==================== block 1
==> src/rtl/external_call_fifo_pkg.sv <==
// Shared helpers for the external_call_fifo show-ahead call queue.
package external_call_fifo_pkg;

    localparam int unsigned DEFAULT_WIDTH = 32;
    localparam int unsigned DEFAULT_DEPTH = 8;
    localparam int unsigned DEFAULT_SLACK = 2;

    function automatic int unsigned ptr_width(input int unsigned depth);
        return (depth > 1) ? $clog2(depth) : 1;
    endfunction

    function automatic int unsigned cnt_width(input int unsigned depth);
        return $clog2(depth + 1);
    endfunction

    // Wraps at DEPTH-1, not at a power-of-two boundary.
    function automatic int unsigned ptr_inc(input int unsigned ptr, input int unsigned depth);
        return (ptr == depth - 1) ? 0 : ptr + 1;
    endfunction

endpackage

==> src/rtl/external_call_fifo_mem.sv <==
// DEPTH x WIDTH flop array: one synchronous write port, one asynchronous read port, no reset.
module external_call_fifo_mem #(
    parameter int unsigned WIDTH = 32,
    parameter int unsigned DEPTH = 8,
    parameter int unsigned PW    = 3
) (
    input  logic             clk,
    input  logic             we_i,
    input  logic [PW-1:0]    waddr_i,
    input  logic [WIDTH-1:0] wdata_i,
    input  logic [PW-1:0]    raddr_i,
    output logic [WIDTH-1:0] rdata_o
);

    logic [WIDTH-1:0] mem_q [DEPTH];

    always_ff @(posedge clk) begin
        if (we_i) begin
            mem_q[waddr_i] <= wdata_i;
        end
    end

    assign rdata_o = mem_q[raddr_i];

endmodule

==> src/rtl/external_call_fifo.sv <==
// Show-ahead call queue feeding an external method's rden/empty argument port.
module external_call_fifo
    import external_call_fifo_pkg::*;
#(
    parameter int unsigned WIDTH = DEFAULT_WIDTH,
    parameter int unsigned DEPTH = DEFAULT_DEPTH,
    parameter int unsigned SLACK = DEFAULT_SLACK
) (
    input  logic                       clk,
    input  logic                       rst,
    input  logic                       enq_valid_in,
    input  logic [WIDTH-1:0]           enq_data_in,
    output logic                       enq_rdy_out,
    input  logic                       deq_rden_in,
    output logic [WIDTH-1:0]           deq_data_out,
    output logic                       deq_empty_out,
    output logic [$clog2(DEPTH+1)-1:0] count_out,
    output logic                       overflow_out,
    output logic                       underflow_out
);

    localparam int unsigned PW = ptr_width(DEPTH);
    localparam int unsigned CW = cnt_width(DEPTH);

    logic [PW-1:0]    wp_q, rp_q;
    logic [CW-1:0]    count_q, count_d;
    logic             empty_q, rdy_q, ovf_q, udf_q;
    logic             push, pop;
    logic [WIDTH-1:0] rd_data;

    assign pop     = deq_rden_in & (count_q != '0);
    assign push    = enq_valid_in & ((32'(count_q) < DEPTH) | pop);
    assign count_d = count_q + CW'(push) - CW'(pop);

    external_call_fifo_mem #(
        .WIDTH (WIDTH),
        .DEPTH (DEPTH),
        .PW    (PW)
    ) u_mem (
        .clk     (clk),
        .we_i    (push),
        .waddr_i (wp_q),
        .wdata_i (enq_data_in),
        .raddr_i (rp_q),
        .rdata_o (rd_data)
    );

    always_ff @(posedge clk) begin
        if (rst) begin
            wp_q    <= '0;
            rp_q    <= '0;
            count_q <= '0;
            empty_q <= 1'b1;
            rdy_q   <= 1'b0;
            ovf_q   <= 1'b0;
            udf_q   <= 1'b0;
        end else begin
            if (push) begin
                wp_q <= PW'(ptr_inc(32'(wp_q), DEPTH));
            end
            if (pop) begin
                rp_q <= PW'(ptr_inc(32'(rp_q), DEPTH));
            end
            count_q <= count_d;
            empty_q <= (count_d == '0);
            // Ready looks at post-update occupancy so the caller's in-flight words still fit.
            rdy_q   <= (DEPTH - 32'(count_d)) > SLACK;
            if (enq_valid_in && !push) begin
                ovf_q <= 1'b1;
            end
            if (deq_rden_in && count_q == '0) begin
                udf_q <= 1'b1;
            end
        end
    end

    assign enq_rdy_out   = rdy_q;
    assign deq_empty_out = empty_q;
    assign deq_data_out  = empty_q ? '0 : rd_data;
    assign count_out     = count_q;
    assign overflow_out  = ovf_q;
    assign underflow_out = udf_q;

endmodule

==> config.mk <==
export PLATFORM = sky130hd
export DESIGN_NAME = external_call_fifo
export DESIGN_NICKNAME = d
export VERILOG_FILES = /design/src/rtl/external_call_fifo_pkg.sv /design/src/rtl/external_call_fifo_mem.sv /design/src/rtl/external_call_fifo.sv
export SDC_FILE = /design/constraint.sdc
export NUM_CORES = 1
export LEC_CHECK = 0
export CORE_AREA = 8 8 146 148
export CTS_CLUSTER_DIAMETER = 80
export DETAILED_ROUTE_END_ITERATION = 10
export DIE_AREA = 0 0 154 156
export GPL_ROUTABILITY_DRIVEN = 0
export PLACE_DENSITY = 0.85
export SYNTH_ARGS = -nofsm -noshare
export SYNTH_HDL_FRONTEND = slang
export SYNTH_SLANG_ARGS = --single-unit
==> constraint.sdc <==
create_clock -name clk -period 6.5 [get_ports clk]
set_input_delay 1.3 -clock clk [delete_from_list [all_inputs] [get_ports clk]]
set_output_delay 1.3 -clock clk [all_outputs]
set_load 0.01 [all_outputs]
### Ports around the boundary, block 1

Drawn at 3 px/um. Pins as bars across the die edge, other pins in gray.
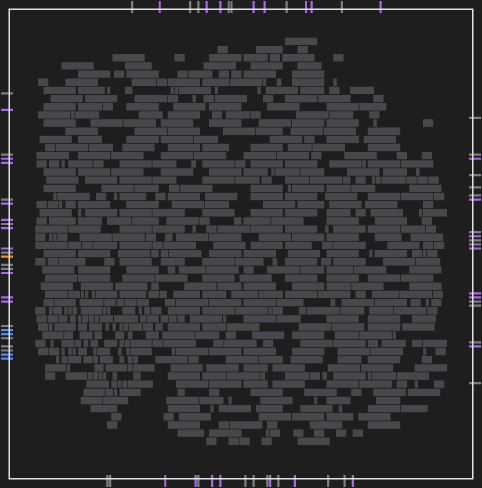
color	port	pins	direction	edge
blue	`count_out`	4	output	left
orange	`deq_empty_out`	1	output	left
purple	`enq_data_in`	32	input	10 left, 8 top, 7 right, 7 bottom
all pins by edge	26 left, 19 right, 16 bottom, 15 top

### M2 wires, block 1

Drawn at 3 px/um. Cells faint in the background.
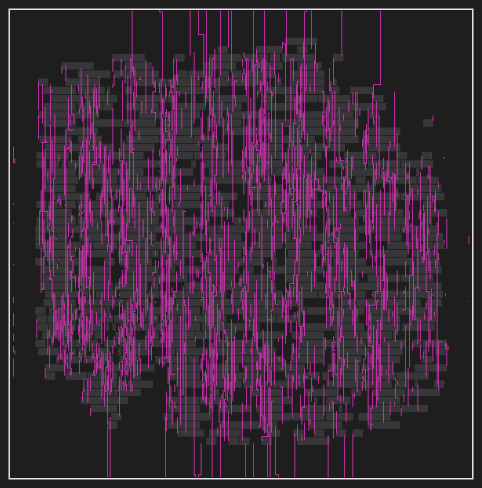
nets with wire on the layer	592
share of all routed wire	50%
longest straight run	56.8 um
wire length on this layer	10500 um
main direction	vertical

### Signal metal coverage by tile, block 1

Drawn at 2 px/um. The die is cut into 31 by 31 equal tiles; dark blue is low, red is high, scaled to the fullest tile. Values are wire area over tile area, all layers added.
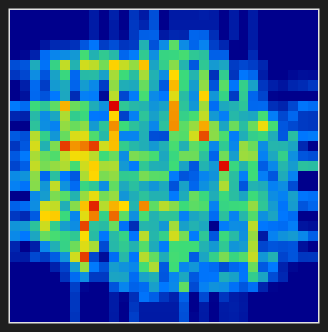
tiles over half the peak	19%
nearly empty tiles	20%
mean over tiles	0.14
fullest tile	0.50
emptiest ninth of the die	top right

==> run notes <==
Figures from the implementation reports.

- The run finished with clean final reports.
- met1 track demand over resource after global routing is 0.233.
- The power per standard cell area is 370 mW/mm^2.
- The worst register-to-register path ends at enq_rdy_out.
- Setup repair after global routing left no endpoint under its margin.
- For reference, the clock transition at the flip-flops on the worst setup and hold paths is 0.06 ns.
- The proportion of layout cells with a drive suffix above 1 reads 0.211.
- The static power due to leakage reads 0.00393 uW.
- The count of inverters not on the clock network in the layout is 11.
- The switching power share of the total is 0.268.
- The adder-cell share of the synthesized area is 0.0148.
- The global-route total usage across every layer reads 0.178.
- Timing analysis after detailed placement gives a worst setup slack of 2.03 ns.
- The number of standard cells after synthesis reads 504.
- The achievable frequency is 214 MHz.
- The critical path buffer and inverter count is 2.
- The final-layout clock buffer total is 31.
- The well tap count is 238.
## stage by stage
| step | instances | power [uW] |
|---|---|---|
| floorplan | 504 | 2830 |
| global placement | 810 | 3170 |
| detailed placement | 810 | 3220 |
| CTS | 858 | 4650 |
| global route | 858 | 4810 |
| finish | 858 | 4610 |
## cells in the final DEF (no fill, tap or decap), drive strengths merged, types with 3 or more instances in the layout
cell type      count
mux4              64
nor2              44
dfxtp             17
clkdlybuf4s50     75
mux2i             32
edfxtp           256
ha                11
nand3              4
clkbuf            31
clkinv            12
clkinvlp           3
a21oi             11
o21ai              3
nand2              6
nor3               4
inv               12
buf               15

==================== block 2
## config.mk

```make
export PLATFORM = sky130hd
export DESIGN_NAME = layer_score_scan
export DESIGN_NICKNAME = d
export VERILOG_FILES = /design/src/rtl/layer_score_scan.sv
export SDC_FILE = /design/constraint.sdc
export NUM_CORES = 1
export LEC_CHECK = 0
export CAP_MARGIN = 0
export CORE_AREA = 2 2 338 340
export DETAILED_ROUTE_END_ITERATION = 10
export DIE_AREA = 0 0 340 342
export PLACE_DENSITY = 0.53
export RECOVER_POWER = 50
export SLEW_MARGIN = 10
export SYNTH_ARGS = -nofsm -noshare
export SYNTH_HDL_FRONTEND = slang
export SYNTH_SLANG_ARGS = --single-unit
```

## constraint.sdc

```tcl
create_clock -name clock -period 40.5 [get_ports clock]
set_input_delay 8.1 -clock clock [delete_from_list [all_inputs] [get_ports clock]]
set_output_delay 8.1 -clock clock [all_outputs]
set_load 0.1 [all_outputs]
```

## src/rtl/layer_score_scan.sv

```systemverilog
// Scores one sample of the learn layer: argmax of out and expected_out, plus summed |out-expected_out|.
// Optional SCORE_STATS_EN builds saturating counters of transferred and correct samples.
module layer_score_scan #(
    parameter int N      = 49,
    parameter int W      = 8,
    parameter int SETTLE = 2
) (
    input  logic                      clock,
    input  logic                      reset,
    input  logic                      start,
    input  logic [N-1:0][W-1:0]       out,
    input  logic [N-1:0][W-1:0]       expected_out,
    output logic                      busy,
    output logic                      res_valid,
    input  logic                      res_ready,
    output logic [$clog2(N)-1:0]      best_idx,
    output logic [W-1:0]              best_val,
    output logic [$clog2(N)-1:0]      exp_idx,
    output logic                      correct,
    output logic [W+$clog2(N)-1:0]    err_sum,
    output logic [15:0]               stat_total,
    output logic [15:0]               stat_correct
);

    localparam int IW = $clog2(N);
    localparam int EW = W + IW;
    localparam int SW = (SETTLE > 1) ? $clog2(SETTLE) : 1;

    typedef enum logic [2:0] {
        S_IDLE,
        S_SETTLE,
        S_CAPTURE,
        S_SCAN,
        S_HOLD
    } state_t;

    state_t state;
    state_t next_state;

    logic [SW-1:0] settle_cnt;
    logic [IW-1:0] scan_idx;
    logic          scan_last;
    logic          xfer;

    logic [W-1:0]  snap_out [N];
    logic [W-1:0]  snap_exp [N];

    logic [IW-1:0] acc_best_idx;
    logic [W-1:0]  acc_best_val;
    logic [IW-1:0] acc_exp_idx;
    logic [W-1:0]  acc_exp_val;
    logic [EW-1:0] acc_err;

    logic [W-1:0]  cur_out;
    logic [W-1:0]  cur_exp;
    logic [W-1:0]  cur_diff;
    logic [IW-1:0] nxt_best_idx;
    logic [W-1:0]  nxt_best_val;
    logic [IW-1:0] nxt_exp_idx;
    logic [W-1:0]  nxt_exp_val;
    logic [EW-1:0] nxt_err;

    // Result handshake: res_valid is high for every HOLD cycle and the outputs
    // are frozen; a transfer happens on a clock edge where res_valid && res_ready.
    assign busy      = (state != S_IDLE);
    assign res_valid = (state == S_HOLD);
    assign xfer      = res_valid && res_ready;
    assign scan_last = (state == S_SCAN) && (scan_idx == IW'(N - 1));

    always_ff @(posedge clock) begin
        if (reset) begin
            state <= S_IDLE;
        end else begin
            state <= next_state;
        end
    end

    always_comb begin
        next_state = state;
        case (state)
            S_IDLE: begin
                if (start) begin
                    next_state = (SETTLE == 0) ? S_CAPTURE : S_SETTLE;
                end
            end
            S_SETTLE: begin
                if (settle_cnt == SW'(SETTLE - 1)) begin
                    next_state = S_CAPTURE;
                end
            end
            S_CAPTURE: next_state = S_SCAN;
            S_SCAN: begin
                if (scan_last) begin
                    next_state = S_HOLD;
                end
            end
            S_HOLD: begin
                if (res_ready) begin
                    next_state = S_IDLE;
                end
            end
            default: next_state = S_IDLE;
        endcase
    end

    // One scan step: strict greater-than keeps the lowest index on ties.
    always_comb begin
        cur_out      = snap_out[scan_idx];
        cur_exp      = snap_exp[scan_idx];
        cur_diff     = (cur_out > cur_exp) ? (cur_out - cur_exp) : (cur_exp - cur_out);
        nxt_best_idx = acc_best_idx;
        nxt_best_val = acc_best_val;
        nxt_exp_idx  = acc_exp_idx;
        nxt_exp_val  = acc_exp_val;
        nxt_err      = acc_err + {{IW{1'b0}}, cur_diff};
        if (cur_out > acc_best_val) begin
            nxt_best_idx = scan_idx;
            nxt_best_val = cur_out;
        end
        if (cur_exp > acc_exp_val) begin
            nxt_exp_idx = scan_idx;
            nxt_exp_val = cur_exp;
        end
    end

    always_ff @(posedge clock) begin
        if (state == S_CAPTURE) begin
            for (int i = 0; i < N; i++) begin
                snap_out[i] <= out[i];
                snap_exp[i] <= expected_out[i];
            end
        end
    end

    always_ff @(posedge clock) begin
        if (reset) begin
            settle_cnt   <= '0;
            scan_idx     <= '0;
            acc_best_idx <= '0;
            acc_best_val <= '0;
            acc_exp_idx  <= '0;
            acc_exp_val  <= '0;
            acc_err      <= '0;
            best_idx     <= '0;
            best_val     <= '0;
            exp_idx      <= '0;
            correct      <= 1'b0;
            err_sum      <= '0;
        end else begin
            case (state)
                S_IDLE: settle_cnt <= '0;
                S_SETTLE: settle_cnt <= settle_cnt + 1'b1;
                S_CAPTURE: begin
                    scan_idx     <= '0;
                    acc_best_idx <= '0;
                    acc_best_val <= '0;
                    acc_exp_idx  <= '0;
                    acc_exp_val  <= '0;
                    acc_err      <= '0;
                end
                S_SCAN: begin
                    scan_idx     <= scan_idx + 1'b1;
                    acc_best_idx <= nxt_best_idx;
                    acc_best_val <= nxt_best_val;
                    acc_exp_idx  <= nxt_exp_idx;
                    acc_exp_val  <= nxt_exp_val;
                    acc_err      <= nxt_err;
                    // Results only move here, so they stay frozen through HOLD.
                    if (scan_last) begin
                        best_idx <= nxt_best_idx;
                        best_val <= nxt_best_val;
                        exp_idx  <= nxt_exp_idx;
                        correct  <= (nxt_best_idx == nxt_exp_idx);
                        err_sum  <= nxt_err;
                    end
                end
                default: ;
            endcase
        end
    end

`ifdef SCORE_STATS_EN
    always_ff @(posedge clock) begin
        if (reset) begin
            stat_total   <= '0;
            stat_correct <= '0;
        end else if (xfer) begin
            if (stat_total != 16'hFFFF) begin
                stat_total <= stat_total + 16'd1;
            end
            if (correct && (stat_correct != 16'hFFFF)) begin
                stat_correct <= stat_correct + 16'd1;
            end
        end
    end
`else
    assign stat_total   = '0;
    assign stat_correct = '0;
`endif

endmodule

```

### Signal metal coverage by tile, block 2

Drawn at 1 px/um. The die is cut into 34 by 34 equal tiles; dark blue is low, red is high, scaled to the fullest tile. Values are wire area over tile area, all layers added.
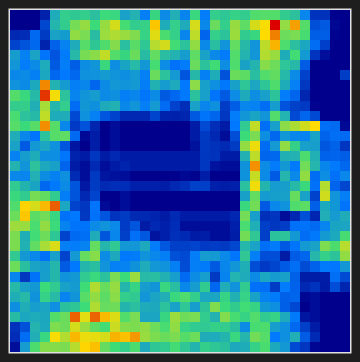
mean over tiles	0.15
emptiest ninth of the die	middle
densest ninth of the die	bottom left
fullest tile	0.50

### Ports around the boundary, block 2

Drawn at 1.5 px/um. Pins as bars across the die edge, other pins in gray.
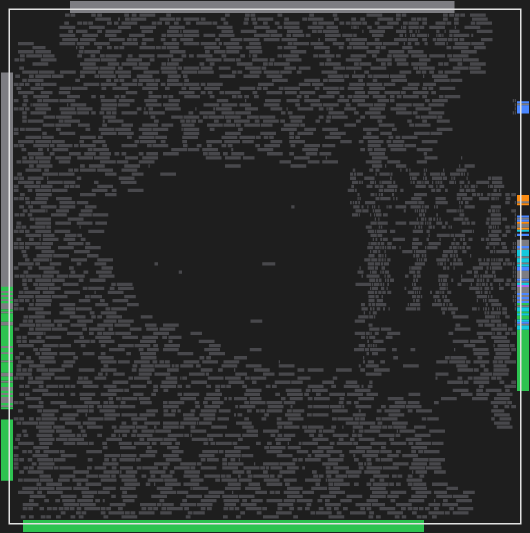
color	port	pins	direction	edge
orange	`exp_idx`	6	output	right
cyan	`err_sum`	14	output	right
purple	`start`	1	input	right
green	`expected_out`	392	input	290 bottom, 68 left, 34 right
blue	`stat_correct`	16	output	right

sequential cells by signal, indices dropped and copies added, names as in the netlist, named ones only:
register      count
best_val          8
acc_exp_val       8
err_sum          14
state             3
exp_idx           6
correct           1
scan_idx          6
snap_out        392
snap_exp        392
acc_exp_idx       6
acc_err          14
acc_best_val      8
acc_best_idx      6
best_idx          6
settle_cnt        1
where the power goes:
| part | switching [uW] | internal (uW) | total [uW] |
|---|---|---|---|
| logic | 71.1 | 91.1 | 162 |
| registers | 8.14 | 1020 | 1030 |
| clock network | 372 | 522 | 894 |
==> run notes <==
Figures from the implementation reports.

- The arrival time of the worst setup path reads 16.87 ns.
- The placed wire-length estimate is 82800 um.
- By area the synthesized netlist is led by edfxtp_1 67%, mux4_2 16%, dfxtp_1 5.3%, ha_1 1.5%, a21oi_1 0.93%.
- The launching element type of the critical path is a register.
- The stat command in Yosys gives a chip area of 0.0349 mm^2.
- The normalized max-slew margin reads -2.12.
- The detailed-routing iteration count for the pre-antenna-repair pass is 5.
- The most crowded layer after global routing reads met2.
- The count of boundary I/O pins is 857.
- Per the repair_timing log after CTS, setup buffers inserted total 0.
- The area after detailed placement reads 0.0447 mm^2.
- The share of flip-flops with an asynchronous set or reset reads 0.
- The count of maximum capacitance violations reads 12.
- Summed over all cells, the static leakage comes to 0.0153 uW.
- The final tally of setup violations is 0.
- Yosys shows that the main logic family after synthesis is multiplexers.
- The wire length of the first global-routing pass reads 154000 um.
- The actual transition at the worst max-transition pin is 4.68 ns.
- The last weighted congestion value of the routability-driven placer reads 0.859.
- The core region area reads 0.113 mm^2.
- The wire length on met1 is 41800 um.
- The classification of the worst-slack hold path reads register to register.
- The register clock-pin slew on the reported worst setup and hold paths reads 0.05 ns.
- The cell depth of the worst hold path reads 2.
- The post-synthesis simple-gate area fraction is 0.0249.
- The synthesized netlist was found by Yosys to have 1748 cells.
- The run finished, with violations left.
- The count of final max-slew check failures is 844.
- Entering global routing, the biggest net connects 97 pins.
- Per the final report, the share of cell area in clock cells is 0.0673.
- There are 877 flip-flops and latches.
- The register share of the cell area is 0.530.
- The post-route minimum period is 16.70 ns.
- The checks that failed: capacitance limit, slew limit.
- The top cell class by occupied area reads registers.
- The count of inverters not on the clock network in the layout is 43.
- The mean post-synth cell area reads 20.0 um^2.
- The nature of the critical path endpoint is a register.
- The maximum clock insertion buffer count reads 3.
- The hold-critical path endpoint reads err_sum[7].
- Setup repair after global routing left no endpoint under its margin.
- Ranked by instance count, the synthesized netlist is headed by 784 x edfxtp_1, 248 x mux4_2, 93 x dfxtp_1.
- In this run the power density over the cells is 43.4 mW/mm^2.

==================== block 3
### Routing congestion, block 3

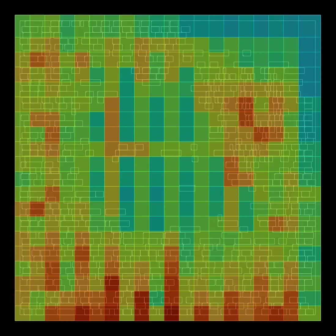
`config.mk`:
```
export PLATFORM = sky130hd
export DESIGN_NAME = md_operand_stage
export DESIGN_NICKNAME = d
export VERILOG_FILES = /design/src/rtl/md_pkg.sv /design/src/rtl/md_src_mux.sv /design/src/rtl/md_operand_stage.sv
export SDC_FILE = /design/constraint.sdc
export NUM_CORES = 1
export LEC_CHECK = 0
export CAP_MARGIN = 20
export CELL_PAD_IN_SITES_DETAIL_PLACEMENT = 0
export CELL_PAD_IN_SITES_GLOBAL_PLACEMENT = 1
export CORE_MARGIN = 2
export CORE_UTILIZATION = 27
export DETAILED_ROUTE_END_ITERATION = 7
export PLACE_DENSITY = 0.91
export SYNTH_ARGS = -nofsm -noshare
export SYNTH_HDL_FRONTEND = slang
export SYNTH_SLANG_ARGS = --single-unit
```
`constraint.sdc`:
```
create_clock -name clk -period 3 [get_ports clk]
set_clock_uncertainty 0.2 [all_clocks]
set_input_delay 0.6 -clock clk [delete_from_list [all_inputs] [get_ports clk]]
set_output_delay 0.6 -clock clk [all_outputs]
set_load 0.01 [all_outputs]
```
`src/rtl/md_pkg.sv`:
```
// Shared types and constants for the mult/div operand stage.
package md_pkg;
    typedef enum logic [1:0] {ST_IDLE, ST_OFFER, ST_WAIT, ST_DONE} md_state_t;
    localparam int CYC_W = 16;
endpackage

```
`src/rtl/md_src_mux.sv`:
```
// N:1 operand source mux; any select at or beyond NSRC falls back to source 0.
module md_src_mux #(
    parameter int WIDTH = 32,
    parameter int NSRC  = 4,
    parameter int SELW  = $clog2(NSRC)
) (
    input  logic [NSRC*WIDTH-1:0] src,
    input  logic [SELW-1:0]       sel,
    output logic [WIDTH-1:0]      out
);
    always_comb begin
        out = src[WIDTH-1:0];
        for (int i = 1; i < NSRC; i++) begin
            if (sel == SELW'(i)) out = src[i*WIDTH +: WIDTH];
        end
    end
endmodule

```
`src/rtl/md_operand_stage.sv`:
```
// Operand capture/handshake stage in front of a multi-cycle mult/div unit.
// Optional feature macro MD_SIGNED_ABS_EN: signed operands are converted to magnitude + sign.
module md_operand_stage
    import md_pkg::*;
#(
    parameter int WIDTH = 32,
    parameter int NSRC  = 4,
    parameter int SELW  = $clog2(NSRC)
) (
    input  logic                  clk,
    input  logic                  reset,
    input  logic [NSRC*WIDTH-1:0] src_a,
    input  logic [NSRC*WIDTH-1:0] src_b,
    input  logic [SELW-1:0]       sel_a,
    input  logic [SELW-1:0]       sel_b,
    input  logic                  start,
    input  logic                  signed_op,
    input  logic                  md_ready,
    input  logic                  md_done,
    output logic [WIDTH-1:0]      op_a,
    output logic [WIDTH-1:0]      op_b,
    output logic                  op_valid,
    output logic                  neg_a,
    output logic                  neg_b,
    output logic                  busy,
    output logic                  done,
    output logic [CYC_W-1:0]      cycles
);
    md_state_t        state;
    logic [WIDTH-1:0] mux_a;
    logic [WIDTH-1:0] mux_b;

    md_src_mux #(.WIDTH(WIDTH), .NSRC(NSRC), .SELW(SELW)) u_mux_a (
        .src (src_a),
        .sel (sel_a),
        .out (mux_a)
    );

    md_src_mux #(.WIDTH(WIDTH), .NSRC(NSRC), .SELW(SELW)) u_mux_b (
        .src (src_b),
        .sel (sel_b),
        .out (mux_b)
    );

    function automatic logic [CYC_W-1:0] sat_inc(input logic [CYC_W-1:0] c);
        return (&c) ? c : c + CYC_W'(1);
    endfunction

`ifdef MD_SIGNED_ABS_EN
    // The most-negative value negates to itself, which is the intended magnitude encoding.
    function automatic logic [WIDTH-1:0] abs_mag(input logic signed [WIDTH-1:0] v);
        return v[WIDTH-1] ? (~v + WIDTH'(1)) : v;
    endfunction
`else
    logic unused_signed_op;
    assign unused_signed_op = signed_op;
`endif

    always_ff @(posedge clk or negedge reset) begin
        if (!reset) begin
            state    <= ST_IDLE;
            op_a     <= '0;
            op_b     <= '0;
            op_valid <= 1'b0;
            neg_a    <= 1'b0;
            neg_b    <= 1'b0;
            busy     <= 1'b0;
            done     <= 1'b0;
            cycles   <= '0;
        end else begin
            case (state)
                ST_IDLE: begin
                    if (start) begin
`ifdef MD_SIGNED_ABS_EN
                        if (signed_op) begin
                            op_a  <= abs_mag(mux_a);
                            op_b  <= abs_mag(mux_b);
                            neg_a <= mux_a[WIDTH-1];
                            neg_b <= mux_b[WIDTH-1];
                        end else begin
                            op_a  <= mux_a;
                            op_b  <= mux_b;
                            neg_a <= 1'b0;
                            neg_b <= 1'b0;
                        end
`else
                        op_a  <= mux_a;
                        op_b  <= mux_b;
                        neg_a <= 1'b0;
                        neg_b <= 1'b0;
`endif
                        cycles   <= '0;
                        op_valid <= 1'b1;
                        busy     <= 1'b1;
                        state    <= ST_OFFER;
                    end
                end
                ST_OFFER: begin
                    if (md_ready) begin
                        op_valid <= 1'b0;
                        state    <= ST_WAIT;
                    end
                end
                ST_WAIT: begin
                    // The cycle on which md_done is seen is counted too.
                    cycles <= sat_inc(cycles);
                    if (md_done) begin
                        done  <= 1'b1;
                        state <= ST_DONE;
                    end
                end
                ST_DONE: begin
                    done  <= 1'b0;
                    busy  <= 1'b0;
                    state <= ST_IDLE;
                end
                default: state <= ST_IDLE;
            endcase
        end
    end
endmodule

```
==> run notes <==
Figures from the implementation reports.

- The count of boundary I/O pins is 351.
- Per STA, the worst path is made up of ha_1, nand3_1, or4_1, o21ai_2, a22o_1.
- The synth_stat.txt file lists the number of cells as 350.
- The area after detailed placement reads 0.00889 mm^2.
- The largest combinational cell category by area reads multiplexers.
- The cell at the root of the clock tree is clkbuf_16.
- The flow ran to the end, and the final reports show no timing, DRC or antenna violations.
- The maximum clock insertion buffer count is 2.
- The core region area reads 0.0186 mm^2.
- Note that the worst hold path type here is register to register.
- Registers represent a cell area share of 0.232.
- The via count normalized by instance count reads 4.95.
- TritonCTS created 9 clock buffers.
- The worst slack on hold paths is 0.301 ns.
- The sequential element share of the synthesized area reads 0.417.
- The net count reported at finish reads 968.
Notes on 'Routing congestion' of block 3 above:
all-layer global routing usage: 0.192
Top Usage Layer GRT: met2
GR Util met1: 0.229

[path summary, 6_finish.rpt]
kind / endpoint / cells past startpoint
max: cycles[2] / 5
min reg2reg: op_b[7] / 1
max in group asynchronous: op_b[19] / 3
min: op_b[7] / 1
min in group asynchronous: op_b[30] / 2
max reg2reg: cycles[2] / 5
[worst max-delay path, delay by kind of cell (launching register included)]
family	cells	cell delay, ns
compound gates	2	0.54
fa+ha+maj	1	0.24
flops	1	0.45
simple gates	2	0.83

==================== block 4
[src/rtl/pc_seq_if.sv]
// Decoder <-> program-counter sequencer bundle: control inputs toward the
// sequencer, fetch address and return-stack status back to the decoder.
interface pc_seq_if #(
   parameter int unsigned WIDTH    = 32,
   parameter int unsigned RS_DEPTH = 16
);
   localparam int unsigned DW = $clog2(RS_DEPTH + 1);

   logic             Stall;
   logic [2:0]       Op;
   logic [WIDTH-1:0] Target;
   logic             Cond;
   logic             ErrClr;
   logic [WIDTH-1:0] PC;
   logic [WIDTH-1:0] NPC;
   logic [WIDTH-1:0] RetTop;
   logic [DW-1:0]    RsDepth;
   logic             Overflow;
   logic             Underflow;

   modport master (
      output Stall, Op, Target, Cond, ErrClr,
      input  PC, NPC, RetTop, RsDepth, Overflow, Underflow
   );

   modport slave (
      input  Stall, Op, Target, Cond, ErrClr,
      output PC, NPC, RetTop, RsDepth, Overflow, Underflow
   );
endinterface

[src/rtl/pc_seq.sv]
// Program-counter sequencer: next fetch address selection plus hardware
// return stack with sticky overflow/underflow flags.
module pc_seq #(
   parameter int unsigned      WIDTH    = 32,
   parameter int unsigned      STEP     = 4,
   parameter logic [WIDTH-1:0] RST_VEC  = '0,
   parameter logic [WIDTH-1:0] TRAP_VEC = WIDTH'(32'h0000_0010),
   parameter int unsigned      RS_DEPTH = 16
) (
   input logic       Clk,
   input logic       Rst,
   pc_seq_if.slave   bus
);
   localparam int unsigned DW = $clog2(RS_DEPTH + 1);
   localparam int unsigned IW = $clog2(RS_DEPTH);

   typedef enum logic [2:0] {
      OP_NEXT = 3'd0,
      OP_JUMP = 3'd1,
      OP_BRZ  = 3'd2,
      OP_CALL = 3'd3,
      OP_RET  = 3'd4,
      OP_TRAP = 3'd5
   } op_e;

   logic [WIDTH-1:0] pc_q, pc_d;
   logic [DW-1:0]    depth_q, depth_d;
   logic             ovf_q, ovf_d;
   logic             unf_q, unf_d;
   logic [WIDTH-1:0] rs_q [RS_DEPTH];

   logic             push;
   logic [WIDTH-1:0] push_val;
   logic [WIDTH-1:0] pc_inc;
   logic [WIDTH-1:0] top;
   logic [IW-1:0]    wr_idx;
   logic [IW-1:0]    top_idx;
   logic             full, empty;
   op_e              op;

   assign op      = op_e'(bus.Op);
   assign pc_inc  = pc_q + WIDTH'(STEP);
   assign full    = (depth_q == DW'(RS_DEPTH));
   assign empty   = (depth_q == '0);
   assign wr_idx  = IW'(depth_q);
   assign top_idx = IW'(depth_q - DW'(1));
   assign top     = empty ? '0 : rs_q[top_idx];

   always_comb begin
      pc_d     = pc_q;
      depth_d  = depth_q;
      ovf_d    = ovf_q;
      unf_d    = unf_q;
      push     = 1'b0;
      push_val = pc_inc;
      if (!bus.Stall) begin
         // Clear first so an error raised this cycle overrides the clear.
         if (bus.ErrClr) begin
            ovf_d = 1'b0;
            unf_d = 1'b0;
         end
         pc_d = pc_inc;
         case (op)
            OP_JUMP: pc_d = bus.Target;
            OP_BRZ:  if (!bus.Cond) pc_d = bus.Target;
            OP_CALL: begin
               pc_d = bus.Target;
               if (full) ovf_d = 1'b1;
               else begin
                  push    = 1'b1;
                  depth_d = depth_q + DW'(1);
               end
            end
            OP_TRAP: begin
               pc_d     = TRAP_VEC;
               push_val = pc_q;
               if (full) ovf_d = 1'b1;
               else begin
                  push    = 1'b1;
                  depth_d = depth_q + DW'(1);
               end
            end
            OP_RET: begin
               if (empty) begin
                  unf_d = 1'b1;
                  pc_d  = RST_VEC;
               end else begin
                  pc_d    = top;
                  depth_d = depth_q - DW'(1);
               end
            end
            default: ;
         endcase
      end
   end

   always_ff @(posedge Clk or posedge Rst) begin
      if (Rst) begin
         pc_q    <= RST_VEC;
         depth_q <= '0;
         ovf_q   <= 1'b0;
         unf_q   <= 1'b0;
      end else begin
         pc_q    <= pc_d;
         depth_q <= depth_d;
         ovf_q   <= ovf_d;
         unf_q   <= unf_d;
      end
   end

   // Stack storage needs no reset; depth_q alone decides what is valid.
   always_ff @(posedge Clk) begin
      if (push) rs_q[wr_idx] <= push_val;
   end

   assign bus.PC        = pc_q;
   assign bus.NPC       = pc_d;
   assign bus.RetTop    = top;
   assign bus.RsDepth   = depth_q;
   assign bus.Overflow  = ovf_q;
   assign bus.Underflow = unf_q;
endmodule

[src/flat_wrapper.sv]
// flat-port wrapper written by rule: the top's interface ports become plain ports
module pc_seq_flat 
#(
   parameter int unsigned      WIDTH    = 32,
   parameter int unsigned      STEP     = 4,
   parameter logic [WIDTH-1:0] RST_VEC  = '0,
   parameter logic [WIDTH-1:0] TRAP_VEC = WIDTH'(32'h0000_0010),
   parameter int unsigned      RS_DEPTH = 16
)
  (Clk, Rst, bus_Stall, bus_Op, bus_Target, bus_Cond, bus_ErrClr, bus_PC, bus_NPC, bus_RetTop, bus_RsDepth, bus_Overflow, bus_Underflow);
  pc_seq_if #(.WIDTH(WIDTH), .RS_DEPTH(RS_DEPTH)) bus_i ();
  input logic Clk;
  input logic Rst;
  input wire logic [$bits(bus_i.Stall)-1:0] bus_Stall;
  input wire logic [$bits(bus_i.Op)-1:0] bus_Op;
  input wire logic [$bits(bus_i.Target)-1:0] bus_Target;
  input wire logic [$bits(bus_i.Cond)-1:0] bus_Cond;
  input wire logic [$bits(bus_i.ErrClr)-1:0] bus_ErrClr;
  output wire logic [$bits(bus_i.PC)-1:0] bus_PC;
  output wire logic [$bits(bus_i.NPC)-1:0] bus_NPC;
  output wire logic [$bits(bus_i.RetTop)-1:0] bus_RetTop;
  output wire logic [$bits(bus_i.RsDepth)-1:0] bus_RsDepth;
  output wire logic [$bits(bus_i.Overflow)-1:0] bus_Overflow;
  output wire logic [$bits(bus_i.Underflow)-1:0] bus_Underflow;
  assign bus_i.Stall = bus_Stall;
  assign bus_i.Op = bus_Op;
  assign bus_i.Target = bus_Target;
  assign bus_i.Cond = bus_Cond;
  assign bus_i.ErrClr = bus_ErrClr;
  assign bus_PC = bus_i.PC;
  assign bus_NPC = bus_i.NPC;
  assign bus_RetTop = bus_i.RetTop;
  assign bus_RsDepth = bus_i.RsDepth;
  assign bus_Overflow = bus_i.Overflow;
  assign bus_Underflow = bus_i.Underflow;
  pc_seq #(.WIDTH(WIDTH), .STEP(STEP), .RST_VEC(RST_VEC), .TRAP_VEC(TRAP_VEC), .RS_DEPTH(RS_DEPTH)) u_core (.Clk(Clk), .Rst(Rst), .bus(bus_i));
endmodule
[config.mk]
export PLATFORM = sky130hd
export DESIGN_NAME = pc_seq_flat
export DESIGN_NICKNAME = d
export VERILOG_FILES = /design/src/rtl/pc_seq_if.sv /design/src/rtl/pc_seq.sv /design/src/flat_wrapper.sv
export SDC_FILE = /design/constraint.sdc
export NUM_CORES = 1
export LEC_CHECK = 0
export CORE_MARGIN = 2
export CORE_UTILIZATION = 54
export CTS_CLUSTER_DIAMETER = 60
export CTS_CLUSTER_SIZE = 14
export DETAILED_ROUTE_END_ITERATION = 7
export GPL_TIMING_DRIVEN = 0
export PLACE_DENSITY_LB_ADDON = 0.25
export SLEW_MARGIN = 20
export SYNTH_ARGS = -nofsm -noshare
export SYNTH_HDL_FRONTEND = slang
export SYNTH_SLANG_ARGS = --single-unit
[constraint.sdc]
create_clock -name Clk -period 4.4 [get_ports Clk]
set_clock_uncertainty 0.15 [all_clocks]
set_input_delay 0.44 -clock Clk [delete_from_list [all_inputs] [get_ports Clk]]
set_output_delay 0.44 -clock Clk [all_outputs]
set_load 0.01 [all_outputs]
==> run notes <==
Figures from the implementation reports.

- The delay contributed by the slowest stage of the critical path reads 0.54 ns.
- OpenROAD emitted warnings numbering 34.
- The parity-gate share of the synthesized area counting xor and xnor cells is 0.0219.
- The share of flip-flops with an asynchronous set or reset is 0.0708.
- The count of inverters not on the clock network in the layout reads 12.
- Per the layout area report, the sequential fraction of cell area is 0.568.
- The area used by multi-input combinational logic is 0.00712 mm^2.
- Multi-input logic gates represent a cell area share of 0.247.
- The slack of the critical path reads -0.0729 ns.
- The met2 layer wire length in the routed design is 33000 um.
- The final reports fail on setup timing.
- The distinct cell type count of the synthesized netlist reads 60.
- For this design, the slowest cell found on the critical path is mux4_2.
- Global routing finished with a remaining overflow of 0.
- The commonest cells after synthesis are 512 x edfxtp_1, 149 x mux4_2, 91 x nand2_1.
- After floorplanning, the die was sized to cover 0.0452 mm^2.
- The detailed-route via count is 14700.
- The post-route minimum period is 4.47 ns.
- Traced cell by cell, the critical path runs through buf_12, buf_12, clkinvlp_4, ha_4, xnor2_4, buf_12, buf_12, buf_16, mux4_2, mux4_2, a221oi_2, a21oi_2, buf_2.
- The number of antenna violations at the first check in global routing is 4.
- The TritonCTS clock tree reads yes.
- The mean post-synth cell area reads 17.6 um^2.
- Summing internal, switching and leakage power gives 20400 uW.
- Looking at the gate-level netlist, the highest instance count belongs to edfxtp_1.
- The uppermost layer routed reads met5.
- The flow ran to the end, but the final reports show violations.
- The power report attributes to the sequential group a share of 0.324.
- According to the cell report, flip-flops and latches in the layout number 551.
- The final tally of setup violations is 5.
- Clock network power for this build is 3890 uW.
- Per the run summary, max-cap violations total 0.
- The H-tree depth is 2.
- The stat command in Yosys gives a chip area of 0.0235 mm^2.
- The core region area reads 0.0430 mm^2.
## path summary, 6_finish.rpt
| kind | from | end | slack, ns | cells past startpoint |
|---|---|---|---|---|
| max in group asynchronous | Rst | u_core.bus.RsDepth[0] | 3.47 | 3 |
| min in group Clk | bus_Target[1] | u_core.bus.PC[1] | 0.35 | 3 |
| min | Rst | u_core.bus.PC[10] | 0.05 | 2 |
| min reg2reg | u_core.bus.Overflow | u_core.bus.Overflow | 0.42 | 2 |
| max | u_core.bus.RsDepth[0] | bus_NPC[28] | -0.07 | 13 |
| max reg2reg | u_core.bus.PC[13] | u_core.rs_q[15][22] | 0.70 | 6 |
### Signal metal coverage by tile, block 4

Drawn at 2 px/um. The die is cut into 21 by 21 equal tiles; dark blue is low, red is high, scaled to the fullest tile. Values are wire area over tile area, all layers added.
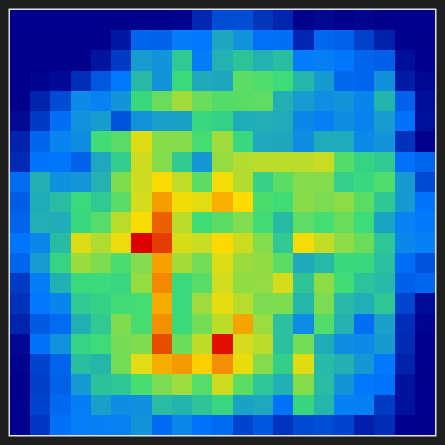
densest ninth of the die	middle
emptiest ninth of the die	top left
fullest tile	0.71
mean over tiles	0.27
tiles over half the peak	32%
nearly empty tiles	10%

### Routing congestion, block 4

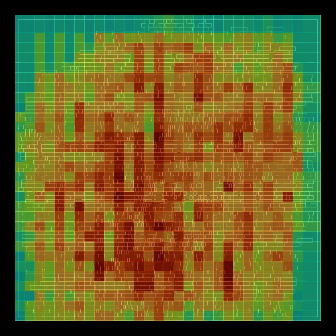
met3 Usage GRT: 0.0687
Top Usage Layer GRT: met2

### Metal 3, block 4

Drawn at 2 px/um. Cells faint in the background.
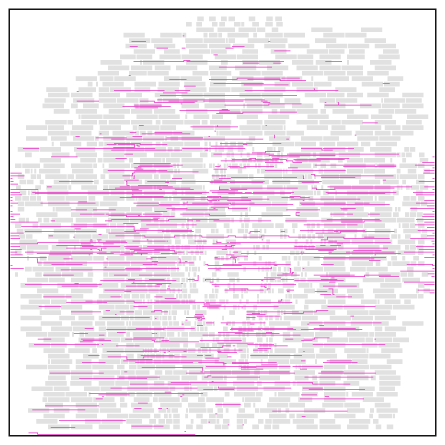
nets with wire on the layer	368
main direction	horizontal
longest straight run	131 um
wire length on this layer	8550 um
share of all routed wire	12%


==================== block 5
**config.mk**
```make
export PLATFORM = sky130hd
export DESIGN_NAME = ram_stream_reader
export DESIGN_NICKNAME = d
export VERILOG_FILES = /design/src/rtl/risc_pkg.sv /design/src/rtl/ram_stream_reader_fifo.sv /design/src/rtl/ram_stream_reader.sv
export SDC_FILE = /design/constraint.sdc
export NUM_CORES = 1
export LEC_CHECK = 0
export CELL_PAD_IN_SITES_DETAIL_PLACEMENT = 0
export CELL_PAD_IN_SITES_GLOBAL_PLACEMENT = 2
export CORE_MARGIN = 4
export CORE_UTILIZATION = 40
export CTS_CLUSTER_DIAMETER = 150
export DETAILED_ROUTE_END_ITERATION = 16
export PLACE_DENSITY = 0.84
export SYNTH_ARGS = -nofsm -noshare
export SYNTH_HDL_FRONTEND = slang
export SYNTH_HIERARCHICAL = 1
export SYNTH_SLANG_ARGS = --single-unit
```
**constraint.sdc**
```tcl
create_clock -name clk -period 4.26 [get_ports clk]
set_input_delay 0.639 -clock clk [delete_from_list [all_inputs] [get_ports clk]]
set_output_delay 0.639 -clock clk [all_outputs]
set_load 0.005 [all_outputs]
```
**src/rtl/risc_pkg.sv**
```systemverilog
`default_nettype none
// ============================================================================
// Module      : risc_pkg
// Description : Shared definitions for the RAM stream reader: default
//               data/address widths and the burst FSM state encoding.
// Revision    : 1.0 - initial release
// ============================================================================
package risc_pkg;

  // Default widths used by blocks that attach to the result RAM
  localparam int DEF_DATA_W = 32;
  localparam int DEF_ADDR_W = 16;

  // Burst controller state encoding
  typedef logic [1:0] state_t;
  localparam state_t ST_IDLE  = 2'd0;
  localparam state_t ST_ISSUE = 2'd1;
  localparam state_t ST_DRAIN = 2'd2;
  localparam state_t ST_FIN   = 2'd3;

endpackage
`default_nettype wire

```
**src/rtl/ram_stream_reader_fifo.sv**
```systemverilog
`default_nettype none
// ============================================================================
// Module      : sync_fifo
// Description : Single-clock FIFO with occupancy count and a registered head
//               word. The head register is refreshed on the clock edge so the
//               output data never depends combinationally on i_pop.
//               DEPTH must be a power of two and at least 2.
// Revision    : 1.0 - initial release
// ============================================================================
module sync_fifo #(
  parameter int WIDTH = 8,
  parameter int DEPTH = 4
) (
  input  logic                     clk,
  input  logic                     rst,      // asynchronous, active low
  input  logic                     i_push,
  input  logic [WIDTH-1:0]         i_data,
  input  logic                     i_pop,
  output logic [WIDTH-1:0]         o_data,
  output logic                     o_valid,
  output logic [$clog2(DEPTH):0]   o_count
);

  localparam int AW = $clog2(DEPTH);

  logic [WIDTH-1:0] r_mem [DEPTH];
  logic [AW-1:0]    r_wptr;
  logic [AW-1:0]    r_rptr;
  logic [AW:0]      r_count;
  logic [WIDTH-1:0] r_head;

  logic             w_push;
  logic             w_pop;
  logic [AW-1:0]    w_rptr_inc;

  // A pop on an empty FIFO is ignored; a push into a full FIFO is only
  // accepted when a pop frees a slot in the same cycle.
  assign w_pop      = i_pop && (r_count != '0);
  assign w_push     = i_push && ((r_count != (AW+1)'(DEPTH)) || w_pop);
  assign w_rptr_inc = r_rptr + AW'(1);

  // Storage array write port; contents need no reset since the count gates them
  always_ff @(posedge clk) begin
    if (w_push) begin
      r_mem[r_wptr] <= i_data;
    end
  end

  // Pointer, occupancy and head-register maintenance
  always_ff @(posedge clk or negedge rst) begin
    if (!rst) begin
      r_wptr  <= '0;
      r_rptr  <= '0;
      r_count <= '0;
      r_head  <= '0;
    end else begin
      if (w_push) begin
        r_wptr <= r_wptr + AW'(1);
      end
      if (w_pop) begin
        r_rptr <= w_rptr_inc;
      end

      case ({w_push, w_pop})
        2'b10:   r_count <= r_count + (AW+1)'(1);
        2'b01:   r_count <= r_count - (AW+1)'(1);
        default: r_count <= r_count;
      endcase

      // Head follows the oldest stored word. With two or more entries the
      // next word is already in the array; otherwise it is the word arriving.
      if (w_pop) begin
        if (r_count > (AW+1)'(1)) begin
          r_head <= r_mem[w_rptr_inc];
        end else if (w_push) begin
          r_head <= i_data;
        end
      end else if (w_push && (r_count == '0)) begin
        r_head <= i_data;
      end
    end
  end

  assign o_data  = r_head;
  assign o_valid = (r_count != '0);
  assign o_count = r_count;

endmodule
`default_nettype wire

```
**src/rtl/ram_stream_reader.sv**
```systemverilog
`default_nettype none
// ============================================================================
// Module      : ram_stream_reader
// Description : Issues a burst of sequential RAM reads on a start pulse and
//               streams the returned words over a valid/ready interface.
//               Reads are issued only when the output buffer can absorb
//               every word already in flight, so no data is ever dropped.
//               Optional macro RAM_READER_CHECKSUM_EN adds a running XOR
//               checksum output over the words accepted in the burst.
// Revision    : 1.0 - initial release
// ============================================================================
module ram_stream_reader
  import risc_pkg::*;
#(
  parameter int DATA_W     = DEF_DATA_W,
  parameter int ADDR_W     = DEF_ADDR_W,
  parameter int RD_LAT     = 1,
  parameter int FIFO_DEPTH = 4
) (
  input  logic              clk,
  input  logic              rst,          // asynchronous, active low
  input  logic              start,
  input  logic [ADDR_W-1:0] base_addr,
  input  logic [ADDR_W-1:0] length,
  output logic              busy,
  output logic              done,
  output logic              mem_rd_en,
  output logic [ADDR_W-1:0] mem_addr,
  input  logic [DATA_W-1:0] mem_rd_data,
  output logic [DATA_W-1:0] out_data,
  output logic              out_valid,
  input  logic              out_ready,
  output logic              out_last
`ifdef RAM_READER_CHECKSUM_EN
  ,
  output logic [DATA_W-1:0] checksum
`endif
);

  // Occupancy counters share the FIFO count width
  localparam int CNT_W = $clog2(FIFO_DEPTH) + 1;

  state_t            r_state;
  state_t            w_state_nxt;

  logic [ADDR_W-1:0] r_addr;
  logic [ADDR_W-1:0] r_remaining;

  // Read-latency tracker: a valid bit and a last-word tag per pipeline stage
  logic [RD_LAT-1:0] r_lat_vld;
  logic [RD_LAT-1:0] r_lat_last;

  logic              w_start_acc;
  logic              w_credit;
  logic              w_issue;
  logic              w_last_issue;
  logic [CNT_W-1:0]  w_inflight;
  logic [CNT_W:0]    w_occupancy;

  logic              w_fifo_valid;
  logic [CNT_W-1:0]  w_fifo_count;
  logic [DATA_W:0]   w_fifo_head;
  logic              w_pop;

  assign w_start_acc  = (r_state == ST_IDLE) && start;
  assign w_occupancy  = {1'b0, w_fifo_count} + {1'b0, w_inflight};
  assign w_credit     = (w_occupancy < (CNT_W+1)'(FIFO_DEPTH));
  assign w_issue      = (r_state == ST_ISSUE) && w_credit;
  assign w_last_issue = w_issue && (r_remaining == ADDR_W'(1));
  assign w_pop        = w_fifo_valid && out_ready;

  // Count reads issued but not yet returned by the RAM
  always_comb begin
    w_inflight = '0;
    for (int i = 0; i < RD_LAT; i++) begin
      w_inflight = w_inflight + CNT_W'(r_lat_vld[i]);
    end
  end

  // FSM state register
  always_ff @(posedge clk or negedge rst) begin
    if (!rst) begin
      r_state <= ST_IDLE;
    end else begin
      r_state <= w_state_nxt;
    end
  end

  // FSM next-state logic
  always_comb begin
    w_state_nxt = r_state;
    case (r_state)
      ST_IDLE: begin
        if (start) begin
          w_state_nxt = (length == '0) ? ST_FIN : ST_ISSUE;
        end
      end
      ST_ISSUE: begin
        if (w_last_issue) begin
          w_state_nxt = ST_DRAIN;
        end
      end
      ST_DRAIN: begin
        // Every read has returned and the buffer has been fully unloaded
        if ((w_inflight == '0) && !w_fifo_valid) begin
          w_state_nxt = ST_FIN;
        end
      end
      ST_FIN: begin
        w_state_nxt = ST_IDLE;
      end
      default: begin
        w_state_nxt = ST_IDLE;
      end
    endcase
  end

  // FSM outputs
  always_comb begin
    busy      = 1'b0;
    done      = 1'b0;
    mem_rd_en = 1'b0;
    case (r_state)
      ST_ISSUE: begin
        busy      = 1'b1;
        mem_rd_en = w_credit;
      end
      ST_DRAIN: begin
        busy = 1'b1;
      end
      ST_FIN: begin
        busy = 1'b1;
        done = 1'b1;
      end
      default: begin
        busy = 1'b0;
      end
    endcase
  end

  // Burst address and remaining-word counter; address wraps at 2^ADDR_W
  always_ff @(posedge clk or negedge rst) begin
    if (!rst) begin
      r_addr      <= '0;
      r_remaining <= '0;
    end else if (w_start_acc) begin
      r_addr      <= base_addr;
      r_remaining <= length;
    end else if (w_issue) begin
      r_addr      <= r_addr + ADDR_W'(1);
      r_remaining <= r_remaining - ADDR_W'(1);
    end
  end

  assign mem_addr = r_addr;

  // Shift each issued read down the latency pipeline, tagging the last one
  always_ff @(posedge clk or negedge rst) begin
    if (!rst) begin
      r_lat_vld  <= '0;
      r_lat_last <= '0;
    end else begin
      for (int i = RD_LAT - 1; i > 0; i--) begin
        r_lat_vld[i]  <= r_lat_vld[i-1];
        r_lat_last[i] <= r_lat_last[i-1];
      end
      r_lat_vld[0]  <= w_issue;
      r_lat_last[0] <= w_last_issue;
    end
  end

  // Output buffer carries the last-word tag alongside the data
  sync_fifo #(
    .WIDTH (DATA_W + 1),
    .DEPTH (FIFO_DEPTH)
  ) u_fifo (
    .clk     (clk),
    .rst     (rst),
    .i_push  (r_lat_vld[RD_LAT-1]),
    .i_data  ({r_lat_last[RD_LAT-1], mem_rd_data}),
    .i_pop   (w_pop),
    .o_data  (w_fifo_head),
    .o_valid (w_fifo_valid),
    .o_count (w_fifo_count)
  );

  assign out_valid = w_fifo_valid;
  assign out_data  = w_fifo_head[DATA_W-1:0];
  // The stored tag is qualified so a stale head never shows last while idle
  assign out_last  = w_fifo_head[DATA_W] && w_fifo_valid;

`ifdef RAM_READER_CHECKSUM_EN
  logic [DATA_W-1:0] r_checksum;

  // Running XOR of accepted words, cleared when a new burst is accepted
  always_ff @(posedge clk or negedge rst) begin
    if (!rst) begin
      r_checksum <= '0;
    end else if (w_start_acc) begin
      r_checksum <= '0;
    end else if (w_pop) begin
      r_checksum <= r_checksum ^ out_data;
    end
  end

  assign checksum = r_checksum;
`endif

endmodule
`default_nettype wire
```
### Signal metal coverage by tile, block 5

Drawn at 2 px/um. The die is cut into 32 by 32 equal tiles; dark blue is low, red is high, scaled to the fullest tile. Values are wire area over tile area, all layers added.
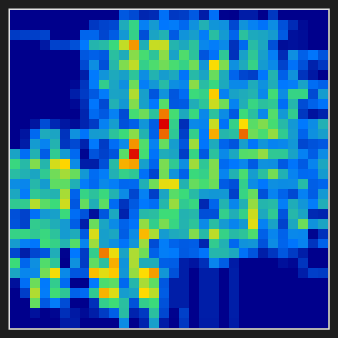
fullest tile	0.46
nearly empty tiles	19%
mean over tiles	0.12
tiles over half the peak	13%
emptiest ninth of the die	top left

### Ports around the boundary, block 5

Drawn at 3 px/um. Pins as bars across the die edge, other pins in gray.
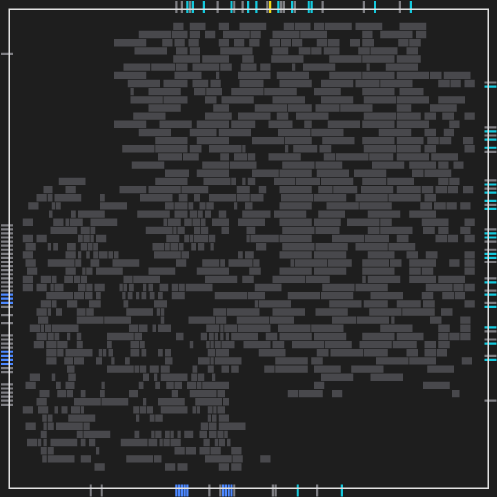
color	port	pins	direction	edge
cyan	`out_data`	32	output	18 right, 12 top, 2 bottom
blue	`length`	16	input	9 bottom, 7 left
yellow	`out_valid`	1	output	top
all pins by edge	40 left, 36 right, 26 top, 19 bottom

==> run notes <==
Figures from the implementation reports.

- The flow ran to the end, and the final reports show no timing, DRC or antenna violations.
- Grouping stages by cell kind, the critical path spends the most delay in AND-OR/OR-AND gates.
- The worst slack on hold paths is 0.188 ns.
- The slack of the critical path is 0.978 ns.
- The met2 layer wire length in the routed design reads 9670 um.
- The summed instance area of the synthesized netlist is 0.00914 mm^2.
- The well tap count is 285.
- The count of inverters not on the clock network in the layout reads 15.
- The cell row count is 55.
- The number of nets with antenna violations after routing reads 0.
- The global-route total usage across every layer reads 0.153.
- The transition time recorded at the tightest slew-check pin is 0.975 ns.
- The data required time of the critical path reads 4.65 ns.
- The uppermost layer routed reads met4.
- The cell taking the most area after synthesis reads edfxtp_1.
- The nature of the critical path endpoint is a register.
- The distinct cell type count of the synthesized netlist is 52.
- In the final report, the number of hold violations comes to 0.
- The number of global-route vias before repair reads 5849.
- The later pin in the worst-skew pair is clocked with a latency of 0.50 ns.
- The warning count from the yosys run reads 6.
- The post-route minimum period reads 3.28 ns.
- The proportion of power drawn by flip-flops and latches is 0.428.
- The share of total power dissipated in combinational logic is 0.337.
- The adder-cell share of the synthesized area reads 0.0230.
- The launching element type of the critical path reads a register.
- The TritonCTS clock tree reads yes.
- The met1 track utilization from global routing reads 0.202.
- The wire length on met1 reads 8460 um.
- The post-route total power reads 7700 uW.
- The count of maximum capacitance violations reads 0.
- The area used by multi-input combinational logic reads 0.00308 mm^2.
- The area after detailed placement reads 0.0106 mm^2.
- The maximum clock insertion buffer count reads 3.
- Clock skew on the completed layout was measured at 0.00758 ns.
- 0 antenna diodes ended up in the layout.
- The number of gates resized after CTS is 0.
- Of the post-synthesis cell area, the dominant cell type holds 0.434.
- The static power due to leakage is 0.00397 uW.
- The count of final max-slew check failures is 0.
## worst paths after layout
path / startpoint / end / slack [ns] / cells past startpoint
min reg2reg: r_lat_last / u_fifo/r_mem[0][32] / 0.54 / 0
max in group asynchronous: rst / mem_addr[12] / 3.20 / 2
min: rst / u_fifo/o_data[17] / 0.19 / 1
max reg2reg: u_fifo/o_count[1] / u_fifo/o_data[25] / 0.98 / 9
max: u_fifo/o_count[1] / u_fifo/o_data[25] / 0.98 / 9
min in group clk: r_lat_last / u_fifo/r_mem[0][32] / 0.54 / 0

==================== block 6
**config.mk**
```make
export PLATFORM = sky130hd
export DESIGN_NAME = tt_um_seq_alu_fifo
export DESIGN_NICKNAME = d
export VERILOG_FILES = /design/src/rtl/tt_um_seq_alu_fifo.sv
export SDC_FILE = /design/constraint.sdc
export NUM_CORES = 1
export LEC_CHECK = 0
export CAP_MARGIN = 20
export CELL_PAD_IN_SITES_DETAIL_PLACEMENT = 2
export CELL_PAD_IN_SITES_GLOBAL_PLACEMENT = 2
export CORE_AREA = 3 3 92 116
export CTS_BUF_LIST = sky130_fd_sc_hd__clkbuf_2
export DETAILED_ROUTE_END_ITERATION = 10
export DIE_AREA = 0 0 95 119
export GPL_TIMING_DRIVEN = 1
export PLACE_DENSITY_LB_ADDON = 0.2
export SYNTH_ARGS = -nofsm -noshare
export SYNTH_HDL_FRONTEND = slang
export SYNTH_SLANG_ARGS = --single-unit
```
**constraint.sdc**
```tcl
create_clock -name clk -period 6.5 [get_ports clk]
set_clock_uncertainty 0.1 [all_clocks]
set_input_delay 0.975 -clock clk [delete_from_list [all_inputs] [get_ports clk]]
set_output_delay 0.975 -clock clk [all_outputs]
set_load 0.02 [all_outputs]
```
**src/rtl/tt_um_seq_alu_fifo.sv**
```systemverilog
// tt_um_seq_alu_fifo: registered ADD/SUB/ACC/CLR unit whose results queue in a DEPTH-entry FIFO.
// Define TT_SEQ_ALU_SAT_EN to saturate ADD/ACC overflow and SUB underflow instead of wrapping.
module tt_um_seq_alu_fifo #(
  parameter int WIDTH = 8,
  parameter int DEPTH = 4
) (
  input  logic                     clk,
  input  logic                     rst_n,
  input  logic                     ena,
  input  logic                     in_valid,
  output logic                     in_ready,
  input  logic [1:0]               in_op,
  input  logic [WIDTH-1:0]         in_a,
  input  logic [WIDTH-1:0]         in_b,
  output logic                     out_valid,
  input  logic                     out_ready,
  output logic [WIDTH-1:0]         out_data,
  output logic                     out_flag,
  output logic [$clog2(DEPTH):0]   out_count
);
  localparam int AW = $clog2(DEPTH);
  localparam int CW = AW + 1;
  localparam logic [CW-1:0] FULL = CW'(DEPTH);
  localparam logic [1:0] OP_SUB = 2'b01;
  localparam logic [1:0] OP_ACC = 2'b10;
  localparam logic [1:0] OP_CLR = 2'b11;
  logic [WIDTH-1:0] r_acc;
  logic [WIDTH-1:0] r_data [DEPTH];
  logic             r_flag [DEPTH];
  logic [AW-1:0]    r_wr, r_rd;
  logic [CW-1:0]    r_count;
  logic             w_push, w_pop, w_flag;
  logic [WIDTH:0]   w_sum, w_diff, w_raw;
  logic [WIDTH-1:0] w_res;
  assign in_ready  = ena & (r_count != FULL);
  assign out_valid = r_count != '0;
  assign w_push    = in_valid & in_ready;
  assign w_pop     = ena & out_valid & out_ready;
  assign out_count = r_count;
  assign out_data  = out_valid ? r_data[r_rd] : '0;
  assign out_flag  = out_valid & r_flag[r_rd];
  // the extra MSB of each raw result is the carry (sum) or borrow (difference)
  always_comb begin
    w_sum  = {1'b0, (in_op == OP_ACC) ? r_acc : in_a} + {1'b0, (in_op == OP_ACC) ? in_a : in_b};
    w_diff = {1'b0, in_a} - {1'b0, in_b};
    w_raw  = (in_op == OP_SUB) ? w_diff : (in_op == OP_CLR) ? '0 : w_sum;
    w_flag = w_raw[WIDTH];
`ifdef TT_SEQ_ALU_SAT_EN
    w_res  = !w_flag ? w_raw[WIDTH-1:0] : (in_op == OP_SUB) ? '0 : '1;
`else
    w_res  = w_raw[WIDTH-1:0];
`endif
  end
  // ACC and CLR both load the accumulator with the pushed result (CLR's is zero)
  always_ff @(posedge clk or negedge rst_n) begin
    if (!rst_n) begin
      r_acc   <= '0;
      r_wr    <= '0;
      r_rd    <= '0;
      r_count <= '0;
      for (int i = 0; i < DEPTH; i++) begin
        r_data[i] <= '0;
        r_flag[i] <= 1'b0;
      end
    end else begin
      if (w_push) begin
        r_data[r_wr] <= w_res;
        r_flag[r_wr] <= w_flag;
        r_wr         <= r_wr + AW'(1);
        if (in_op[1]) r_acc <= w_res;
      end
      if (w_pop) r_rd <= r_rd + AW'(1);
      r_count <= r_count + CW'(w_push) - CW'(w_pop);
    end
  end
endmodule
```
### M2 wires, block 6

Drawn at 4 px/um. Cells faint in the background.
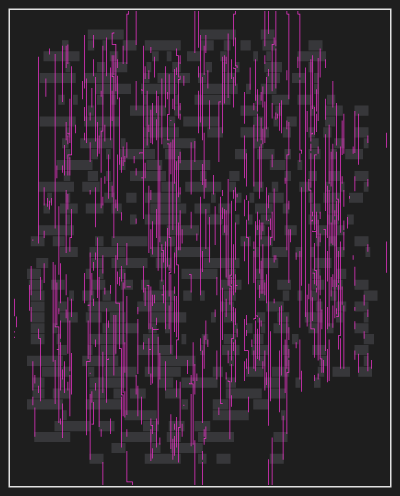
main direction	vertical
share of all routed wire	53%
wire length on this layer	4370 um
nets with wire on the layer	362

### Signal metal coverage by tile, block 6

Drawn at 3 px/um. The die is cut into 19 by 24 equal tiles; dark blue is low, red is high, scaled to the fullest tile. Values are wire area over tile area, all layers added.
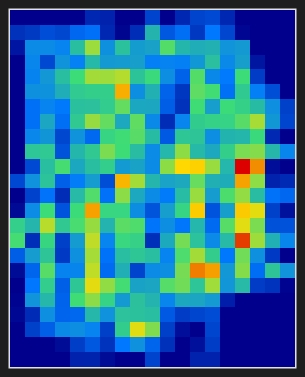
mean over tiles	0.11
emptiest ninth of the die	bottom right
tiles over half the peak	18%
nearly empty tiles	17%
fullest tile	0.38

==> logic make-up after synthesis <==
logic type	count (synthesis)	synth area share
compound gates	72	0.139
xor+xnor	9	0.0236
fa+ha+maj	25	0.100
buf+inv	32	0.0495
flops	51	0.382
mux	44	0.177
simple gates	83	0.127
==> metal layers <==
metal / share of wire / GRT usage
met5: 0 / 0
met4: 0.013 / 0.0460
met2: 0.53 / 0.285
met1: 0.44 / 0.204
met3: 0.025 / 0.0234
==> flip-flops by register name (all words and copies together), names as in the netlist <==
register	flops
r_acc	8
r_data	32
out_count	3
r_rd	2
r_wr	2
r_flag	4
==> run notes <==
Figures from the implementation reports.

- The flow ran to the end, and the final reports show no timing, DRC or antenna violations.
- The count of cells in the finished layout, fillers not included, comes to 475.
- The number of global-route vias before repair came to 2788.
- The main area contributors are dfrtp_1 38%, mux2_2 10%, ha_1 8.2%, mux4_2 6.1%, o21ai_0 4.3%.
- The antenna diode count is 0.
- The cell at the root of the clock tree reads clkbuf_2.
- The number of register bits inferred by synthesis reads 51.
- The switching component of the power reads 574 uW.
- The starting utilization of the core area is 0.345.
- The clock network power reads 126 uW.
- The share of the clock period used by the worst path after layout is 0.605.
- The violation count after the first detailed-route iteration is 61.
- The congestion estimate from routability-driven global placement came to 0.706.
- During I/O placement, the number of pins put on the boundary was 37.
- The final setup TNS reads 0 ns.
- The count of inverters not on the clock network in the layout reads 18.
- The sum of routed wire length over all layers reads 8320 um.
- The first global-routing pass estimated 14400 um of wire.
- In this run, synthesis inferred 0 flip-flops with an integrated enable.
- The proportion of power drawn by flip-flops and latches is 0.398.
- Among cell families on the critical path, the largest total delay comes from buffers and inverters.
- The pin closest to its max-slew limit shows a slew of 0.683 ns.
- The largest net degree at the start of global routing reads 52.
- The final report lists the setup-violating endpoint count as 0.
- The CTS log lists the clock sinks for this run as 51.
- The routed layout has 2492 vias.

==================== block 7
### Signal metal coverage by tile, block 7

Drawn at 3 px/um. The die is cut into 28 by 28 equal tiles; dark blue is low, red is high, scaled to the fullest tile. Values are wire area over tile area, all layers added.
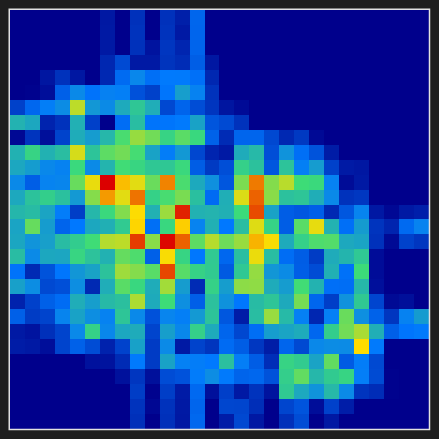
### Metal 3, block 7

Drawn at 3 px/um. Cells faint in the background.
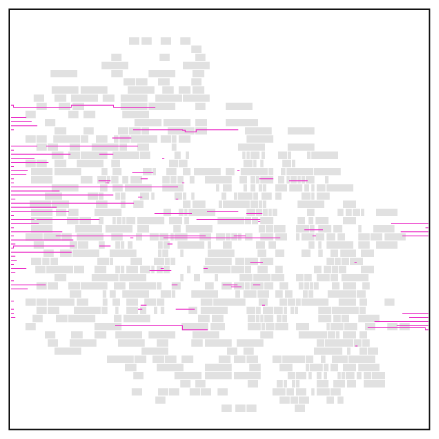
<file path="src/rtl/seg_scan_pwm_ctrl_if.sv">
// seg_scan_pwm_ctrl_if
// Bundles the digit data, brightness controls and scan outputs of the
// seg_scan_pwm_ctrl display scanner.
//   master : the producer side (counting/timekeeping logic). It drives the
//            digit data and brightness controls and observes the scan outputs.
//   slave  : the scanner itself.
// Signals:
//   digit_val    4*NUM_DIGITS  digit i nibble at [4i+3:4i], digit 0 least significant
//   special_mask NUM_DIGITS    digit shows the special (separator) glyph
//   dp_mask      NUM_DIGITS    decimal-point request per digit
//   blank_mask   NUM_DIGITS    digit is never selected
//   lz_blank     1             enable leading-zero suppression
//   duty_tgt     PWM_BITS      target brightness
//   ramp_en      1             step brightness by 1 LSB per frame
//   dig_val      4             code of the digit in the current slot
//   dig_special  1             special glyph flag of the current digit
//   dig_dp       1             decimal point of the current digit
//   seg_sel      NUM_DIGITS    one-hot PWM-gated digit select
//   frame_tick   1             one-cycle pulse at the start of each frame
//   duty_cur     PWM_BITS      brightness currently applied
interface seg_scan_pwm_ctrl_if #(
   parameter int NUM_DIGITS = 8,
   parameter int PWM_BITS   = 4
);
   logic [4*NUM_DIGITS-1:0] digit_val;
   logic [NUM_DIGITS-1:0]   special_mask;
   logic [NUM_DIGITS-1:0]   dp_mask;
   logic [NUM_DIGITS-1:0]   blank_mask;
   logic                    lz_blank;
   logic [PWM_BITS-1:0]     duty_tgt;
   logic                    ramp_en;

   logic [3:0]              dig_val;
   logic                    dig_special;
   logic                    dig_dp;
   logic [NUM_DIGITS-1:0]   seg_sel;
   logic                    frame_tick;
   logic [PWM_BITS-1:0]     duty_cur;

   modport master (
      output digit_val, special_mask, dp_mask, blank_mask, lz_blank, duty_tgt, ramp_en,
      input  dig_val, dig_special, dig_dp, seg_sel, frame_tick, duty_cur
   );

   modport slave (
      input  digit_val, special_mask, dp_mask, blank_mask, lz_blank, duty_tgt, ramp_en,
      output dig_val, dig_special, dig_dp, seg_sel, frame_tick, duty_cur
   );
endinterface

</file>
<file path="src/rtl/seg_scan_pwm_ctrl.sv">
// seg_scan_pwm_ctrl
// Time-multiplexed scanner for an N-digit seven-segment bank. Each digit
// owns one slot of SLOT_CYCLES clocks per frame; the select line of the
// current digit is gated by a PWM window derived from the applied
// brightness. Digit data, masks and brightness are captured at the frame
// start so every displayed frame is internally consistent.
// Ports:
//   clk   system clock
//   arst  asynchronous active-high reset
//   bus   seg_scan_pwm_ctrl_if slave modport (data in, scan outputs out);
//         the interface instance must use the same NUM_DIGITS/PWM_BITS.
module seg_scan_pwm_ctrl #(
   parameter int CLK_FREQ       = 200_000_000,
   parameter int SCAN_FREQ      = 8_000,
   parameter int NUM_DIGITS     = 8,
   parameter int PWM_BITS       = 4,
   parameter bit SEL_ACTIVE_LOW = 1'b0
) (
   input logic                clk,
   input logic                arst,
   seg_scan_pwm_ctrl_if.slave bus
);

   localparam int SLOT_CYCLES = CLK_FREQ / SCAN_FREQ;
   localparam int CNT_W       = (SLOT_CYCLES > 1) ? $clog2(SLOT_CYCLES) : 1;
   localparam int IDX_W       = $clog2(NUM_DIGITS);
   // Wide enough for SLOT_CYCLES * (2^PWM_BITS - 1) without truncation.
   localparam int PROD_W      = $clog2(SLOT_CYCLES + 1) + PWM_BITS;

   localparam logic [CNT_W-1:0]  CNT_LAST  = CNT_W'(SLOT_CYCLES - 1);
   localparam logic [IDX_W-1:0]  IDX_LAST  = IDX_W'(NUM_DIGITS - 1);
   localparam logic [PROD_W-1:0] SLOT_WIDE = PROD_W'(SLOT_CYCLES);

   logic [CNT_W-1:0]          cnt;
   logic [IDX_W-1:0]          idx;
   logic [4*NUM_DIGITS-1:0]   sh_digit_val;
   logic [NUM_DIGITS-1:0]     sh_special;
   logic [NUM_DIGITS-1:0]     sh_dp;
   logic [NUM_DIGITS-1:0]     sh_blank;
   logic                      sh_lz;
   logic [PWM_BITS-1:0]       duty;

   logic                      frame_start;
   logic [NUM_DIGITS-1:0]     suppressed;
   logic [PROD_W-1:0]         threshold;
   logic                      sel_on;
   logic [NUM_DIGITS-1:0]     sel_raw;

   assign frame_start = (cnt == '0) && (idx == '0);

   // Slot/digit scan counters plus the frame-boundary capture of all
   // display data and the brightness update (jump or single-LSB ramp).
   always_ff @(posedge clk or posedge arst) begin
      if (arst) begin
         cnt          <= '0;
         idx          <= '0;
         sh_digit_val <= '0;
         sh_special   <= '0;
         sh_dp        <= '0;
         sh_blank     <= '0;
         sh_lz        <= 1'b0;
         duty         <= '0;
      end else begin
         if (cnt == CNT_LAST) begin
            cnt <= '0;
            idx <= (idx == IDX_LAST) ? '0 : idx + 1'b1;
         end else begin
            cnt <= cnt + 1'b1;
         end

         if (frame_start) begin
            sh_digit_val <= bus.digit_val;
            sh_special   <= bus.special_mask;
            sh_dp        <= bus.dp_mask;
            sh_blank     <= bus.blank_mask;
            sh_lz        <= bus.lz_blank;
            if (!bus.ramp_en) begin
               duty <= bus.duty_tgt;
            end else if (bus.duty_tgt > duty) begin
               duty <= duty + 1'b1;
            end else if (bus.duty_tgt < duty) begin
               duty <= duty - 1'b1;
            end
         end
      end
   end

   // Leading-zero suppression: walk down from the most significant digit
   // and keep suppressing until a digit carries a value, a special glyph or
   // a decimal point. Digit 0 is outside the loop so it always stays lit.
   always_comb begin
      logic still_leading;
      suppressed    = '0;
      still_leading = sh_lz;
      for (int i = NUM_DIGITS - 1; i >= 1; i--) begin
         if ((sh_digit_val[4*i +: 4] != 4'd0) || sh_special[i] || sh_dp[i]) begin
            still_leading = 1'b0;
         end
         suppressed[i] = still_leading;
      end
   end

   // PWM on-window is the first (SLOT_CYCLES*duty)>>PWM_BITS cycles of the
   // slot, so full-scale duty never quite reaches 100% and duty 0 is dark.
   always_comb begin
      threshold = (SLOT_WIDE * PROD_W'(duty)) >> PWM_BITS;
      sel_on    = (PROD_W'(cnt) < threshold) && !sh_blank[idx] && !suppressed[idx];
      sel_raw   = '0;
      if (sel_on) begin
         sel_raw[idx] = 1'b1;
      end
   end

   assign bus.seg_sel     = SEL_ACTIVE_LOW ? ~sel_raw : sel_raw;
   assign bus.dig_val     = sh_digit_val[4*idx +: 4];
   assign bus.dig_special = sh_special[idx];
   assign bus.dig_dp      = sh_dp[idx];
   assign bus.duty_cur    = duty;
   // Masked by arst so the pulse stays low while reset is held, yet fires
   // in the very first cycle after release when cnt and idx are both zero.
   assign bus.frame_tick  = frame_start && !arst;

endmodule

</file>
<file path="src/flat_wrapper.sv">
// flat-port wrapper written by rule: the top's interface ports become plain ports
module seg_scan_pwm_ctrl_flat 
#(
   parameter int CLK_FREQ       = 200_000_000,
   parameter int SCAN_FREQ      = 8_000,
   parameter int NUM_DIGITS     = 8,
   parameter int PWM_BITS       = 4,
   parameter bit SEL_ACTIVE_LOW = 1'b0
)
  (clk, arst, bus_digit_val, bus_special_mask, bus_dp_mask, bus_blank_mask, bus_lz_blank, bus_duty_tgt, bus_ramp_en, bus_dig_val, bus_dig_special, bus_dig_dp, bus_seg_sel, bus_frame_tick, bus_duty_cur);
  seg_scan_pwm_ctrl_if #(.NUM_DIGITS(NUM_DIGITS), .PWM_BITS(PWM_BITS)) bus_i ();
  input logic clk;
  input logic arst;
  input wire logic [$bits(bus_i.digit_val)-1:0] bus_digit_val;
  input wire logic [$bits(bus_i.special_mask)-1:0] bus_special_mask;
  input wire logic [$bits(bus_i.dp_mask)-1:0] bus_dp_mask;
  input wire logic [$bits(bus_i.blank_mask)-1:0] bus_blank_mask;
  input wire logic [$bits(bus_i.lz_blank)-1:0] bus_lz_blank;
  input wire logic [$bits(bus_i.duty_tgt)-1:0] bus_duty_tgt;
  input wire logic [$bits(bus_i.ramp_en)-1:0] bus_ramp_en;
  output wire logic [$bits(bus_i.dig_val)-1:0] bus_dig_val;
  output wire logic [$bits(bus_i.dig_special)-1:0] bus_dig_special;
  output wire logic [$bits(bus_i.dig_dp)-1:0] bus_dig_dp;
  output wire logic [$bits(bus_i.seg_sel)-1:0] bus_seg_sel;
  output wire logic [$bits(bus_i.frame_tick)-1:0] bus_frame_tick;
  output wire logic [$bits(bus_i.duty_cur)-1:0] bus_duty_cur;
  assign bus_i.digit_val = bus_digit_val;
  assign bus_i.special_mask = bus_special_mask;
  assign bus_i.dp_mask = bus_dp_mask;
  assign bus_i.blank_mask = bus_blank_mask;
  assign bus_i.lz_blank = bus_lz_blank;
  assign bus_i.duty_tgt = bus_duty_tgt;
  assign bus_i.ramp_en = bus_ramp_en;
  assign bus_dig_val = bus_i.dig_val;
  assign bus_dig_special = bus_i.dig_special;
  assign bus_dig_dp = bus_i.dig_dp;
  assign bus_seg_sel = bus_i.seg_sel;
  assign bus_frame_tick = bus_i.frame_tick;
  assign bus_duty_cur = bus_i.duty_cur;
  seg_scan_pwm_ctrl #(.CLK_FREQ(CLK_FREQ), .SCAN_FREQ(SCAN_FREQ), .NUM_DIGITS(NUM_DIGITS), .PWM_BITS(PWM_BITS), .SEL_ACTIVE_LOW(SEL_ACTIVE_LOW)) u_core (.clk(clk), .arst(arst), .bus(bus_i));
endmodule
</file>
<file path="config.mk">
export PLATFORM = sky130hd
export DESIGN_NAME = seg_scan_pwm_ctrl_flat
export DESIGN_NICKNAME = d
export VERILOG_FILES = /design/src/rtl/seg_scan_pwm_ctrl_if.sv /design/src/rtl/seg_scan_pwm_ctrl.sv /design/src/flat_wrapper.sv
export SDC_FILE = /design/constraint.sdc
export NUM_CORES = 1
export LEC_CHECK = 0
export ABC_AREA = 0
export CAP_MARGIN = 20
export CORE_MARGIN = 5
export CORE_UTILIZATION = 29
export DETAILED_ROUTE_END_ITERATION = 12
export PLACE_DENSITY = 0.56
export RECOVER_POWER = 50
export SLEW_MARGIN = 20
export SYNTH_ARGS = -nofsm -noshare
export SYNTH_HDL_FRONTEND = slang
export SYNTH_SLANG_ARGS = --single-unit
</file>
<file path="constraint.sdc">
create_clock -name clk -period 4.2 [get_ports clk]
set_clock_uncertainty 0.2 [all_clocks]
set_input_delay 0.63 -clock clk [delete_from_list [all_inputs] [get_ports clk]]
set_output_delay 0.63 -clock clk [all_outputs]
set_load 0.1 [all_outputs]
</file>
==> run notes <==
Figures from the implementation reports.

- The relative area of non-clock buffer cells in the final design reads 0.182.
- The launching element type of the critical path reads a register.
- The tool warning count is 34.
- The tally of non-filler cells in the final layout is 792.
- The worst hold path begins at u_core.sh_blank[6].
- The initialized floorplan defines 47 standard-cell rows.
- Once routing completed, OpenROAD measured the worst setup slack at -0.743 ns.
- The post-placement worst setup slack reads -0.408 ns.
- Note, the detailed placer reported a final HPWL of 10500 um.
- The H-tree depth is 3.
- The final tally of setup violations reads 8.
- The highest fanout seen on the critical path reads 4.
- The count of library flops with an enable pin is 0.
- The flow ran to the end, but the final reports show violations.
- The hold-critical path endpoint reads u_core.sh_blank[6].
- The distinct cell type count of the synthesized netlist is 50.
- The register with the most flip-flops in the layout has 32 of them.
- The area added between synthesis and finish reads 40.1%.
- After clock tree synthesis, the repair step resized 4 gates.
- The normalized max-slew margin reads 0.0343.
- The count of maximum capacitance violations is 0.
- Of the total standard cell area in the layout, the multi-input combinational portion is 0.430.
- The proportion of layout cells with a drive suffix above 1 reads 0.292.
- The fraction of met2 tracks used by global routing is 0.229.
- The most used flip-flop cell after synthesis is dfrtp_1.
- In this run the mean area of a mapped cell was 10.7 um^2.
- The final reports fail on setup timing.
- The count of endpoints failing hold in the final timing report reads 0.
- The uppermost layer routed is met4.
About 'Signal metal coverage by tile' of block 7:
emptiest ninth of the die	top right
fullest tile	0.53
mean over tiles	0.11
tiles over half the peak	11%

About 'Metal 3' of block 7:
longest straight run	55.4 um
wire length on this layer	877 um
main direction	horizontal
nets with wire on the layer	79

## critical path, stage by stage, from the launching register on
cell      delay, ns
dfrtp_2        0.45
ha_4           0.18
xor2_2         0.14
ha_2           0.18
a21o_1         0.18
ha_4           0.25
a211oi_2       0.18
o21bai_1       0.09
a21o_1         0.17
a41o_1         0.26
a31oi_2        0.15
xor2_1         0.20
ha_1           0.27
nand4_1        0.13
nor3_2         0.06
a21oi_2        0.15
nand4_1        0.14
buf_6          0.20
nor3_4         0.20
buf_12         0.20

==================== block 8
## src/rtl/led_sw_pio_pkg.sv

```systemverilog
// Shared register map and bus widths for the switch/LED peripheral.
package led_sw_pio_pkg;

  localparam int unsigned REG_W  = 32;
  localparam int unsigned ADDR_W = 3;

  localparam logic [ADDR_W-1:0] ADDR_DATA_IN  = 3'd0;
  localparam logic [ADDR_W-1:0] ADDR_LED      = 3'd1;
  localparam logic [ADDR_W-1:0] ADDR_LED_SET  = 3'd2;
  localparam logic [ADDR_W-1:0] ADDR_LED_CLR  = 3'd3;
  localparam logic [ADDR_W-1:0] ADDR_BLINK_EN = 3'd4;
  localparam logic [ADDR_W-1:0] ADDR_IRQ_MASK = 3'd5;
  localparam logic [ADDR_W-1:0] ADDR_EDGE_CAP = 3'd6;
  localparam logic [ADDR_W-1:0] ADDR_EDGE_SEL = 3'd7;

endpackage

```

## src/rtl/sw_debounce.sv

```systemverilog
// Per-bit switch conditioner: 2-flop synchroniser followed by a stability debouncer.
module sw_debounce #(
  parameter int unsigned DEBOUNCE_CYCLES = 50000
) (
  input  logic clk,
  input  logic reset,
  input  logic d_async,
  output logic q,
  output logic changed
);

  localparam int unsigned CNT_W = (DEBOUNCE_CYCLES > 0) ? $clog2(DEBOUNCE_CYCLES + 1) : 1;

  logic             sync_q1;
  logic             sync_q2;
  logic [CNT_W-1:0] cnt;
  logic             settled;

  // q flips at the next edge whenever this pulse is high; the top captures edges off it
  assign settled = (cnt == CNT_W'(DEBOUNCE_CYCLES));
  assign changed = (sync_q2 != q) && settled;

  always_ff @(posedge clk or posedge reset) begin
    if (reset) begin
      sync_q1 <= 1'b0;
      sync_q2 <= 1'b0;
      cnt     <= '0;
      q       <= 1'b0;
    end else begin
      sync_q1 <= d_async;
      sync_q2 <= sync_q1;
      if (sync_q2 == q) begin
        cnt <= '0;
      end else if (settled) begin
        q   <= sync_q2;
        cnt <= '0;
      end else begin
        cnt <= cnt + CNT_W'(1);
      end
    end
  end

endmodule

```

## src/rtl/led_sw_pio.sv

```systemverilog
// Avalon-MM switch/LED slave: debounced inputs, edge capture + irq, atomic LED ops, blink.
module led_sw_pio
  import led_sw_pio_pkg::*;
#(
  parameter int unsigned SW_WIDTH        = 4,
  parameter int unsigned LED_WIDTH       = 4,
  parameter int unsigned DEBOUNCE_CYCLES = 50000,
  parameter int unsigned BLINK_DIV       = 25000000
) (
  input  logic                 clk,
  input  logic                 reset,
  input  logic [ADDR_W-1:0]    avs_address,
  input  logic                 avs_read,
  input  logic                 avs_write,
  input  logic [REG_W-1:0]     avs_writedata,
  output logic [REG_W-1:0]     avs_readdata,
  output logic                 irq,
  input  logic [SW_WIDTH-1:0]  sw_in,
  output logic [LED_WIDTH-1:0] led_out
);

  localparam int unsigned BLINK_CNT_W = $clog2(BLINK_DIV);

  logic [SW_WIDTH-1:0]    sw_db;
  logic [SW_WIDTH-1:0]    sw_chg;
  logic [SW_WIDTH-1:0]    irq_mask;
  logic [SW_WIDTH-1:0]    edge_sel;
  logic [SW_WIDTH-1:0]    edge_cap;
  logic [SW_WIDTH-1:0]    cap_set;
  logic [SW_WIDTH-1:0]    cap_clr;
  logic [LED_WIDTH-1:0]   led_reg;
  logic [LED_WIDTH-1:0]   blink_en;
  logic [LED_WIDTH-1:0]   led_nxt;
  logic [LED_WIDTH-1:0]   blink_nxt;
  logic [LED_WIDTH-1:0]   led_drv;
  logic [BLINK_CNT_W-1:0] blink_cnt;
  logic                   blink_wrap;
  logic                   phase;
  logic                   phase_nxt;
  logic [REG_W-1:0]       rd_mux;
  logic                   unused_wd;

  assign unused_wd = ^avs_writedata;

  for (genvar i = 0; i < SW_WIDTH; i++) begin : g_sw
    sw_debounce #(
      .DEBOUNCE_CYCLES(DEBOUNCE_CYCLES)
    ) u_debounce (
      .clk     (clk),
      .reset   (reset),
      .d_async (sw_in[i]),
      .q       (sw_db[i]),
      .changed (sw_chg[i])
    );
  end

  // Next LED/blink state; led_out is driven from it so bus writes show after one edge
  always_comb begin
    led_nxt   = led_reg;
    blink_nxt = blink_en;
    if (avs_write) begin
      case (avs_address)
        ADDR_LED:      led_nxt   = avs_writedata[LED_WIDTH-1:0];
        ADDR_LED_SET:  led_nxt   = led_reg | avs_writedata[LED_WIDTH-1:0];
        ADDR_LED_CLR:  led_nxt   = led_reg & ~avs_writedata[LED_WIDTH-1:0];
        ADDR_BLINK_EN: blink_nxt = avs_writedata[LED_WIDTH-1:0];
        default: ;
      endcase
    end
  end

  assign blink_wrap = (blink_cnt == BLINK_CNT_W'(BLINK_DIV - 1));
  assign phase_nxt  = phase ^ blink_wrap;
  assign led_drv    = led_nxt & ~(blink_nxt & {LED_WIDTH{~phase_nxt}});

  // A change pulse means q flips next edge, so the new level is ~sw_db
  assign cap_set = sw_chg & (~sw_db ^ edge_sel);
  assign cap_clr = (avs_write && (avs_address == ADDR_EDGE_CAP)) ?
                   avs_writedata[SW_WIDTH-1:0] : '0;

  always_comb begin
    rd_mux = '0;
    case (avs_address)
      ADDR_DATA_IN:  rd_mux = REG_W'(sw_db);
      ADDR_LED:      rd_mux = REG_W'(led_reg);
      ADDR_BLINK_EN: rd_mux = REG_W'(blink_en);
      ADDR_IRQ_MASK: rd_mux = REG_W'(irq_mask);
      ADDR_EDGE_CAP: rd_mux = REG_W'(edge_cap);
      ADDR_EDGE_SEL: rd_mux = REG_W'(edge_sel);
      default:       rd_mux = '0;
    endcase
  end

  always_ff @(posedge clk or posedge reset) begin
    if (reset) begin
      led_reg      <= '0;
      blink_en     <= '0;
      irq_mask     <= '0;
      edge_sel     <= '0;
      edge_cap     <= '0;
      blink_cnt    <= '0;
      phase        <= 1'b0;
      led_out      <= '0;
      irq          <= 1'b0;
      avs_readdata <= '0;
    end else begin
      led_reg   <= led_nxt;
      blink_en  <= blink_nxt;
      blink_cnt <= blink_wrap ? '0 : blink_cnt + BLINK_CNT_W'(1);
      phase     <= phase_nxt;
      led_out   <= led_drv;
      if (avs_write && (avs_address == ADDR_IRQ_MASK)) begin
        irq_mask <= avs_writedata[SW_WIDTH-1:0];
      end
      if (avs_write && (avs_address == ADDR_EDGE_SEL)) begin
        edge_sel <= avs_writedata[SW_WIDTH-1:0];
      end
      // New captures override a same-cycle clear
      edge_cap     <= (edge_cap & ~cap_clr) | cap_set;
      irq          <= |(edge_cap & irq_mask);
      avs_readdata <= avs_read ? rd_mux : '0;
    end
  end

endmodule

```

## config.mk

```make
export PLATFORM = sky130hd
export DESIGN_NAME = led_sw_pio
export DESIGN_NICKNAME = d
export VERILOG_FILES = /design/src/rtl/led_sw_pio_pkg.sv /design/src/rtl/sw_debounce.sv /design/src/rtl/led_sw_pio.sv
export SDC_FILE = /design/constraint.sdc
export NUM_CORES = 1
export LEC_CHECK = 0
export CAP_MARGIN = 30
export CORE_AREA = 2 2 151 153
export DETAILED_ROUTE_END_ITERATION = 12
export DIE_AREA = 0 0 153 155
export DONT_BUFFER_PORTS = 1
export PLACE_DENSITY_LB_ADDON = 0.3
export SYNTH_ARGS = -nofsm -noshare
export SYNTH_HDL_FRONTEND = slang
export SYNTH_SLANG_ARGS = --single-unit
```

## constraint.sdc

```tcl
create_clock -name clk -period 6 [get_ports clk]
set_clock_uncertainty 0.05 [all_clocks]
set_input_delay 0.9 -clock clk [delete_from_list [all_inputs] [get_ports clk]]
set_output_delay 0.9 -clock clk [all_outputs]
set_load 0.01 [all_outputs]
```

### Signal metal coverage by tile, block 8

Drawn at 2 px/um. The die is cut into 31 by 31 equal tiles; dark blue is low, red is high, scaled to the fullest tile. Values are wire area over tile area, all layers added.
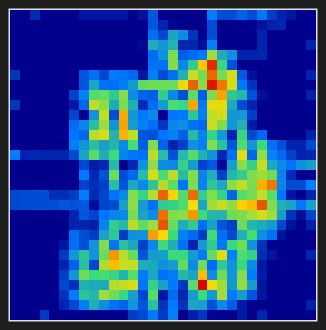
fullest tile	0.38
mean over tiles	0.082
tiles over half the peak	15%

[report_power, final]
group / leakage, uW / internal, uW / switching [uW]
registers: 0.00175 / 930 / 40.6
clock network: 0.000318 / 742 / 409
logic: 0.00104 / 47.8 / 68.0
[cells by family (layout without fill, tap and decap cells)]
logic type,Yosys count,after routing,synth area share
xor+xnor,64,64,0.0859
simple gates,271,271,0.226
mux,25,25,0.0447
fa+ha+maj,9,9,0.0172
flops,131,131,0.502
buf+inv,67,60,0.0558
compound gates,69,69,0.0680
other cells,1,30,0.000574
==> run notes <==
Figures from the implementation reports.

- The cell with the most instances on the worst path is nor2_1.
- Setup repair after global routing left no endpoint under its margin.
- The top cell class by occupied area reads registers.
- The number of register bits inferred by synthesis is 131.
- The cell depth of the worst hold path is 0.
- The flip-flop count of the largest register after layout reads 64.
- Per the post-place timing report, worst setup slack is 3.76 ns.
- The most crowded layer after global routing is met2.
- The startpoint identified for the worst hold timing path is g_sw[1].u_debounce.sync_q1.
- The met2 layer wire length in the routed design is 6020 um.
- The violation count after the first detailed-route iteration is 236.
- The largest registers in the layout are g_sw.u_debounce.cnt: 64 flops, blink_cnt: 25 flops.
- The flow ran to the end, and the final reports show no timing, DRC or antenna violations.
- The relative area of non-clock buffer cells in the final design reads 0.00102.
- The count of final max-slew check failures reads 0.
- The capturing instance or port of the critical path is blink_cnt[3].
- The die footprint is 0.0237 mm^2.
- For this design the static power due to leakage is 0.00310 uW.
- The fraction of met2 tracks used by global routing reads 0.186.
- The layout report gives the register share of total cell area as 0.443.
- The register with the most flip-flops is g_sw.u_debounce.cnt.
- The normalized max-slew margin reads 0.383.
- Per the final report, the share of cell area in clock cells is 0.0885.
- Counting along the longest clock path gives a buffer depth of 2.
- Grouping stages by cell kind, the critical path spends the most delay in simple AND/OR/NAND/NOR gates.
- The cell taking the most area after synthesis is dfrtp_1.
- The arrival time of data at the worst endpoint is listed as 2.41 ns.
- The number of global-route vias before repair is 4395.
- The share of the synthesized area in the top cell type reads 0.502.
- The met1 track utilization from global routing is 0.147.
- The delay contributed by the slowest stage of the critical path is 0.79 ns.
- STA reports a reg2reg setup slack of 3.80 ns.
- The horizontal die dimension reported for this design is 153 um.
- The last weighted congestion value of the routability-driven placer is 0.717.
- The average detailed-routed wire length per instance reads 13.5 um.
- The worst IR drop on VDD is 0.000185 V.
- The mean post-synth cell area reads 10.2 um^2.
- The highest fanout seen on the critical path reads 13.
- In the post-route analysis, the smallest setup slack over all paths is 3.80 ns.

==================== block 9
### Ports around the boundary, block 9

Drawn at 12 px/um. Pins as bars across the die edge, other pins in gray.
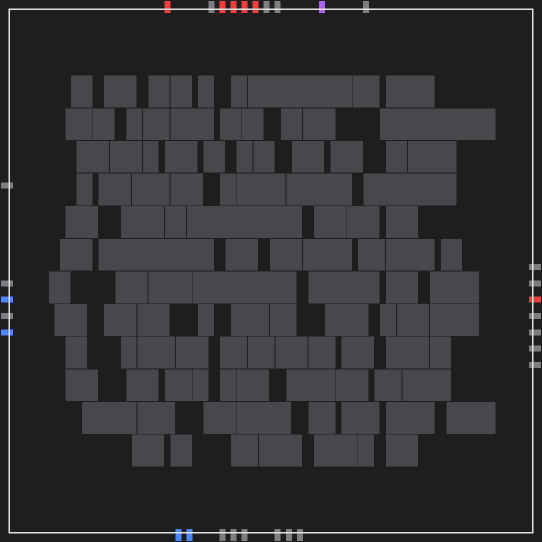
### Metal 3, block 9

Drawn at 12 px/um. Cells faint in the background.
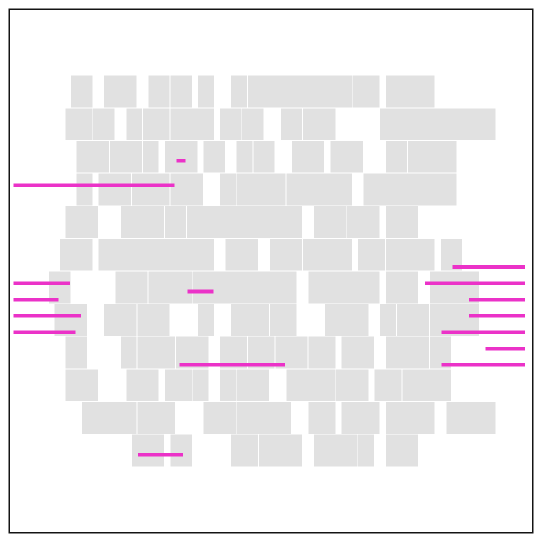
### config.mk
export PLATFORM = sky130hd
export DESIGN_NAME = control_sequencer_flat
export DESIGN_NICKNAME = d
export VERILOG_FILES = /design/src/rtl/control_sequencer_if.sv /design/src/rtl/control_sequencer.sv /design/src/flat_wrapper.sv
export SDC_FILE = /design/constraint.sdc
export NUM_CORES = 1
export LEC_CHECK = 0
export CORE_MARGIN = 3
export CORE_UTILIZATION = 28
export CTS_CLUSTER_DIAMETER = 100
export DETAILED_ROUTE_END_ITERATION = 16
export GPL_ROUTABILITY_DRIVEN = 0
export PLACE_DENSITY = 0.74
export SLEW_MARGIN = 20
export SYNTH_ARGS = -nofsm -noshare
export SYNTH_HDL_FRONTEND = slang
export SYNTH_SLANG_ARGS = --single-unit
### constraint.sdc
create_clock -name clk -period 1.9 [get_ports clk]
set_input_delay 0.475 -clock clk [delete_from_list [all_inputs] [get_ports clk]]
set_output_delay 0.475 -clock clk [all_outputs]
set_load 0.02 [all_outputs]
### src/rtl/control_sequencer_if.sv
// Control-sequencer interface: bundles the decode inputs (opcode, ALU flags) and every
// control line the sequencer drives onto the SAP-1 datapath.
//   master : the sequencer (reads opcode/flags, drives control word, tstate, halted)
//   slave  : the datapath side (drives opcode/flags, reads controls)
interface control_sequencer_if;
  logic [3:0] opcode;      // IR upper nibble, valid from T4
  logic       carry_flag;  // ALU carry from last ADD/SUB
  logic       zero_flag;   // ALU zero from last ADD/SUB
  logic       Cp, Ep, Lm, CE, RamWe, Li, Ei;
  logic       Ain, ALowerIn, Aout, Bin, Su, Eu, Oin, Jmp;
  logic [5:0] tstate;      // one-hot T1..T6, bit0 = T1
  logic       halted;

  modport master (
    input  opcode, carry_flag, zero_flag,
    output Cp, Ep, Lm, CE, RamWe, Li, Ei, Ain, ALowerIn, Aout, Bin, Su, Eu, Oin, Jmp,
    output tstate, halted
  );

  modport slave (
    output opcode, carry_flag, zero_flag,
    input  Cp, Ep, Lm, CE, RamWe, Li, Ei, Ain, ALowerIn, Aout, Bin, Su, Eu, Oin, Jmp,
    input  tstate, halted
  );
endinterface

### src/rtl/control_sequencer.sv
// SAP-1 controller/sequencer: T-state counter plus instruction decoder. Emits one
// control word per clock; holds no datapath storage.
// Ports:
//   clk  - system clock, state advances on rising edge
//   rst  - asynchronous active-high reset; forces T1 and zeroes all outputs while high
//   ctl  - control_sequencer_if.master: opcode/flags in, control lines/tstate/halted out
// Parameter HALT_ON_ILLEGAL: 1 makes opcodes 1000-1101 behave as HLT, 0 as NOP.
// Optional macro SHORT_CYCLE_EN: return to T1 right after the last non-empty execute state.
module control_sequencer #(
  parameter bit HALT_ON_ILLEGAL = 1'b0
) (
  input logic               clk,
  input logic               rst,
  control_sequencer_if.master ctl
);

  typedef enum logic [2:0] {StT1, StT2, StT3, StT4, StT5, StT6, StHalt} state_e;

`ifdef SHORT_CYCLE_EN
  localparam bit ShortCycle = 1'b1;
`else
  localparam bit ShortCycle = 1'b0;
`endif

  // Control word bit positions
  localparam int unsigned BCp = 14, BEp = 13, BLm = 12, BCE = 11, BRamWe = 10, BLi = 9;
  localparam int unsigned BEi = 8, BAin = 7, BALowerIn = 6, BAout = 5, BBin = 4, BSu = 3;
  localparam int unsigned BEu = 2, BOin = 1, BJmp = 0;

  state_e      state_q, state_d;
  logic        illegal, hlt_op, done_t4, done_t5;
  logic [14:0] word;
  logic [5:0]  tstate;

  assign illegal = ctl.opcode[3] & (ctl.opcode[2:1] != 2'b11);  // 1000..1101
  assign hlt_op  = (ctl.opcode == 4'hF) | (illegal & HALT_ON_ILLEGAL);
  // Early exit points: LDA/STA finish at T5, everything outside ADD/SUB/LDA/STA at T4
  assign done_t5 = ShortCycle & ((ctl.opcode == 4'h0) | (ctl.opcode == 4'h3));
  assign done_t4 = ShortCycle & (ctl.opcode[3:2] != 2'b00);

  always_ff @(posedge clk or posedge rst) begin
    if (rst) state_q <= StT1;
    else     state_q <= state_d;
  end

  always_comb begin
    state_d = state_q;
    unique case (state_q)
      StT1:    state_d = StT2;
      StT2:    state_d = StT3;
      StT3:    state_d = StT4;
      StT4:    state_d = hlt_op ? StHalt : (done_t4 ? StT1 : StT5);
      StT5:    state_d = done_t5 ? StT1 : StT6;
      StT6:    state_d = StT1;
      StHalt:  state_d = StHalt;
      default: state_d = StT1;
    endcase
  end

  always_comb begin
    word   = '0;
    tstate = 6'b000001;
    if (!rst) begin
      unique case (state_q)
        StT1: begin
          tstate = 6'b000001;
          word[BEp] = 1'b1;
          word[BLm] = 1'b1;
        end
        StT2: begin
          tstate = 6'b000010;
          word[BCp] = 1'b1;
        end
        StT3: begin
          tstate = 6'b000100;
          word[BCE] = 1'b1;
          word[BLi] = 1'b1;
        end
        StT4: begin
          tstate = 6'b001000;
          case (ctl.opcode)
            4'h0, 4'h1, 4'h2, 4'h3: begin
              word[BEi] = 1'b1;
              word[BLm] = 1'b1;
            end
            4'h4: begin
              word[BEi]       = 1'b1;
              word[BALowerIn] = 1'b1;
            end
            4'h5: begin
              word[BEi]  = 1'b1;
              word[BJmp] = 1'b1;
            end
            4'h6: begin
              word[BEi]  = 1'b1;
              word[BJmp] = ctl.carry_flag;
            end
            4'h7: begin
              word[BEi]  = 1'b1;
              word[BJmp] = ctl.zero_flag;
            end
            4'hE: begin
              word[BAout] = 1'b1;
              word[BOin]  = 1'b1;
            end
            default: ;
          endcase
        end
        StT5: begin
          tstate = 6'b010000;
          case (ctl.opcode)
            4'h0: begin
              word[BCE]  = 1'b1;
              word[BAin] = 1'b1;
            end
            4'h1, 4'h2: begin
              word[BCE] = 1'b1;
              word[BBin] = 1'b1;
            end
            4'h3: begin
              word[BAout]  = 1'b1;
              word[BRamWe] = 1'b1;
            end
            default: ;
          endcase
        end
        StT6: begin
          tstate = 6'b100000;
          if (ctl.opcode == 4'h1 || ctl.opcode == 4'h2) begin
            word[BEu]  = 1'b1;
            word[BAin] = 1'b1;
            word[BSu]  = (ctl.opcode == 4'h2);
          end
        end
        StHalt:  tstate = 6'b000000;
        default: tstate = 6'b000001;
      endcase
    end
  end

  assign ctl.Cp       = word[BCp];
  assign ctl.Ep       = word[BEp];
  assign ctl.Lm       = word[BLm];
  assign ctl.CE       = word[BCE];
  assign ctl.RamWe    = word[BRamWe];
  assign ctl.Li       = word[BLi];
  assign ctl.Ei       = word[BEi];
  assign ctl.Ain      = word[BAin];
  assign ctl.ALowerIn = word[BALowerIn];
  assign ctl.Aout     = word[BAout];
  assign ctl.Bin      = word[BBin];
  assign ctl.Su       = word[BSu];
  assign ctl.Eu       = word[BEu];
  assign ctl.Oin      = word[BOin];
  assign ctl.Jmp      = word[BJmp];
  assign ctl.tstate   = tstate;
  assign ctl.halted   = (state_q == StHalt) & ~rst;

endmodule

### src/flat_wrapper.sv
// flat-port wrapper written by rule: the top's interface ports become plain ports
module control_sequencer_flat 
#(
  parameter bit HALT_ON_ILLEGAL = 1'b0
)
  (clk, rst, ctl_opcode, ctl_carry_flag, ctl_zero_flag, ctl_Cp, ctl_Ep, ctl_Lm, ctl_CE, ctl_RamWe, ctl_Li, ctl_Ei, ctl_Ain, ctl_ALowerIn, ctl_Aout, ctl_Bin, ctl_Su, ctl_Eu, ctl_Oin, ctl_Jmp, ctl_tstate, ctl_halted);
  control_sequencer_if ctl_i ();
  input logic clk;
  input logic rst;
  input wire logic [$bits(ctl_i.opcode)-1:0] ctl_opcode;
  input wire logic [$bits(ctl_i.carry_flag)-1:0] ctl_carry_flag;
  input wire logic [$bits(ctl_i.zero_flag)-1:0] ctl_zero_flag;
  output wire logic [$bits(ctl_i.Cp)-1:0] ctl_Cp;
  output wire logic [$bits(ctl_i.Ep)-1:0] ctl_Ep;
  output wire logic [$bits(ctl_i.Lm)-1:0] ctl_Lm;
  output wire logic [$bits(ctl_i.CE)-1:0] ctl_CE;
  output wire logic [$bits(ctl_i.RamWe)-1:0] ctl_RamWe;
  output wire logic [$bits(ctl_i.Li)-1:0] ctl_Li;
  output wire logic [$bits(ctl_i.Ei)-1:0] ctl_Ei;
  output wire logic [$bits(ctl_i.Ain)-1:0] ctl_Ain;
  output wire logic [$bits(ctl_i.ALowerIn)-1:0] ctl_ALowerIn;
  output wire logic [$bits(ctl_i.Aout)-1:0] ctl_Aout;
  output wire logic [$bits(ctl_i.Bin)-1:0] ctl_Bin;
  output wire logic [$bits(ctl_i.Su)-1:0] ctl_Su;
  output wire logic [$bits(ctl_i.Eu)-1:0] ctl_Eu;
  output wire logic [$bits(ctl_i.Oin)-1:0] ctl_Oin;
  output wire logic [$bits(ctl_i.Jmp)-1:0] ctl_Jmp;
  output wire logic [$bits(ctl_i.tstate)-1:0] ctl_tstate;
  output wire logic [$bits(ctl_i.halted)-1:0] ctl_halted;
  assign ctl_i.opcode = ctl_opcode;
  assign ctl_i.carry_flag = ctl_carry_flag;
  assign ctl_i.zero_flag = ctl_zero_flag;
  assign ctl_Cp = ctl_i.Cp;
  assign ctl_Ep = ctl_i.Ep;
  assign ctl_Lm = ctl_i.Lm;
  assign ctl_CE = ctl_i.CE;
  assign ctl_RamWe = ctl_i.RamWe;
  assign ctl_Li = ctl_i.Li;
  assign ctl_Ei = ctl_i.Ei;
  assign ctl_Ain = ctl_i.Ain;
  assign ctl_ALowerIn = ctl_i.ALowerIn;
  assign ctl_Aout = ctl_i.Aout;
  assign ctl_Bin = ctl_i.Bin;
  assign ctl_Su = ctl_i.Su;
  assign ctl_Eu = ctl_i.Eu;
  assign ctl_Oin = ctl_i.Oin;
  assign ctl_Jmp = ctl_i.Jmp;
  assign ctl_tstate = ctl_i.tstate;
  assign ctl_halted = ctl_i.halted;
  control_sequencer #(.HALT_ON_ILLEGAL(HALT_ON_ILLEGAL)) u_core (.clk(clk), .rst(rst), .ctl(ctl_i));
endmodule
==> run notes <==
Figures from the implementation reports.

- The run finished, with violations left.
- The final reports fail on setup timing.
- The register clock-pin slew on the reported worst setup and hold paths is 0.05 ns.
- The area figure in the yosys stat output is 394 um^2.
- Looking at the critical path, the highest net fanout was 6.
- The final-layout clock buffer total is 4.
- The layout has 51 buffers outside the clock class.
- After routing, the total negative slack on setup checks comes to -0.226 ns.
- Hold timing on the final database bottoms out at a slack of 0.387 ns.
- The area used by multi-input combinational logic is 370 um^2.
- The final report lists a non-filler cell total of 120.
- The register share of the cell area is 0.0873.
- The floorplan net count is 63.
- The global-route total usage across every layer reads 0.185.
- After synthesis, the netlist uses 24 different library cells.
- The finished layout cell area reads 903 um^2.
- The count of nets left with antenna violations once routing finished came out at 0.
- The mean post-synth cell area reads 7.17 um^2.
- The final timing report counts setup violations totalling 8.
- The critical path in this run is classified as register to output port.
- The share of the clock period used by the worst path after layout is 1.03.
- The H-tree depth reads 1.
- The wire length of the first global-routing pass reads 2630 um.
- The antenna diode count reads 0.
- The sum of routed wire length over all layers is 1730 um.
- The critical path ends at ctl_Jmp.
- The slack of the critical path is -0.0594 ns.
- The number of register bits inferred by synthesis is 3.
- The relative area of non-clock buffer cells in the final design reads 0.442.
- The yosys cell count reads 55.
- The achievable frequency reads 510 MHz.
About 'Ports around the boundary' of block 9:
color	port	pins	direction	edge
red	`ctl_tstate`	6	output	5 top, 1 right
purple	`ctl_Li`	1	output	top
blue	`ctl_opcode`	4	input	2 bottom, 2 left
all pins by edge	10 top, 8 bottom, 7 right, 5 left

About 'Metal 3' of block 9:
nets with wire on the layer	14
wire length on this layer	84.0 um

[cell families (layout without fill, tap and decap cells)]
| family | Yosys count | count (layout) | share of synthesized area |
|---|---|---|---|
| xor+xnor | 1 | 1 | 0.0222 |
| simple gates | 35 | 35 | 0.530 |
| flops | 3 | 3 | 0.190 |
| mux | 1 | 1 | 0.0254 |
| buf+inv | 7 | 58 | 0.0794 |
| compound gates | 8 | 8 | 0.152 |
[power breakdown]
group / total, uW / internal [uW] / switching, uW
clock network: 128 / 79.7 / 48.0
registers: 164 / 104 / 59.7
logic: 791 / 410 / 380
total: 1080 / 594 / 488

==================== block 10
### Routing congestion, block 10

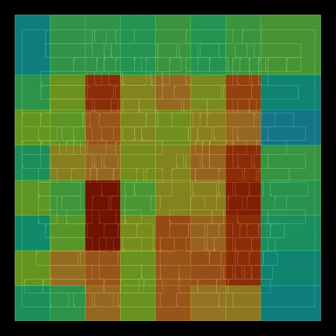
### M2 wires, block 10

Drawn at 8 px/um. Cells faint in the background.
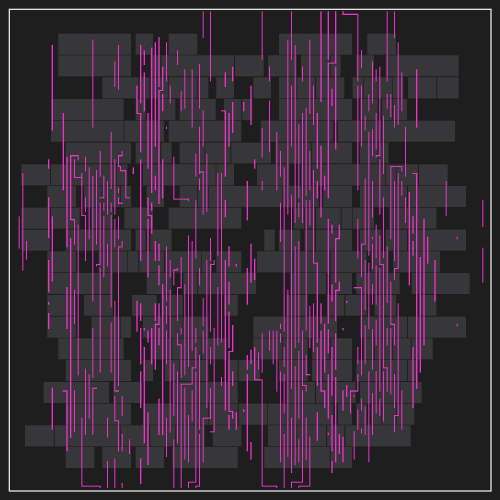
File: src/rtl/gray_conv_arbiter.sv
// gray_conv_arbiter
//   Round-robin arbiter in front of a Gray-to-binary converter. In IDLE the
//   lowest requesting index at or after rr_ptr is granted. Its Gray word and
//   index are captured, converted in CONV, and held in DONE until the consumer
//   accepts. After the accept, rr_ptr moves to the slot after the served id.
//
//   Build option:
//     GRAY_CONV_SERIAL_EN  defined   : CONV resolves one bit per cycle, MSB first
//                                      (WIDTH cycles in CONV).
//                          undefined : CONV resolves every bit in a single cycle.
//
//   Ports:
//     clk        in   rising-edge clock
//     rst_n      in   asynchronous active-low reset
//     req_valid  in   per-requester request
//     req_gray   in   Gray words, requester i at [i*WIDTH +: WIDTH]
//     req_ready  out  one-hot grant in IDLE, zero elsewhere
//     out_valid  out  result available (DONE)
//     out_ready  in   consumer accept
//     out_binary out  converted word, zero when out_valid is low
//     out_id     out  owner of the result, zero when out_valid is low
//     busy       out  high outside IDLE
module gray_conv_arbiter #(
   parameter int unsigned WIDTH   = 4,
   parameter int unsigned NUM_REQ = 4,
   parameter int unsigned IDW     = $clog2(NUM_REQ)
) (
   input  logic                     clk,
   input  logic                     rst_n,
   input  logic [NUM_REQ-1:0]       req_valid,
   input  logic [NUM_REQ*WIDTH-1:0] req_gray,
   output logic [NUM_REQ-1:0]       req_ready,
   output logic                     out_valid,
   input  logic                     out_ready,
   output logic [WIDTH-1:0]         out_binary,
   output logic [IDW-1:0]           out_id,
   output logic                     busy
);

   typedef enum logic [1:0] {StIdle, StConv, StDone} state_e;

   state_e           state_q, state_d;
   logic [IDW-1:0]   rr_ptr_q, rr_ptr_d;
   logic [IDW-1:0]   id_q, id_d;
   logic [WIDTH-1:0] gray_q, gray_d;
   logic [WIDTH-1:0] bin_q, bin_d;
   logic             out_valid_q, out_valid_d;

`ifdef GRAY_CONV_SERIAL_EN
   localparam int unsigned CW = $clog2(WIDTH);
   logic [CW-1:0]  cnt_q, cnt_d;
   // Bit WIDTH is a constant zero so the MSB step needs no special case.
   logic [WIDTH:0] bin_ext;
   assign bin_ext = {1'b0, bin_q};
`endif

   // Round-robin pick: scan from rr_ptr upward with wrap, first hit wins.
   logic                 gnt_any;
   logic [IDW-1:0]       gnt_id;
   logic [NUM_REQ-1:0]   gnt_oh;
   logic [WIDTH-1:0]     gnt_gray;

   always_comb begin
      int idx;
      idx      = 0;
      gnt_any  = 1'b0;
      gnt_id   = '0;
      gnt_oh   = '0;
      gnt_gray = '0;
      for (int off = 0; off < int'(NUM_REQ); off++) begin
         idx = int'(rr_ptr_q) + off;
         if (idx >= int'(NUM_REQ)) begin
            idx = idx - int'(NUM_REQ);
         end
         if (!gnt_any && req_valid[idx]) begin
            gnt_any     = 1'b1;
            gnt_id      = IDW'(idx);
            gnt_oh[idx] = 1'b1;
            gnt_gray    = req_gray[idx*int'(WIDTH) +: WIDTH];
         end
      end
   end

   // Gated by rst_n so req_ready stays low while reset is held.
   assign req_ready = (state_q == StIdle && rst_n) ? gnt_oh : '0;

   always_comb begin
      state_d     = state_q;
      rr_ptr_d    = rr_ptr_q;
      id_d        = id_q;
      gray_d      = gray_q;
      bin_d       = bin_q;
      out_valid_d = out_valid_q;
`ifdef GRAY_CONV_SERIAL_EN
      cnt_d       = cnt_q;
`endif
      unique case (state_q)
         StIdle: begin
            if (gnt_any) begin
               gray_d  = gnt_gray;
               id_d    = gnt_id;
               bin_d   = '0;
`ifdef GRAY_CONV_SERIAL_EN
               cnt_d   = CW'(WIDTH - 1);
`endif
               state_d = StConv;
            end
         end
         StConv: begin
`ifdef GRAY_CONV_SERIAL_EN
            bin_d[cnt_q] = gray_q[cnt_q] ^ bin_ext[int'(cnt_q) + 1];
            if (cnt_q == '0) begin
               state_d     = StDone;
               out_valid_d = 1'b1;
            end else begin
               cnt_d = cnt_q - 1'b1;
            end
`else
            bin_d[WIDTH-1] = gray_q[WIDTH-1];
            for (int k = int'(WIDTH) - 2; k >= 0; k--) begin
               bin_d[k] = bin_d[k+1] ^ gray_q[k];
            end
            state_d     = StDone;
            out_valid_d = 1'b1;
`endif
         end
         StDone: begin
            // Return to IDLE only; the next grant waits one cycle.
            if (out_ready) begin
               state_d     = StIdle;
               out_valid_d = 1'b0;
               rr_ptr_d    = (id_q == IDW'(NUM_REQ - 1)) ? '0 : id_q + 1'b1;
            end
         end
         default: state_d = StIdle;
      endcase
   end

   always_ff @(posedge clk or negedge rst_n) begin
      if (!rst_n) begin
         state_q     <= StIdle;
         rr_ptr_q    <= '0;
         id_q        <= '0;
         gray_q      <= '0;
         bin_q       <= '0;
         out_valid_q <= 1'b0;
`ifdef GRAY_CONV_SERIAL_EN
         cnt_q       <= '0;
`endif
      end else begin
         state_q     <= state_d;
         rr_ptr_q    <= rr_ptr_d;
         id_q        <= id_d;
         gray_q      <= gray_d;
         bin_q       <= bin_d;
         out_valid_q <= out_valid_d;
`ifdef GRAY_CONV_SERIAL_EN
         cnt_q       <= cnt_d;
`endif
      end
   end

   assign out_valid  = out_valid_q;
   assign out_binary = out_valid_q ? bin_q : '0;
   assign out_id     = out_valid_q ? id_q : '0;
   assign busy       = (state_q != StIdle);

endmodule

File: config.mk
export PLATFORM = sky130hd
export DESIGN_NAME = gray_conv_arbiter
export DESIGN_NICKNAME = d
export VERILOG_FILES = /design/src/rtl/gray_conv_arbiter.sv
export SDC_FILE = /design/constraint.sdc
export NUM_CORES = 1
export LEC_CHECK = 0
export CAP_MARGIN = 20
export CORE_UTILIZATION = 50
export CTS_BUF_LIST = sky130_fd_sc_hd__clkbuf_8
export DETAILED_ROUTE_END_ITERATION = 8
export PLACE_DENSITY = 0.78
export SKIP_CTS_REPAIR_TIMING = 1
export SYNTH_ARGS = -nofsm -noshare
export SYNTH_HDL_FRONTEND = slang
export SYNTH_SLANG_ARGS = --single-unit
File: constraint.sdc
create_clock -name clk -period 4.45 [get_ports clk]
set_clock_uncertainty 0.1 [all_clocks]
set_input_delay 0.89 -clock clk [delete_from_list [all_inputs] [get_ports clk]]
set_output_delay 0.89 -clock clk [all_outputs]
set_load 0.1 [all_outputs]
==> run notes <==
Figures from the implementation reports.

- The count of final max-slew check failures is 0.
- The cell-mix breakdown from Yosys lists the simple-gate area share as 0.130.
- The detailed-route via count is 1523.
- The nature of the critical path endpoint is an output port.
- The cell at the root of the clock tree reads clkbuf_8.
- The worst setup path startpoint is req_valid[3].
- The run finished with clean final reports.
- The detailed-routing iteration count for the pre-antenna-repair pass is 4.
- The final layout contains routed wiring with a total length of 4030 um.
- The number of antenna violations at the first check in global routing reads 0.
- The aggregate global routing overflow is 0.
- The distinct cell type count of the synthesized netlist is 36.
- The kind of cell with the highest combined delay along the critical path is buffers and inverters.
- The die is 60.0 um tall.
- The worst setup path category is input pin to output port.
- The worst slack on hold paths reads 0.409 ns.
- The number of standard cells after synthesis reads 170.
- The critical path buffer and inverter count reads 2.
- The placed wire-length estimate reads 3120 um.
- The capture instance of the worst register-to-register path reads gray_q[0].
- The tally of non-filler cells in the final layout is 247.
About 'Routing congestion' of block 10:
met2 track demand over resource in global routing: 0.414
Top Usage Layer GRT: met2
all-layer global routing usage: 0.234
DR WL/cell: 16.3 um

About 'M2 wires' of block 10:
main direction	vertical
longest straight run	26.9 um
wire length on this layer	2180 um
nets with wire on the layer	209
share of all routed wire	54%

routing by layer:
layer  routed length, um  vias up
met2                2180       46
met3                 121        6
met5                   0        -
met1                1670      756
li1                    -      715
met4                  55        0
cell type report:
type / count / share of cell area
tap: 44 / 0.0252
clock buffer: 3 / 0.0189
clock inverter: 1 / 0.00172
multi-input combinational: 132 / 0.566
inverter: 11 / 0.0189
sequential: 15 / 0.172
timing repair buffer: 41 / 0.198

==================== block 11
<file path="src/rtl/ebus_xfer.sv">
// EBUS transfer sequencer: turns a one-cycle EBOX request into the DEMAND/TRANSFER
// handshake, drives the address/write-data registers and captures read data.
module ebus_xfer #(
  parameter int unsigned TIMEOUT = 255
) (
  input  logic        clk,
  input  logic        CROBAR_N,
  input  logic        req,
  input  logic [6:0]  reqCS,
  input  logic [2:0]  reqFunc,
  input  logic        reqIsRead,
  input  logic [35:0] reqData,
  input  logic        ebusTransfer,
  input  logic [35:0] ebusData,
  output logic [6:0]  ebusCS,
  output logic [2:0]  ebusFunc,
  output logic        ebusDemand,
  output logic        ebusDriveEbox,
  output logic [35:0] ebusDataOut,
  output logic        busy,
  output logic        done,
  output logic        timeout,
  output logic [35:0] rdData
);

  typedef enum logic [1:0] {
    ST_IDLE    = 2'd0,
    ST_SETUP   = 2'd1,
    ST_DEMAND  = 2'd2,
    ST_RELEASE = 2'd3
  } state_t;

  // The counter holds edges already waited, so the abort edge is the one seeing TIMEOUT-1.
  localparam logic [15:0] CNT_LAST = 16'(TIMEOUT - 32'd1);

  state_t      state_q, state_d;
  logic [15:0] cnt_q, cnt_d;
  logic [6:0]  cs_q, cs_d;
  logic [2:0]  func_q, func_d;
  logic [35:0] dout_q, dout_d;
  logic        drive_q, drive_d;
  logic        is_read_q, is_read_d;
  logic        demand_q, demand_d;
  logic        busy_q, busy_d;
  logic        done_q, done_d;
  logic        timeout_q, timeout_d;
  logic [35:0] rd_q, rd_d;
  logic        go_idle_s;
  logic        cnt_last_s;

  // Next-state and next-output logic for the handshake sequencer.
  always_comb begin
    state_d    = state_q;
    cnt_d      = cnt_q;
    cs_d       = cs_q;
    func_d     = func_q;
    dout_d     = dout_q;
    drive_d    = drive_q;
    is_read_d  = is_read_q;
    demand_d   = demand_q;
    busy_d     = busy_q;
    done_d     = 1'b0;
    timeout_d  = 1'b0;
    rd_d       = rd_q;
    go_idle_s  = 1'b0;
    cnt_last_s = (cnt_q == CNT_LAST);

    case (state_q)
      ST_IDLE: begin
        if (req) begin
          state_d   = ST_SETUP;
          busy_d    = 1'b1;
          cs_d      = reqCS;
          func_d    = reqFunc;
          dout_d    = reqData;
          is_read_d = reqIsRead;
          drive_d   = ~reqIsRead;
        end else begin
          state_d = ST_IDLE;
        end
      end
      ST_SETUP: begin
        state_d  = ST_DEMAND;
        demand_d = 1'b1;
        cnt_d    = 16'd0;
      end
      ST_DEMAND: begin
        if (ebusTransfer) begin
          if (is_read_q) begin
            rd_d = ebusData;
          end else begin
            rd_d = rd_q;
          end
          demand_d = 1'b0;
          cnt_d    = 16'd0;
          state_d  = ST_RELEASE;
        end else if (cnt_last_s) begin
          timeout_d = 1'b1;
          go_idle_s = 1'b1;
        end else begin
          cnt_d = cnt_q + 16'd1;
        end
      end
      ST_RELEASE: begin
        if (!ebusTransfer) begin
          done_d    = 1'b1;
          go_idle_s = 1'b1;
        end else if (cnt_last_s) begin
          timeout_d = 1'b1;
          go_idle_s = 1'b1;
        end else begin
          cnt_d = cnt_q + 16'd1;
        end
      end
      default: begin
        go_idle_s = 1'b1;
      end
    endcase

    // Any return to IDLE drops the whole bus side; rdData is deliberately kept.
    if (go_idle_s) begin
      state_d   = ST_IDLE;
      cnt_d     = 16'd0;
      cs_d      = 7'd0;
      func_d    = 3'd0;
      dout_d    = 36'd0;
      drive_d   = 1'b0;
      is_read_d = 1'b0;
      demand_d  = 1'b0;
      busy_d    = 1'b0;
    end else begin
      busy_d = busy_d;
    end
  end

  // State and output registers, cleared asynchronously by CROBAR.
  always_ff @(posedge clk or negedge CROBAR_N) begin
    if (!CROBAR_N) begin
      state_q   <= ST_IDLE;
      cnt_q     <= 16'd0;
      cs_q      <= 7'd0;
      func_q    <= 3'd0;
      dout_q    <= 36'd0;
      drive_q   <= 1'b0;
      is_read_q <= 1'b0;
      demand_q  <= 1'b0;
      busy_q    <= 1'b0;
      done_q    <= 1'b0;
      timeout_q <= 1'b0;
      rd_q      <= 36'd0;
    end else begin
      state_q   <= state_d;
      cnt_q     <= cnt_d;
      cs_q      <= cs_d;
      func_q    <= func_d;
      dout_q    <= dout_d;
      drive_q   <= drive_d;
      is_read_q <= is_read_d;
      demand_q  <= demand_d;
      busy_q    <= busy_d;
      done_q    <= done_d;
      timeout_q <= timeout_d;
      rd_q      <= rd_d;
    end
  end

  assign ebusCS        = cs_q;
  assign ebusFunc      = func_q;
  assign ebusDemand    = demand_q;
  assign ebusDriveEbox = drive_q;
  assign ebusDataOut   = dout_q;
  assign busy          = busy_q;
  assign done          = done_q;
  assign timeout       = timeout_q;
  assign rdData        = rd_q;

endmodule

</file>
<file path="config.mk">
export PLATFORM = sky130hd
export DESIGN_NAME = ebus_xfer
export DESIGN_NICKNAME = d
export VERILOG_FILES = /design/src/rtl/ebus_xfer.sv
export SDC_FILE = /design/constraint.sdc
export NUM_CORES = 1
export LEC_CHECK = 0
export CORE_ASPECT_RATIO = 1.1
export CORE_UTILIZATION = 45
export CTS_BUF_LIST = sky130_fd_sc_hd__clkbuf_4 sky130_fd_sc_hd__clkbuf_8
export CTS_CLUSTER_DIAMETER = 150
export DETAILED_ROUTE_END_ITERATION = 8
export GPL_ROUTABILITY_DRIVEN = 0
export PLACE_DENSITY = 0.82
export SYNTH_ARGS = -nofsm -noshare
export SYNTH_HDL_FRONTEND = slang
export SYNTH_SLANG_ARGS = --single-unit
</file>
<file path="constraint.sdc">
create_clock -name clk -period 2.8 [get_ports clk]
set_input_delay 0.56 -clock clk [delete_from_list [all_inputs] [get_ports clk]]
set_output_delay 0.56 -clock clk [all_outputs]
set_load 0.05 [all_outputs]
</file>
==> run notes <==
Figures from the implementation reports.

- The flow ran to the end, and the final reports show no timing, DRC or antenna violations.
- The logs give a warning total of 30.
- The register clock-pin slew on the reported worst setup and hold paths reads 0.11 ns.
- The critical path buffer and inverter count reads 1.
- The floorplan net count reads 514.
- The timing report attributes the biggest portion of critical-path delay to simple AND/OR/NAND/NOR gates.
- The final report lists a non-filler cell total of 715.
- The number of fillers in the final layout is 735.
- The most common cell after layout, fill and taps aside reads clkdlybuf4s50_1.
- The total internal power reads 4080 uW.
- Yosys mapped a number of flops with a built-in enable equal to 0.
- VDD sags by at most 0.000718 V.
- After detailed routing, the wire length on met1 is 4290 um.
- The placement report lists the number of port buffers as 173.
- The worst slack on hold paths reads 0.237 ns.
- The overall die size recorded for this design is 0.0104 mm^2.
- The total number of clock tree sinks is 106.
- The final tally of setup violations is 0.
- The combinational power reported by the tool is 4590 uW.
- The area fraction of the largest cell type after synthesis is 0.591.
- The wire length of the first global-routing pass is 18000 um.
- Setup repair after global routing left no endpoint under its margin.
- The net count reported at finish is 686.
- The share of the Yosys chip area taken by registers is 0.591.
- The worst setup path startpoint is cnt_q[0].
- The count of boundary I/O pins is 174.
- The DRC violation count after routing is 0.
- The count of maximum capacitance violations is 0.
- The global-route track usage on met3 is 0.0502.
- The normalized max-slew margin is 0.532.
- The proportion of layout cells with a drive suffix above 1 is 0.120.
- The clock network power is 873 uW.
- For reference, the final report shows the max-slew violation count at 0.
- STA reports the tightest min-delay check as being of type input pin to asynchronous set/reset pin.
- The number of nets with antenna violations after routing is 0.
- The main power-consuming group is combinational cells.
- TritonCTS built the clock tree.
- The detailed-route via count reads 3700.
- The reg2reg setup slack reads 0.36 ns.
- The area recorded from the Yosys report for this design is 0.00449 mm^2.
- The total clock buffers created by CTS reads 9.
-- area by class of cell --
cell class              instances  share of cell area
flip-flops and latches        106               0.405
repair buffers                184               0.280
multi-input cells             287               0.263
well taps                     117              0.0223
clock buffers                  10              0.0200
clock inverters                 6             0.00763
inverters                       5             0.00286
-- logic make-up (layout without fill, tap and decap cells) --
family | Yosys count | in the layout
AND-OR/OR-AND | 63 | 63
flip-flops | 106 | 106
buffers and inverters | 28 | 205
adder cells (fa/ha/maj) | 6 | 6
multiplexers | 38 | 38
AND/OR/NAND/NOR | 167 | 167
XOR/XNOR | 13 | 13
### Routing congestion, block 11

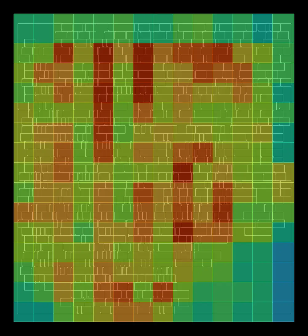
all-layer global routing usage: 0.216
Top Usage Layer GRT: met2
met2 track demand over resource in global routing: 0.380


==================== block 12
### Routing congestion, block 12

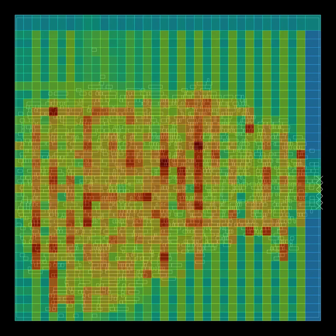
### Metal 3, block 12

Drawn at 2 px/um. Cells faint in the background.
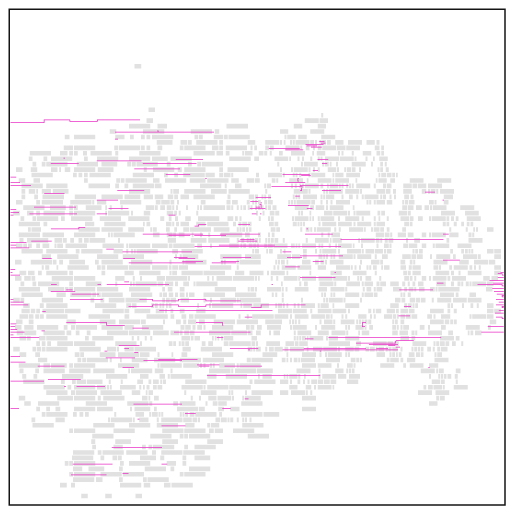
**config.mk**
```make
export PLATFORM = sky130hd
export DESIGN_NAME = synth_voice_mixer
export DESIGN_NICKNAME = d
export VERILOG_FILES = /design/src/rtl/synth_pkg.sv /design/src/rtl/synth_wave_shape.sv /design/src/rtl/synth_voice_mixer.sv
export SDC_FILE = /design/constraint.sdc
export NUM_CORES = 1
export LEC_CHECK = 0
export CORE_UTILIZATION = 30
export CTS_BUF_LIST = sky130_fd_sc_hd__clkbuf_4 sky130_fd_sc_hd__clkbuf_8
export CTS_CLUSTER_DIAMETER = 120
export DETAILED_ROUTE_END_ITERATION = 7
export SLEW_MARGIN = 20
export SYNTH_ARGS = -nofsm -noshare
export SYNTH_HDL_FRONTEND = slang
export SYNTH_SLANG_ARGS = --single-unit
```
**constraint.sdc**
```tcl
create_clock -name i_clk -period 26.4 [get_ports i_clk]
set_input_delay 2.64 -clock i_clk [delete_from_list [all_inputs] [get_ports i_clk]]
set_output_delay 2.64 -clock i_clk [all_outputs]
set_load 0.02 [all_outputs]
```
**src/rtl/synth_pkg.sv**
```systemverilog
`default_nettype none
// +----------------------------------------------------------------------+
// | synth_pkg: wave codes, FSM states, LFSR constants, saturation helper |
// | Revision: 1.0                                                        |
// +----------------------------------------------------------------------+
package synth_pkg;

  localparam logic [1:0] WAVE_SAW    = 2'd0;
  localparam logic [1:0] WAVE_SQUARE = 2'd1;
  localparam logic [1:0] WAVE_TRI    = 2'd2;
  localparam logic [1:0] WAVE_OFF    = 2'd3;

  typedef enum logic [1:0] {
    IDLE  = 2'd0,
    ACCUM = 2'd1,
    OUT   = 2'd2
  } state_t;

  localparam logic [15:0] LFSR_SEED = 16'hACE1;
  localparam logic [15:0] LFSR_TAPS = 16'hB400;

  // Clamp to the range of a signed value of the given width.
  function automatic int saturate(input int value, input int width);
    int hi;
    int lo;
    hi = (1 << (width - 1)) - 1;
    lo = -(1 << (width - 1));
    if (value > hi) return hi;
    if (value < lo) return lo;
    return value;
  endfunction

endpackage
`default_nettype wire

```
**src/rtl/synth_wave_shape.sv**
```systemverilog
`default_nettype none
// +----------------------------------------------------------------------+
// | synth_wave_shape: phase MSBs + wave code -> signed waveform sample   |
// | Revision: 1.0                                                        |
// +----------------------------------------------------------------------+
module synth_wave_shape
  import synth_pkg::*;
#(
  parameter int OUT_W = 16
) (
  input  logic        [OUT_W-1:0] i_phase,
  input  logic        [1:0]       i_wave,
  output logic signed [OUT_W-1:0] o_shape
);

  logic             w_msb;
  logic [OUT_W-2:0] w_u;

  always_comb begin
    w_msb   = i_phase[OUT_W-1];
    // Fold the second half of the period back down for the triangle.
    w_u     = w_msb ? ~i_phase[OUT_W-2:0] : i_phase[OUT_W-2:0];
    o_shape = '0;
    case (i_wave)
      WAVE_SAW:    o_shape = {~w_msb, i_phase[OUT_W-2:0]};
      WAVE_SQUARE: o_shape = w_msb ? {1'b1, {(OUT_W-1){1'b0}}} : {1'b0, {(OUT_W-1){1'b1}}};
      WAVE_TRI:    o_shape = {~w_u[OUT_W-2], w_u[OUT_W-3:0], 1'b0};
      default:     o_shape = '0;
    endcase
  end

endmodule
`default_nettype wire

```
**src/rtl/synth_voice_mixer.sv**
```systemverilog
`default_nettype none
// +----------------------------------------------------------------------+
// | synth_voice_mixer: N-voice time-multiplexed oscillator + mixer.      |
// | Define SYNTH_NOISE_EN to turn wave code 3 into LFSR noise.           |
// | Revision: 1.0                                                        |
// +----------------------------------------------------------------------+
module synth_voice_mixer
  import synth_pkg::*;
#(
  parameter int NUM_VOICES = 4,
  parameter int ACC_W      = 24,
  parameter int OUT_W      = 16,
  parameter int SAMPLE_DIV = 10
) (
  input  logic                          i_clk,
  input  logic                          i_rst,
  input  logic                          i_cfg_we,
  input  logic [$clog2(NUM_VOICES)-1:0] i_cfg_voice,
  input  logic [ACC_W-1:0]              i_cfg_fcw,
  input  logic [1:0]                    i_cfg_wave,
  input  logic [7:0]                    i_cfg_level,
  output logic [OUT_W-1:0]              o_sample,
  output logic                          o_valid,
  output logic                          o_busy
);

  localparam int c_VW     = $clog2(NUM_VOICES);
  localparam int c_SUM_W  = OUT_W + c_VW + 1;
  localparam int c_PROD_W = OUT_W + 9;
  localparam int c_CNT_W  = $clog2(SAMPLE_DIV);
  localparam logic [c_VW-1:0]    c_LAST_V   = c_VW'(NUM_VOICES - 1);
  localparam logic [c_CNT_W-1:0] c_CNT_LAST = c_CNT_W'(SAMPLE_DIV - 1);

  logic [ACC_W-1:0] r_phase [NUM_VOICES];
  logic [ACC_W-1:0] r_fcw   [NUM_VOICES];
  logic [1:0]       r_wave  [NUM_VOICES];
  logic [7:0]       r_level [NUM_VOICES];

  logic [c_CNT_W-1:0]        r_cnt;
  state_t                    r_state;
  state_t                    w_state_next;
  logic [c_VW-1:0]           r_v;
  logic signed [c_SUM_W-1:0] r_sum;
  logic [OUT_W-1:0]          r_sample;
  logic                      r_valid;

  logic                       w_tick;
  logic [ACC_W-1:0]           w_phase_cur;
  logic [ACC_W-1:0]           w_fcw_cur;
  logic [1:0]                 w_wave_cur;
  logic [7:0]                 w_level_cur;
  logic signed [OUT_W-1:0]    w_shape;
  logic signed [OUT_W-1:0]    w_src;
  logic signed [c_PROD_W-1:0] w_prod;

  assign w_tick      = (r_cnt == '0) && (r_state == IDLE);
  assign w_phase_cur = r_phase[r_v];
  assign w_fcw_cur   = r_fcw[r_v];
  assign w_wave_cur  = r_wave[r_v];
  assign w_level_cur = r_level[r_v];

  synth_wave_shape #(
    .OUT_W(OUT_W)
  ) u_shape (
    .i_phase(w_phase_cur[ACC_W-1 -: OUT_W]),
    .i_wave (w_wave_cur),
    .o_shape(w_shape)
  );

`ifdef SYNTH_NOISE_EN
  logic [15:0] r_lfsr;

  always_ff @(posedge i_clk) begin
    if (i_rst) begin
      r_lfsr <= LFSR_SEED;
    end else if (r_state == OUT) begin
      r_lfsr <= {1'b0, r_lfsr[15:1]} ^ (r_lfsr[0] ? LFSR_TAPS : 16'h0000);
    end
  end

  assign w_src = (w_wave_cur == WAVE_OFF) ? OUT_W'($signed(r_lfsr)) : w_shape;
`else
  assign w_src = w_shape;
`endif

  // Signed shape times unsigned level; the zero-extended level keeps the product signed.
  assign w_prod = c_PROD_W'(w_src) * c_PROD_W'($signed({1'b0, w_level_cur}));

  always_ff @(posedge i_clk) begin
    if (i_rst) r_state <= IDLE;
    else       r_state <= w_state_next;
  end

  always_comb begin
    w_state_next = r_state;
    case (r_state)
      IDLE:    if (w_tick) w_state_next = ACCUM;
      ACCUM:   if (r_v == c_LAST_V) w_state_next = OUT;
      OUT:     w_state_next = IDLE;
      default: w_state_next = IDLE;
    endcase
  end

  always_ff @(posedge i_clk) begin
    if (i_rst) begin
      for (int i = 0; i < NUM_VOICES; i++) begin
        r_phase[i] <= '0;
        r_fcw[i]   <= '0;
        r_wave[i]  <= WAVE_OFF;
        r_level[i] <= '0;
      end
      r_cnt    <= '0;
      r_v      <= '0;
      r_sum    <= '0;
      r_sample <= '0;
      r_valid  <= 1'b0;
    end else begin
      r_cnt   <= (r_cnt == c_CNT_LAST) ? '0 : r_cnt + 1'b1;
      r_valid <= (r_state == OUT);
      // Config lands at the edge, so a voice being swept this cycle still sees its old values.
      if (i_cfg_we) begin
        r_fcw[i_cfg_voice]   <= i_cfg_fcw;
        r_wave[i_cfg_voice]  <= i_cfg_wave;
        r_level[i_cfg_voice] <= i_cfg_level;
      end
      case (r_state)
        IDLE: begin
          if (w_tick) begin
            r_v   <= '0;
            r_sum <= '0;
          end
        end
        ACCUM: begin
          r_phase[r_v] <= w_phase_cur + w_fcw_cur;
          r_sum        <= r_sum + c_SUM_W'(w_prod >>> 8);
          r_v          <= r_v + 1'b1;
        end
        OUT: begin
          r_sample <= OUT_W'(saturate(int'(r_sum), OUT_W));
        end
        default: ;
      endcase
    end
  end

  assign o_sample = r_sample;
  assign o_valid  = r_valid;
  assign o_busy   = (r_state != IDLE);

endmodule
`default_nettype wire

```
==> run notes <==
Figures from the implementation reports.

- The flow ran to the end, but the final reports show violations.
- The final reports fail on DRC.
- The post-synthesis simple-gate area fraction is 0.157.
- The well tap count reads 773.
- After the first detailed-routing iteration, the DRC count stood at 837.
- The kind of cell with the highest combined delay on the critical path is AND-OR/OR-AND gates.
- The detailed-routing iteration count for the pre-antenna-repair pass is 7.
- Per STA, the highest per-stage delay on the worst path measures 0.79 ns.
- The post-route total power is 2780 uW.
- The final setup TNS reads 0 ns.
- The largest net degree at the start of global routing is 42.
- The distinct cell type count of the synthesized netlist is 53.
- The count of maximum capacitance violations reads 0.
- The area added between synthesis and finish reads 13.0%.
- The sequential element share of the synthesized area reads 0.438.
- In this run the worst path has a maximum fanout of 41.
- 57 I/O pins were placed.
- The number of input and output port buffers inserted is 56.
- The cell-mix breakdown from Yosys lists the adder-cell area share as 0.179.
- The clock latency of the later-clocked register in the worst-skew pair reads 0.60 ns.
- The TritonCTS clock tree reads yes.
- Across all setup checks in the final design, the least slack found is 16.22 ns.
- The final core utilization reads 0.344.
- The number of standard cells after synthesis reads 1632.
- The first global-routing pass estimated 65400 um of wire.
- Checking max transition, the worst relative margin is 0.318.
- Setup repair after global routing left no endpoint under its margin.
- The tally of non-filler cells in the final layout is 2488.
- Per the detail_route log, the uppermost layer with routed signals is met4.
- The relative area of non-clock buffer cells in the final design is 0.0324.
- Across every metal layer, demand over resource in global routing totals 0.135.
- Synthesis produced a netlist with a net count of 1867.
- Across the VDD grid, the largest voltage drop is 0.000104 V.
- The count of library flops with an enable pin is 232.
- The most used flip-flop cell after synthesis reads edfxtp_1.
- The final weighted congestion recorded by global placement is 0.817.
- The total instance count after detailed placement is 2406.
- The DRC violation count after routing is 10.
- The wire length on met1 is 18700 um.
- After layout, the setup clock skew is reported as 0.0276 ns.
Notes on 'Routing congestion' of block 12 above:
met2 track demand over resource in global routing: 0.224
Top Usage Layer GRT: met2
DR WL/cell: 16.2 um
GR Util met1: 0.182

Notes on 'Metal 3' of block 12 above:
wire length on this layer	2180 um
share of all routed wire	5.4%
nets with wire on the layer	124
longest straight run	72.9 um
main direction	horizontal

## report_power, final
group / internal (uW) / switching [uW]
clock network: 220 / 177
logic: 817 / 1030
registers: 517 / 17.1
## state kept, by name, indices dropped and copies added (netlist names), named ones only
register	flops
r_fcw	96
r_phase	96
r_level	32
r_sum	19
o_sample	16
r_wave	8
r_cnt	4
r_state	2
r_v	2
o_valid	1
## path summary, 6_finish.rpt
| kind | endpoint | startpoint |
|---|---|---|
| worst min-delay path | o_sample[7] | o_sample[7] |
| worst min register to register | o_sample[7] | o_sample[7] |
| worst max-delay path | r_sum[18] | register |
| worst max register to register | r_sum[18] | register |

==================== block 13
### Ports around the boundary, block 13

Drawn at 6 px/um. Pins as bars across the die edge, other pins in gray.
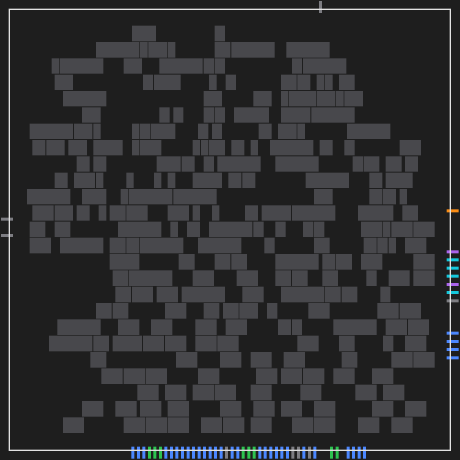
### M2 wires, block 13

Drawn at 6 px/um. Cells faint in the background.
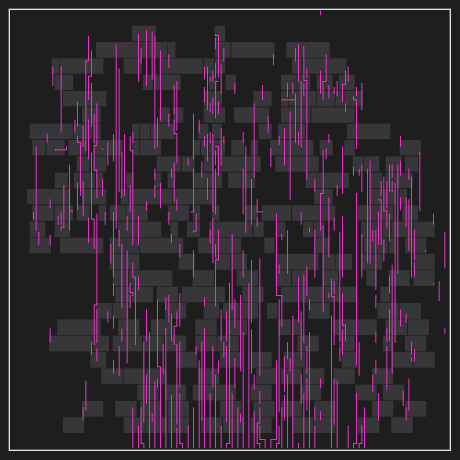
[src/rtl/uart_tx_scheduler_if.sv]
// Requester handshake plus transmitter drive signals for uart_tx_scheduler.
// The master side is the requesters and the transmitter; the slave side is the scheduler.
interface uart_tx_scheduler_if #(
  parameter int NUM_REQ = 4
);
  localparam int ID_W = $clog2(NUM_REQ);

  logic [NUM_REQ-1:0]   i_req_valid;
  logic [8*NUM_REQ-1:0] i_req_data;
  logic [NUM_REQ-1:0]   o_req_ready;
  logic [7:0]           o_tx_data;
  logic                 o_tx_start;
  logic                 o_tx_reset;
  logic                 o_busy;
  logic [ID_W-1:0]      o_grant_id;

  modport master (
    output i_req_valid, i_req_data,
    input  o_req_ready, o_tx_data, o_tx_start, o_tx_reset, o_busy, o_grant_id
  );

  modport slave (
    input  i_req_valid, i_req_data,
    output o_req_ready, o_tx_data, o_tx_start, o_tx_reset, o_busy, o_grant_id
  );
endinterface

[src/rtl/uart_tx_scheduler.sv]
// Round-robin scheduler sharing one UART transmitter among NUM_REQ byte producers.
// The transmitter reports no completion, so each frame is timed here with a guard counter.
//
// state | meaning
// IDLE  | searching requesters; a valid one is accepted this cycle
// START | single-cycle start pulse to the transmitter, guard counter loaded
// WAIT  | frame in flight (or post-reset drain); counts down to 0
module uart_tx_scheduler #(
  parameter int NUM_REQ         = 4,
  parameter int BAUD_RATE       = 10000,
  parameter int CLOCK_FREQUENCY = 250000
) (
  input logic              clk,
  input logic              r_reset,
  uart_tx_scheduler_if.slave bus
);
  localparam int CYCLES_PER_SAMPLE = CLOCK_FREQUENCY / BAUD_RATE;
  localparam int FRAME_CYCLES      = 10 * CYCLES_PER_SAMPLE + 2;
  localparam int ID_W              = $clog2(NUM_REQ);

  typedef enum logic [1:0] {IDLE, START, WAIT} state_t;

  state_t          state;
  logic [15:0]     cnt;
  logic [ID_W-1:0] last;
  logic [ID_W-1:0] winner;
  logic [ID_W-1:0] cand;
  logic            found;
  logic            grant;
  logic [7:0]      tx_data;
  logic            tx_start;
  logic            busy;
  logic [ID_W-1:0] grant_id;
  int              idx;

  // Search starts just after the last winner, so the last winner has lowest priority.
  always_comb begin
    winner = '0;
    cand   = '0;
    found  = 1'b0;
    idx    = 0;
    for (int i = 1; i <= NUM_REQ; i++) begin
      idx = int'(last) + i;
      if (idx >= NUM_REQ) idx = idx - NUM_REQ;
      cand = ID_W'(idx);
      if (!found && bus.i_req_valid[cand]) begin
        winner = cand;
        found  = 1'b1;
      end
    end
  end

  assign grant           = found && (state == IDLE) && !r_reset;
  assign bus.o_req_ready = grant ? (NUM_REQ'(1) << winner) : '0;
  assign bus.o_tx_reset  = r_reset;
  assign bus.o_tx_data   = tx_data;
  assign bus.o_tx_start  = tx_start;
  assign bus.o_busy      = busy;
  assign bus.o_grant_id  = grant_id;

  // Reset parks in WAIT with a full count so a frame already in the transmitter drains.
  always_ff @(posedge clk) begin
    if (r_reset) begin
      state    <= WAIT;
      cnt      <= 16'(FRAME_CYCLES - 1);
      last     <= ID_W'(NUM_REQ - 1);
      grant_id <= ID_W'(NUM_REQ - 1);
      tx_data  <= '0;
      tx_start <= 1'b0;
      busy     <= 1'b1;
    end else begin
      case (state)
        IDLE: begin
          if (grant) begin
            tx_data  <= bus.i_req_data[{winner, 3'b000} +: 8];
            last     <= winner;
            grant_id <= winner;
            tx_start <= 1'b1;
            busy     <= 1'b1;
            state    <= START;
          end
        end
        START: begin
          tx_start <= 1'b0;
          cnt      <= 16'(FRAME_CYCLES - 1);
          state    <= WAIT;
        end
        WAIT: begin
          if (cnt == 16'd0) begin
            busy  <= 1'b0;
            state <= IDLE;
          end else begin
            cnt <= cnt - 16'd1;
          end
        end
        default: begin
          tx_start <= 1'b0;
          busy     <= 1'b0;
          state    <= IDLE;
        end
      endcase
    end
  end
endmodule
[src/flat_wrapper.sv]
// flat-port wrapper written by rule: the top's interface ports become plain ports
module uart_tx_scheduler_flat 
#(
  parameter int NUM_REQ         = 4,
  parameter int BAUD_RATE       = 10000,
  parameter int CLOCK_FREQUENCY = 250000
)
  (clk, r_reset, bus_i_req_valid, bus_i_req_data, bus_o_req_ready, bus_o_tx_data, bus_o_tx_start, bus_o_tx_reset, bus_o_busy, bus_o_grant_id);
  uart_tx_scheduler_if #(.NUM_REQ(NUM_REQ)) bus_i ();
  input logic clk;
  input logic r_reset;
  input wire logic [$bits(bus_i.i_req_valid)-1:0] bus_i_req_valid;
  input wire logic [$bits(bus_i.i_req_data)-1:0] bus_i_req_data;
  output wire logic [$bits(bus_i.o_req_ready)-1:0] bus_o_req_ready;
  output wire logic [$bits(bus_i.o_tx_data)-1:0] bus_o_tx_data;
  output wire logic [$bits(bus_i.o_tx_start)-1:0] bus_o_tx_start;
  output wire logic [$bits(bus_i.o_tx_reset)-1:0] bus_o_tx_reset;
  output wire logic [$bits(bus_i.o_busy)-1:0] bus_o_busy;
  output wire logic [$bits(bus_i.o_grant_id)-1:0] bus_o_grant_id;
  assign bus_i.i_req_valid = bus_i_req_valid;
  assign bus_i.i_req_data = bus_i_req_data;
  assign bus_o_req_ready = bus_i.o_req_ready;
  assign bus_o_tx_data = bus_i.o_tx_data;
  assign bus_o_tx_start = bus_i.o_tx_start;
  assign bus_o_tx_reset = bus_i.o_tx_reset;
  assign bus_o_busy = bus_i.o_busy;
  assign bus_o_grant_id = bus_i.o_grant_id;
  uart_tx_scheduler #(.NUM_REQ(NUM_REQ), .BAUD_RATE(BAUD_RATE), .CLOCK_FREQUENCY(CLOCK_FREQUENCY)) u_core (.clk(clk), .r_reset(r_reset), .bus(bus_i));
endmodule
[config.mk]
export PLATFORM = sky130hd
export DESIGN_NAME = uart_tx_scheduler_flat
export DESIGN_NICKNAME = d
export VERILOG_FILES = /design/src/rtl/uart_tx_scheduler_if.sv /design/src/rtl/uart_tx_scheduler.sv /design/src/flat_wrapper.sv
export SDC_FILE = /design/constraint.sdc
export NUM_CORES = 1
export LEC_CHECK = 0
export ABC_AREA = 0
export CORE_MARGIN = 2
export CORE_UTILIZATION = 35
export DETAILED_ROUTE_END_ITERATION = 6
export GPL_TIMING_DRIVEN = 0
export SLEW_MARGIN = 0
export SYNTH_ARGS = -nofsm -noshare
export SYNTH_HDL_FRONTEND = slang
export SYNTH_SLANG_ARGS = --single-unit
[constraint.sdc]
create_clock -name clk -period 3.5 [get_ports clk]
set_clock_uncertainty 0.15 [all_clocks]
set_input_delay 0.7 -clock clk [delete_from_list [all_inputs] [get_ports clk]]
set_output_delay 0.7 -clock clk [all_outputs]
set_load 0.05 [all_outputs]
==> run notes <==
Figures from the implementation reports.

- The largest combinational cell category by area reads simple AND/OR/NAND/NOR gates.
- Of the total power, the share spent switching nets is 0.235.
- The worst setup path startpoint reads r_reset.
- The TritonCTS clock tree is yes.
- Timing would allow up to 295 MHz.
- The finished layout cell area is 0.00240 mm^2.
- The area after detailed placement reads 0.00229 mm^2.
- In the global route stage, met1 resource usage came out at 0.228.
- The worst setup path category is input pin to output port.
- The clock drives 30 sinks.
- The number of antenna diodes in the final layout is 0.
- The static power due to leakage is 0.00101 uW.
- The total clock buffers created by CTS reads 5.
- The number of register bits inferred by synthesis reads 30.
- Hold-check failures listed in the final report amount to 0.
- The number of standard cells after synthesis reads 183.
- The multi-input combinational area share is 0.434.
- The met2 layer wire length in the routed design reads 2050 um.
- Setup repair after global routing left no endpoint under its margin.
- The clock network fraction of total power is 0.382.
- The run finished with clean final reports.
- For this block, wires on met1 add up to 2040 um.
- The cell at the root of the clock tree is clkbuf_8.
- Counting pins that exceed their max-slew limit in the final report gives 0.
- The power report attributes to the combinational group a share of 0.151.
- The yosys cell count reads 183.
- The share of the synthesized area in the top cell type is 0.358.
- Detailed routing placed a total of 115 um of wire on met3.
- The well tap count reads 54.
- Clock-pin slew was measured on the worst setup and hold paths at 0.06 ns.
- Global route summary, busiest routing layer listed as met2.
- The capture instance of the worst register-to-register path is u_core.cnt[7].
- By instance count after routing, the leading logic cell types are 50 x clkdlybuf4s50_1, 30 x dfxtp_1, 27 x mux2i_1, 10 x nor2_1, 10 x nor3b_1.
- The register with the most flip-flops in the layout has 16 of them.
## Picture notes: 'Ports around the boundary' of block 13
color	port	pins	direction	edge
purple	`bus_o_grant_id`	2	output	right
orange	`bus_o_busy`	1	output	right
green	`bus_o_tx_data`	8	output	bottom
cyan	`bus_i_req_valid`	4	input	right
blue	`bus_i_req_data`	32	input	28 bottom, 4 right
all pins by edge	40 bottom, 12 right, 2 left, 1 top

## Picture notes: 'M2 wires' of block 13
longest straight run	30.6 um
main direction	vertical

-- how the worst min path moves through the flow --
stage	startpoint	slack, ns	to	cells after the start
2_1_floorplan	u_core.state[1]	0.29	u_core.bus.o_busy	1
3_3_place_gp	u_core.bus.o_tx_start	0.28	u_core.bus.o_tx_start	1
3_5_place_dp	u_core.bus.o_tx_start	0.29	u_core.bus.o_tx_start	1
4_1_cts	u_core.bus.o_tx_start	0.31	u_core.bus.o_tx_start	1
5_1_grt	u_core.bus.o_tx_start	0.33	u_core.bus.o_tx_start	1
6_report	u_core.bus.o_tx_start	0.31	u_core.bus.o_tx_start	1

==================== block 14
`config.mk`:
```
export PLATFORM = sky130hd
export DESIGN_NAME = dmem_access_ctrl
export DESIGN_NICKNAME = d
export VERILOG_FILES = /design/src/rtl/dmem_access_ctrl.sv
export SDC_FILE = /design/constraint.sdc
export NUM_CORES = 1
export LEC_CHECK = 0
export ABC_CLOCK_PERIOD_IN_PS = 3700
export CAP_MARGIN = 20
export CORE_ASPECT_RATIO = 1.4
export CORE_UTILIZATION = 30
export CTS_CLUSTER_DIAMETER = 150
export DETAILED_ROUTE_END_ITERATION = 8
export GPL_ROUTABILITY_DRIVEN = 0
export PLACE_DENSITY = 0.57
export SYNTH_ARGS = -nofsm -noshare
export SYNTH_HDL_FRONTEND = slang
export SYNTH_SLANG_ARGS = --single-unit
```
`constraint.sdc`:
```
create_clock -name clock -period 3.7 [get_ports clock]
set_clock_uncertainty 0.15 [all_clocks]
set_input_delay 0.74 -clock clock [delete_from_list [all_inputs] [get_ports clock]]
set_output_delay 0.74 -clock clock [all_outputs]
set_load 0.02 [all_outputs]
```
`src/rtl/dmem_access_ctrl.sv`:
```
// Data-memory access controller.
// Arbitrates the single data-memory port between the load/store path and the
// stack unit (CALL/RET push/pop), owns the stack pointer and sequences each
// access through IDLE -> ISSUE -> (WAIT) -> DONE against a memory with a
// registered read port.
module dmem_access_ctrl #(
  parameter int DATA_W    = 32,
  parameter int MEM_DEPTH = 256,
  parameter int SP_BASE   = 255,
  parameter int SP_LIMIT  = 128
) (
  input  logic              clock,
  input  logic              reset,
  // load/store requester
  input  logic              ls_req,
  input  logic              ls_we,
  input  logic [DATA_W-1:0] ls_addr,
  input  logic [DATA_W-1:0] ls_wdata,
  output logic              ls_ack,
  output logic              ls_err,
  output logic [DATA_W-1:0] ls_rdata,
  // stack requester
  input  logic              stk_req,
  input  logic              stk_pop,
  input  logic [DATA_W-1:0] stk_wdata,
  output logic              stk_ack,
  output logic              stk_err,
  output logic [DATA_W-1:0] stk_rdata,
  output logic [DATA_W-1:0] sp,
  output logic              busy,
  // data memory port
  output logic              mem_en,
  output logic              mem_enr,
  output logic              mem_enw,
  output logic [DATA_W-1:0] mem_addr,
  output logic [DATA_W-1:0] mem_wdata,
  input  logic [DATA_W-1:0] mem_rdata
);

  localparam logic [DATA_W-1:0] DEPTH_V = DATA_W'(MEM_DEPTH);
  localparam logic [DATA_W-1:0] BASE_V  = DATA_W'(SP_BASE);
  localparam logic [DATA_W-1:0] LIMIT_V = DATA_W'(SP_LIMIT);
  localparam logic [DATA_W-1:0] ONE_V   = DATA_W'(1);

  typedef enum logic [1:0] {S_IDLE, S_ISSUE, S_WAIT, S_DONE} state_t;
  typedef enum logic {GNT_LS, GNT_STK} grant_t;

  state_t state;
  grant_t last_grant;
  grant_t cur_grant;
  logic   cur_read;
  logic   cur_pop;
  logic   cur_err;
  logic   en_q;
  logic   enr_q;
  logic   enw_q;

  logic              pick_ls;
  logic              any_req;
  logic              req_err;
  logic              req_write;
  logic [DATA_W-1:0] req_addr;
  logic [DATA_W-1:0] req_wdata;

  // Round-robin grant decision and the access it would perform this cycle.
  always_comb begin
    // NOTE: every signal gets a default before any branch, so no latch is inferred.
    pick_ls   = ls_req && (!stk_req || (last_grant == GNT_STK));
    any_req   = ls_req || stk_req;
    req_err   = 1'b0;
    req_write = 1'b0;
    req_addr  = '0;
    req_wdata = '0;
    if (pick_ls) begin
      req_err   = (ls_addr >= DEPTH_V);
      req_write = ls_we;
      req_addr  = ls_addr;
      req_wdata = ls_we ? ls_wdata : '0;
    end else if (stk_pop) begin
      // pop reads the slot just above the next-free pointer
      req_err   = (sp == BASE_V);
      req_write = 1'b0;
      req_addr  = sp + ONE_V;
    end else begin
      req_err   = (sp < LIMIT_V);
      req_write = 1'b1;
      req_addr  = sp;
      req_wdata = stk_wdata;
    end
  end

  // Memory strobes are forced low while reset is high so a reset cycle never writes.
  always_comb begin
    mem_en  = en_q  && !reset;
    mem_enr = enr_q && !reset;
    mem_enw = enw_q && !reset;
    busy    = (state != S_IDLE);
  end

  // Access sequencer: grant, issue, wait for read data, acknowledge and commit SP.
  always_ff @(posedge clock) begin
    if (reset) begin
      state      <= S_IDLE;
      last_grant <= GNT_STK;
      cur_grant  <= GNT_LS;
      cur_read   <= 1'b0;
      cur_pop    <= 1'b0;
      cur_err    <= 1'b0;
      sp         <= BASE_V;
      ls_ack     <= 1'b0;
      ls_err     <= 1'b0;
      ls_rdata   <= '0;
      stk_ack    <= 1'b0;
      stk_err    <= 1'b0;
      stk_rdata  <= '0;
      en_q       <= 1'b0;
      enr_q      <= 1'b0;
      enw_q      <= 1'b0;
      mem_addr   <= '0;
      mem_wdata  <= '0;
    end else begin
      // NOTE: non-blocking assignments everywhere here; the defaults below are
      // overridden by later assignments in the same cycle, giving one-cycle pulses.
      ls_ack    <= 1'b0;
      ls_err    <= 1'b0;
      stk_ack   <= 1'b0;
      stk_err   <= 1'b0;
      en_q      <= 1'b0;
      enr_q     <= 1'b0;
      enw_q     <= 1'b0;
      mem_addr  <= '0;
      mem_wdata <= '0;
      case (state)
        S_IDLE: begin
          if (any_req) begin
            cur_grant <= pick_ls ? GNT_LS : GNT_STK;
            cur_read  <= !req_write;
            cur_pop   <= !pick_ls && stk_pop;
            cur_err   <= req_err;
            if (req_err) begin
              // rejected at grant: acknowledge with error, memory untouched
              ls_ack  <= pick_ls;
              ls_err  <= pick_ls;
              stk_ack <= !pick_ls;
              stk_err <= !pick_ls;
              state   <= S_DONE;
            end else begin
              en_q      <= 1'b1;
              enr_q     <= !req_write;
              enw_q     <= req_write;
              mem_addr  <= req_addr;
              mem_wdata <= req_wdata;
              state     <= S_ISSUE;
            end
          end
        end
        S_ISSUE: begin
          if (cur_read) begin
            state <= S_WAIT;
          end else begin
            ls_ack  <= (cur_grant == GNT_LS);
            stk_ack <= (cur_grant == GNT_STK);
            state   <= S_DONE;
          end
        end
        S_WAIT: begin
          if (cur_grant == GNT_LS) ls_rdata  <= mem_rdata;
          else                     stk_rdata <= mem_rdata;
          ls_ack  <= (cur_grant == GNT_LS);
          stk_ack <= (cur_grant == GNT_STK);
          state   <= S_DONE;
        end
        S_DONE: begin
          if (!cur_err && (cur_grant == GNT_STK)) begin
            sp <= cur_pop ? (sp + ONE_V) : (sp - ONE_V);
          end
          last_grant <= cur_grant;
          state      <= S_IDLE;
        end
        default: state <= S_IDLE;
      endcase
    end
  end

endmodule
```
### Routing congestion, block 14

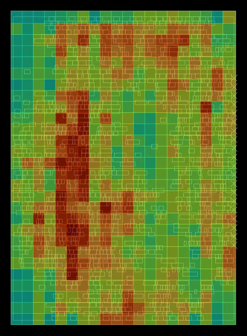
DR WL/cell: 18.7 um
met2 track demand over resource in global routing: 0.379

### Ports around the boundary, block 14

Drawn at 2 px/um. Pins as bars across the die edge, other pins in gray.
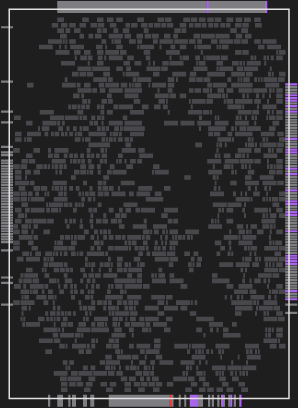
color	port	pins	direction	edge
red	`stk_ack`	1	output	bottom
purple	`ls_rdata`	32	output	23 right, 7 bottom, 2 top

==> run notes <==
Figures from the implementation reports.

- The relative area of non-clock buffer cells in the final design is 0.273.
- Ranking logic cells in the layout by count gives the top entries 300 x clkdlybuf4s50_1, 174 x dfxtp_1, 163 x nand2_1, 92 x nor2_1, 77 x a21oi_1.
- The checks that failed: DRC.
- The biggest slice of the total power is consumed by registers.
- The area used by multi-input combinational logic reads 0.00398 mm^2.
- Per the area breakdown, the dominant cell category is multi-input combinational cells.
- The total setup buffers inserted after CTS reads 0.
- The chip width is 139 um.
- The area growth from synthesis to layout is 48.8%.
- The count of boundary I/O pins is 302.
- The power per standard cell area reads 470 mW/mm^2.
- The uppermost layer routed is met4.
- The count of endpoints failing hold in the final timing report reads 0.
- The arrival time of the worst setup path reads 3.10 ns.
- The wire length on met1 is 12000 um.
- The global-route total usage across every layer reads 0.217.
- The register clock-pin slew on the reported worst setup and hold paths is 0.07 ns.
- The cell row count reads 69.
- The run finished, with violations left.
- The proportion of layout cells with a drive suffix above 1 is 0.0634.
- The cell at the root of the clock tree is clkbuf_16.
- The DRC violation count after routing is 20.
- The worst IR drop on VDD is 0.000334 V.
### Metal 3, block 14

Drawn at 2 px/um. Cells faint in the background.
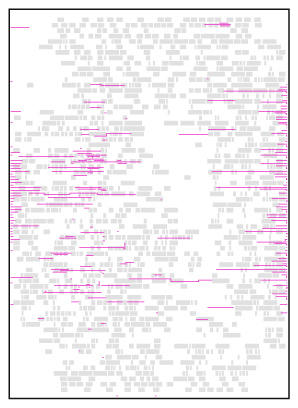
longest straight run	37.5 um
main direction	horizontal
wire length on this layer	1470 um

[worst min-delay path: stages, from the launching register on]
cell and delay (ns):
dfxtp_1 0.31, nand2_1 0.05, a21oi_1 0.05
[path summary, 6_finish.rpt]
path | start | to | slack [ns] | cells past startpoint
max | sp[8] | sp[25] | 0.78 | 5
min | stk_rdata[17] | stk_rdata[17] | 0.30 | 2
max reg2reg | sp[8] | sp[25] | 0.78 | 5
min reg2reg | stk_rdata[17] | stk_rdata[17] | 0.30 | 2
[sequential cells by signal (all words and copies together), names as in the netlist, 2 cells and up]
register   count
sp            32
mem_addr      32
mem_wdata     32
state          2
ls_rdata      32
stk_rdata     32

==================== block 15
File: config.mk
export PLATFORM = sky130hd
export DESIGN_NAME = mul_div_unit
export DESIGN_NICKNAME = d
export VERILOG_FILES = /design/src/rtl/md_pkg.sv /design/src/rtl/md_sign_fix.sv /design/src/rtl/mul_div_unit.sv
export SDC_FILE = /design/constraint.sdc
export NUM_CORES = 1
export LEC_CHECK = 0
export ABC_CLOCK_PERIOD_IN_PS = 4500
export CELL_PAD_IN_SITES_DETAIL_PLACEMENT = 1
export CELL_PAD_IN_SITES_GLOBAL_PLACEMENT = 1
export CORE_MARGIN = 1.5
export CORE_UTILIZATION = 35
export DETAILED_ROUTE_END_ITERATION = 7
export GPL_TIMING_DRIVEN = 0
export PLACE_DENSITY_LB_ADDON = 0.2
export RECOVER_POWER = 100
export SYNTH_ARGS = -nofsm -noshare
export SYNTH_HDL_FRONTEND = slang
export SYNTH_SLANG_ARGS = --single-unit
File: constraint.sdc
create_clock -name clk -period 4.5 [get_ports clk]
set_input_delay 0.675 -clock clk [delete_from_list [all_inputs] [get_ports clk]]
set_output_delay 0.675 -clock clk [all_outputs]
set_load 0.05 [all_outputs]
File: src/rtl/md_pkg.sv
// Shared definitions for the HI/LO multiply/divide unit: operation
// encodings, controller states and the iteration counter width.
package md_pkg;

    localparam int MD_WIDTH = 32;
    localparam int CNT_W    = $clog2(MD_WIDTH);

    typedef enum logic [1:0] {
        OP_MULT = 2'b00,
        OP_DIV  = 2'b01,
        OP_MTHI = 2'b10,
        OP_MTLO = 2'b11
    } md_op_e;

    typedef enum logic [1:0] {
        IDLE = 2'b00,
        CALC = 2'b01,
        FIX  = 2'b10
    } md_state_e;

endpackage

File: src/rtl/md_sign_fix.sv
// Final sign correction for the iterative datapath. The core loop always
// works on magnitudes; this block turns the unsigned result back into the
// signed HI/LO pair (whole 64-bit product, or quotient and remainder
// separately).
module md_sign_fix #(
    parameter int W = 32
) (
    input  logic           isMult_i,
    input  logic           negProd_i,
    input  logic           negQuo_i,
    input  logic           negRem_i,
    input  logic [2*W-1:0] work_i,
    output logic [W-1:0]   hi_o,
    output logic [W-1:0]   lo_o
);

    logic [2*W-1:0] prod;
    logic [W-1:0]   quo;
    logic [W-1:0]   rem;

    // Negate the product as a single 64-bit value, or the division fields individually
    always_comb begin
        prod = negProd_i ? -work_i : work_i;
        quo  = negQuo_i ? -work_i[W-1:0] : work_i[W-1:0];
        rem  = negRem_i ? -work_i[2*W-1:W] : work_i[2*W-1:W];
        if (isMult_i) begin
            hi_o = prod[2*W-1:W];
            lo_o = prod[W-1:0];
        end else begin
            hi_o = rem;
            lo_o = quo;
        end
    end

endmodule

File: src/rtl/mul_div_unit.sv
// Multi-cycle HI/LO unit: shift-add multiply and restoring divide, one
// bit per cycle on magnitudes, followed by a sign-fix cycle that writes
// HI/LO. MTHI/MTLO write the registers directly from IDLE.
module mul_div_unit
    import md_pkg::*;
#(
    parameter int WIDTH = MD_WIDTH
) (
    input  logic             clk,
    input  logic             reset,
    input  logic             start,
    input  logic [1:0]       op,
    input  logic             sign,
    input  logic [WIDTH-1:0] A,
    input  logic [WIDTH-1:0] B,
    output logic             busy,
    output logic             done,
    output logic             div_zero,
    output logic [WIDTH-1:0] hi,
    output logic [WIDTH-1:0] lo
);

    localparam logic [CNT_W-1:0] LAST_ITER = CNT_W'(WIDTH - 1);

    md_state_e          state_q;
    logic [CNT_W-1:0]   cnt_q;
    logic               isDiv_q;
    logic               sign_q;
    logic               negA_q;
    logic               negB_q;
    logic [WIDTH-1:0]   rawA_q;
    logic [WIDTH-1:0]   rawB_q;
    logic [WIDTH-1:0]   opnd_q;
    logic [2*WIDTH-1:0] work_q;
    logic [WIDTH-1:0]   hi_q;
    logic [WIDTH-1:0]   lo_q;
    logic               done_q;
    logic               divZero_q;

    logic [WIDTH-1:0]   absA;
    logic [WIDTH-1:0]   absB;
    logic [WIDTH:0]     mulSum;
    logic [WIDTH:0]     divTop;
    logic [WIDTH-1:0]   divDiff;
    logic               divOk;
    logic [2*WIDTH-1:0] work_d;
    logic [WIDTH-1:0]   fixHi;
    logic [WIDTH-1:0]   fixLo;

    // Operand magnitudes at issue and the next value of the iteration register
    always_comb begin
        absA    = (sign && A[WIDTH-1]) ? -A : A;
        absB    = (sign && B[WIDTH-1]) ? -B : B;
        mulSum  = {1'b0, work_q[2*WIDTH-1:WIDTH]} + (work_q[0] ? {1'b0, opnd_q} : '0);
        divTop  = work_q[2*WIDTH-1:WIDTH-1];
        divOk   = (divTop >= {1'b0, opnd_q});
        divDiff = divTop[WIDTH-1:0] - opnd_q;
        if (isDiv_q) begin
            work_d = divOk ? {divDiff, work_q[WIDTH-2:0], 1'b1}
                           : {work_q[2*WIDTH-2:0], 1'b0};
        end else begin
            work_d = {mulSum, work_q[WIDTH-1:1]};
        end
    end

    md_sign_fix #(.W(WIDTH)) u_sign_fix (
        .isMult_i  (!isDiv_q),
        .negProd_i (sign_q && (negA_q ^ negB_q)),
        .negQuo_i  (sign_q && (negA_q ^ negB_q)),
        .negRem_i  (sign_q && negA_q),
        .work_i    (work_q),
        .hi_o      (fixHi),
        .lo_o      (fixLo)
    );

    // Controller FSM with registered HI/LO, done and div_zero
    always_ff @(posedge clk or negedge reset) begin
        if (!reset) begin
            state_q   <= IDLE;
            cnt_q     <= '0;
            isDiv_q   <= 1'b0;
            sign_q    <= 1'b0;
            negA_q    <= 1'b0;
            negB_q    <= 1'b0;
            rawA_q    <= '0;
            rawB_q    <= '0;
            opnd_q    <= '0;
            work_q    <= '0;
            hi_q      <= '0;
            lo_q      <= '0;
            done_q    <= 1'b0;
            divZero_q <= 1'b0;
        end else begin
            done_q    <= 1'b0;
            divZero_q <= 1'b0;
            case (state_q)
                IDLE: begin
                    if (start) begin
                        case (md_op_e'(op))
                            OP_MTHI: hi_q <= A;
                            OP_MTLO: lo_q <= A;
                            default: begin
                                isDiv_q <= (md_op_e'(op) == OP_DIV);
                                sign_q  <= sign;
                                negA_q  <= A[WIDTH-1];
                                negB_q  <= B[WIDTH-1];
                                rawA_q  <= A;
                                rawB_q  <= B;
                                opnd_q  <= (md_op_e'(op) == OP_DIV) ? absB : absA;
                                work_q  <= {{WIDTH{1'b0}}, (md_op_e'(op) == OP_DIV) ? absA : absB};
                                cnt_q   <= '0;
                                state_q <= CALC;
                            end
                        endcase
                    end
                end
                CALC: begin
                    work_q <= work_d;
                    cnt_q  <= cnt_q + CNT_W'(1);
                    if (cnt_q == LAST_ITER) begin
                        state_q <= FIX;
                    end
                end
                FIX: begin
                    if (isDiv_q && (rawB_q == '0)) begin
                        lo_q      <= '1;
                        hi_q      <= rawA_q;
                        divZero_q <= 1'b1;
                    end else begin
                        hi_q <= fixHi;
                        lo_q <= fixLo;
                    end
                    done_q  <= 1'b1;
                    state_q <= IDLE;
                end
                default: state_q <= IDLE;
            endcase
        end
    end

    assign busy     = (state_q != IDLE);
    assign done     = done_q;
    assign div_zero = divZero_q;
    assign hi       = hi_q;
    assign lo       = lo_q;

endmodule
### Ports around the boundary, block 15

Drawn at 2 px/um. Pins as bars across the die edge, other pins in gray.
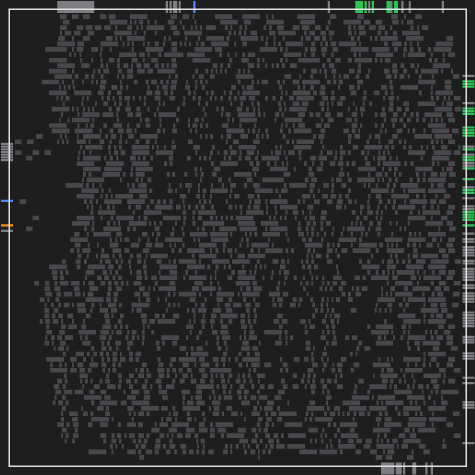
color	port	pins	direction	edge
blue	`op`	2	input	1 top, 1 left
green	`lo`	32	output	22 right, 10 top
orange	`start`	1	input	left
all pins by edge	70 right, 42 top, 15 bottom, 10 left

### Signal metal coverage by tile, block 15

Drawn at 1.5 px/um. The die is cut into 23 by 23 equal tiles; dark blue is low, red is high, scaled to the fullest tile. Values are wire area over tile area, all layers added.
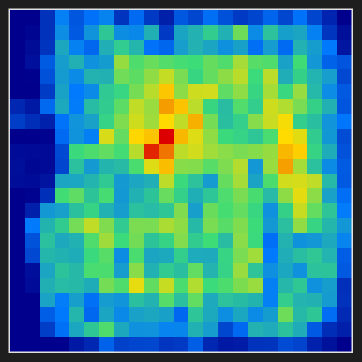
nearly empty tiles	6.4%
densest ninth of the die	middle
tiles over half the peak	28%
fullest tile	0.67
mean over tiles	0.25

### Routing congestion, block 15

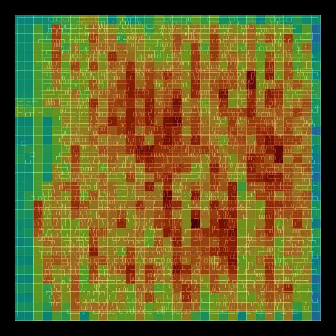
DR WL/cell: 26.3 um
met2 track demand over resource in global routing: 0.505
met3 Usage GRT: 0.0330
Top Usage Layer GRT: met2

worst reg2reg max path: stages, from the launching register on:
cell	delay, ns
dfrtp_1	0.37
clkbuf_1	0.23
inv_1	0.18
ha_1	0.18
inv_1	0.06
fa_1	0.41
a21o_1	0.20
nand4_1	0.09
nand3b_1	0.22
a2111oi_0	1.07
o21ai_0	0.36
a41o_1	0.33
a21oi_1	0.19
xnor2_1	0.10
a211o_1	0.31
power by group:
part           switching (uW)  internal, uW  total [uW]
registers                1090          3120        4220
clock network            1060          1630        2690
logic                    7860          4290       12100
total                   10000          9040       19100
==> run notes <==
Figures from the implementation reports.

- The run finished, with violations left.
- The checks that failed: capacitance limit, slew limit.
- The count of maximum capacitance violations is 1.
- The multi-input combinational area share reads 0.525.
- The max-slew check reports its worst relative slack as -0.121.
- The timing report lists the critical path depth as 14 cells.
- The report puts the cell count of the worst reg-to-reg path at 14.
- The register clock-pin slew on the reported worst setup and hold paths is 0.06 ns.
- The final timing report lists a hold violation count of 0.
- Summed over all layers, the global routing overflow is 0.
- The worst slack on hold paths reads 0.470 ns.
- The post-route total power is 19100 uW.
- The delay contributed by the slowest stage of the critical path reads 1.07 ns.
- The count of final max-slew check failures is 212.
- The kind of cell with the highest combined delay on the critical path is AND-OR/OR-AND gates.
- The launch instance of the worst register-to-register path is work_q[31].
- The cell with the most instances on the worst path is inv_1.
- The count of inverters not on the clock network in the layout reads 71.
- The cell row count is 82.
- The post-route minimum period reads 4.42 ns.
- The detailed-route via count is 18400.
- The largest net degree at the start of global routing reads 109.
- The number of input and output port buffers inserted is 127.
- The actual transition at the worst max-transition pin reads 1.68 ns.
- The total number of clock tree sinks is 235.
- The compound-cell area share of the yosys netlist reads 0.246.
- The area added between synthesis and finish reads 18.1%.
- The most common cell after layout, fill and taps aside reads nand2_1.

==================== block 16
### Ports around the boundary, block 16

Drawn at 4 px/um. Pins as bars across the die edge, other pins in gray.
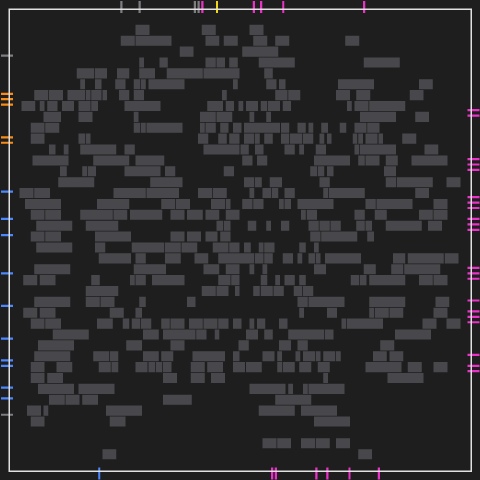
### Metal 3, block 16

Drawn at 4 px/um. Cells faint in the background.
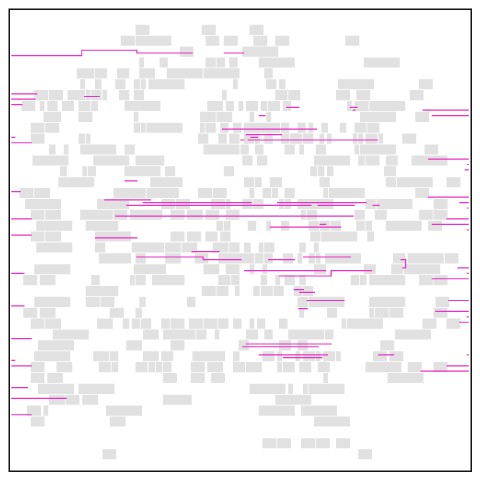
### Routing congestion, block 16

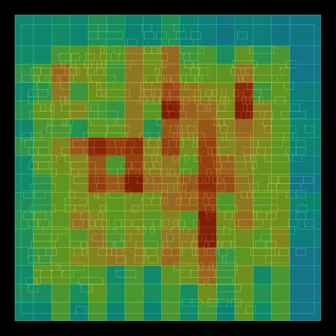
`src/rtl/tbac_pipe.sv`:
```
// Truncated binary-antilogarithm converter (log-to-linear).
// Rebuilds (1.y) * 2^k from a log-domain word {k, y}, discarding every
// fraction bit shifted below the binary point. Two-stage pipeline with
// valid/ready on both sides; stage 1 decodes the shift, stage 2 shifts.
module tbac_pipe #(
  parameter int M  = 5,
  parameter int FW = 16 - M,
  parameter int KW = 5,
  parameter int OW = 32
) (
  input  logic          clk,
  input  logic          rst,
  input  logic          in_valid,
  output logic          in_ready,
  input  logic          in_zero,
  input  logic [KW-1:0] in_k,
  input  logic [FW-1:0] in_y,
  output logic          out_valid,
  input  logic          out_ready,
  output logic [OW-1:0] out_p
);

  localparam logic [KW-1:0] FW_K = KW'(FW);

  // Pipeline control
  logic          s1_valid;
  logic          s2_valid;
  logic          adv2;
  logic          accept;

  // Stage-1 decode of the incoming word
  logic          dir_left;
  logic [KW-1:0] sh_amt;

  // Stage-1 registers
  logic          zero_p1;
  logic          left_p1;
  logic [FW:0]   m_p1;
  logic [KW-1:0] sh_p1;

  // Stage-2 combinational shift result
  logic [OW-1:0] shifted_p1;

  // Scale the mantissa by 2^(k-FW); a right shift simply drops the
  // fractional bits, which is the truncation the log multiplier expects.
  function automatic logic [OW-1:0] trunc_shift(input logic [FW:0]   m,
                                                input logic          left,
                                                input logic [KW-1:0] sh);
    logic [OW-1:0] wide;
    wide = OW'(m);
    if (left)
      return wide << sh;
    else
      return wide >> sh;
  endfunction

  assign adv2      = s1_valid & (~s2_valid | out_ready);
  assign in_ready  = ~s1_valid | adv2;
  assign accept    = in_valid & in_ready;
  assign out_valid = s2_valid;

  assign dir_left  = (in_k >= FW_K);
  assign sh_amt    = dir_left ? (in_k - FW_K) : (FW_K - in_k);

  // Valid bits for both stages: set on load, cleared when drained
  always_ff @(posedge clk or posedge rst) begin
    if (rst) begin
      s1_valid <= 1'b0;
      s2_valid <= 1'b0;
    end else begin
      if (accept)
        s1_valid <= 1'b1;
      else if (adv2)
        s1_valid <= 1'b0;

      if (adv2)
        s2_valid <= 1'b1;
      else if (out_ready)
        s2_valid <= 1'b0;
    end
  end

  // ---- stage 1: capture mantissa, zero flag and decoded shift ----
  always_ff @(posedge clk or posedge rst) begin
    if (rst) begin
      zero_p1 <= 1'b0;
      left_p1 <= 1'b0;
      m_p1    <= '0;
      sh_p1   <= '0;
    end else if (accept) begin
      zero_p1 <= in_zero;
      left_p1 <= dir_left;
      m_p1    <= {1'b1, in_y};
      sh_p1   <= sh_amt;
    end
  end

  assign shifted_p1 = trunc_shift(m_p1, left_p1, sh_p1);

  // ---- stage 2: barrel shift with zero mask, held while stalled ----
  always_ff @(posedge clk or posedge rst) begin
    if (rst)
      out_p <= '0;
    else if (adv2)
      out_p <= zero_p1 ? '0 : shifted_p1;
  end

endmodule

```
`config.mk`:
```
export PLATFORM = sky130hd
export DESIGN_NAME = tbac_pipe
export DESIGN_NICKNAME = d
export VERILOG_FILES = /design/src/rtl/tbac_pipe.sv
export SDC_FILE = /design/constraint.sdc
export NUM_CORES = 1
export LEC_CHECK = 0
export CAP_MARGIN = 20
export CORE_MARGIN = 2
export CORE_UTILIZATION = 30
export DETAILED_ROUTE_END_ITERATION = 8
export GPL_ROUTABILITY_DRIVEN = 0
export PLACE_DENSITY_LB_ADDON = 0.08
export SYNTH_ARGS = -nofsm -noshare
export SYNTH_HDL_FRONTEND = slang
export SYNTH_SLANG_ARGS = --single-unit
```
`constraint.sdc`:
```
create_clock -name clk -period 3.05 [get_ports clk]
set_clock_uncertainty 0.2 [all_clocks]
set_input_delay 0.4575 -clock clk [delete_from_list [all_inputs] [get_ports clk]]
set_output_delay 0.4575 -clock clk [all_outputs]
set_load 0.03 [all_outputs]
```
==> run notes <==
Figures from the implementation reports.

- The met2 layer wire length in the routed design reads 4930 um.
- In this run the critical register-to-register path is captured at out_p[30].
- The flow ran to the end, and the final reports show no timing, DRC or antenna violations.
- The fraction of area in clock buffers and inverters is 0.0317.
- In this run, power in combinational logic comes to 1180 uW.
- The core region area reads 0.0120 mm^2.
- The count of nets left with antenna violations once routing finished came out at 0.
- The floorplan step set the die width to 115 um.
- The final setup TNS reads 0 ns.
- The repair_antennas step left the layout with diodes totalling 0.
- The violation count after the first detailed-route iteration is 232.
- Across all checked pins, the minimum headroom to the slew limit is 0.356.
- The register share of the cell area is 0.293.
- From the final report, the count of setup violators was given as 0.
- The fraction of met2 tracks used by global routing reads 0.266.
- The achievable frequency is 402 MHz.
## Picture notes: 'Ports around the boundary' of block 16
color	port	pins	direction	edge
blue	`in_y`	11	input	10 left, 1 bottom
orange	`in_k`	5	input	left
magenta	`out_p`	32	output	21 right, 6 bottom, 5 top
yellow	`out_valid`	1	output	top

## Picture notes: 'Metal 3' of block 16
longest straight run	59.3 um
nets with wire on the layer	65
share of all routed wire	6.2%
main direction	horizontal
wire length on this layer	697 um

## Picture notes: 'Routing congestion' of block 16
all-layer global routing usage: 0.176
GR Util met1: 0.252
Top Usage Layer GRT: met2
share of the core filled with cells: 0.377

kinds of logic (layout without fill, tap and decap cells):
| logic type | Yosys count | count (layout) | synth area share |
|---|---|---|---|
| DFF | 53 | 53 | 0.358 |
| xor gates and xnor gates | 1 | 1 | 0.00236 |
| buffers and inverters | 44 | 85 | 0.0581 |
| adders and majority gates | 3 | 3 | 0.0101 |
| muxes | 65 | 65 | 0.231 |
| AOI/OAI and AO/OA | 87 | 87 | 0.180 |
| and+or+nand+nor | 113 | 113 | 0.160 |

==================== block 17
--- src/rtl/reorder_buffer.sv ---
// reorder_buffer: circular in-order commit buffer with writeback bypass and mispredict flush
module reorder_buffer #(
  parameter int ROB_SIZE  = 16,
  parameter int ROB_WIDTH = 4
) (
  input  logic                 clk_in,
  input  logic                 rst_in,
  input  logic                 rdy_in,
  output logic                 dec_full,
  output logic [ROB_WIDTH-1:0] dec_rob_id,
  input  logic                 dec_rdy,
  input  logic [1:0]           dec_type,
  input  logic [4:0]           dec_rd,
  input  logic                 dec_ready,
  input  logic [31:0]          dec_value,
  input  logic                 dec_pred_taken,
  input  logic [31:0]          dec_alt_pc,
  input  logic [ROB_WIDTH-1:0] dec_query_j_id,
  input  logic [ROB_WIDTH-1:0] dec_query_k_id,
  output logic                 dec_query_j_ready,
  output logic                 dec_query_k_ready,
  output logic [31:0]          dec_query_j_data,
  output logic [31:0]          dec_query_k_data,
  input  logic                 rs_rdy,
  input  logic [ROB_WIDTH-1:0] rs_rob_id,
  input  logic [31:0]          rs_data,
  input  logic                 rs_set_jump_addr,
  input  logic                 lsb_rdy,
  input  logic [ROB_WIDTH-1:0] lsb_rob_id,
  input  logic [31:0]          lsb_data,
  output logic                 reg_en,
  output logic [4:0]           reg_rd,
  output logic [31:0]          reg_data,
  output logic [ROB_WIDTH-1:0] reg_rob_id,
  output logic                 lsb_commit_en,
  output logic [ROB_WIDTH-1:0] lsb_commit_rob_id,
  output logic                 flush,
  output logic [31:0]          flush_pc
);
  typedef enum logic [1:0] {T_REG, T_STORE, T_BRANCH, T_JALR} rob_type_t;
  logic [ROB_SIZE-1:0]  present, ready, pred, taken;
  rob_type_t            e_type  [ROB_SIZE];
  logic [4:0]           e_rd    [ROB_SIZE];
  logic [31:0]          e_value [ROB_SIZE];
  logic [31:0]          e_alt   [ROB_SIZE];
  logic [ROB_WIDTH-1:0] head, tail;
  logic [ROB_WIDTH:0]   count;
  logic issue, commit, mispredict, rs_wb, lsb_wb, rs_j, rs_k, lsb_j, lsb_k;
  // Handshake decisions for this cycle; full is taken from the registered count only.
  always_comb begin
    issue      = dec_rdy && !dec_full;
    commit     = (count != '0) && ready[head];
    mispredict = commit && (e_type[head] == T_JALR || (e_type[head] == T_BRANCH && taken[head] != pred[head]));
    rs_wb      = rs_rdy && present[rs_rob_id];
    lsb_wb     = lsb_rdy && present[lsb_rob_id] && !(rs_rdy && rs_rob_id == lsb_rob_id);
    rs_j       = rs_rdy && rs_rob_id == dec_query_j_id;
    rs_k       = rs_rdy && rs_rob_id == dec_query_k_id;
    lsb_j      = lsb_rdy && lsb_rob_id == dec_query_j_id;
    lsb_k      = lsb_rdy && lsb_rob_id == dec_query_k_id;
  end
  assign dec_full   = count == (ROB_WIDTH+1)'(ROB_SIZE);
  assign dec_rob_id = tail;
  // Operand lookup with same-cycle writeback bypass; a jump-target writeback leaves the link value in place.
  always_comb begin
    dec_query_j_ready = present[dec_query_j_id] && (ready[dec_query_j_id] || rs_j || lsb_j);
    dec_query_k_ready = present[dec_query_k_id] && (ready[dec_query_k_id] || rs_k || lsb_k);
    dec_query_j_data  = rs_j ? (rs_set_jump_addr ? e_value[dec_query_j_id] : rs_data) :
                        (lsb_j && e_type[dec_query_j_id] != T_STORE) ? lsb_data : e_value[dec_query_j_id];
    dec_query_k_data  = rs_k ? (rs_set_jump_addr ? e_value[dec_query_k_id] : rs_data) :
                        (lsb_k && e_type[dec_query_k_id] != T_STORE) ? lsb_data : e_value[dec_query_k_id];
  end
  // Entry payload: writebacks first so a same-cycle issue to the tail slot overrides them.
  always_ff @(posedge clk_in) begin
    if (rdy_in) begin
      if (rs_wb) begin
        if (rs_set_jump_addr) e_alt[rs_rob_id] <= rs_data;
        else e_value[rs_rob_id] <= rs_data;
        taken[rs_rob_id] <= rs_data[0];
      end
      if (lsb_wb && e_type[lsb_rob_id] != T_STORE) e_value[lsb_rob_id] <= lsb_data;
      if (issue) begin
        e_type[tail]  <= rob_type_t'(dec_type);
        e_rd[tail]    <= dec_rd;
        e_value[tail] <= dec_value;
        e_alt[tail]   <= dec_alt_pc;
        pred[tail]    <= dec_pred_taken;
        taken[tail]   <= dec_pred_taken;
      end
    end
  end
  // Pointers, status bits and registered commit/flush outputs.
  always_ff @(posedge clk_in or posedge rst_in) begin
    if (rst_in) begin
      head <= '0;
      tail <= '0;
      count <= '0;
      present <= '0;
      ready <= '0;
      reg_en <= 1'b0;
      reg_rd <= '0;
      reg_data <= '0;
      reg_rob_id <= '0;
      lsb_commit_en <= 1'b0;
      lsb_commit_rob_id <= '0;
      flush <= 1'b0;
      flush_pc <= '0;
    end else if (!rdy_in) begin
      reg_en <= 1'b0;
      lsb_commit_en <= 1'b0;
      flush <= 1'b0;
    end else begin
      reg_en <= commit && (e_type[head] == T_REG || e_type[head] == T_JALR);
      lsb_commit_en <= commit && e_type[head] == T_STORE;
      flush <= mispredict;
      if (commit && (e_type[head] == T_REG || e_type[head] == T_JALR)) begin
        reg_rd <= e_rd[head];
        reg_data <= e_value[head];
        reg_rob_id <= head;
      end
      if (commit && e_type[head] == T_STORE) lsb_commit_rob_id <= head;
      if (mispredict) flush_pc <= e_alt[head];
      if (mispredict) begin
        head <= '0;
        tail <= '0;
        count <= '0;
        present <= '0;
        ready <= '0;
      end else begin
        if (rs_wb) ready[rs_rob_id] <= 1'b1;
        if (lsb_wb) ready[lsb_rob_id] <= 1'b1;
        if (commit) begin
          present[head] <= 1'b0;
          ready[head] <= 1'b0;
          head <= head + ROB_WIDTH'(1);
        end
        if (issue) begin
          present[tail] <= 1'b1;
          ready[tail] <= dec_ready;
          tail <= tail + ROB_WIDTH'(1);
        end
        count <= count + (ROB_WIDTH+1)'(issue) - (ROB_WIDTH+1)'(commit);
      end
    end
  end
endmodule

--- config.mk ---
export PLATFORM = sky130hd
export DESIGN_NAME = reorder_buffer
export DESIGN_NICKNAME = d
export VERILOG_FILES = /design/src/rtl/reorder_buffer.sv
export SDC_FILE = /design/constraint.sdc
export NUM_CORES = 2
export LEC_CHECK = 0
export CAP_MARGIN = 20
export CORE_MARGIN = 2
export CORE_UTILIZATION = 40
export DETAILED_ROUTE_END_ITERATION = 8
export PLACE_DENSITY = 0.63
export RECOVER_POWER = 100
export SYNTH_ARGS = -nofsm -noshare
export SYNTH_HDL_FRONTEND = slang
export SYNTH_SLANG_ARGS = --single-unit
--- constraint.sdc ---
create_clock -name clk_in -period 5.6 [get_ports clk_in]
set_input_delay 1.68 -clock clk_in [delete_from_list [all_inputs] [get_ports clk_in]]
set_output_delay 1.68 -clock clk_in [all_outputs]
set_load 0.005 [all_outputs]
### Signal metal coverage by tile, block 17

The die is cut into 22 by 22 equal tiles; dark blue is low, red is high, scaled to the fullest tile. Values are wire area over tile area, all layers added.
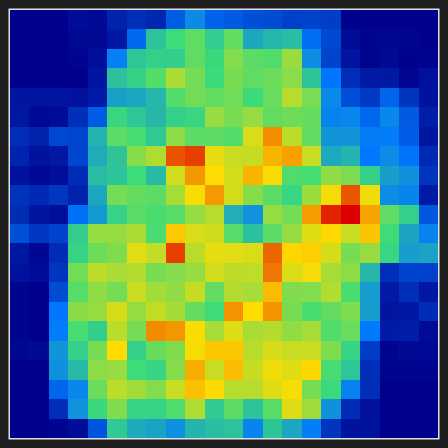
nearly empty tiles	13%
mean over tiles	0.28
emptiest ninth of the die	top left
fullest tile	0.72
tiles over half the peak	44%

### Metal 3, block 17

Drawn at 1 px/um. Cells faint in the background.
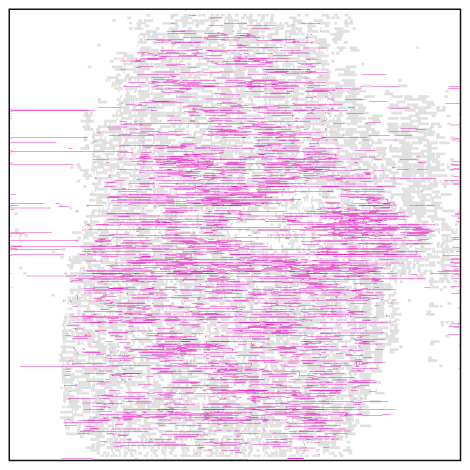
nets with wire on the layer	851
longest straight run	170 um
wire length on this layer	41.4 mm

### Routing congestion, block 17

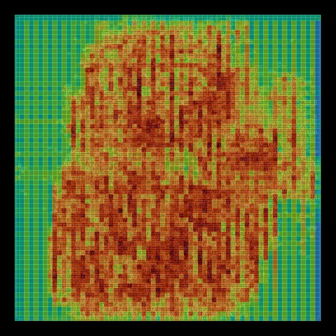
share of the core filled with cells: 0.464
met3 Usage GRT: 0.0842
GR Util met1: 0.384
Top Usage Layer GRT: met2
met2 track demand over resource in global routing: 0.464

==> run notes <==
Figures from the implementation reports.

- The report counts max-capacitance violations totalling 37.
- Hold analysis lists the worst path endpoint as flush_pc[12].
- The aggregate global routing overflow is 0.
- The slack of the critical path is -0.0625 ns.
- Multi-input logic gates represent a cell area share of 0.412.
- Counting instances in the post-synthesis netlist gives the leading cell types as 2162 x nand2_1, 1168 x edfxtp_1, 695 x mux4_2.
- The first global-routing pass estimated 448000 um of wire.
- The final reports fail on capacitance limit, slew limit, setup timing.
- The starting utilization of the core area is 0.403.
- The largest combinational cell category by area reads multiplexers.
- The combinational power is 10100 uW.
- The number of antenna violations at the first check in global routing is 42.
- After synthesis the netlist holds a flip-flop and latch count of 1293.
- The main power-consuming group reads registers.
- The global-route total usage across every layer is 0.308.
- The final route contains 62100 vias.
- Counting flops with a built-in enable in the synthesized netlist gives 1168.
- The nature of the critical path endpoint reads a register.
- The count of final max-slew check failures reads 1333.
- The sequential cells in the finished layout cover a total of 0.0382 mm^2.
- The run finished, with violations left.
- The register share of the cell area is 0.417.
- The TritonCTS clock tree reads yes.
- The launching element type of the critical path is an input pin.
- The final tally of setup violations reads 8.
- The sum of routed wire length over all layers reads 318000 um.
- The detailed-routing iteration count for the pre-antenna-repair pass is 9.
## worst register-to-register path: stages, from the launching register on
cell	delay, ns
dfrtp_2	1.52
mux4_2	0.66
and3_1	0.25
or2_0	0.28
o21a_1	0.33
nand2_2	1.02
clkbuf_1	0.67
mux2_2	0.42
## layer usage
layer / vias to the layer above / wire (um) / part of all wire
met4: 16 / 25100 / 0.079
met1: 30700 / 109000 / 0.34
met3: 1101 / 41400 / 0.13
li1: 25500 / - / -
met5: - / 94 / 0.00030
met2: 4823 / 143000 / 0.45

==================== block 18
[src/rtl/uart_pkg.sv]
// Shared UART definitions: FSM state encoding, default timing parameters and
// the three-point majority vote used by the oversampling receiver.
package uart_pkg;

  typedef enum logic [2:0] {
    IDLE,
    START,
    DATA,
    PARITY,
    STOP,
    BREAK
  } uart_state_t;

  // 50 MHz / (9600 * 16)
  localparam int DEF_BAUD_DIV   = 326;
  localparam int DEF_OVERSAMPLE = 16;
  localparam int DEF_DATA_BITS  = 8;

  // Two-out-of-three vote over the samples taken around mid-bit.
  function automatic logic majority3(input logic a, input logic b, input logic c);
    return (a & b) | (a & c) | (b & c);
  endfunction

endpackage

[src/rtl/uart_baud_tick.sv]
// Oversample tick generator: counts 0..BAUD_DIV-1 and emits a one-cycle tick
// on the wrap. A restart forces the count back to 0 so the receiver can align
// its bit grid to the detected start edge.
module uart_baud_tick
  import uart_pkg::*;
#(
  parameter int BAUD_DIV = DEF_BAUD_DIV
) (
  input  logic clk,
  input  logic rst,
  input  logic restart,
  output logic tick
);

  localparam int CW = $clog2(BAUD_DIV);
  localparam logic [CW-1:0] CNT_LAST = CW'(BAUD_DIV - 1);

  logic [CW-1:0] cnt;

  // Divider counter: wraps at BAUD_DIV-1, restart realigns to 0.
  always_ff @(posedge clk) begin
    if (rst || restart) begin
      cnt <= '0;
    end else if (cnt == CNT_LAST) begin
      cnt <= '0;
    end else begin
      cnt <= cnt + 1'b1;
    end
  end

  // A restart cycle never counts as a tick, so the first tick after an edge
  // lands a full BAUD_DIV cycles later.
  assign tick = (cnt == CNT_LAST) && !restart;

endmodule

[src/rtl/uart_rx_sampler.sv]
// Oversampling UART receiver front-end (8N1, LSB first).
// Synchronises rx_line, validates the start bit by a mid-bit majority vote,
// shifts in the data bits, checks the stop bit and delivers the byte with a
// one-cycle finish strobe. A low stop bit raises frame_err and parks the
// receiver in BREAK until the line has been high for a full tick.
// Optional feature macro: UART_RX_PARITY_EN (8E1 frame with parity check).
module uart_rx_sampler
  import uart_pkg::*;
#(
  parameter int BAUD_DIV   = DEF_BAUD_DIV,
  parameter int OVERSAMPLE = DEF_OVERSAMPLE,
  parameter int DATA_BITS  = DEF_DATA_BITS
) (
  input  logic                 clk,
  input  logic                 rst,
  input  logic                 rx_line,
  output logic [DATA_BITS-1:0] data,
  output logic                 finish,
  output logic                 busy,
  output logic                 frame_err,
  output logic                 parity_err
);

  localparam int SW = $clog2(OVERSAMPLE);
  localparam logic [SW-1:0] S_LAST = SW'(OVERSAMPLE - 1);
  localparam logic [SW-1:0] S_V0   = SW'(OVERSAMPLE / 2 - 2);
  localparam logic [SW-1:0] S_V1   = SW'(OVERSAMPLE / 2 - 1);
  localparam logic [SW-1:0] S_MID  = SW'(OVERSAMPLE / 2);

  localparam int BW = $clog2(DATA_BITS + 1);
  localparam logic [BW-1:0] B_LAST = BW'(DATA_BITS - 1);

  // Synchroniser and edge history
  logic sync1, sync2, rx_d;
  logic rx_s;

  // Timing
  logic          tick, restart, mid;
  logic [SW-1:0] sample_cnt;
  logic          v0, v1, vote;

  // Datapath
  logic [BW-1:0]        bit_cnt;
  logic [DATA_BITS-1:0] shreg;

  // FSM
  uart_state_t state, state_nxt;
  logic        start_ok, shift_en, stop_ok, stop_bad;
`ifdef UART_RX_PARITY_EN
  logic par_en;
  logic par_bit;
`endif

  // Two-flop synchroniser plus one history flop for falling-edge detection;
  // all held at the idle level (1) in reset.
  always_ff @(posedge clk) begin
    if (rst) begin
      sync1 <= 1'b1;
      sync2 <= 1'b1;
      rx_d  <= 1'b1;
    end else begin
      sync1 <= rx_line;
      sync2 <= sync1;
      rx_d  <= sync2;
    end
  end

  assign rx_s = sync2;

  // The bit grid restarts on a start edge; in BREAK a low line keeps the
  // divider clear so the exit tick needs a full tick period of high line.
  assign restart = ((state == IDLE) && rx_d && !rx_s) ||
                   ((state == BREAK) && !rx_s);

  uart_baud_tick #(
    .BAUD_DIV (BAUD_DIV)
  ) u_baud_tick (
    .clk     (clk),
    .rst     (rst),
    .restart (restart),
    .tick    (tick)
  );

  // Tick position within the current bit; tick number = sample_cnt + 1.
  always_ff @(posedge clk) begin
    if (rst || restart) begin
      sample_cnt <= '0;
    end else if (tick && (state != IDLE)) begin
      sample_cnt <= (sample_cnt == S_LAST) ? '0 : sample_cnt + 1'b1;
    end
  end

  // Capture the first two vote samples; the third is the live line value.
  always_ff @(posedge clk) begin
    if (tick && (sample_cnt == S_V0)) begin
      v0 <= rx_s;
    end
    if (tick && (sample_cnt == S_V1)) begin
      v1 <= rx_s;
    end
  end

  assign mid  = tick && (sample_cnt == S_MID);
  assign vote = majority3(v0, v1, rx_s);

  // FSM state register.
  always_ff @(posedge clk) begin
    if (rst) begin
      state <= IDLE;
    end else begin
      state <= state_nxt;
    end
  end

  // Next-state logic and per-bit decision strobes.
  always_comb begin
    state_nxt = state;
    start_ok  = 1'b0;
    shift_en  = 1'b0;
    stop_ok   = 1'b0;
    stop_bad  = 1'b0;
`ifdef UART_RX_PARITY_EN
    par_en    = 1'b0;
`endif
    case (state)
      IDLE: begin
        if (rx_d && !rx_s) begin
          state_nxt = START;
        end
      end
      START: begin
        if (mid) begin
          if (!vote) begin
            start_ok  = 1'b1;
            state_nxt = DATA;
          end else begin
            state_nxt = IDLE;
          end
        end
      end
      DATA: begin
        if (mid) begin
          shift_en = 1'b1;
          if (bit_cnt == B_LAST) begin
`ifdef UART_RX_PARITY_EN
            state_nxt = PARITY;
`else
            state_nxt = STOP;
`endif
          end
        end
      end
      PARITY: begin
`ifdef UART_RX_PARITY_EN
        if (mid) begin
          par_en    = 1'b1;
          state_nxt = STOP;
        end
`else
        state_nxt = IDLE;
`endif
      end
      STOP: begin
        if (mid) begin
          if (vote) begin
            stop_ok   = 1'b1;
            state_nxt = IDLE;
          end else begin
            stop_bad  = 1'b1;
            state_nxt = BREAK;
          end
        end
      end
      BREAK: begin
        if (rx_s && tick) begin
          state_nxt = IDLE;
        end
      end
      default: begin
        state_nxt = IDLE;
      end
    endcase
  end

  // Data bit counter, cleared whenever the receiver is idle.
  always_ff @(posedge clk) begin
    if (rst || (state == IDLE)) begin
      bit_cnt <= '0;
    end else if (shift_en) begin
      bit_cnt <= bit_cnt + 1'b1;
    end
  end

  // LSB-first shift register: each new bit enters at the MSB end.
  always_ff @(posedge clk) begin
    if (shift_en) begin
      shreg <= {vote, shreg[DATA_BITS-1:1]};
    end
  end

  // Registered outputs; reset overrides a coincident stop-bit decision.
  always_ff @(posedge clk) begin
    if (rst) begin
      data      <= '0;
      finish    <= 1'b0;
      busy      <= 1'b0;
      frame_err <= 1'b0;
    end else begin
      finish    <= stop_ok;
      frame_err <= stop_bad;
      if (stop_ok) begin
        data <= shreg;
      end
      if (start_ok) begin
        busy <= 1'b1;
      end else if (stop_ok || stop_bad) begin
        busy <= 1'b0;
      end
    end
  end

`ifdef UART_RX_PARITY_EN
  // Parity bit capture.
  always_ff @(posedge clk) begin
    if (par_en) begin
      par_bit <= vote;
    end
  end

  // Even parity check, reported alongside the stop-bit outcome.
  always_ff @(posedge clk) begin
    if (rst) begin
      parity_err <= 1'b0;
    end else begin
      parity_err <= (stop_ok || stop_bad) && ((^shreg) ^ par_bit);
    end
  end
`else
  assign parity_err = 1'b0;
`endif

endmodule

[config.mk]
export PLATFORM = sky130hd
export DESIGN_NAME = uart_rx_sampler
export DESIGN_NICKNAME = d
export VERILOG_FILES = /design/src/rtl/uart_pkg.sv /design/src/rtl/uart_baud_tick.sv /design/src/rtl/uart_rx_sampler.sv
export SDC_FILE = /design/constraint.sdc
export NUM_CORES = 1
export LEC_CHECK = 0
export ABC_AREA = 1
export CORE_MARGIN = 1.5
export CORE_UTILIZATION = 30
export DETAILED_ROUTE_END_ITERATION = 8
export SYNTH_ARGS = -nofsm -noshare
export SYNTH_HDL_FRONTEND = slang
export SYNTH_HIERARCHICAL = 1
export SYNTH_SLANG_ARGS = --single-unit
[constraint.sdc]
create_clock -name clk -period 2.7 [get_ports clk]
set_input_delay 0.54 -clock clk [delete_from_list [all_inputs] [get_ports clk]]
set_output_delay 0.54 -clock clk [all_outputs]
set_load 0.01 [all_outputs]
### M2 wires, block 18

Drawn at 6 px/um. Cells faint in the background.
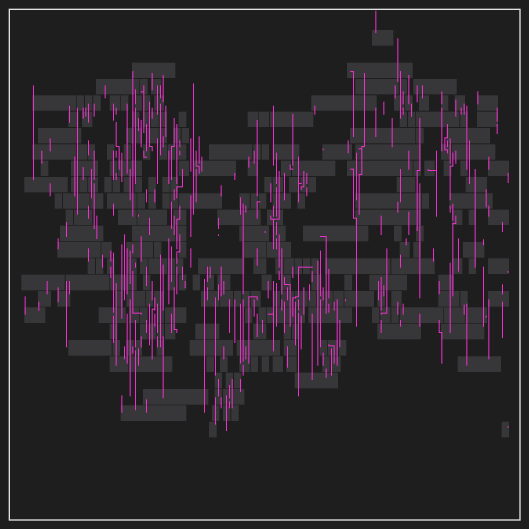
longest straight run	24.1 um
share of all routed wire	43%
wire length on this layer	1460 um
nets with wire on the layer	210

### Signal metal coverage by tile, block 18

Drawn at 4 px/um. The die is cut into 17 by 17 equal tiles; dark blue is low, red is high, scaled to the fullest tile. Values are wire area over tile area, all layers added.
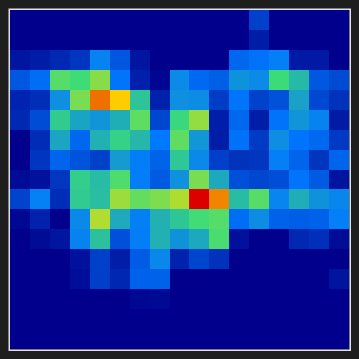
mean over tiles	0.075
tiles over half the peak	7.6%
nearly empty tiles	40%
fullest tile	0.47
emptiest ninth of the die	bottom right
densest ninth of the die	middle

logic make-up after synthesis:
logic type,Yosys count,share of synthesized area
adders and majority gates,6,0.0373
xor gates and xnor gates,4,0.0174
and+or+nand+nor,134,0.317
buffers and inverters,35,0.0697
DFF,44,0.488
AOI/OAI and AO/OA,27,0.0691
other,1,0.00187
flip-flops by register name, summed over array words and instances, names as in the netlist, 3 cells and up:
register,cells
shreg,8
sample_cnt,4
u_baud_tick/cnt,9
state,3
bit_cnt,4
data,8
==> run notes <==
Figures from the implementation reports.

- The most critical setup path has its startpoint at state[0].
- The critical path ends at bit_cnt[2].
- The detailed-route via count reads 1533.
- The DRC violation count after routing reads 6.
- The arrival time of the worst setup path reads 2.31 ns.
- The tally of non-filler cells in the final layout reads 348.
- At the floorplan stage, the core utilization is reported as 0.313.
- The kind of cell with the highest combined delay on the critical path is simple AND/OR/NAND/NOR gates.
- In this run the critical path is formed by inv_1, nand2_1, nor2_2, nand2_2, nand2_2, inv_1, nor2_1, nor2_1, nand4_4, nor2_4, inv_1, o21ai_0, a21oi_1.
- The switching power share of the total reads 0.328.
- The flow ran to the end, but the final reports show violations.
- For this design, the slowest cell found on the critical path is dfxtp_1.
- The slack of the critical path reads 0.586 ns.
- The vertical die size reads 84.9 um.
- Wire segments on met3 add up to 176 um in the final route.
- The final reports fail on DRC.
- As logged by OpenROAD, the buffers inserted on ports number 13.
- The die covers 0.00720 mm^2.
- After clock tree synthesis, the setup repair step added 0 buffers.
- The layout has 647 filler cells.
- The first TritonRoute pass finished after 6 iterations.
- Of the total power, combinational logic draws 0.241.
- The finished layout cell area is 0.00235 mm^2.
- The sequential element share of the synthesized area is 0.488.
- The power per standard cell area reads 706 mW/mm^2.
- The relative area of non-clock buffer cells in the final design is 0.0586.
- The area figure in the yosys stat output is 0.00201 mm^2.
- The met1 track utilization from global routing reads 0.140.

==================== block 19
### Routing congestion, block 19

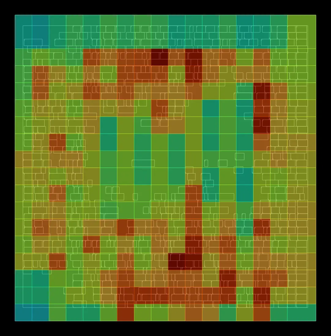
### Metal 3, block 19

Drawn at 4 px/um. Cells faint in the background.
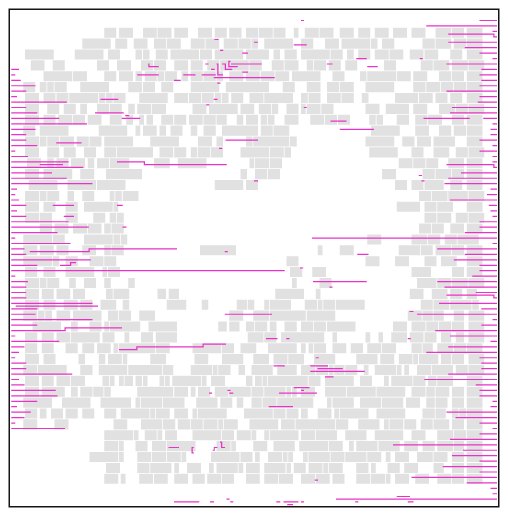
### Signal metal coverage by tile, block 19

Drawn at 3 px/um. The die is cut into 24 by 25 equal tiles; dark blue is low, red is high, scaled to the fullest tile. Values are wire area over tile area, all layers added.
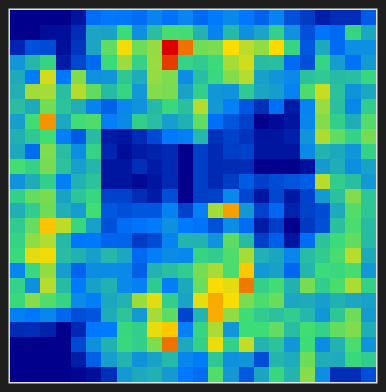
===== config.mk =====
export PLATFORM = sky130hd
export DESIGN_NAME = riscv_mem_arbiter_flat
export DESIGN_NICKNAME = d
export VERILOG_FILES = /design/src/rtl/riscv_mem_arbiter_if.sv /design/src/rtl/riscv_mem_arbiter.sv /design/src/flat_wrapper.sv
export SDC_FILE = /design/constraint.sdc
export NUM_CORES = 1
export LEC_CHECK = 0
export CAP_MARGIN = 10
export CORE_AREA = 3 3 119 121
export DETAILED_ROUTE_END_ITERATION = 7
export DIE_AREA = 0 0 122 124
export GPL_TIMING_DRIVEN = 0
export PLACE_DENSITY = 0.83
export RECOVER_POWER = 25
export SLEW_MARGIN = 0
export SYNTH_ARGS = -nofsm -noshare
export SYNTH_HDL_FRONTEND = slang
export SYNTH_SLANG_ARGS = --single-unit

===== constraint.sdc =====
create_clock -name clk_i -period 1.72 [get_ports clk_i]
set_clock_uncertainty 0.15 [all_clocks]
set_input_delay 0.344 -clock clk_i [delete_from_list [all_inputs] [get_ports clk_i]]
set_output_delay 0.344 -clock clk_i [all_outputs]
set_load 0.02 [all_outputs]

===== src/rtl/riscv_mem_arbiter_if.sv =====
// Bus bundle between two requesters, the arbiter and one shared memory port.
// The master side drives the requests and the memory response; the slave
// side (the arbiter) drives read data, ready pulses and the memory request.
interface riscv_mem_arbiter_if;
  logic        m0_req_i;
  logic        m0_we_i;
  logic [3:0]  m0_be_i;
  logic [31:0] m0_addr_i;
  logic [31:0] m0_wd_i;
  logic [31:0] m0_rd_o;
  logic        m0_ready_o;

  logic        m1_req_i;
  logic        m1_we_i;
  logic [3:0]  m1_be_i;
  logic [31:0] m1_addr_i;
  logic [31:0] m1_wd_i;
  logic [31:0] m1_rd_o;
  logic        m1_ready_o;

  logic        mem_req_o;
  logic        mem_we_o;
  logic [3:0]  mem_be_o;
  logic [31:0] mem_addr_o;
  logic [31:0] mem_wd_o;
  logic [31:0] mem_rd_i;
  logic        mem_ready_i;

  logic [1:0]  grant_o;

  modport master (
    output m0_req_i, m0_we_i, m0_be_i, m0_addr_i, m0_wd_i,
    output m1_req_i, m1_we_i, m1_be_i, m1_addr_i, m1_wd_i,
    output mem_rd_i, mem_ready_i,
    input  m0_rd_o, m0_ready_o, m1_rd_o, m1_ready_o,
    input  mem_req_o, mem_we_o, mem_be_o, mem_addr_o, mem_wd_o,
    input  grant_o
  );

  modport slave (
    input  m0_req_i, m0_we_i, m0_be_i, m0_addr_i, m0_wd_i,
    input  m1_req_i, m1_we_i, m1_be_i, m1_addr_i, m1_wd_i,
    input  mem_rd_i, mem_ready_i,
    output m0_rd_o, m0_ready_o, m1_rd_o, m1_ready_o,
    output mem_req_o, mem_we_o, mem_be_o, mem_addr_o, mem_wd_o,
    output grant_o
  );
endinterface


===== src/rtl/riscv_mem_arbiter.sv =====
// Two-requester arbiter in front of a single memory port. One transaction is
// in flight at a time; the winner's command is captured on grant and held on
// the memory port until the memory signals completion. Ties go round-robin
// (FIXED_PRIO=0) or always to m1 (FIXED_PRIO=1).
module riscv_mem_arbiter #(
  parameter int FIXED_PRIO = 0
) (
  input  logic          clk_i,
  input  logic          rst_i,
  riscv_mem_arbiter_if.slave bus
);

  typedef enum logic {IDLE, BUSY} state_t;

  state_t      state_q, state_d;
  logic [1:0]  grant_q;
  logic        last_m1_q;   // 1 when m1 was served last; reset value makes m0 win the first tie
  logic        pick_m1;
  logic        load;
  logic        done;

  logic        req_we_q;
  logic [3:0]  req_be_q;
  logic [31:0] req_addr_q;
  logic [31:0] req_wd_q;

  // Next-state, winner selection and completion detect
  always_comb begin
    state_d = state_q;
    pick_m1 = 1'b0;
    load    = 1'b0;
    done    = 1'b0;
    case (state_q)
      IDLE: begin
        if (bus.m0_req_i && bus.m1_req_i) begin
          pick_m1 = (FIXED_PRIO != 0) ? 1'b1 : !last_m1_q;
        end else begin
          pick_m1 = bus.m1_req_i;
        end
        if (bus.m0_req_i || bus.m1_req_i) begin
          load    = 1'b1;
          state_d = BUSY;
        end
      end
      BUSY: begin
        if (bus.mem_ready_i) begin
          done    = 1'b1;
          state_d = IDLE;
        end
      end
      default: state_d = IDLE;
    endcase
  end

  // State register
  always_ff @(posedge clk_i) begin
    if (rst_i) begin
      state_q <= IDLE;
    end else begin
      state_q <= state_d;
    end
  end

  // Owner and round-robin pointer
  always_ff @(posedge clk_i) begin
    if (rst_i) begin
      grant_q   <= 2'b00;
      last_m1_q <= 1'b1;
    end else if (load) begin
      grant_q   <= pick_m1 ? 2'b10 : 2'b01;
    end else if (done) begin
      grant_q   <= 2'b00;
      last_m1_q <= grant_q[1];
    end
  end

  // Request register: the winner's command, frozen for the whole transaction
  always_ff @(posedge clk_i) begin
    if (rst_i) begin
      req_we_q   <= 1'b0;
      req_be_q   <= 4'b0000;
      req_addr_q <= 32'h0;
      req_wd_q   <= 32'h0;
    end else if (load) begin
      if (pick_m1) begin
        req_we_q   <= bus.m1_we_i;
        req_be_q   <= bus.m1_be_i;
        req_addr_q <= bus.m1_addr_i;
        req_wd_q   <= bus.m1_wd_i;
      end else begin
        req_we_q   <= bus.m0_we_i;
        req_be_q   <= bus.m0_be_i;
        req_addr_q <= bus.m0_addr_i;
        req_wd_q   <= bus.m0_wd_i;
      end
    end
  end

  assign bus.mem_req_o  = (state_q == BUSY);
  assign bus.mem_we_o   = req_we_q;
  assign bus.mem_be_o   = req_be_q;
  assign bus.mem_addr_o = req_addr_q;
  assign bus.mem_wd_o   = req_wd_q;
  assign bus.grant_o    = grant_q;

  // Completion is routed only to the owner; the other side sees zeros
  assign bus.m0_ready_o = done && grant_q[0];
  assign bus.m1_ready_o = done && grant_q[1];
  assign bus.m0_rd_o    = bus.m0_ready_o ? bus.mem_rd_i : 32'h0;
  assign bus.m1_rd_o    = bus.m1_ready_o ? bus.mem_rd_i : 32'h0;

endmodule


===== src/flat_wrapper.sv =====
// flat-port wrapper written by rule: the top's interface ports become plain ports
module riscv_mem_arbiter_flat 
#(
  parameter int FIXED_PRIO = 0
)
  (clk_i, rst_i, bus_m0_req_i, bus_m0_we_i, bus_m0_be_i, bus_m0_addr_i, bus_m0_wd_i, bus_m1_req_i, bus_m1_we_i, bus_m1_be_i, bus_m1_addr_i, bus_m1_wd_i, bus_mem_rd_i, bus_mem_ready_i, bus_m0_rd_o, bus_m0_ready_o, bus_m1_rd_o, bus_m1_ready_o, bus_mem_req_o, bus_mem_we_o, bus_mem_be_o, bus_mem_addr_o, bus_mem_wd_o, bus_grant_o);
  riscv_mem_arbiter_if bus_i ();
  input  logic clk_i;
  input  logic rst_i;
  input wire logic [$bits(bus_i.m0_req_i)-1:0] bus_m0_req_i;
  input wire logic [$bits(bus_i.m0_we_i)-1:0] bus_m0_we_i;
  input wire logic [$bits(bus_i.m0_be_i)-1:0] bus_m0_be_i;
  input wire logic [$bits(bus_i.m0_addr_i)-1:0] bus_m0_addr_i;
  input wire logic [$bits(bus_i.m0_wd_i)-1:0] bus_m0_wd_i;
  input wire logic [$bits(bus_i.m1_req_i)-1:0] bus_m1_req_i;
  input wire logic [$bits(bus_i.m1_we_i)-1:0] bus_m1_we_i;
  input wire logic [$bits(bus_i.m1_be_i)-1:0] bus_m1_be_i;
  input wire logic [$bits(bus_i.m1_addr_i)-1:0] bus_m1_addr_i;
  input wire logic [$bits(bus_i.m1_wd_i)-1:0] bus_m1_wd_i;
  input wire logic [$bits(bus_i.mem_rd_i)-1:0] bus_mem_rd_i;
  input wire logic [$bits(bus_i.mem_ready_i)-1:0] bus_mem_ready_i;
  output wire logic [$bits(bus_i.m0_rd_o)-1:0] bus_m0_rd_o;
  output wire logic [$bits(bus_i.m0_ready_o)-1:0] bus_m0_ready_o;
  output wire logic [$bits(bus_i.m1_rd_o)-1:0] bus_m1_rd_o;
  output wire logic [$bits(bus_i.m1_ready_o)-1:0] bus_m1_ready_o;
  output wire logic [$bits(bus_i.mem_req_o)-1:0] bus_mem_req_o;
  output wire logic [$bits(bus_i.mem_we_o)-1:0] bus_mem_we_o;
  output wire logic [$bits(bus_i.mem_be_o)-1:0] bus_mem_be_o;
  output wire logic [$bits(bus_i.mem_addr_o)-1:0] bus_mem_addr_o;
  output wire logic [$bits(bus_i.mem_wd_o)-1:0] bus_mem_wd_o;
  output wire logic [$bits(bus_i.grant_o)-1:0] bus_grant_o;
  assign bus_i.m0_req_i = bus_m0_req_i;
  assign bus_i.m0_we_i = bus_m0_we_i;
  assign bus_i.m0_be_i = bus_m0_be_i;
  assign bus_i.m0_addr_i = bus_m0_addr_i;
  assign bus_i.m0_wd_i = bus_m0_wd_i;
  assign bus_i.m1_req_i = bus_m1_req_i;
  assign bus_i.m1_we_i = bus_m1_we_i;
  assign bus_i.m1_be_i = bus_m1_be_i;
  assign bus_i.m1_addr_i = bus_m1_addr_i;
  assign bus_i.m1_wd_i = bus_m1_wd_i;
  assign bus_i.mem_rd_i = bus_mem_rd_i;
  assign bus_i.mem_ready_i = bus_mem_ready_i;
  assign bus_m0_rd_o = bus_i.m0_rd_o;
  assign bus_m0_ready_o = bus_i.m0_ready_o;
  assign bus_m1_rd_o = bus_i.m1_rd_o;
  assign bus_m1_ready_o = bus_i.m1_ready_o;
  assign bus_mem_req_o = bus_i.mem_req_o;
  assign bus_mem_we_o = bus_i.mem_we_o;
  assign bus_mem_be_o = bus_i.mem_be_o;
  assign bus_mem_addr_o = bus_i.mem_addr_o;
  assign bus_mem_wd_o = bus_i.mem_wd_o;
  assign bus_grant_o = bus_i.grant_o;
  riscv_mem_arbiter #(.FIXED_PRIO(FIXED_PRIO)) u_core (.clk_i(clk_i), .rst_i(rst_i), .bus(bus_i));
endmodule

==> run notes <==
Figures from the implementation reports.

- The run finished, with violations left.
- The checks that failed: setup timing.
- The number of fillers in the final layout reads 1114.
- The last weighted congestion value of the routability-driven placer is 0.843.
- The core region area is 0.0132 mm^2.
- According to the Yosys statistics, the synthesized design has a chip area of 0.00395 mm^2.
- The classification of the worst-slack hold path reads register to register.
- Detailed placement reports a standard cell area of 0.00737 mm^2.
- The worst IR drop on VDD reads 0.000433 V.
- The final tally of setup violations is 108.
- The total number of sequential cells is 73.
- The data required time of the critical path is 1.23 ns.
- In this run, the synthesized area fraction spent on adder and majority cells is recorded as 0.
- Per the timing report, the achievable frequency comes out to 503 MHz.
- The number of global-route vias before repair is 5173.
- The DRC violation count after routing is 0.
- The worst setup path category reads register to output port.
- The register clock-pin slew on the reported worst setup and hold paths is 0.06 ns.
- The tally of non-filler cells in the final layout is 967.
- The clock network fraction of total power is 0.361.
- The number of gates resized after CTS reads 604.
- The number of multi-input logic gates reads 289.
- Per the layout report, the design carries 385 non-clock buffers.
- The critical path in the final layout is reported with a setup slack of -0.267 ns.
- The sequential element share of the synthesized area reads 0.370.
- Measured against the total synthesized area, the mux share comes to 0.
- The switching component of the power was reported as 1700 uW.
- The relative area of non-clock buffer cells in the final design is 0.444.
- The detailed-route via count reads 5277.
Notes on 'Routing congestion' of block 19 above:
Top Usage Layer GRT: met2
all-layer global routing usage: 0.245

Notes on 'Metal 3' of block 19 above:
longest straight run	68.1 um
share of all routed wire	7.9%
nets with wire on the layer	210

Notes on 'Signal metal coverage by tile' of block 19 above:
tiles over half the peak	20%
mean over tiles	0.22
nearly empty tiles	4.8%
emptiest ninth of the die	middle

## routing by layer
layer,routed length [um],track usage,part of all wire
met1,7570,0.275,0.38
met2,10200,0.434,0.50
met3,1590,0.0677,0.079
met4,814,0.110,0.040
met5,7,0,0.00035
## sequential cells by signal (all words and copies together), names as in the netlist
register / count
u_core.bus.mem_wd_o: 32
u_core.bus.grant_o: 2
u_core.bus.mem_req_o: 1
u_core.last_m1_q: 1
u_core.bus.mem_addr_o: 32
u_core.bus.mem_be_o: 4
u_core.bus.mem_we_o: 1

==================== block 20
<file path="src/rtl/elm_img_pkg.sv">
// Shared types and default geometry for the ELM image front end.
// Consumers: image_stream_deserializer (optional feature macro ISD_IMG_COUNT_EN).
package elm_img_pkg;

  localparam int unsigned ISD_WORD_W_DEF        = 32;
  localparam int unsigned ISD_WORDS_PER_IMG_DEF = 8;
  localparam int unsigned ISD_CNT_W_DEF         = 16;

  typedef enum logic {
    FILL = 1'b0,
    HOLD = 1'b1
  } isd_state_t;

endpackage : elm_img_pkg

</file>
<file path="src/rtl/image_stream_deserializer.sv">
// Packs WORDS_PER_IMG serial words into one image, double buffered, valid/ready on both sides.
// Define ISD_IMG_COUNT_EN to add the img_count port counting delivered images.
module image_stream_deserializer
  import elm_img_pkg::*;
#(
  parameter int unsigned WORD_W        = ISD_WORD_W_DEF,
  parameter int unsigned WORDS_PER_IMG = ISD_WORDS_PER_IMG_DEF,
  parameter int unsigned CNT_W         = ISD_CNT_W_DEF
) (
  input  logic                            clock,
  input  logic                            reset,
  input  logic [WORD_W-1:0]               in_data,
  input  logic                            in_valid,
  input  logic                            in_last,
  output logic                            in_ready,
  output logic [WORD_W*WORDS_PER_IMG-1:0] out_image,
  output logic                            out_valid,
  input  logic                            out_ready,
  output logic                            frame_err
`ifdef ISD_IMG_COUNT_EN
  ,
  output logic [CNT_W-1:0]                img_count
`endif
);

  localparam int unsigned IMG_W = WORD_W * WORDS_PER_IMG;
  localparam int unsigned CW    = $clog2(WORDS_PER_IMG);
  localparam logic [CW-1:0] LAST_IDX = CW'(WORDS_PER_IMG - 1);

  isd_state_t       state_q, state_d;
  logic [CW-1:0]    cnt_q, cnt_d;
  logic [IMG_W-1:0] fill_q, fill_d;
  logic [IMG_W-1:0] out_image_q, out_image_d;
  logic             out_valid_q, out_valid_d;
  logic             frame_err_q, frame_err_d;

  logic [IMG_W-1:0] fill_shift;
  logic             out_free;

  // Earlier words migrate toward the MSBs, so word0 ends up in the top slice.
  assign fill_shift = {fill_q[IMG_W-WORD_W-1:0], in_data};
  assign out_free   = !out_valid_q || out_ready;

  // NOTE: every always_comb output gets a default first so no path can infer a latch.
  always_comb begin
    state_d     = state_q;
    cnt_d       = cnt_q;
    fill_d      = fill_q;
    out_image_d = out_image_q;
    out_valid_d = out_valid_q && !out_ready;
    frame_err_d = 1'b0;

    unique case (state_q)
      FILL: begin
        if (in_valid) begin
          fill_d = fill_shift;
          if (cnt_q == LAST_IDX) begin
            cnt_d = '0;
            if (!in_last) begin
              frame_err_d = 1'b1;
            end else if (out_free) begin
              out_image_d = fill_shift;
              out_valid_d = 1'b1;
            end else begin
              state_d = HOLD;
            end
          end else if (in_last) begin
            frame_err_d = 1'b1;
            cnt_d       = '0;
          end else begin
            cnt_d = cnt_q + CW'(1);
          end
        end
      end

      HOLD: begin
        if (out_free) begin
          out_image_d = fill_q;
          out_valid_d = 1'b1;
          state_d     = FILL;
        end
      end

      default: state_d = FILL;
    endcase
  end

  // NOTE: sequential state uses non-blocking assignments only; the reset is synchronous
  // and clears the data registers too, so a partial or held image never survives it.
  always_ff @(posedge clock) begin
    if (reset) begin
      state_q     <= FILL;
      cnt_q       <= '0;
      fill_q      <= '0;
      out_image_q <= '0;
      out_valid_q <= 1'b0;
      frame_err_q <= 1'b0;
    end else begin
      state_q     <= state_d;
      cnt_q       <= cnt_d;
      fill_q      <= fill_d;
      out_image_q <= out_image_d;
      out_valid_q <= out_valid_d;
      frame_err_q <= frame_err_d;
    end
  end

  assign in_ready  = (state_q == FILL);
  assign out_image = out_image_q;
  assign out_valid = out_valid_q;
  assign frame_err = frame_err_q;

`ifdef ISD_IMG_COUNT_EN
  logic [CNT_W-1:0] img_count_q;

  always_ff @(posedge clock) begin
    if (reset) begin
      img_count_q <= '0;
    end else if (out_valid_q && out_ready) begin
      img_count_q <= img_count_q + CNT_W'(1);
    end
  end

  assign img_count = img_count_q;
`else
  // CNT_W only sizes the optional counter; referenced here so the header stays uniform.
  if (CNT_W == 0) begin : g_no_counter
  end
`endif

endmodule : image_stream_deserializer

</file>
<file path="config.mk">
export PLATFORM = sky130hd
export DESIGN_NAME = image_stream_deserializer
export DESIGN_NICKNAME = d
export VERILOG_FILES = /design/src/rtl/elm_img_pkg.sv /design/src/rtl/image_stream_deserializer.sv
export SDC_FILE = /design/constraint.sdc
export NUM_CORES = 1
export LEC_CHECK = 0
export CORE_MARGIN = 2
export CORE_UTILIZATION = 50
export DETAILED_ROUTE_END_ITERATION = 12
export GPL_ROUTABILITY_DRIVEN = 1
export PLACE_DENSITY = 0.7
export SLEW_MARGIN = 20
export SYNTH_ARGS = -nofsm -noshare
export SYNTH_HDL_FRONTEND = slang
export SYNTH_SLANG_ARGS = --single-unit
</file>
<file path="constraint.sdc">
create_clock -name clock -period 2.04 [get_ports clock]
set_input_delay 0.408 -clock clock [delete_from_list [all_inputs] [get_ports clock]]
set_output_delay 0.408 -clock clock [all_outputs]
set_load 0.02 [all_outputs]
</file>
### Signal metal coverage by tile, block 20

Drawn at 1.5 px/um. The die is cut into 23 by 23 equal tiles; dark blue is low, red is high, scaled to the fullest tile. Values are wire area over tile area, all layers added.
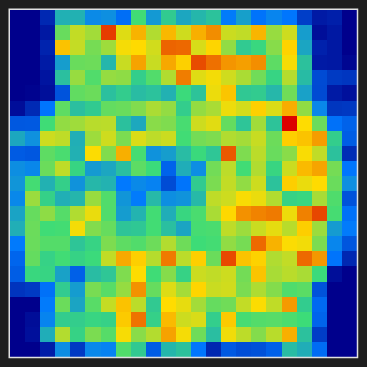
tiles over half the peak	54%
nearly empty tiles	6.2%
fullest tile	0.61
mean over tiles	0.29

==> run notes <==
Figures from the implementation reports.

- The run finished with clean final reports.
- Between clock sinks in the finished design, the worst skew comes to 0.0195 ns.
- After synthesis, the largest family of logic cells by area is simple AND/OR/NAND/NOR gates.
- The worst setup path category is register to output port.
- The cell type that accounts for the most area after synthesis is dfxtp_1.
- The achievable frequency reads 496 MHz.
- STA lists the startpoint of the worst hold path as in_last.
- The wire length on met1 is 39500 um.
- The share of flip-flops with an asynchronous set or reset reads 0.
- The number of setup buffers added after CTS is 0.
- The number of antenna violations at the first check in global routing is 2.
- The flow measured a signed area growth from synthesis to layout of 21.8%.
- The number of standard cells after synthesis reads 2981.
- The floorplan net count is 3021.
- The detailed-route via count is 25400.
- The static power due to leakage reads 0.0119 uW.
- The slack of the critical path reads 0.0240 ns.
- The nature of the critical path endpoint reads an output port.
- The top cell class by occupied area reads multi-input combinational cells.
- As reported, the later end of the worst-skew pair has a clock insertion delay of 0.62 ns.
- Once synthesis finished, the tally of register bits stood at 518.
- The endpoint of the worst hold path is reported as frame_err.
- The die is 231 um tall.
- The wire length of the first global-routing pass reads 142000 um.
- Yosys stat counts 2981 cells in the synthesized netlist.
- The capture instance of the worst register-to-register path is out_image[175].
-- power groups by stage --
stage | Combinational (uW) | Clock (uW) | Sequential [uW]
6_report | 863 | 10200 | 10300
5_1_grt | 909 | 10600 | 10300
4_1_cts | 840 | 10300 | 10300
3_5_place_dp | 838 | 0 | 10500
3_3_place_gp | 832 | 0 | 10500
2_1_floorplan | 522 | 0 | 10500
-- kinds of logic after synthesis --
kind of cell,Yosys count
buffers and inverters,391
AND-OR/OR-AND,709
multiplexers,32
XOR/XNOR,1
adder cells (fa/ha/maj),3
flip-flops,518
AND/OR/NAND/NOR,1327

==================== block 21
### Routing congestion, block 21

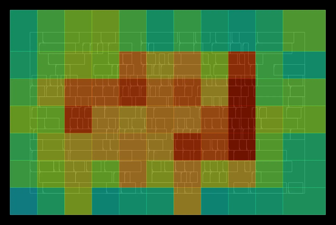
`config.mk`:
```
export PLATFORM = sky130hd
export DESIGN_NAME = run_ctrl
export DESIGN_NICKNAME = d
export VERILOG_FILES = /design/src/rtl/run_ctrl.sv
export SDC_FILE = /design/constraint.sdc
export NUM_CORES = 1
export LEC_CHECK = 0
export CAP_MARGIN = 20
export CORE_ASPECT_RATIO = 0.6
export CORE_MARGIN = 5
export CORE_UTILIZATION = 57
export DETAILED_ROUTE_END_ITERATION = 7
export PLACE_DENSITY = 0.85
export SLEW_MARGIN = 20
export SYNTH_ARGS = -nofsm -noshare
export SYNTH_HDL_FRONTEND = slang
export SYNTH_SLANG_ARGS = --single-unit
```
`constraint.sdc`:
```
create_clock -name clk -period 3.9 [get_ports clk]
set_input_delay 0.78 -clock clk [delete_from_list [all_inputs] [get_ports clk]]
set_output_delay 0.78 -clock clk [all_outputs]
set_load 0.01 [all_outputs]
```
`src/rtl/run_ctrl.sv`:
```
// Run sequencer: turns a host start pulse into a timed core reset and a gated run
// window, counts RUN cycles and reports halt (done) or watchdog expiry (timed_out).
module run_ctrl #(
  parameter int unsigned RST_CYCLES = 2,
  parameter int unsigned CNT_WIDTH  = 16,
  parameter int unsigned TIMEOUT    = 4096
) (
  input  logic                 clk,
  input  logic                 reset,
  input  logic                 req,
  input  logic                 abort,
  input  logic                 core_done,
  output logic                 core_rst,
  output logic                 core_en,
  output logic                 busy,
  output logic                 done,
  output logic                 timed_out,
  output logic [CNT_WIDTH-1:0] cycle_cnt
);

  localparam int unsigned         RCW      = (RST_CYCLES > 1) ? $clog2(RST_CYCLES) : 1;
  localparam logic [RCW-1:0]       RST_LOAD = RCW'(RST_CYCLES - 1);
  localparam logic [CNT_WIDTH-1:0] TO_VAL   = CNT_WIDTH'(TIMEOUT);
  localparam bit                   TO_EN    = (TIMEOUT != 0);

  typedef enum logic [2:0] {
    IDLE,
    RSTC,
    RUN,
    DONE,
    FAULT
  } state_t;

  state_t               state, state_nx;
  logic                 req_q;
  logic                 start;
  logic [RCW-1:0]       rst_cnt, rst_cnt_nx;
  logic [CNT_WIDTH-1:0] cnt_nx, cnt_inc;
  logic [4:0]           flags_nx;

  assign start = req & ~req_q;

  always_comb begin
    state_nx   = state;
    rst_cnt_nx = rst_cnt;
    cnt_nx     = cycle_cnt;
    cnt_inc    = (cycle_cnt == '1) ? cycle_cnt : cycle_cnt + CNT_WIDTH'(1);
    unique case (state)
      IDLE: begin
        if (start) begin
          state_nx   = RSTC;
          rst_cnt_nx = RST_LOAD;
          cnt_nx     = '0;
        end
      end
      RSTC: begin
        if (abort) begin
          state_nx = IDLE;
        end else if (rst_cnt == '0) begin
          state_nx = RUN;
        end else begin
          rst_cnt_nx = rst_cnt - RCW'(1);
        end
      end
      RUN: begin
        if (abort) begin
          state_nx = IDLE;
        end else begin
          cnt_nx = cnt_inc;
          // core_done wins over a watchdog expiry landing on the same cycle
          if (core_done) begin
            state_nx = DONE;
          end else if (TO_EN && (cnt_inc == TO_VAL)) begin
            state_nx = FAULT;
          end
        end
      end
      DONE, FAULT: begin
        if (abort) begin
          state_nx = IDLE;
        end else if (start) begin
          state_nx   = RSTC;
          rst_cnt_nx = RST_LOAD;
          cnt_nx     = '0;
        end
      end
      default: state_nx = IDLE;
    endcase
  end

  // Output flops are loaded from the decode of the next state, so each output
  // is a clean register that still tracks the state in the same cycle.
  always_comb begin
    flags_nx = 5'b10000;
    unique case (state_nx)
      IDLE:    flags_nx = 5'b10000;
      RSTC:    flags_nx = 5'b10100;
      RUN:     flags_nx = 5'b01100;
      DONE:    flags_nx = 5'b00010;
      FAULT:   flags_nx = 5'b00011;
      default: flags_nx = 5'b10000;
    endcase
  end

  always_ff @(posedge clk or negedge reset) begin
    if (!reset) begin
      state     <= IDLE;
      req_q     <= 1'b0;
      rst_cnt   <= '0;
      cycle_cnt <= '0;
      core_rst  <= 1'b1;
      core_en   <= 1'b0;
      busy      <= 1'b0;
      done      <= 1'b0;
      timed_out <= 1'b0;
    end else begin
      state     <= state_nx;
      req_q     <= req;
      rst_cnt   <= rst_cnt_nx;
      cycle_cnt <= cnt_nx;
      {core_rst, core_en, busy, done, timed_out} <= flags_nx;
    end
  end

endmodule

```
==> run notes <==
Figures from the implementation reports.

- The critical path in this run is classified as register to register.
- The mean post-synth cell area reads 8.76 um^2.
- Subtracting the final worst setup slack from the clock period gives 2.85 ns.
- The number of buffers other than clock buffers in the final layout reads 28.
- The worst slack on hold paths is 0.631 ns.
- The final tally of setup violations reads 0.
- The area after detailed placement reads 0.00194 mm^2.
- The cell-mix breakdown from Yosys lists the adder-cell area share as 0.00751.
- The classification of the worst-slack hold path is register to register.
- The area added between synthesis and finish reads 20.5%.
- Adding up every negative setup slack in the final design gives 0 ns.
- Once the clock tree was built, the setup fixing pass inserted 0 buffers.
- The via count normalized by instance count reads 6.33.
- The kind of cell with the highest combined delay on the critical path is AND-OR/OR-AND gates.
- Setup repair after global routing left no endpoint under its margin.
- The count of inverters not on the clock network in the layout is 6.
- The gate-level netlist out of Yosys references 49 unique cell types.
- The logic gate share of total power is 0.265.
- The cell depth of the worst hold path reads 1.
- The normalized max-slew margin is 0.667.
- The clock passes through at most 2 buffers.
- The run finished with clean final reports.
- The data required time of the critical path is 4.08 ns.
Notes on 'Routing congestion' of block 21 above:
GR Util met1: 0.353
DR WL/cell: 18.1 um
share of the core filled with cells: 0.708
Top Usage Layer GRT: met2

-- synth_stat cells, drive strengths merged, types with 5 or more instances --
cell	instances
clkbuf	5
nand4	7
dfrtp	25
nor2	13
nand3	10
o21ai	18
inv	6
a21oi	15
buf	7
and3	5
a31oi	5
nand2	19
-- flip-flops by register name, indices dropped and copies added (netlist names) --
| signal | cells |
|---|---|
| timed_out | 1 |
| core_rst | 1 |
| done | 1 |
| busy | 1 |
| core_en | 1 |
| state | 3 |
| rst_cnt | 1 |
| req_q | 1 |
| cycle_cnt | 16 |

==================== block 22
### M2 wires, block 22

Drawn at 1 px/um. Cells faint in the background.
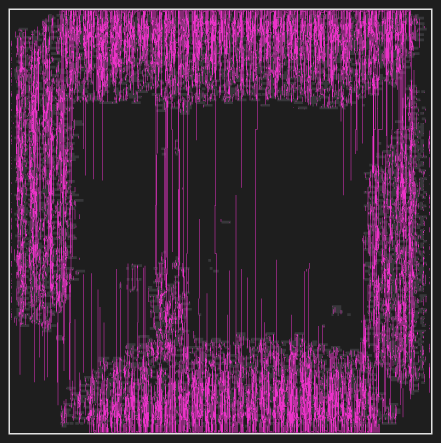
### Metal 3, block 22

Drawn at 1 px/um. Cells faint in the background.
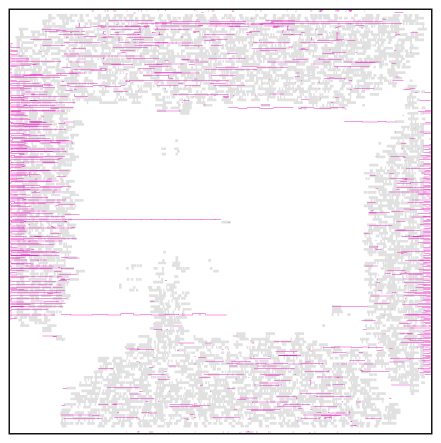
### Ports around the boundary, block 22

Drawn at 1 px/um. Pins as bars across the die edge, other pins in gray.
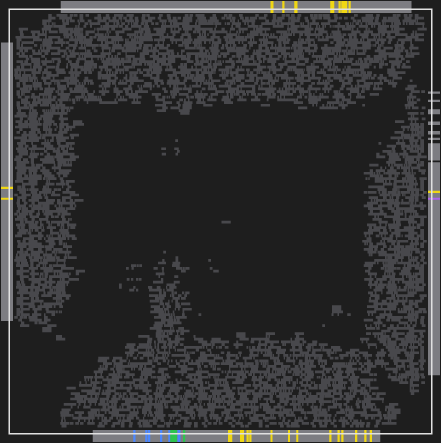
==> src/rtl/split_stream32.sv <==
// Serial-to-parallel splitter: fans a stream on in0 out into 32 held slots,
// one slot per running cycle, after a programmable start delay.
module split_stream32 #(
  parameter int DATA_W  = 32,
  parameter int DELAY_W = 7,
  parameter int LEN_W   = 5
) (
  input  logic              clk,
  input  logic              rst,
  input  logic              run,
  input  logic              running,
  output logic              done,
  input  logic [DELAY_W-1:0] delay0,
  input  logic [LEN_W-1:0]  length,
  input  logic [DATA_W-1:0] in0,
  output logic [DATA_W-1:0] out0,
  output logic [DATA_W-1:0] out1,
  output logic [DATA_W-1:0] out2,
  output logic [DATA_W-1:0] out3,
  output logic [DATA_W-1:0] out4,
  output logic [DATA_W-1:0] out5,
  output logic [DATA_W-1:0] out6,
  output logic [DATA_W-1:0] out7,
  output logic [DATA_W-1:0] out8,
  output logic [DATA_W-1:0] out9,
  output logic [DATA_W-1:0] out10,
  output logic [DATA_W-1:0] out11,
  output logic [DATA_W-1:0] out12,
  output logic [DATA_W-1:0] out13,
  output logic [DATA_W-1:0] out14,
  output logic [DATA_W-1:0] out15,
  output logic [DATA_W-1:0] out16,
  output logic [DATA_W-1:0] out17,
  output logic [DATA_W-1:0] out18,
  output logic [DATA_W-1:0] out19,
  output logic [DATA_W-1:0] out20,
  output logic [DATA_W-1:0] out21,
  output logic [DATA_W-1:0] out22,
  output logic [DATA_W-1:0] out23,
  output logic [DATA_W-1:0] out24,
  output logic [DATA_W-1:0] out25,
  output logic [DATA_W-1:0] out26,
  output logic [DATA_W-1:0] out27,
  output logic [DATA_W-1:0] out28,
  output logic [DATA_W-1:0] out29,
  output logic [DATA_W-1:0] out30,
  output logic [DATA_W-1:0] out31
);

  typedef enum logic [1:0] {
    IDLE,
    WAIT,
    DIST
  } state_t;

  state_t state, state_n;

  logic [DATA_W-1:0]  slot [32];
  logic [LEN_W-1:0]   idx, idx_n;
  logic [LEN_W-1:0]   len_q, len_n;
  logic [DELAY_W-1:0] cnt, cnt_n;
  logic               done_n;
  logic               wr;

  always_comb begin
    state_n = state;
    idx_n   = idx;
    len_n   = len_q;
    cnt_n   = cnt;
    done_n  = done;
    wr      = 1'b0;
    if (running) begin
      unique case (state)
        WAIT: begin
          cnt_n = cnt - DELAY_W'(1);
          if (cnt <= DELAY_W'(1)) state_n = DIST;
        end
        DIST: begin
          wr = 1'b1;
          if (idx == len_q) begin
            done_n  = 1'b1;
            state_n = IDLE;
          end else begin
            idx_n = idx + LEN_W'(1);
          end
        end
        default: ;
      endcase
      // A run overrides the sequencing above but not this edge's write
      if (run) begin
        len_n   = length;
        idx_n   = '0;
        done_n  = 1'b0;
        cnt_n   = delay0;
        state_n = (delay0 == '0) ? DIST : WAIT;
      end
    end
  end

  always_ff @(posedge clk or posedge rst) begin
    if (rst) begin
      state <= IDLE;
      idx   <= '0;
      len_q <= '0;
      cnt   <= '0;
      done  <= 1'b1;
      for (int i = 0; i < 32; i++) slot[i] <= '0;
    end else begin
      state <= state_n;
      idx   <= idx_n;
      len_q <= len_n;
      cnt   <= cnt_n;
      done  <= done_n;
      if (wr) slot[idx] <= in0;
    end
  end

  assign out0  = slot[0];
  assign out1  = slot[1];
  assign out2  = slot[2];
  assign out3  = slot[3];
  assign out4  = slot[4];
  assign out5  = slot[5];
  assign out6  = slot[6];
  assign out7  = slot[7];
  assign out8  = slot[8];
  assign out9  = slot[9];
  assign out10 = slot[10];
  assign out11 = slot[11];
  assign out12 = slot[12];
  assign out13 = slot[13];
  assign out14 = slot[14];
  assign out15 = slot[15];
  assign out16 = slot[16];
  assign out17 = slot[17];
  assign out18 = slot[18];
  assign out19 = slot[19];
  assign out20 = slot[20];
  assign out21 = slot[21];
  assign out22 = slot[22];
  assign out23 = slot[23];
  assign out24 = slot[24];
  assign out25 = slot[25];
  assign out26 = slot[26];
  assign out27 = slot[27];
  assign out28 = slot[28];
  assign out29 = slot[29];
  assign out30 = slot[30];
  assign out31 = slot[31];

endmodule

==> config.mk <==
export PLATFORM = sky130hd
export DESIGN_NAME = split_stream32
export DESIGN_NICKNAME = d
export VERILOG_FILES = /design/src/rtl/split_stream32.sv
export SDC_FILE = /design/constraint.sdc
export NUM_CORES = 2
export LEC_CHECK = 0
export ABC_AREA = 1
export CAP_MARGIN = 15
export CORE_AREA = 4 4 417 419
export CTS_CLUSTER_DIAMETER = 30
export DETAILED_ROUTE_END_ITERATION = 16
export DIE_AREA = 0 0 421 423
export PLACE_DENSITY = 0.55
export SYNTH_ARGS = -nofsm -noshare
export SYNTH_HDL_FRONTEND = slang
export SYNTH_SLANG_ARGS = --single-unit
==> constraint.sdc <==
create_clock -name clk -period 60.1 [get_ports clk]
set_clock_uncertainty 0.2 [all_clocks]
set_input_delay 18.03 -clock clk [delete_from_list [all_inputs] [get_ports clk]]
set_output_delay 18.03 -clock clk [all_outputs]
set_load 0.01 [all_outputs]
==> run notes <==
Figures from the implementation reports.

- Buffers placed on the I/O ports in this run total 1072.
- The run finished with clean final reports.
- The largest net degree at the start of global routing is 179.
- The floorplan net count is 3664.
- Counting cells, the worst reg-to-reg path comes to 4.
- The finished layout holds 7153 standard cells, fillers aside.
- The count of library flops with an enable pin reads 0.
- Counting only logic cells after layout, the most numerous master is clkdlybuf4s50_1.
- The multi-input combinational area share is 0.168.
- The highest fanout seen on the critical path is 117.
- The number of buffers inserted for hold repair after clock tree synthesis is 0.
- Per the timing report, the most critical flop-to-flop path finishes at out20[10].
- The capturing instance or port of the critical path reads out14[1].
- The core region area reads 0.171 mm^2.
- The combinational power reads 332 uW.
- The cell with the most instances on the worst path is buf_4.
- The detailed-routing iteration count for the pre-antenna-repair pass is 5.
- Clock tree synthesis selected as its root buffer the cell clkbuf_16.
- Per the final report, max-transition violations number 0.
- Counting flops with an async set or reset pin after synthesis yields a share of 1.00.
- The critical path in this run is classified as input pin to asynchronous set/reset pin.
- The routed layout has 31300 vias.
- The main power-consuming group reads the clock network.
- The final design was reported to hold multi-input combinational gates totalling 2207.
- The data required time of the critical path reads 60.76 ns.
- The starting utilization of the core area is 0.220.
- The count of maximum capacitance violations reads 0.
- The antenna diode count reads 8.
## Picture notes: 'M2 wires' of block 22
share of all routed wire	50%
wire length on this layer	81.0 mm
main direction	vertical
nets with wire on the layer	3828
longest straight run	217 um

## Picture notes: 'Metal 3' of block 22
share of all routed wire	7.9%
longest straight run	150 um

## Picture notes: 'Ports around the boundary' of block 22
color	port	pins	direction	edge
blue	`delay0`	7	input	bottom
green	`length`	5	input	bottom
yellow	`out30`	32	output	15 bottom, 14 top, 2 left, 1 right
purple	`rst`	1	input	right
all pins by edge	380 top, 311 bottom, 204 left, 178 right

-- stage by stage --
stage	power, uW	utilization
detailed placement	1170	0.295
global route	2700	0.349
finish	2610	0.349
global placement	1160	0.295
floorplan	959	-
CTS	2630	0.349
-- logic make-up (layout without fill, tap and decap cells) --
logic type               Yosys count  in the layout  share of synthesized area
flip-flops                      1044           1044                      0.696
AND-OR/OR-AND                   1055           1055                      0.141
AND/OR/NAND/NOR                 1140           1140                      0.122
adder cells (fa/ha/maj)            6              6                    0.00200
XOR/XNOR                           5              5                    0.00117
buffers and inverters            359           1661                     0.0379
multiplexers                       1              1                   0.000300
other                              0              8                          0

==================== block 23
$ cat config.mk
export PLATFORM = sky130hd
export DESIGN_NAME = run_ctrl
export DESIGN_NICKNAME = d
export VERILOG_FILES = /design/src/rtl/run_ctrl.sv
export SDC_FILE = /design/constraint.sdc
export NUM_CORES = 1
export LEC_CHECK = 0
export CORE_MARGIN = 5
export CORE_UTILIZATION = 55
export DETAILED_ROUTE_END_ITERATION = 10
export PLACE_DENSITY = 0.81
export SYNTH_ARGS = -nofsm -noshare
export SYNTH_HDL_FRONTEND = slang
export SYNTH_SLANG_ARGS = --single-unit
$ cat constraint.sdc
create_clock -name clk -period 3.52 [get_ports clk]
set_clock_uncertainty 0.2 [all_clocks]
set_input_delay 0.704 -clock clk [delete_from_list [all_inputs] [get_ports clk]]
set_output_delay 0.704 -clock clk [all_outputs]
set_load 0.02 [all_outputs]
$ cat src/rtl/run_ctrl.sv
// run_ctrl: sequences core reset/start for one host-requested run and reports its outcome
module run_ctrl #(
  parameter int RST_CYCLES = 2,
  parameter int MAX_CYCLES = 16'hFFFF
) (
  input  logic        clk,
  input  logic        reset,
  input  logic        host_req,
  input  logic        abort,
  input  logic        core_done,
  output logic        host_ack,
  output logic        core_reset,
  output logic        core_start,
  output logic        busy,
  output logic [15:0] cycle_count,
  output logic        timeout,
  output logic        aborted
);
  typedef enum logic [2:0] {IDLE, RST, START, RUN, REPORT} state_t;
  state_t      state, state_n;
  logic [3:0]  rc, rc_n;
  logic [15:0] cnt_n;
  logic        to_n, ab_n;
  always_ff @(posedge clk or negedge reset)
    if (!reset) begin
      state       <= IDLE;
      rc          <= '0;
      cycle_count <= '0;
      timeout     <= 1'b0;
      aborted     <= 1'b0;
    end else begin
      state       <= state_n;
      rc          <= rc_n;
      cycle_count <= cnt_n;
      timeout     <= to_n;
      aborted     <= ab_n;
    end
  always_comb begin
    state_n = state;
    rc_n    = rc;
    cnt_n   = cycle_count;
    to_n    = timeout;
    ab_n    = aborted;
    case (state)
      IDLE: if (host_req) begin
        state_n = RST;
        rc_n    = '0;
        cnt_n   = '0;
        to_n    = 1'b0;
        ab_n    = 1'b0;
      end
      RST:
        if (abort) begin
          state_n = REPORT;
          ab_n    = 1'b1;
        end else if (rc == 4'(RST_CYCLES - 1)) state_n = START;
        else rc_n = rc + 4'd1;
      START:
        if (abort) begin
          state_n = REPORT;
          ab_n    = 1'b1;
        end else state_n = RUN;
      RUN:
        if (core_done) state_n = REPORT;
        else if (abort) begin
          state_n = REPORT;
          ab_n    = 1'b1;
        end else begin
          cnt_n = cycle_count + 16'd1;
          if (cycle_count == 16'(MAX_CYCLES - 1)) begin
            state_n = REPORT;
            to_n    = 1'b1;
          end
        end
      REPORT: if (!host_req) state_n = IDLE;
      default: state_n = IDLE;
    endcase
  end
  assign core_reset = !(state == START || state == RUN);
  assign core_start = state == START;
  assign busy       = state == RST || state == START || state == RUN;
  assign host_ack   = state == REPORT;
endmodule

### Signal metal coverage by tile, block 23

Drawn at 6 px/um. The die is cut into 12 by 12 equal tiles; dark blue is low, red is high, scaled to the fullest tile. Values are wire area over tile area, all layers added.
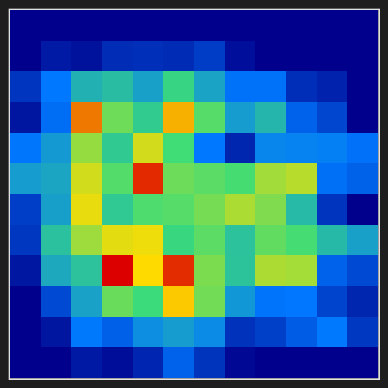
nearly empty tiles	20%
mean over tiles	0.15
fullest tile	0.50
tiles over half the peak	25%
emptiest ninth of the die	top right

### M2 wires, block 23

Drawn at 8 px/um. Cells faint in the background.
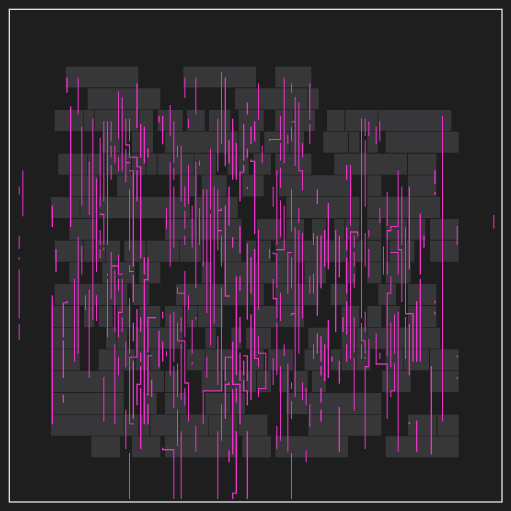
wire length on this layer	1620 um
nets with wire on the layer	166

==> run notes <==
Figures from the implementation reports.

- The normalized max-slew margin reads 0.586.
- met2 track demand over resource after global routing is 0.317.
- The proportion of layout cells with a drive suffix above 1 reads 0.0437.
- Per the synthesis report, the AND-OR/OR-AND share of the synthesized area is 0.207.
- The arrival time of the worst setup path is 1.87 ns.
- The met1 track utilization from global routing is 0.292.
- The classification of the worst-slack hold path reads register to register.
- As logged by OpenROAD, the buffers inserted on ports number 26.
- The main power-consuming group is registers.
- The cell with the most instances after synthesis reads dfrtp_1.
- The number of nets with antenna violations after routing is 0.
- Summing all flip-flop and latch instances after layout gives 626 um^2.
- The post-route minimum period reads 2.77 ns.
- The highest clock rate this design can be run at is 361 MHz.
- The number of antenna violations at the first check in global routing was 0.
- The chip width is 61.4 um.
- Setup repair after global routing left no endpoint under its margin.
- TritonCTS built the clock tree.
- The summed instance area of the synthesized netlist is 0.00145 mm^2.
- The wire length of the first global-routing pass is 5890 um.
- The number of multi-input logic gates reads 122.
- The aggregate global routing overflow is 0.
- The last weighted congestion value of the routability-driven placer reads 0.840.
- The data required time of the critical path reads 2.62 ns.
- The die footprint reads 0.00377 mm^2.
- After the first detailed-routing iteration, the DRC count stood at 78.
- The count of library flops with an enable pin reads 0.
- The area figure in the yosys stat output reads 0.00145 mm^2.
- The most used flip-flop cell after synthesis is dfrtp_1.
- In this run the critical register-to-register path is captured at cycle_count[12].
- The largest net degree at the start of global routing reads 26.
- The number of setup buffers added after CTS is 0.
- Of the total power, the share spent switching nets is 0.376.
- The run finished with clean final reports.
- The power report attributes to the combinational group a share of 0.330.
## worst min-delay path by stage
stage | slack (ns) | depth (start not counted) | start | to
6_report | 0.33 | 2 | aborted | aborted
2_1_floorplan | 0.21 | 0 | reset | aborted
5_1_grt | 0.37 | 2 | timeout | timeout
3_5_place_dp | 0.29 | 2 | timeout | timeout
3_3_place_gp | 0.28 | 2 | timeout | timeout
4_1_cts | 0.33 | 2 | timeout | timeout
## flip-flops by register name, indices dropped and copies added (netlist names)
register,count
aborted,1
cycle_count,16
rc,4
state,3
timeout,1

==================== block 24
### Signal metal coverage by tile, block 24

Drawn at 6 px/um. The die is cut into 13 by 14 equal tiles; dark blue is low, red is high, scaled to the fullest tile. Values are wire area over tile area, all layers added.
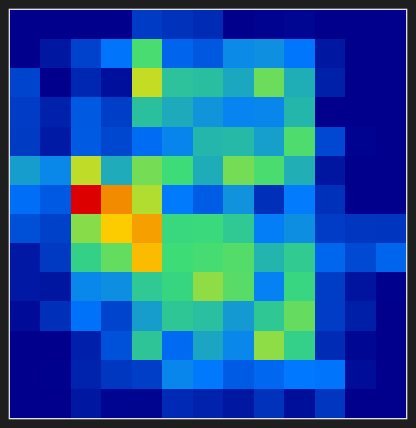
### Ports around the boundary, block 24

Drawn at 6 px/um. Pins as bars across the die edge, other pins in gray.
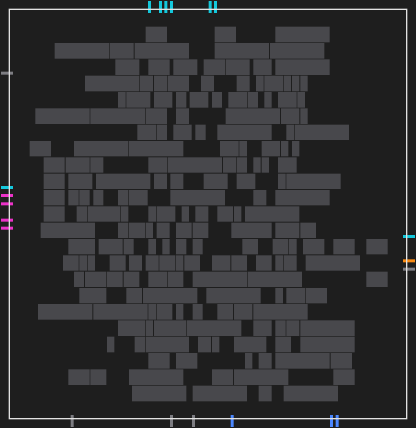
$ cat config.mk
export PLATFORM = sky130hd
export DESIGN_NAME = seq_tx
export DESIGN_NICKNAME = d
export VERILOG_FILES = /design/src/rtl/seq_tx.sv
export SDC_FILE = /design/constraint.sdc
export NUM_CORES = 1
export LEC_CHECK = 0
export CAP_MARGIN = 10
export CORE_AREA = 2 2 64 66
export CTS_BUF_LIST = sky130_fd_sc_hd__clkbuf_16
export DETAILED_ROUTE_END_ITERATION = 10
export DIE_AREA = 0 0 66 68
export PLACE_DENSITY = 0.69
export SLEW_MARGIN = 20
export SYNTH_ARGS = -nofsm -noshare
export SYNTH_HDL_FRONTEND = slang
export SYNTH_SLANG_ARGS = --single-unit
$ cat constraint.sdc
create_clock -name clk -period 1.8 [get_ports clk]
set_input_delay 0.36 -clock clk [delete_from_list [all_inputs] [get_ports clk]]
set_output_delay 0.36 -clock clk [all_outputs]
set_load 0.02 [all_outputs]
$ cat src/rtl/seq_tx.sv
`default_nettype none
// +----------------------------------------------------------------------------+
// | seq_tx : serial word transmitter with programmable repeats and idle gaps   |
// | Rev 1.0                                                                    |
// +----------------------------------------------------------------------------+
module seq_tx #(
  parameter int WIDTH     = 8,
  parameter int GAP       = 2,
  parameter int MSB_FIRST = 1
) (
  input  logic                       clk,
  input  logic                       rstn,
  input  logic                       start,
  input  logic [WIDTH-1:0]           data,
  input  logic [3:0]                 reps,
  output logic                       out,
  output logic                       busy,
  output logic                       done,
  output logic [$clog2(WIDTH)-1:0]   bit_idx
);

  localparam int BW = $clog2(WIDTH);
  localparam int GW = (GAP > 1) ? $clog2(GAP) : 1;
  localparam logic [BW-1:0] BIT_LAST = BW'(WIDTH - 1);
  localparam logic [GW-1:0] GAP_LAST = GW'((GAP > 0) ? GAP - 1 : 0);

  localparam logic [1:0] S_IDLE  = 2'd0;
  localparam logic [1:0] S_SHIFT = 2'd1;
  localparam logic [1:0] S_GAP   = 2'd2;
  localparam logic [1:0] S_DONE  = 2'd3;

  logic [1:0]       state_q, state_d;
  logic [WIDTH-1:0] shift_q, shift_d;
  logic [WIDTH-1:0] word_q, word_d;
  logic [3:0]       rep_q, rep_d;
  logic [BW-1:0]    bit_q, bit_d;
  logic [GW-1:0]    gap_q, gap_d;
  logic             out_q, out_d;
  logic             busy_q, busy_d;
  logic             done_q, done_d;
  logic [BW-1:0]    bit_idx_q, bit_idx_d;

  logic [WIDTH-1:0] w_shifted;
  logic             w_first_d;

  // Bit order only changes which end is sent and which way the register moves.
  generate
    if (MSB_FIRST != 0) begin : g_msb_first
      assign w_shifted = {shift_q[WIDTH-2:0], 1'b0};
      assign w_first_d = shift_d[WIDTH-1];
    end else begin : g_lsb_first
      assign w_shifted = {1'b0, shift_q[WIDTH-1:1]};
      assign w_first_d = shift_d[0];
    end
  endgenerate

  always_comb begin
    state_d = state_q;
    shift_d = shift_q;
    word_d  = word_q;
    rep_d   = rep_q;
    bit_d   = bit_q;
    gap_d   = gap_q;
    case (state_q)
      S_IDLE: begin
        if (start) begin
          word_d  = data;
          shift_d = data;
          rep_d   = (reps == 4'd0) ? 4'd1 : reps;
          bit_d   = '0;
          gap_d   = '0;
          state_d = S_SHIFT;
        end
      end
      S_SHIFT: begin
        if (bit_q == BIT_LAST) begin
          rep_d = rep_q - 4'd1;
          bit_d = '0;
          if (rep_q > 4'd1) begin
            if (GAP > 0) begin
              gap_d   = '0;
              state_d = S_GAP;
            end else begin
              shift_d = word_q;
            end
          end else begin
            state_d = S_DONE;
          end
        end else begin
          shift_d = w_shifted;
          bit_d   = bit_q + BW'(1);
        end
      end
      S_GAP: begin
        if (gap_q == GAP_LAST) begin
          shift_d = word_q;
          bit_d   = '0;
          state_d = S_SHIFT;
        end else begin
          gap_d = gap_q + GW'(1);
        end
      end
      S_DONE:  state_d = S_IDLE;
      default: state_d = S_IDLE;
    endcase
  end

  // Outputs are registered from the next-state view so they align with state_q.
  always_comb begin
    out_d     = (state_d == S_SHIFT) & w_first_d;
    busy_d    = (state_d == S_SHIFT) || (state_d == S_GAP);
    done_d    = (state_d == S_DONE);
    bit_idx_d = (state_d == S_SHIFT) ? bit_d : '0;
  end

  always_ff @(posedge clk or negedge rstn) begin
    if (!rstn) begin
      state_q   <= S_IDLE;
      shift_q   <= '0;
      word_q    <= '0;
      rep_q     <= '0;
      bit_q     <= '0;
      gap_q     <= '0;
      out_q     <= 1'b0;
      busy_q    <= 1'b0;
      done_q    <= 1'b0;
      bit_idx_q <= '0;
    end else begin
      state_q   <= state_d;
      shift_q   <= shift_d;
      word_q    <= word_d;
      rep_q     <= rep_d;
      bit_q     <= bit_d;
      gap_q     <= gap_d;
      out_q     <= out_d;
      busy_q    <= busy_d;
      done_q    <= done_d;
      bit_idx_q <= bit_idx_d;
    end
  end

  assign out     = out_q;
  assign busy    = busy_q;
  assign done    = done_q;
  assign bit_idx = bit_idx_q;

endmodule
`default_nettype wire

==> run notes <==
Figures from the implementation reports.

- In the global route stage, met3 resource usage came out at 0.0477.
- The worst slack on hold paths is 0.483 ns.
- In this design, the stage delay of the slowest critical-path cell is 0.59 ns.
- The total number of sequential cells reads 32.
- The H-tree depth reads 2.
- The fraction of area in clock buffers and inverters is 0.0631.
- Counting every instance in the synthesized netlist gives 161.
- The nature of the critical path endpoint is a register.
- The sequential power is 1260 uW.
- Across the whole layout, storage elements account for 801 um^2.
- The sequential element share of the synthesized area is 0.471.
- The flow ran to the end, and the final reports show no timing, DRC or antenna violations.
- The number of buffers other than clock buffers in the final layout reads 33.
- The count of inverters not on the clock network in the layout is 15.
- The share of synthesized area spent on multiplexers is 0.0706.
- After synthesis, the netlist uses 41 different library cells.
- The slack of the critical path reads 0.0969 ns.
- In the finished design, the share of the clock period the worst path needs comes to 0.946.
- In the final layout, the registers with the most flip-flops are shift_q: 8 flops, word_q: 8 flops, rep_q: 4 flops.
- Of the total power, combinational logic draws 0.421.
- Counting instances in the post-synthesis netlist gives the leading cell types as 32 x dfrtp_1, 15 x inv_1, 13 x nand2_1.
- The tally of non-filler cells in the final layout is 243.
- The number of antenna violations at the first check in global routing was 0.
- The static power due to leakage reads 0.000968 uW.
- Per the synth stats, the proportion of register bits with asynchronous set or reset is 1.00.
- The count of library flops with an enable pin reads 0.
- The detailed placer reported the number of placed instances as 234.
- Broken down by cell family, the worst path's largest delay share belongs to flip-flops.
- The critical path buffer and inverter count reads 0.
- The met2 layer wire length in the routed design is 1730 um.
- For the worst reg-to-reg path, the startpoint reported by OpenROAD is state_q[0].
- The cell sitting at the root of the clock tree is a clkbuf_16.
- The worst IR drop on VDD is 0.000601 V.
- The wire length on met1 is 1720 um.
- The actual transition at the worst max-transition pin is 0.419 ns.
- The cell taking the most area after synthesis is dfrtp_1.
- The vertical die size reads 68 um.
About 'Signal metal coverage by tile' of block 24:
emptiest ninth of the die	bottom left
nearly empty tiles	22%
tiles over half the peak	13%
densest ninth of the die	middle
mean over tiles	0.13

About 'Ports around the boundary' of block 24:
color	port	pins	direction	edge
magenta	`reps`	4	input	left
cyan	`data`	8	input	6 top, 1 left, 1 right
orange	`start`	1	input	right
blue	`bit_idx`	3	output	bottom

-- how the worst max path moves through the flow --
stage / cells past startpoint / start / end / slack, ns
detailed placement: 5 / start / rep_q[3] / -0.03
global route: 5 / state_q[0] / bit_idx[0] / 0.006
CTS: 7 / bit_q[0] / bit_idx[0] / 0.04
global placement: 7 / bit_q[0] / bit_idx[0] / -0.01
floorplan: 7 / bit_q[0] / bit_idx[0] / 0.12
finish: 5 / state_q[0] / bit_idx[0] / 0.1

==================== block 25
### M2 wires, block 25

Drawn at 6 px/um. Cells faint in the background.
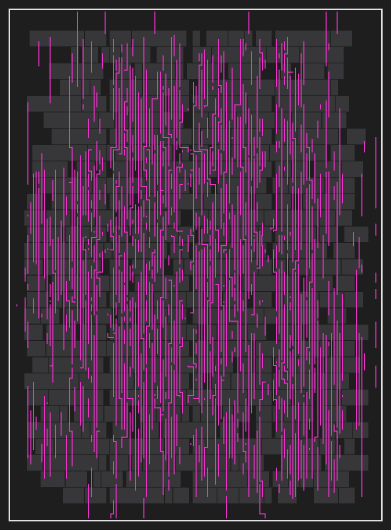
### Signal metal coverage by tile, block 25

Drawn at 4 px/um. The die is cut into 12 by 17 equal tiles; dark blue is low, red is high, scaled to the fullest tile. Values are wire area over tile area, all layers added.
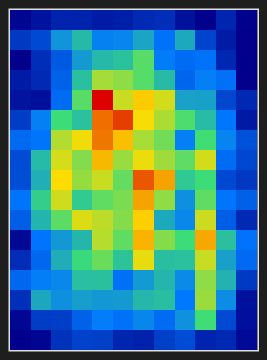
### Routing congestion, block 25

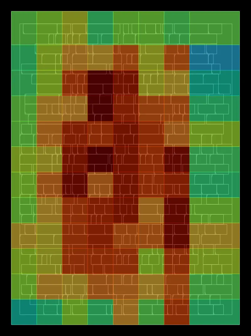
==> src/rtl/route_arbiter.sv <==
`default_nettype none
// ============================================================================
// Module      : route_arbiter
// Description : Per-output round-robin route reservation for an N-port
//               switch. Each input may claim one output and keep it until it
//               relieves it. Outputs are registered crossbar selects and busy
//               flags.
// Revision    : 1.0 - initial release
// ============================================================================
module route_arbiter #(
    parameter int N             = 4,
    parameter int REQUEST_WIDTH = 2
) (
    input  logic                       clk,
    input  logic                       rst,
    input  logic [N-1:0]               routeReserveRequestValid,
    input  logic [N*REQUEST_WIDTH-1:0] routeReserveRequest,
    input  logic [N-1:0]               routeRelieve,
    output logic [N-1:0]               routeReserveStatus,
    output logic [N*REQUEST_WIDTH-1:0] outSelect,
    output logic [N-1:0]               outBusy
);

    // Each output is either free or owned by exactly one input.
    typedef enum logic [0:0] {
        S_FREE  = 1'b0,
        S_OWNED = 1'b1
    } out_state_t;

    out_state_t               r_state          [N];
    out_state_t               w_state_next     [N];
    logic [REQUEST_WIDTH-1:0] r_owner          [N];
    logic [REQUEST_WIDTH-1:0] w_owner_next     [N];
    logic [REQUEST_WIDTH-1:0] r_rr             [N];
    logic [REQUEST_WIDTH-1:0] w_rr_next        [N];
    logic [REQUEST_WIDTH-1:0] r_held_port      [N];
    logic [REQUEST_WIDTH-1:0] w_held_port_next [N];
    logic [N-1:0]             r_held;
    logic [N-1:0]             w_held_next;

    // w_eligible[j][i]: input i may be granted output j this cycle.
    logic [N-1:0]             w_eligible       [N];
    logic [N-1:0]             w_grant_valid;
    logic [REQUEST_WIDTH-1:0] w_grant_idx      [N];

    // Eligibility: valid request for this output, not already holding, not relieving.
    // Codes >= N never match any output index, so they are ignored naturally.
    always_comb begin
        for (int j = 0; j < N; j++) begin
            w_eligible[j] = '0;
            for (int i = 0; i < N; i++) begin
                if (routeReserveRequestValid[i] && !r_held[i] && !routeRelieve[i] &&
                    (int'(routeReserveRequest[i*REQUEST_WIDTH +: REQUEST_WIDTH]) == j)) begin
                    w_eligible[j][i] = 1'b1;
                end
            end
        end
    end

    // Round-robin search per free output, starting at rr[j] and wrapping modulo N.
    always_comb begin
        for (int j = 0; j < N; j++) begin
            w_grant_valid[j] = 1'b0;
            w_grant_idx[j]   = '0;
            if (r_state[j] == S_FREE) begin
                for (int k = 0; k < N; k++) begin
                    for (int i = 0; i < N; i++) begin
                        if (!w_grant_valid[j] && w_eligible[j][i] &&
                            (i == ((int'(r_rr[j]) + k) % N))) begin
                            w_grant_valid[j] = 1'b1;
                            w_grant_idx[j]   = REQUEST_WIDTH'(i);
                        end
                    end
                end
            end
        end
    end

    // Next-state: apply grants and relieves. A relieve only touches an owned
    // output and a grant only a free one, so they never collide.
    always_comb begin
        w_held_next = r_held;
        for (int j = 0; j < N; j++) begin
            w_state_next[j]     = r_state[j];
            w_owner_next[j]     = r_owner[j];
            w_rr_next[j]        = r_rr[j];
            w_held_port_next[j] = r_held_port[j];
        end

        for (int j = 0; j < N; j++) begin
            if (w_grant_valid[j]) begin
                w_state_next[j] = S_OWNED;
                w_owner_next[j] = w_grant_idx[j];
                for (int i = 0; i < N; i++) begin
                    if (int'(w_grant_idx[j]) == i) begin
                        w_rr_next[j]        = REQUEST_WIDTH'((i + 1) % N);
                        w_held_next[i]      = 1'b1;
                        w_held_port_next[i] = REQUEST_WIDTH'(j);
                    end
                end
            end
        end

        for (int i = 0; i < N; i++) begin
            if (r_held[i] && routeRelieve[i]) begin
                w_held_next[i] = 1'b0;
                for (int j = 0; j < N; j++) begin
                    if (int'(r_held_port[i]) == j) begin
                        w_state_next[j] = S_FREE;
                    end
                end
            end
        end
    end

    // State registers; reset drops every ownership and rewinds the pointers.
    always_ff @(posedge clk or posedge rst) begin
        if (rst) begin
            r_held <= '0;
            for (int j = 0; j < N; j++) begin
                r_state[j]     <= S_FREE;
                r_owner[j]     <= '0;
                r_rr[j]        <= '0;
                r_held_port[j] <= '0;
            end
        end else begin
            r_held <= w_held_next;
            for (int j = 0; j < N; j++) begin
                r_state[j]     <= w_state_next[j];
                r_owner[j]     <= w_owner_next[j];
                r_rr[j]        <= w_rr_next[j];
                r_held_port[j] <= w_held_port_next[j];
            end
        end
    end

    assign routeReserveStatus = r_held;

    generate
        for (genvar j = 0; j < N; j++) begin : g_out
            assign outSelect[j*REQUEST_WIDTH +: REQUEST_WIDTH] = r_owner[j];
            assign outBusy[j] = (r_state[j] == S_OWNED);
        end
    endgenerate

endmodule
`default_nettype wire

==> config.mk <==
export PLATFORM = sky130hd
export DESIGN_NAME = route_arbiter
export DESIGN_NICKNAME = d
export VERILOG_FILES = /design/src/rtl/route_arbiter.sv
export SDC_FILE = /design/constraint.sdc
export NUM_CORES = 1
export LEC_CHECK = 0
export CAP_MARGIN = 20
export CORE_ASPECT_RATIO = 1.4
export CORE_MARGIN = 2
export CORE_UTILIZATION = 49
export DETAILED_ROUTE_END_ITERATION = 8
export PLACE_DENSITY = 0.76
export SETUP_SLACK_MARGIN = 0.4
export SLEW_MARGIN = 20
export SYNTH_ARGS = -nofsm -noshare
export SYNTH_HDL_FRONTEND = slang
export SYNTH_SLANG_ARGS = --single-unit
==> constraint.sdc <==
create_clock -name clk -period 2.54 [get_ports clk]
set_clock_uncertainty 0.2 [all_clocks]
set_input_delay 0.381 -clock clk [delete_from_list [all_inputs] [get_ports clk]]
set_output_delay 0.381 -clock clk [all_outputs]
set_load 0.01 [all_outputs]
==> run notes <==
Figures from the implementation reports.

- The layout has 117 buffers outside the clock class.
- The worst setup path startpoint is routeReserveStatus[0].
- Setup repair after global routing could not meet its margin everywhere.
- The classification of the worst-slack hold path reads input pin to asynchronous set/reset pin.
- The number of gates resized after CTS reads 66.
- The number of global-route vias before repair reads 2496.
- The flow ran to the end, but the final reports show violations.
- The slack of the critical path reads -0.226 ns.
- The cell at the root of the clock tree reads clkbuf_8.
- Counting the buffers created by CTS gives 5.
- The final reports fail on setup timing.
- The clock network power is 391 uW.
- The final-layout clock buffer total reads 7.
- The core region area reads 0.00454 mm^2.
- The register clock-pin slew on the reported worst setup and hold paths reads 0.07 ns.
- The total number of sequential cells reads 32.
- Of the total synthesized cell area, the portion taken by full adders, half adders and majority gates is 0.0926.
- The required time at the worst endpoint is listed as 2.52 ns.
- The count of inverters not on the clock network in the layout is 31.
- The count of endpoints failing hold in the final timing report is 0.
- The fraction of met2 tracks used by global routing is 0.500.
- The normalized max-slew margin is 0.720.
- The total instance count after detailed placement is 380.
- The number of antenna violations at the first check in global routing reads 0.
- Before CTS, the worst setup slack after placement is -0.646 ns.
- The critical path buffer and inverter count is 4.
- The via count normalized by instance count reads 6.20.
- The power report attributes to the clock group a share of 0.146.
- TritonCTS built the clock tree.
- The parity-gate share of the synthesized area counting xor and xnor cells reads 0.
- The final tally of setup violations is 12.
- The share of synthesized area spent on multiplexers reads 0.00926.
- The well tap count reads 62.
- The aggregate global routing overflow reads 0.
- The tool warning count is 42.
- The number of fillers in the final layout is 210.
- The net count reported at finish reads 393.
About 'M2 wires' of block 25:
share of all routed wire	50%
main direction	vertical
longest straight run	34.0 um
wire length on this layer	4450 um

About 'Signal metal coverage by tile' of block 25:
emptiest ninth of the die	top right
densest ninth of the die	middle
nearly empty tiles	5.4%

About 'Routing congestion' of block 25:
share of the core filled with cells: 0.877
all-layer global routing usage: 0.311

==> registers in the layout, indices dropped and copies added (netlist names) <==
signal / cells
outBusy: 4
routeReserveStatus: 4
r_rr: 8
r_held_port: 8
outSelect: 8
==> Yosys cell counts, types with 6 or more instances <==
cell,count,area (um^2)
nor3_1,8,40.0
nor2_1,6,22.5
a22o_1,16,140
o21bai_1,6,45.0
o21ai_0,14,70.1
nand2_1,19,71.3
dfrtp_1,32,801
nand3_1,6,30.0
ha_1,17,213
inv_1,31,116


==> layout pictures side by side <==
M2 wires.
image #1
Drawn at 2 px/um. Cells faint in the background.
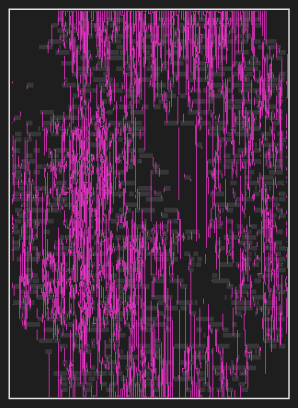
image #2
Drawn at 1.5 px/um. Cells faint in the background.
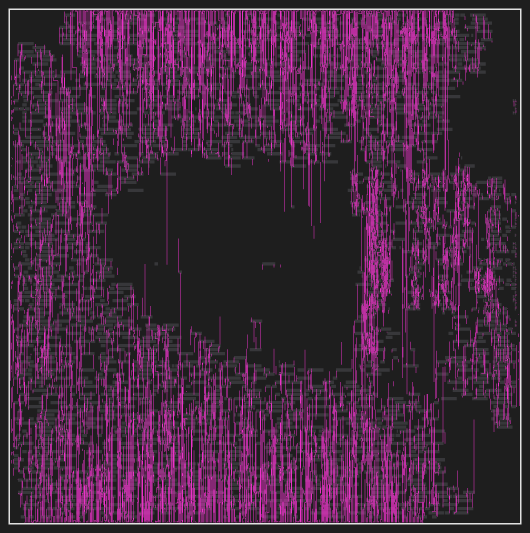
image #3
Drawn at 3 px/um. Cells faint in the background.
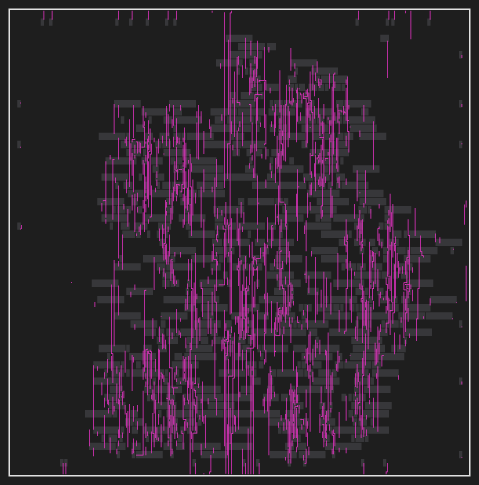
image #4
Drawn at 3 px/um. Cells faint in the background.
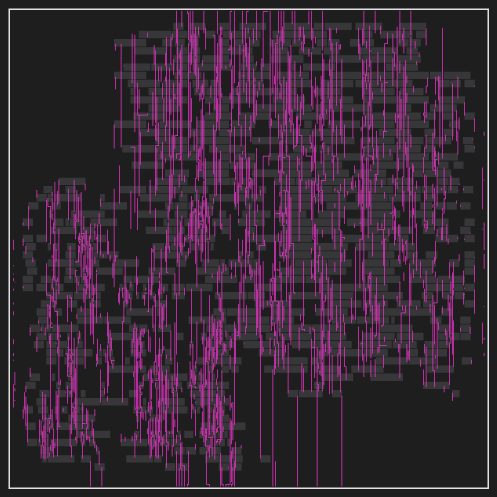
image #5
Drawn at 2 px/um. Cells faint in the background.
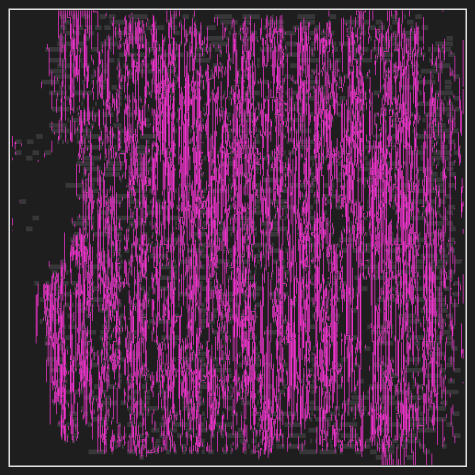
image #6
Drawn at 1 px/um. Cells faint in the background.
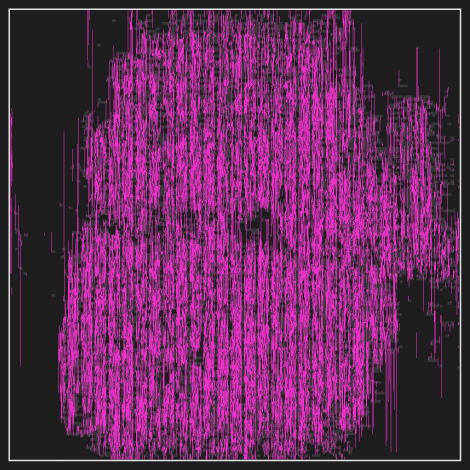
- largest die: image #6
| picture | from |
|---|---|
| image #2 | block 2 |
| image #6 | block 17 |
| image #5 | block 15 |
| image #1 | block 14 |
| image #3 | block 8 |
| image #4 | block 5 |

Key to image #3:
nets with wire on the layer	539
main direction	vertical
longest straight run	58.5 um
wire length on this layer	6020 um
share of all routed wire	47%


## Gallery

M2 wires.
picture 1
Drawn at 2 px/um. Cells faint in the background.
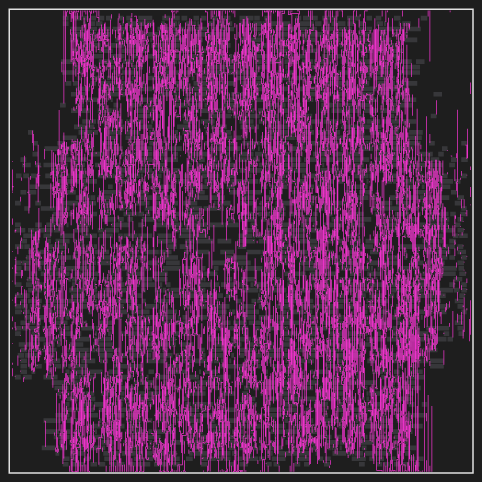
picture 2
Drawn at 4 px/um. Cells faint in the background.
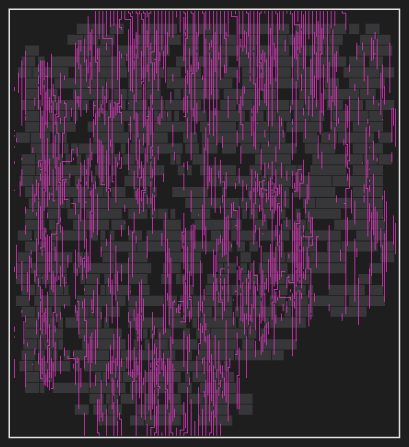
picture 3
Drawn at 2 px/um. Cells faint in the background.
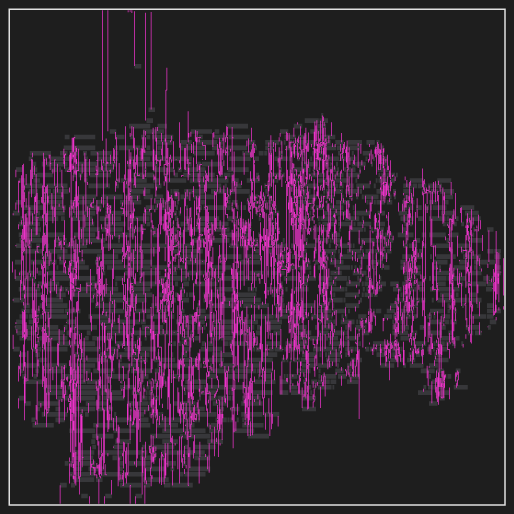
picture 4
Drawn at 3 px/um. Cells faint in the background.
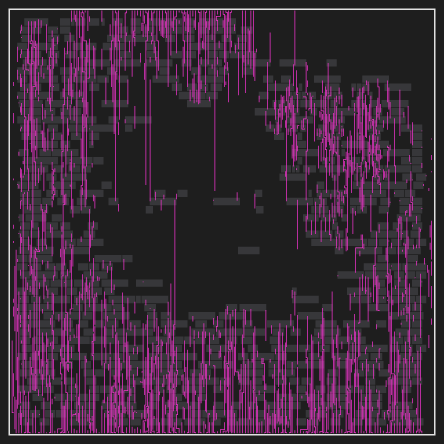
picture 5
Drawn at 12 px/um. Cells faint in the background.
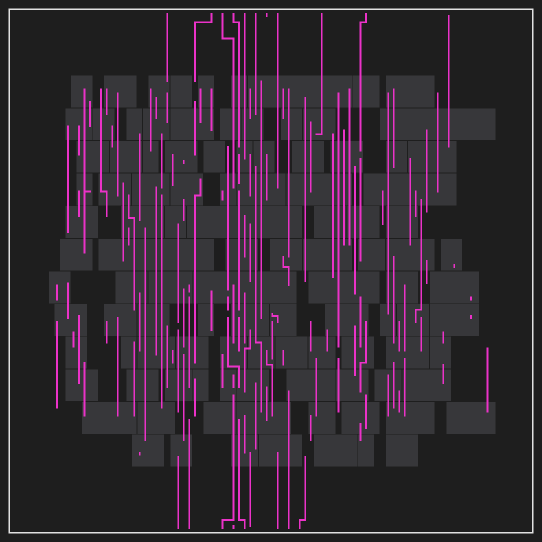
picture 6
Drawn at 2 px/um. Cells faint in the background.
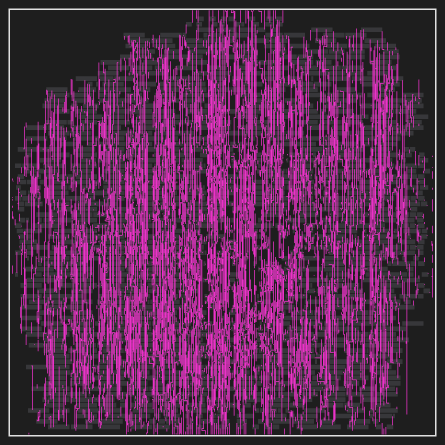
- smallest die: picture 5
Picture 3 is block 12.
Picture 2 is block 11.
Picture 5 is block 9.
Picture 6 is block 4.
Picture 1 is block 20.
Picture 4 is block 3.

Key to picture 1:
share of all routed wire	43%
wire length on this layer	40.0 mm

Power is estimated from default activity; no workload was simulated.
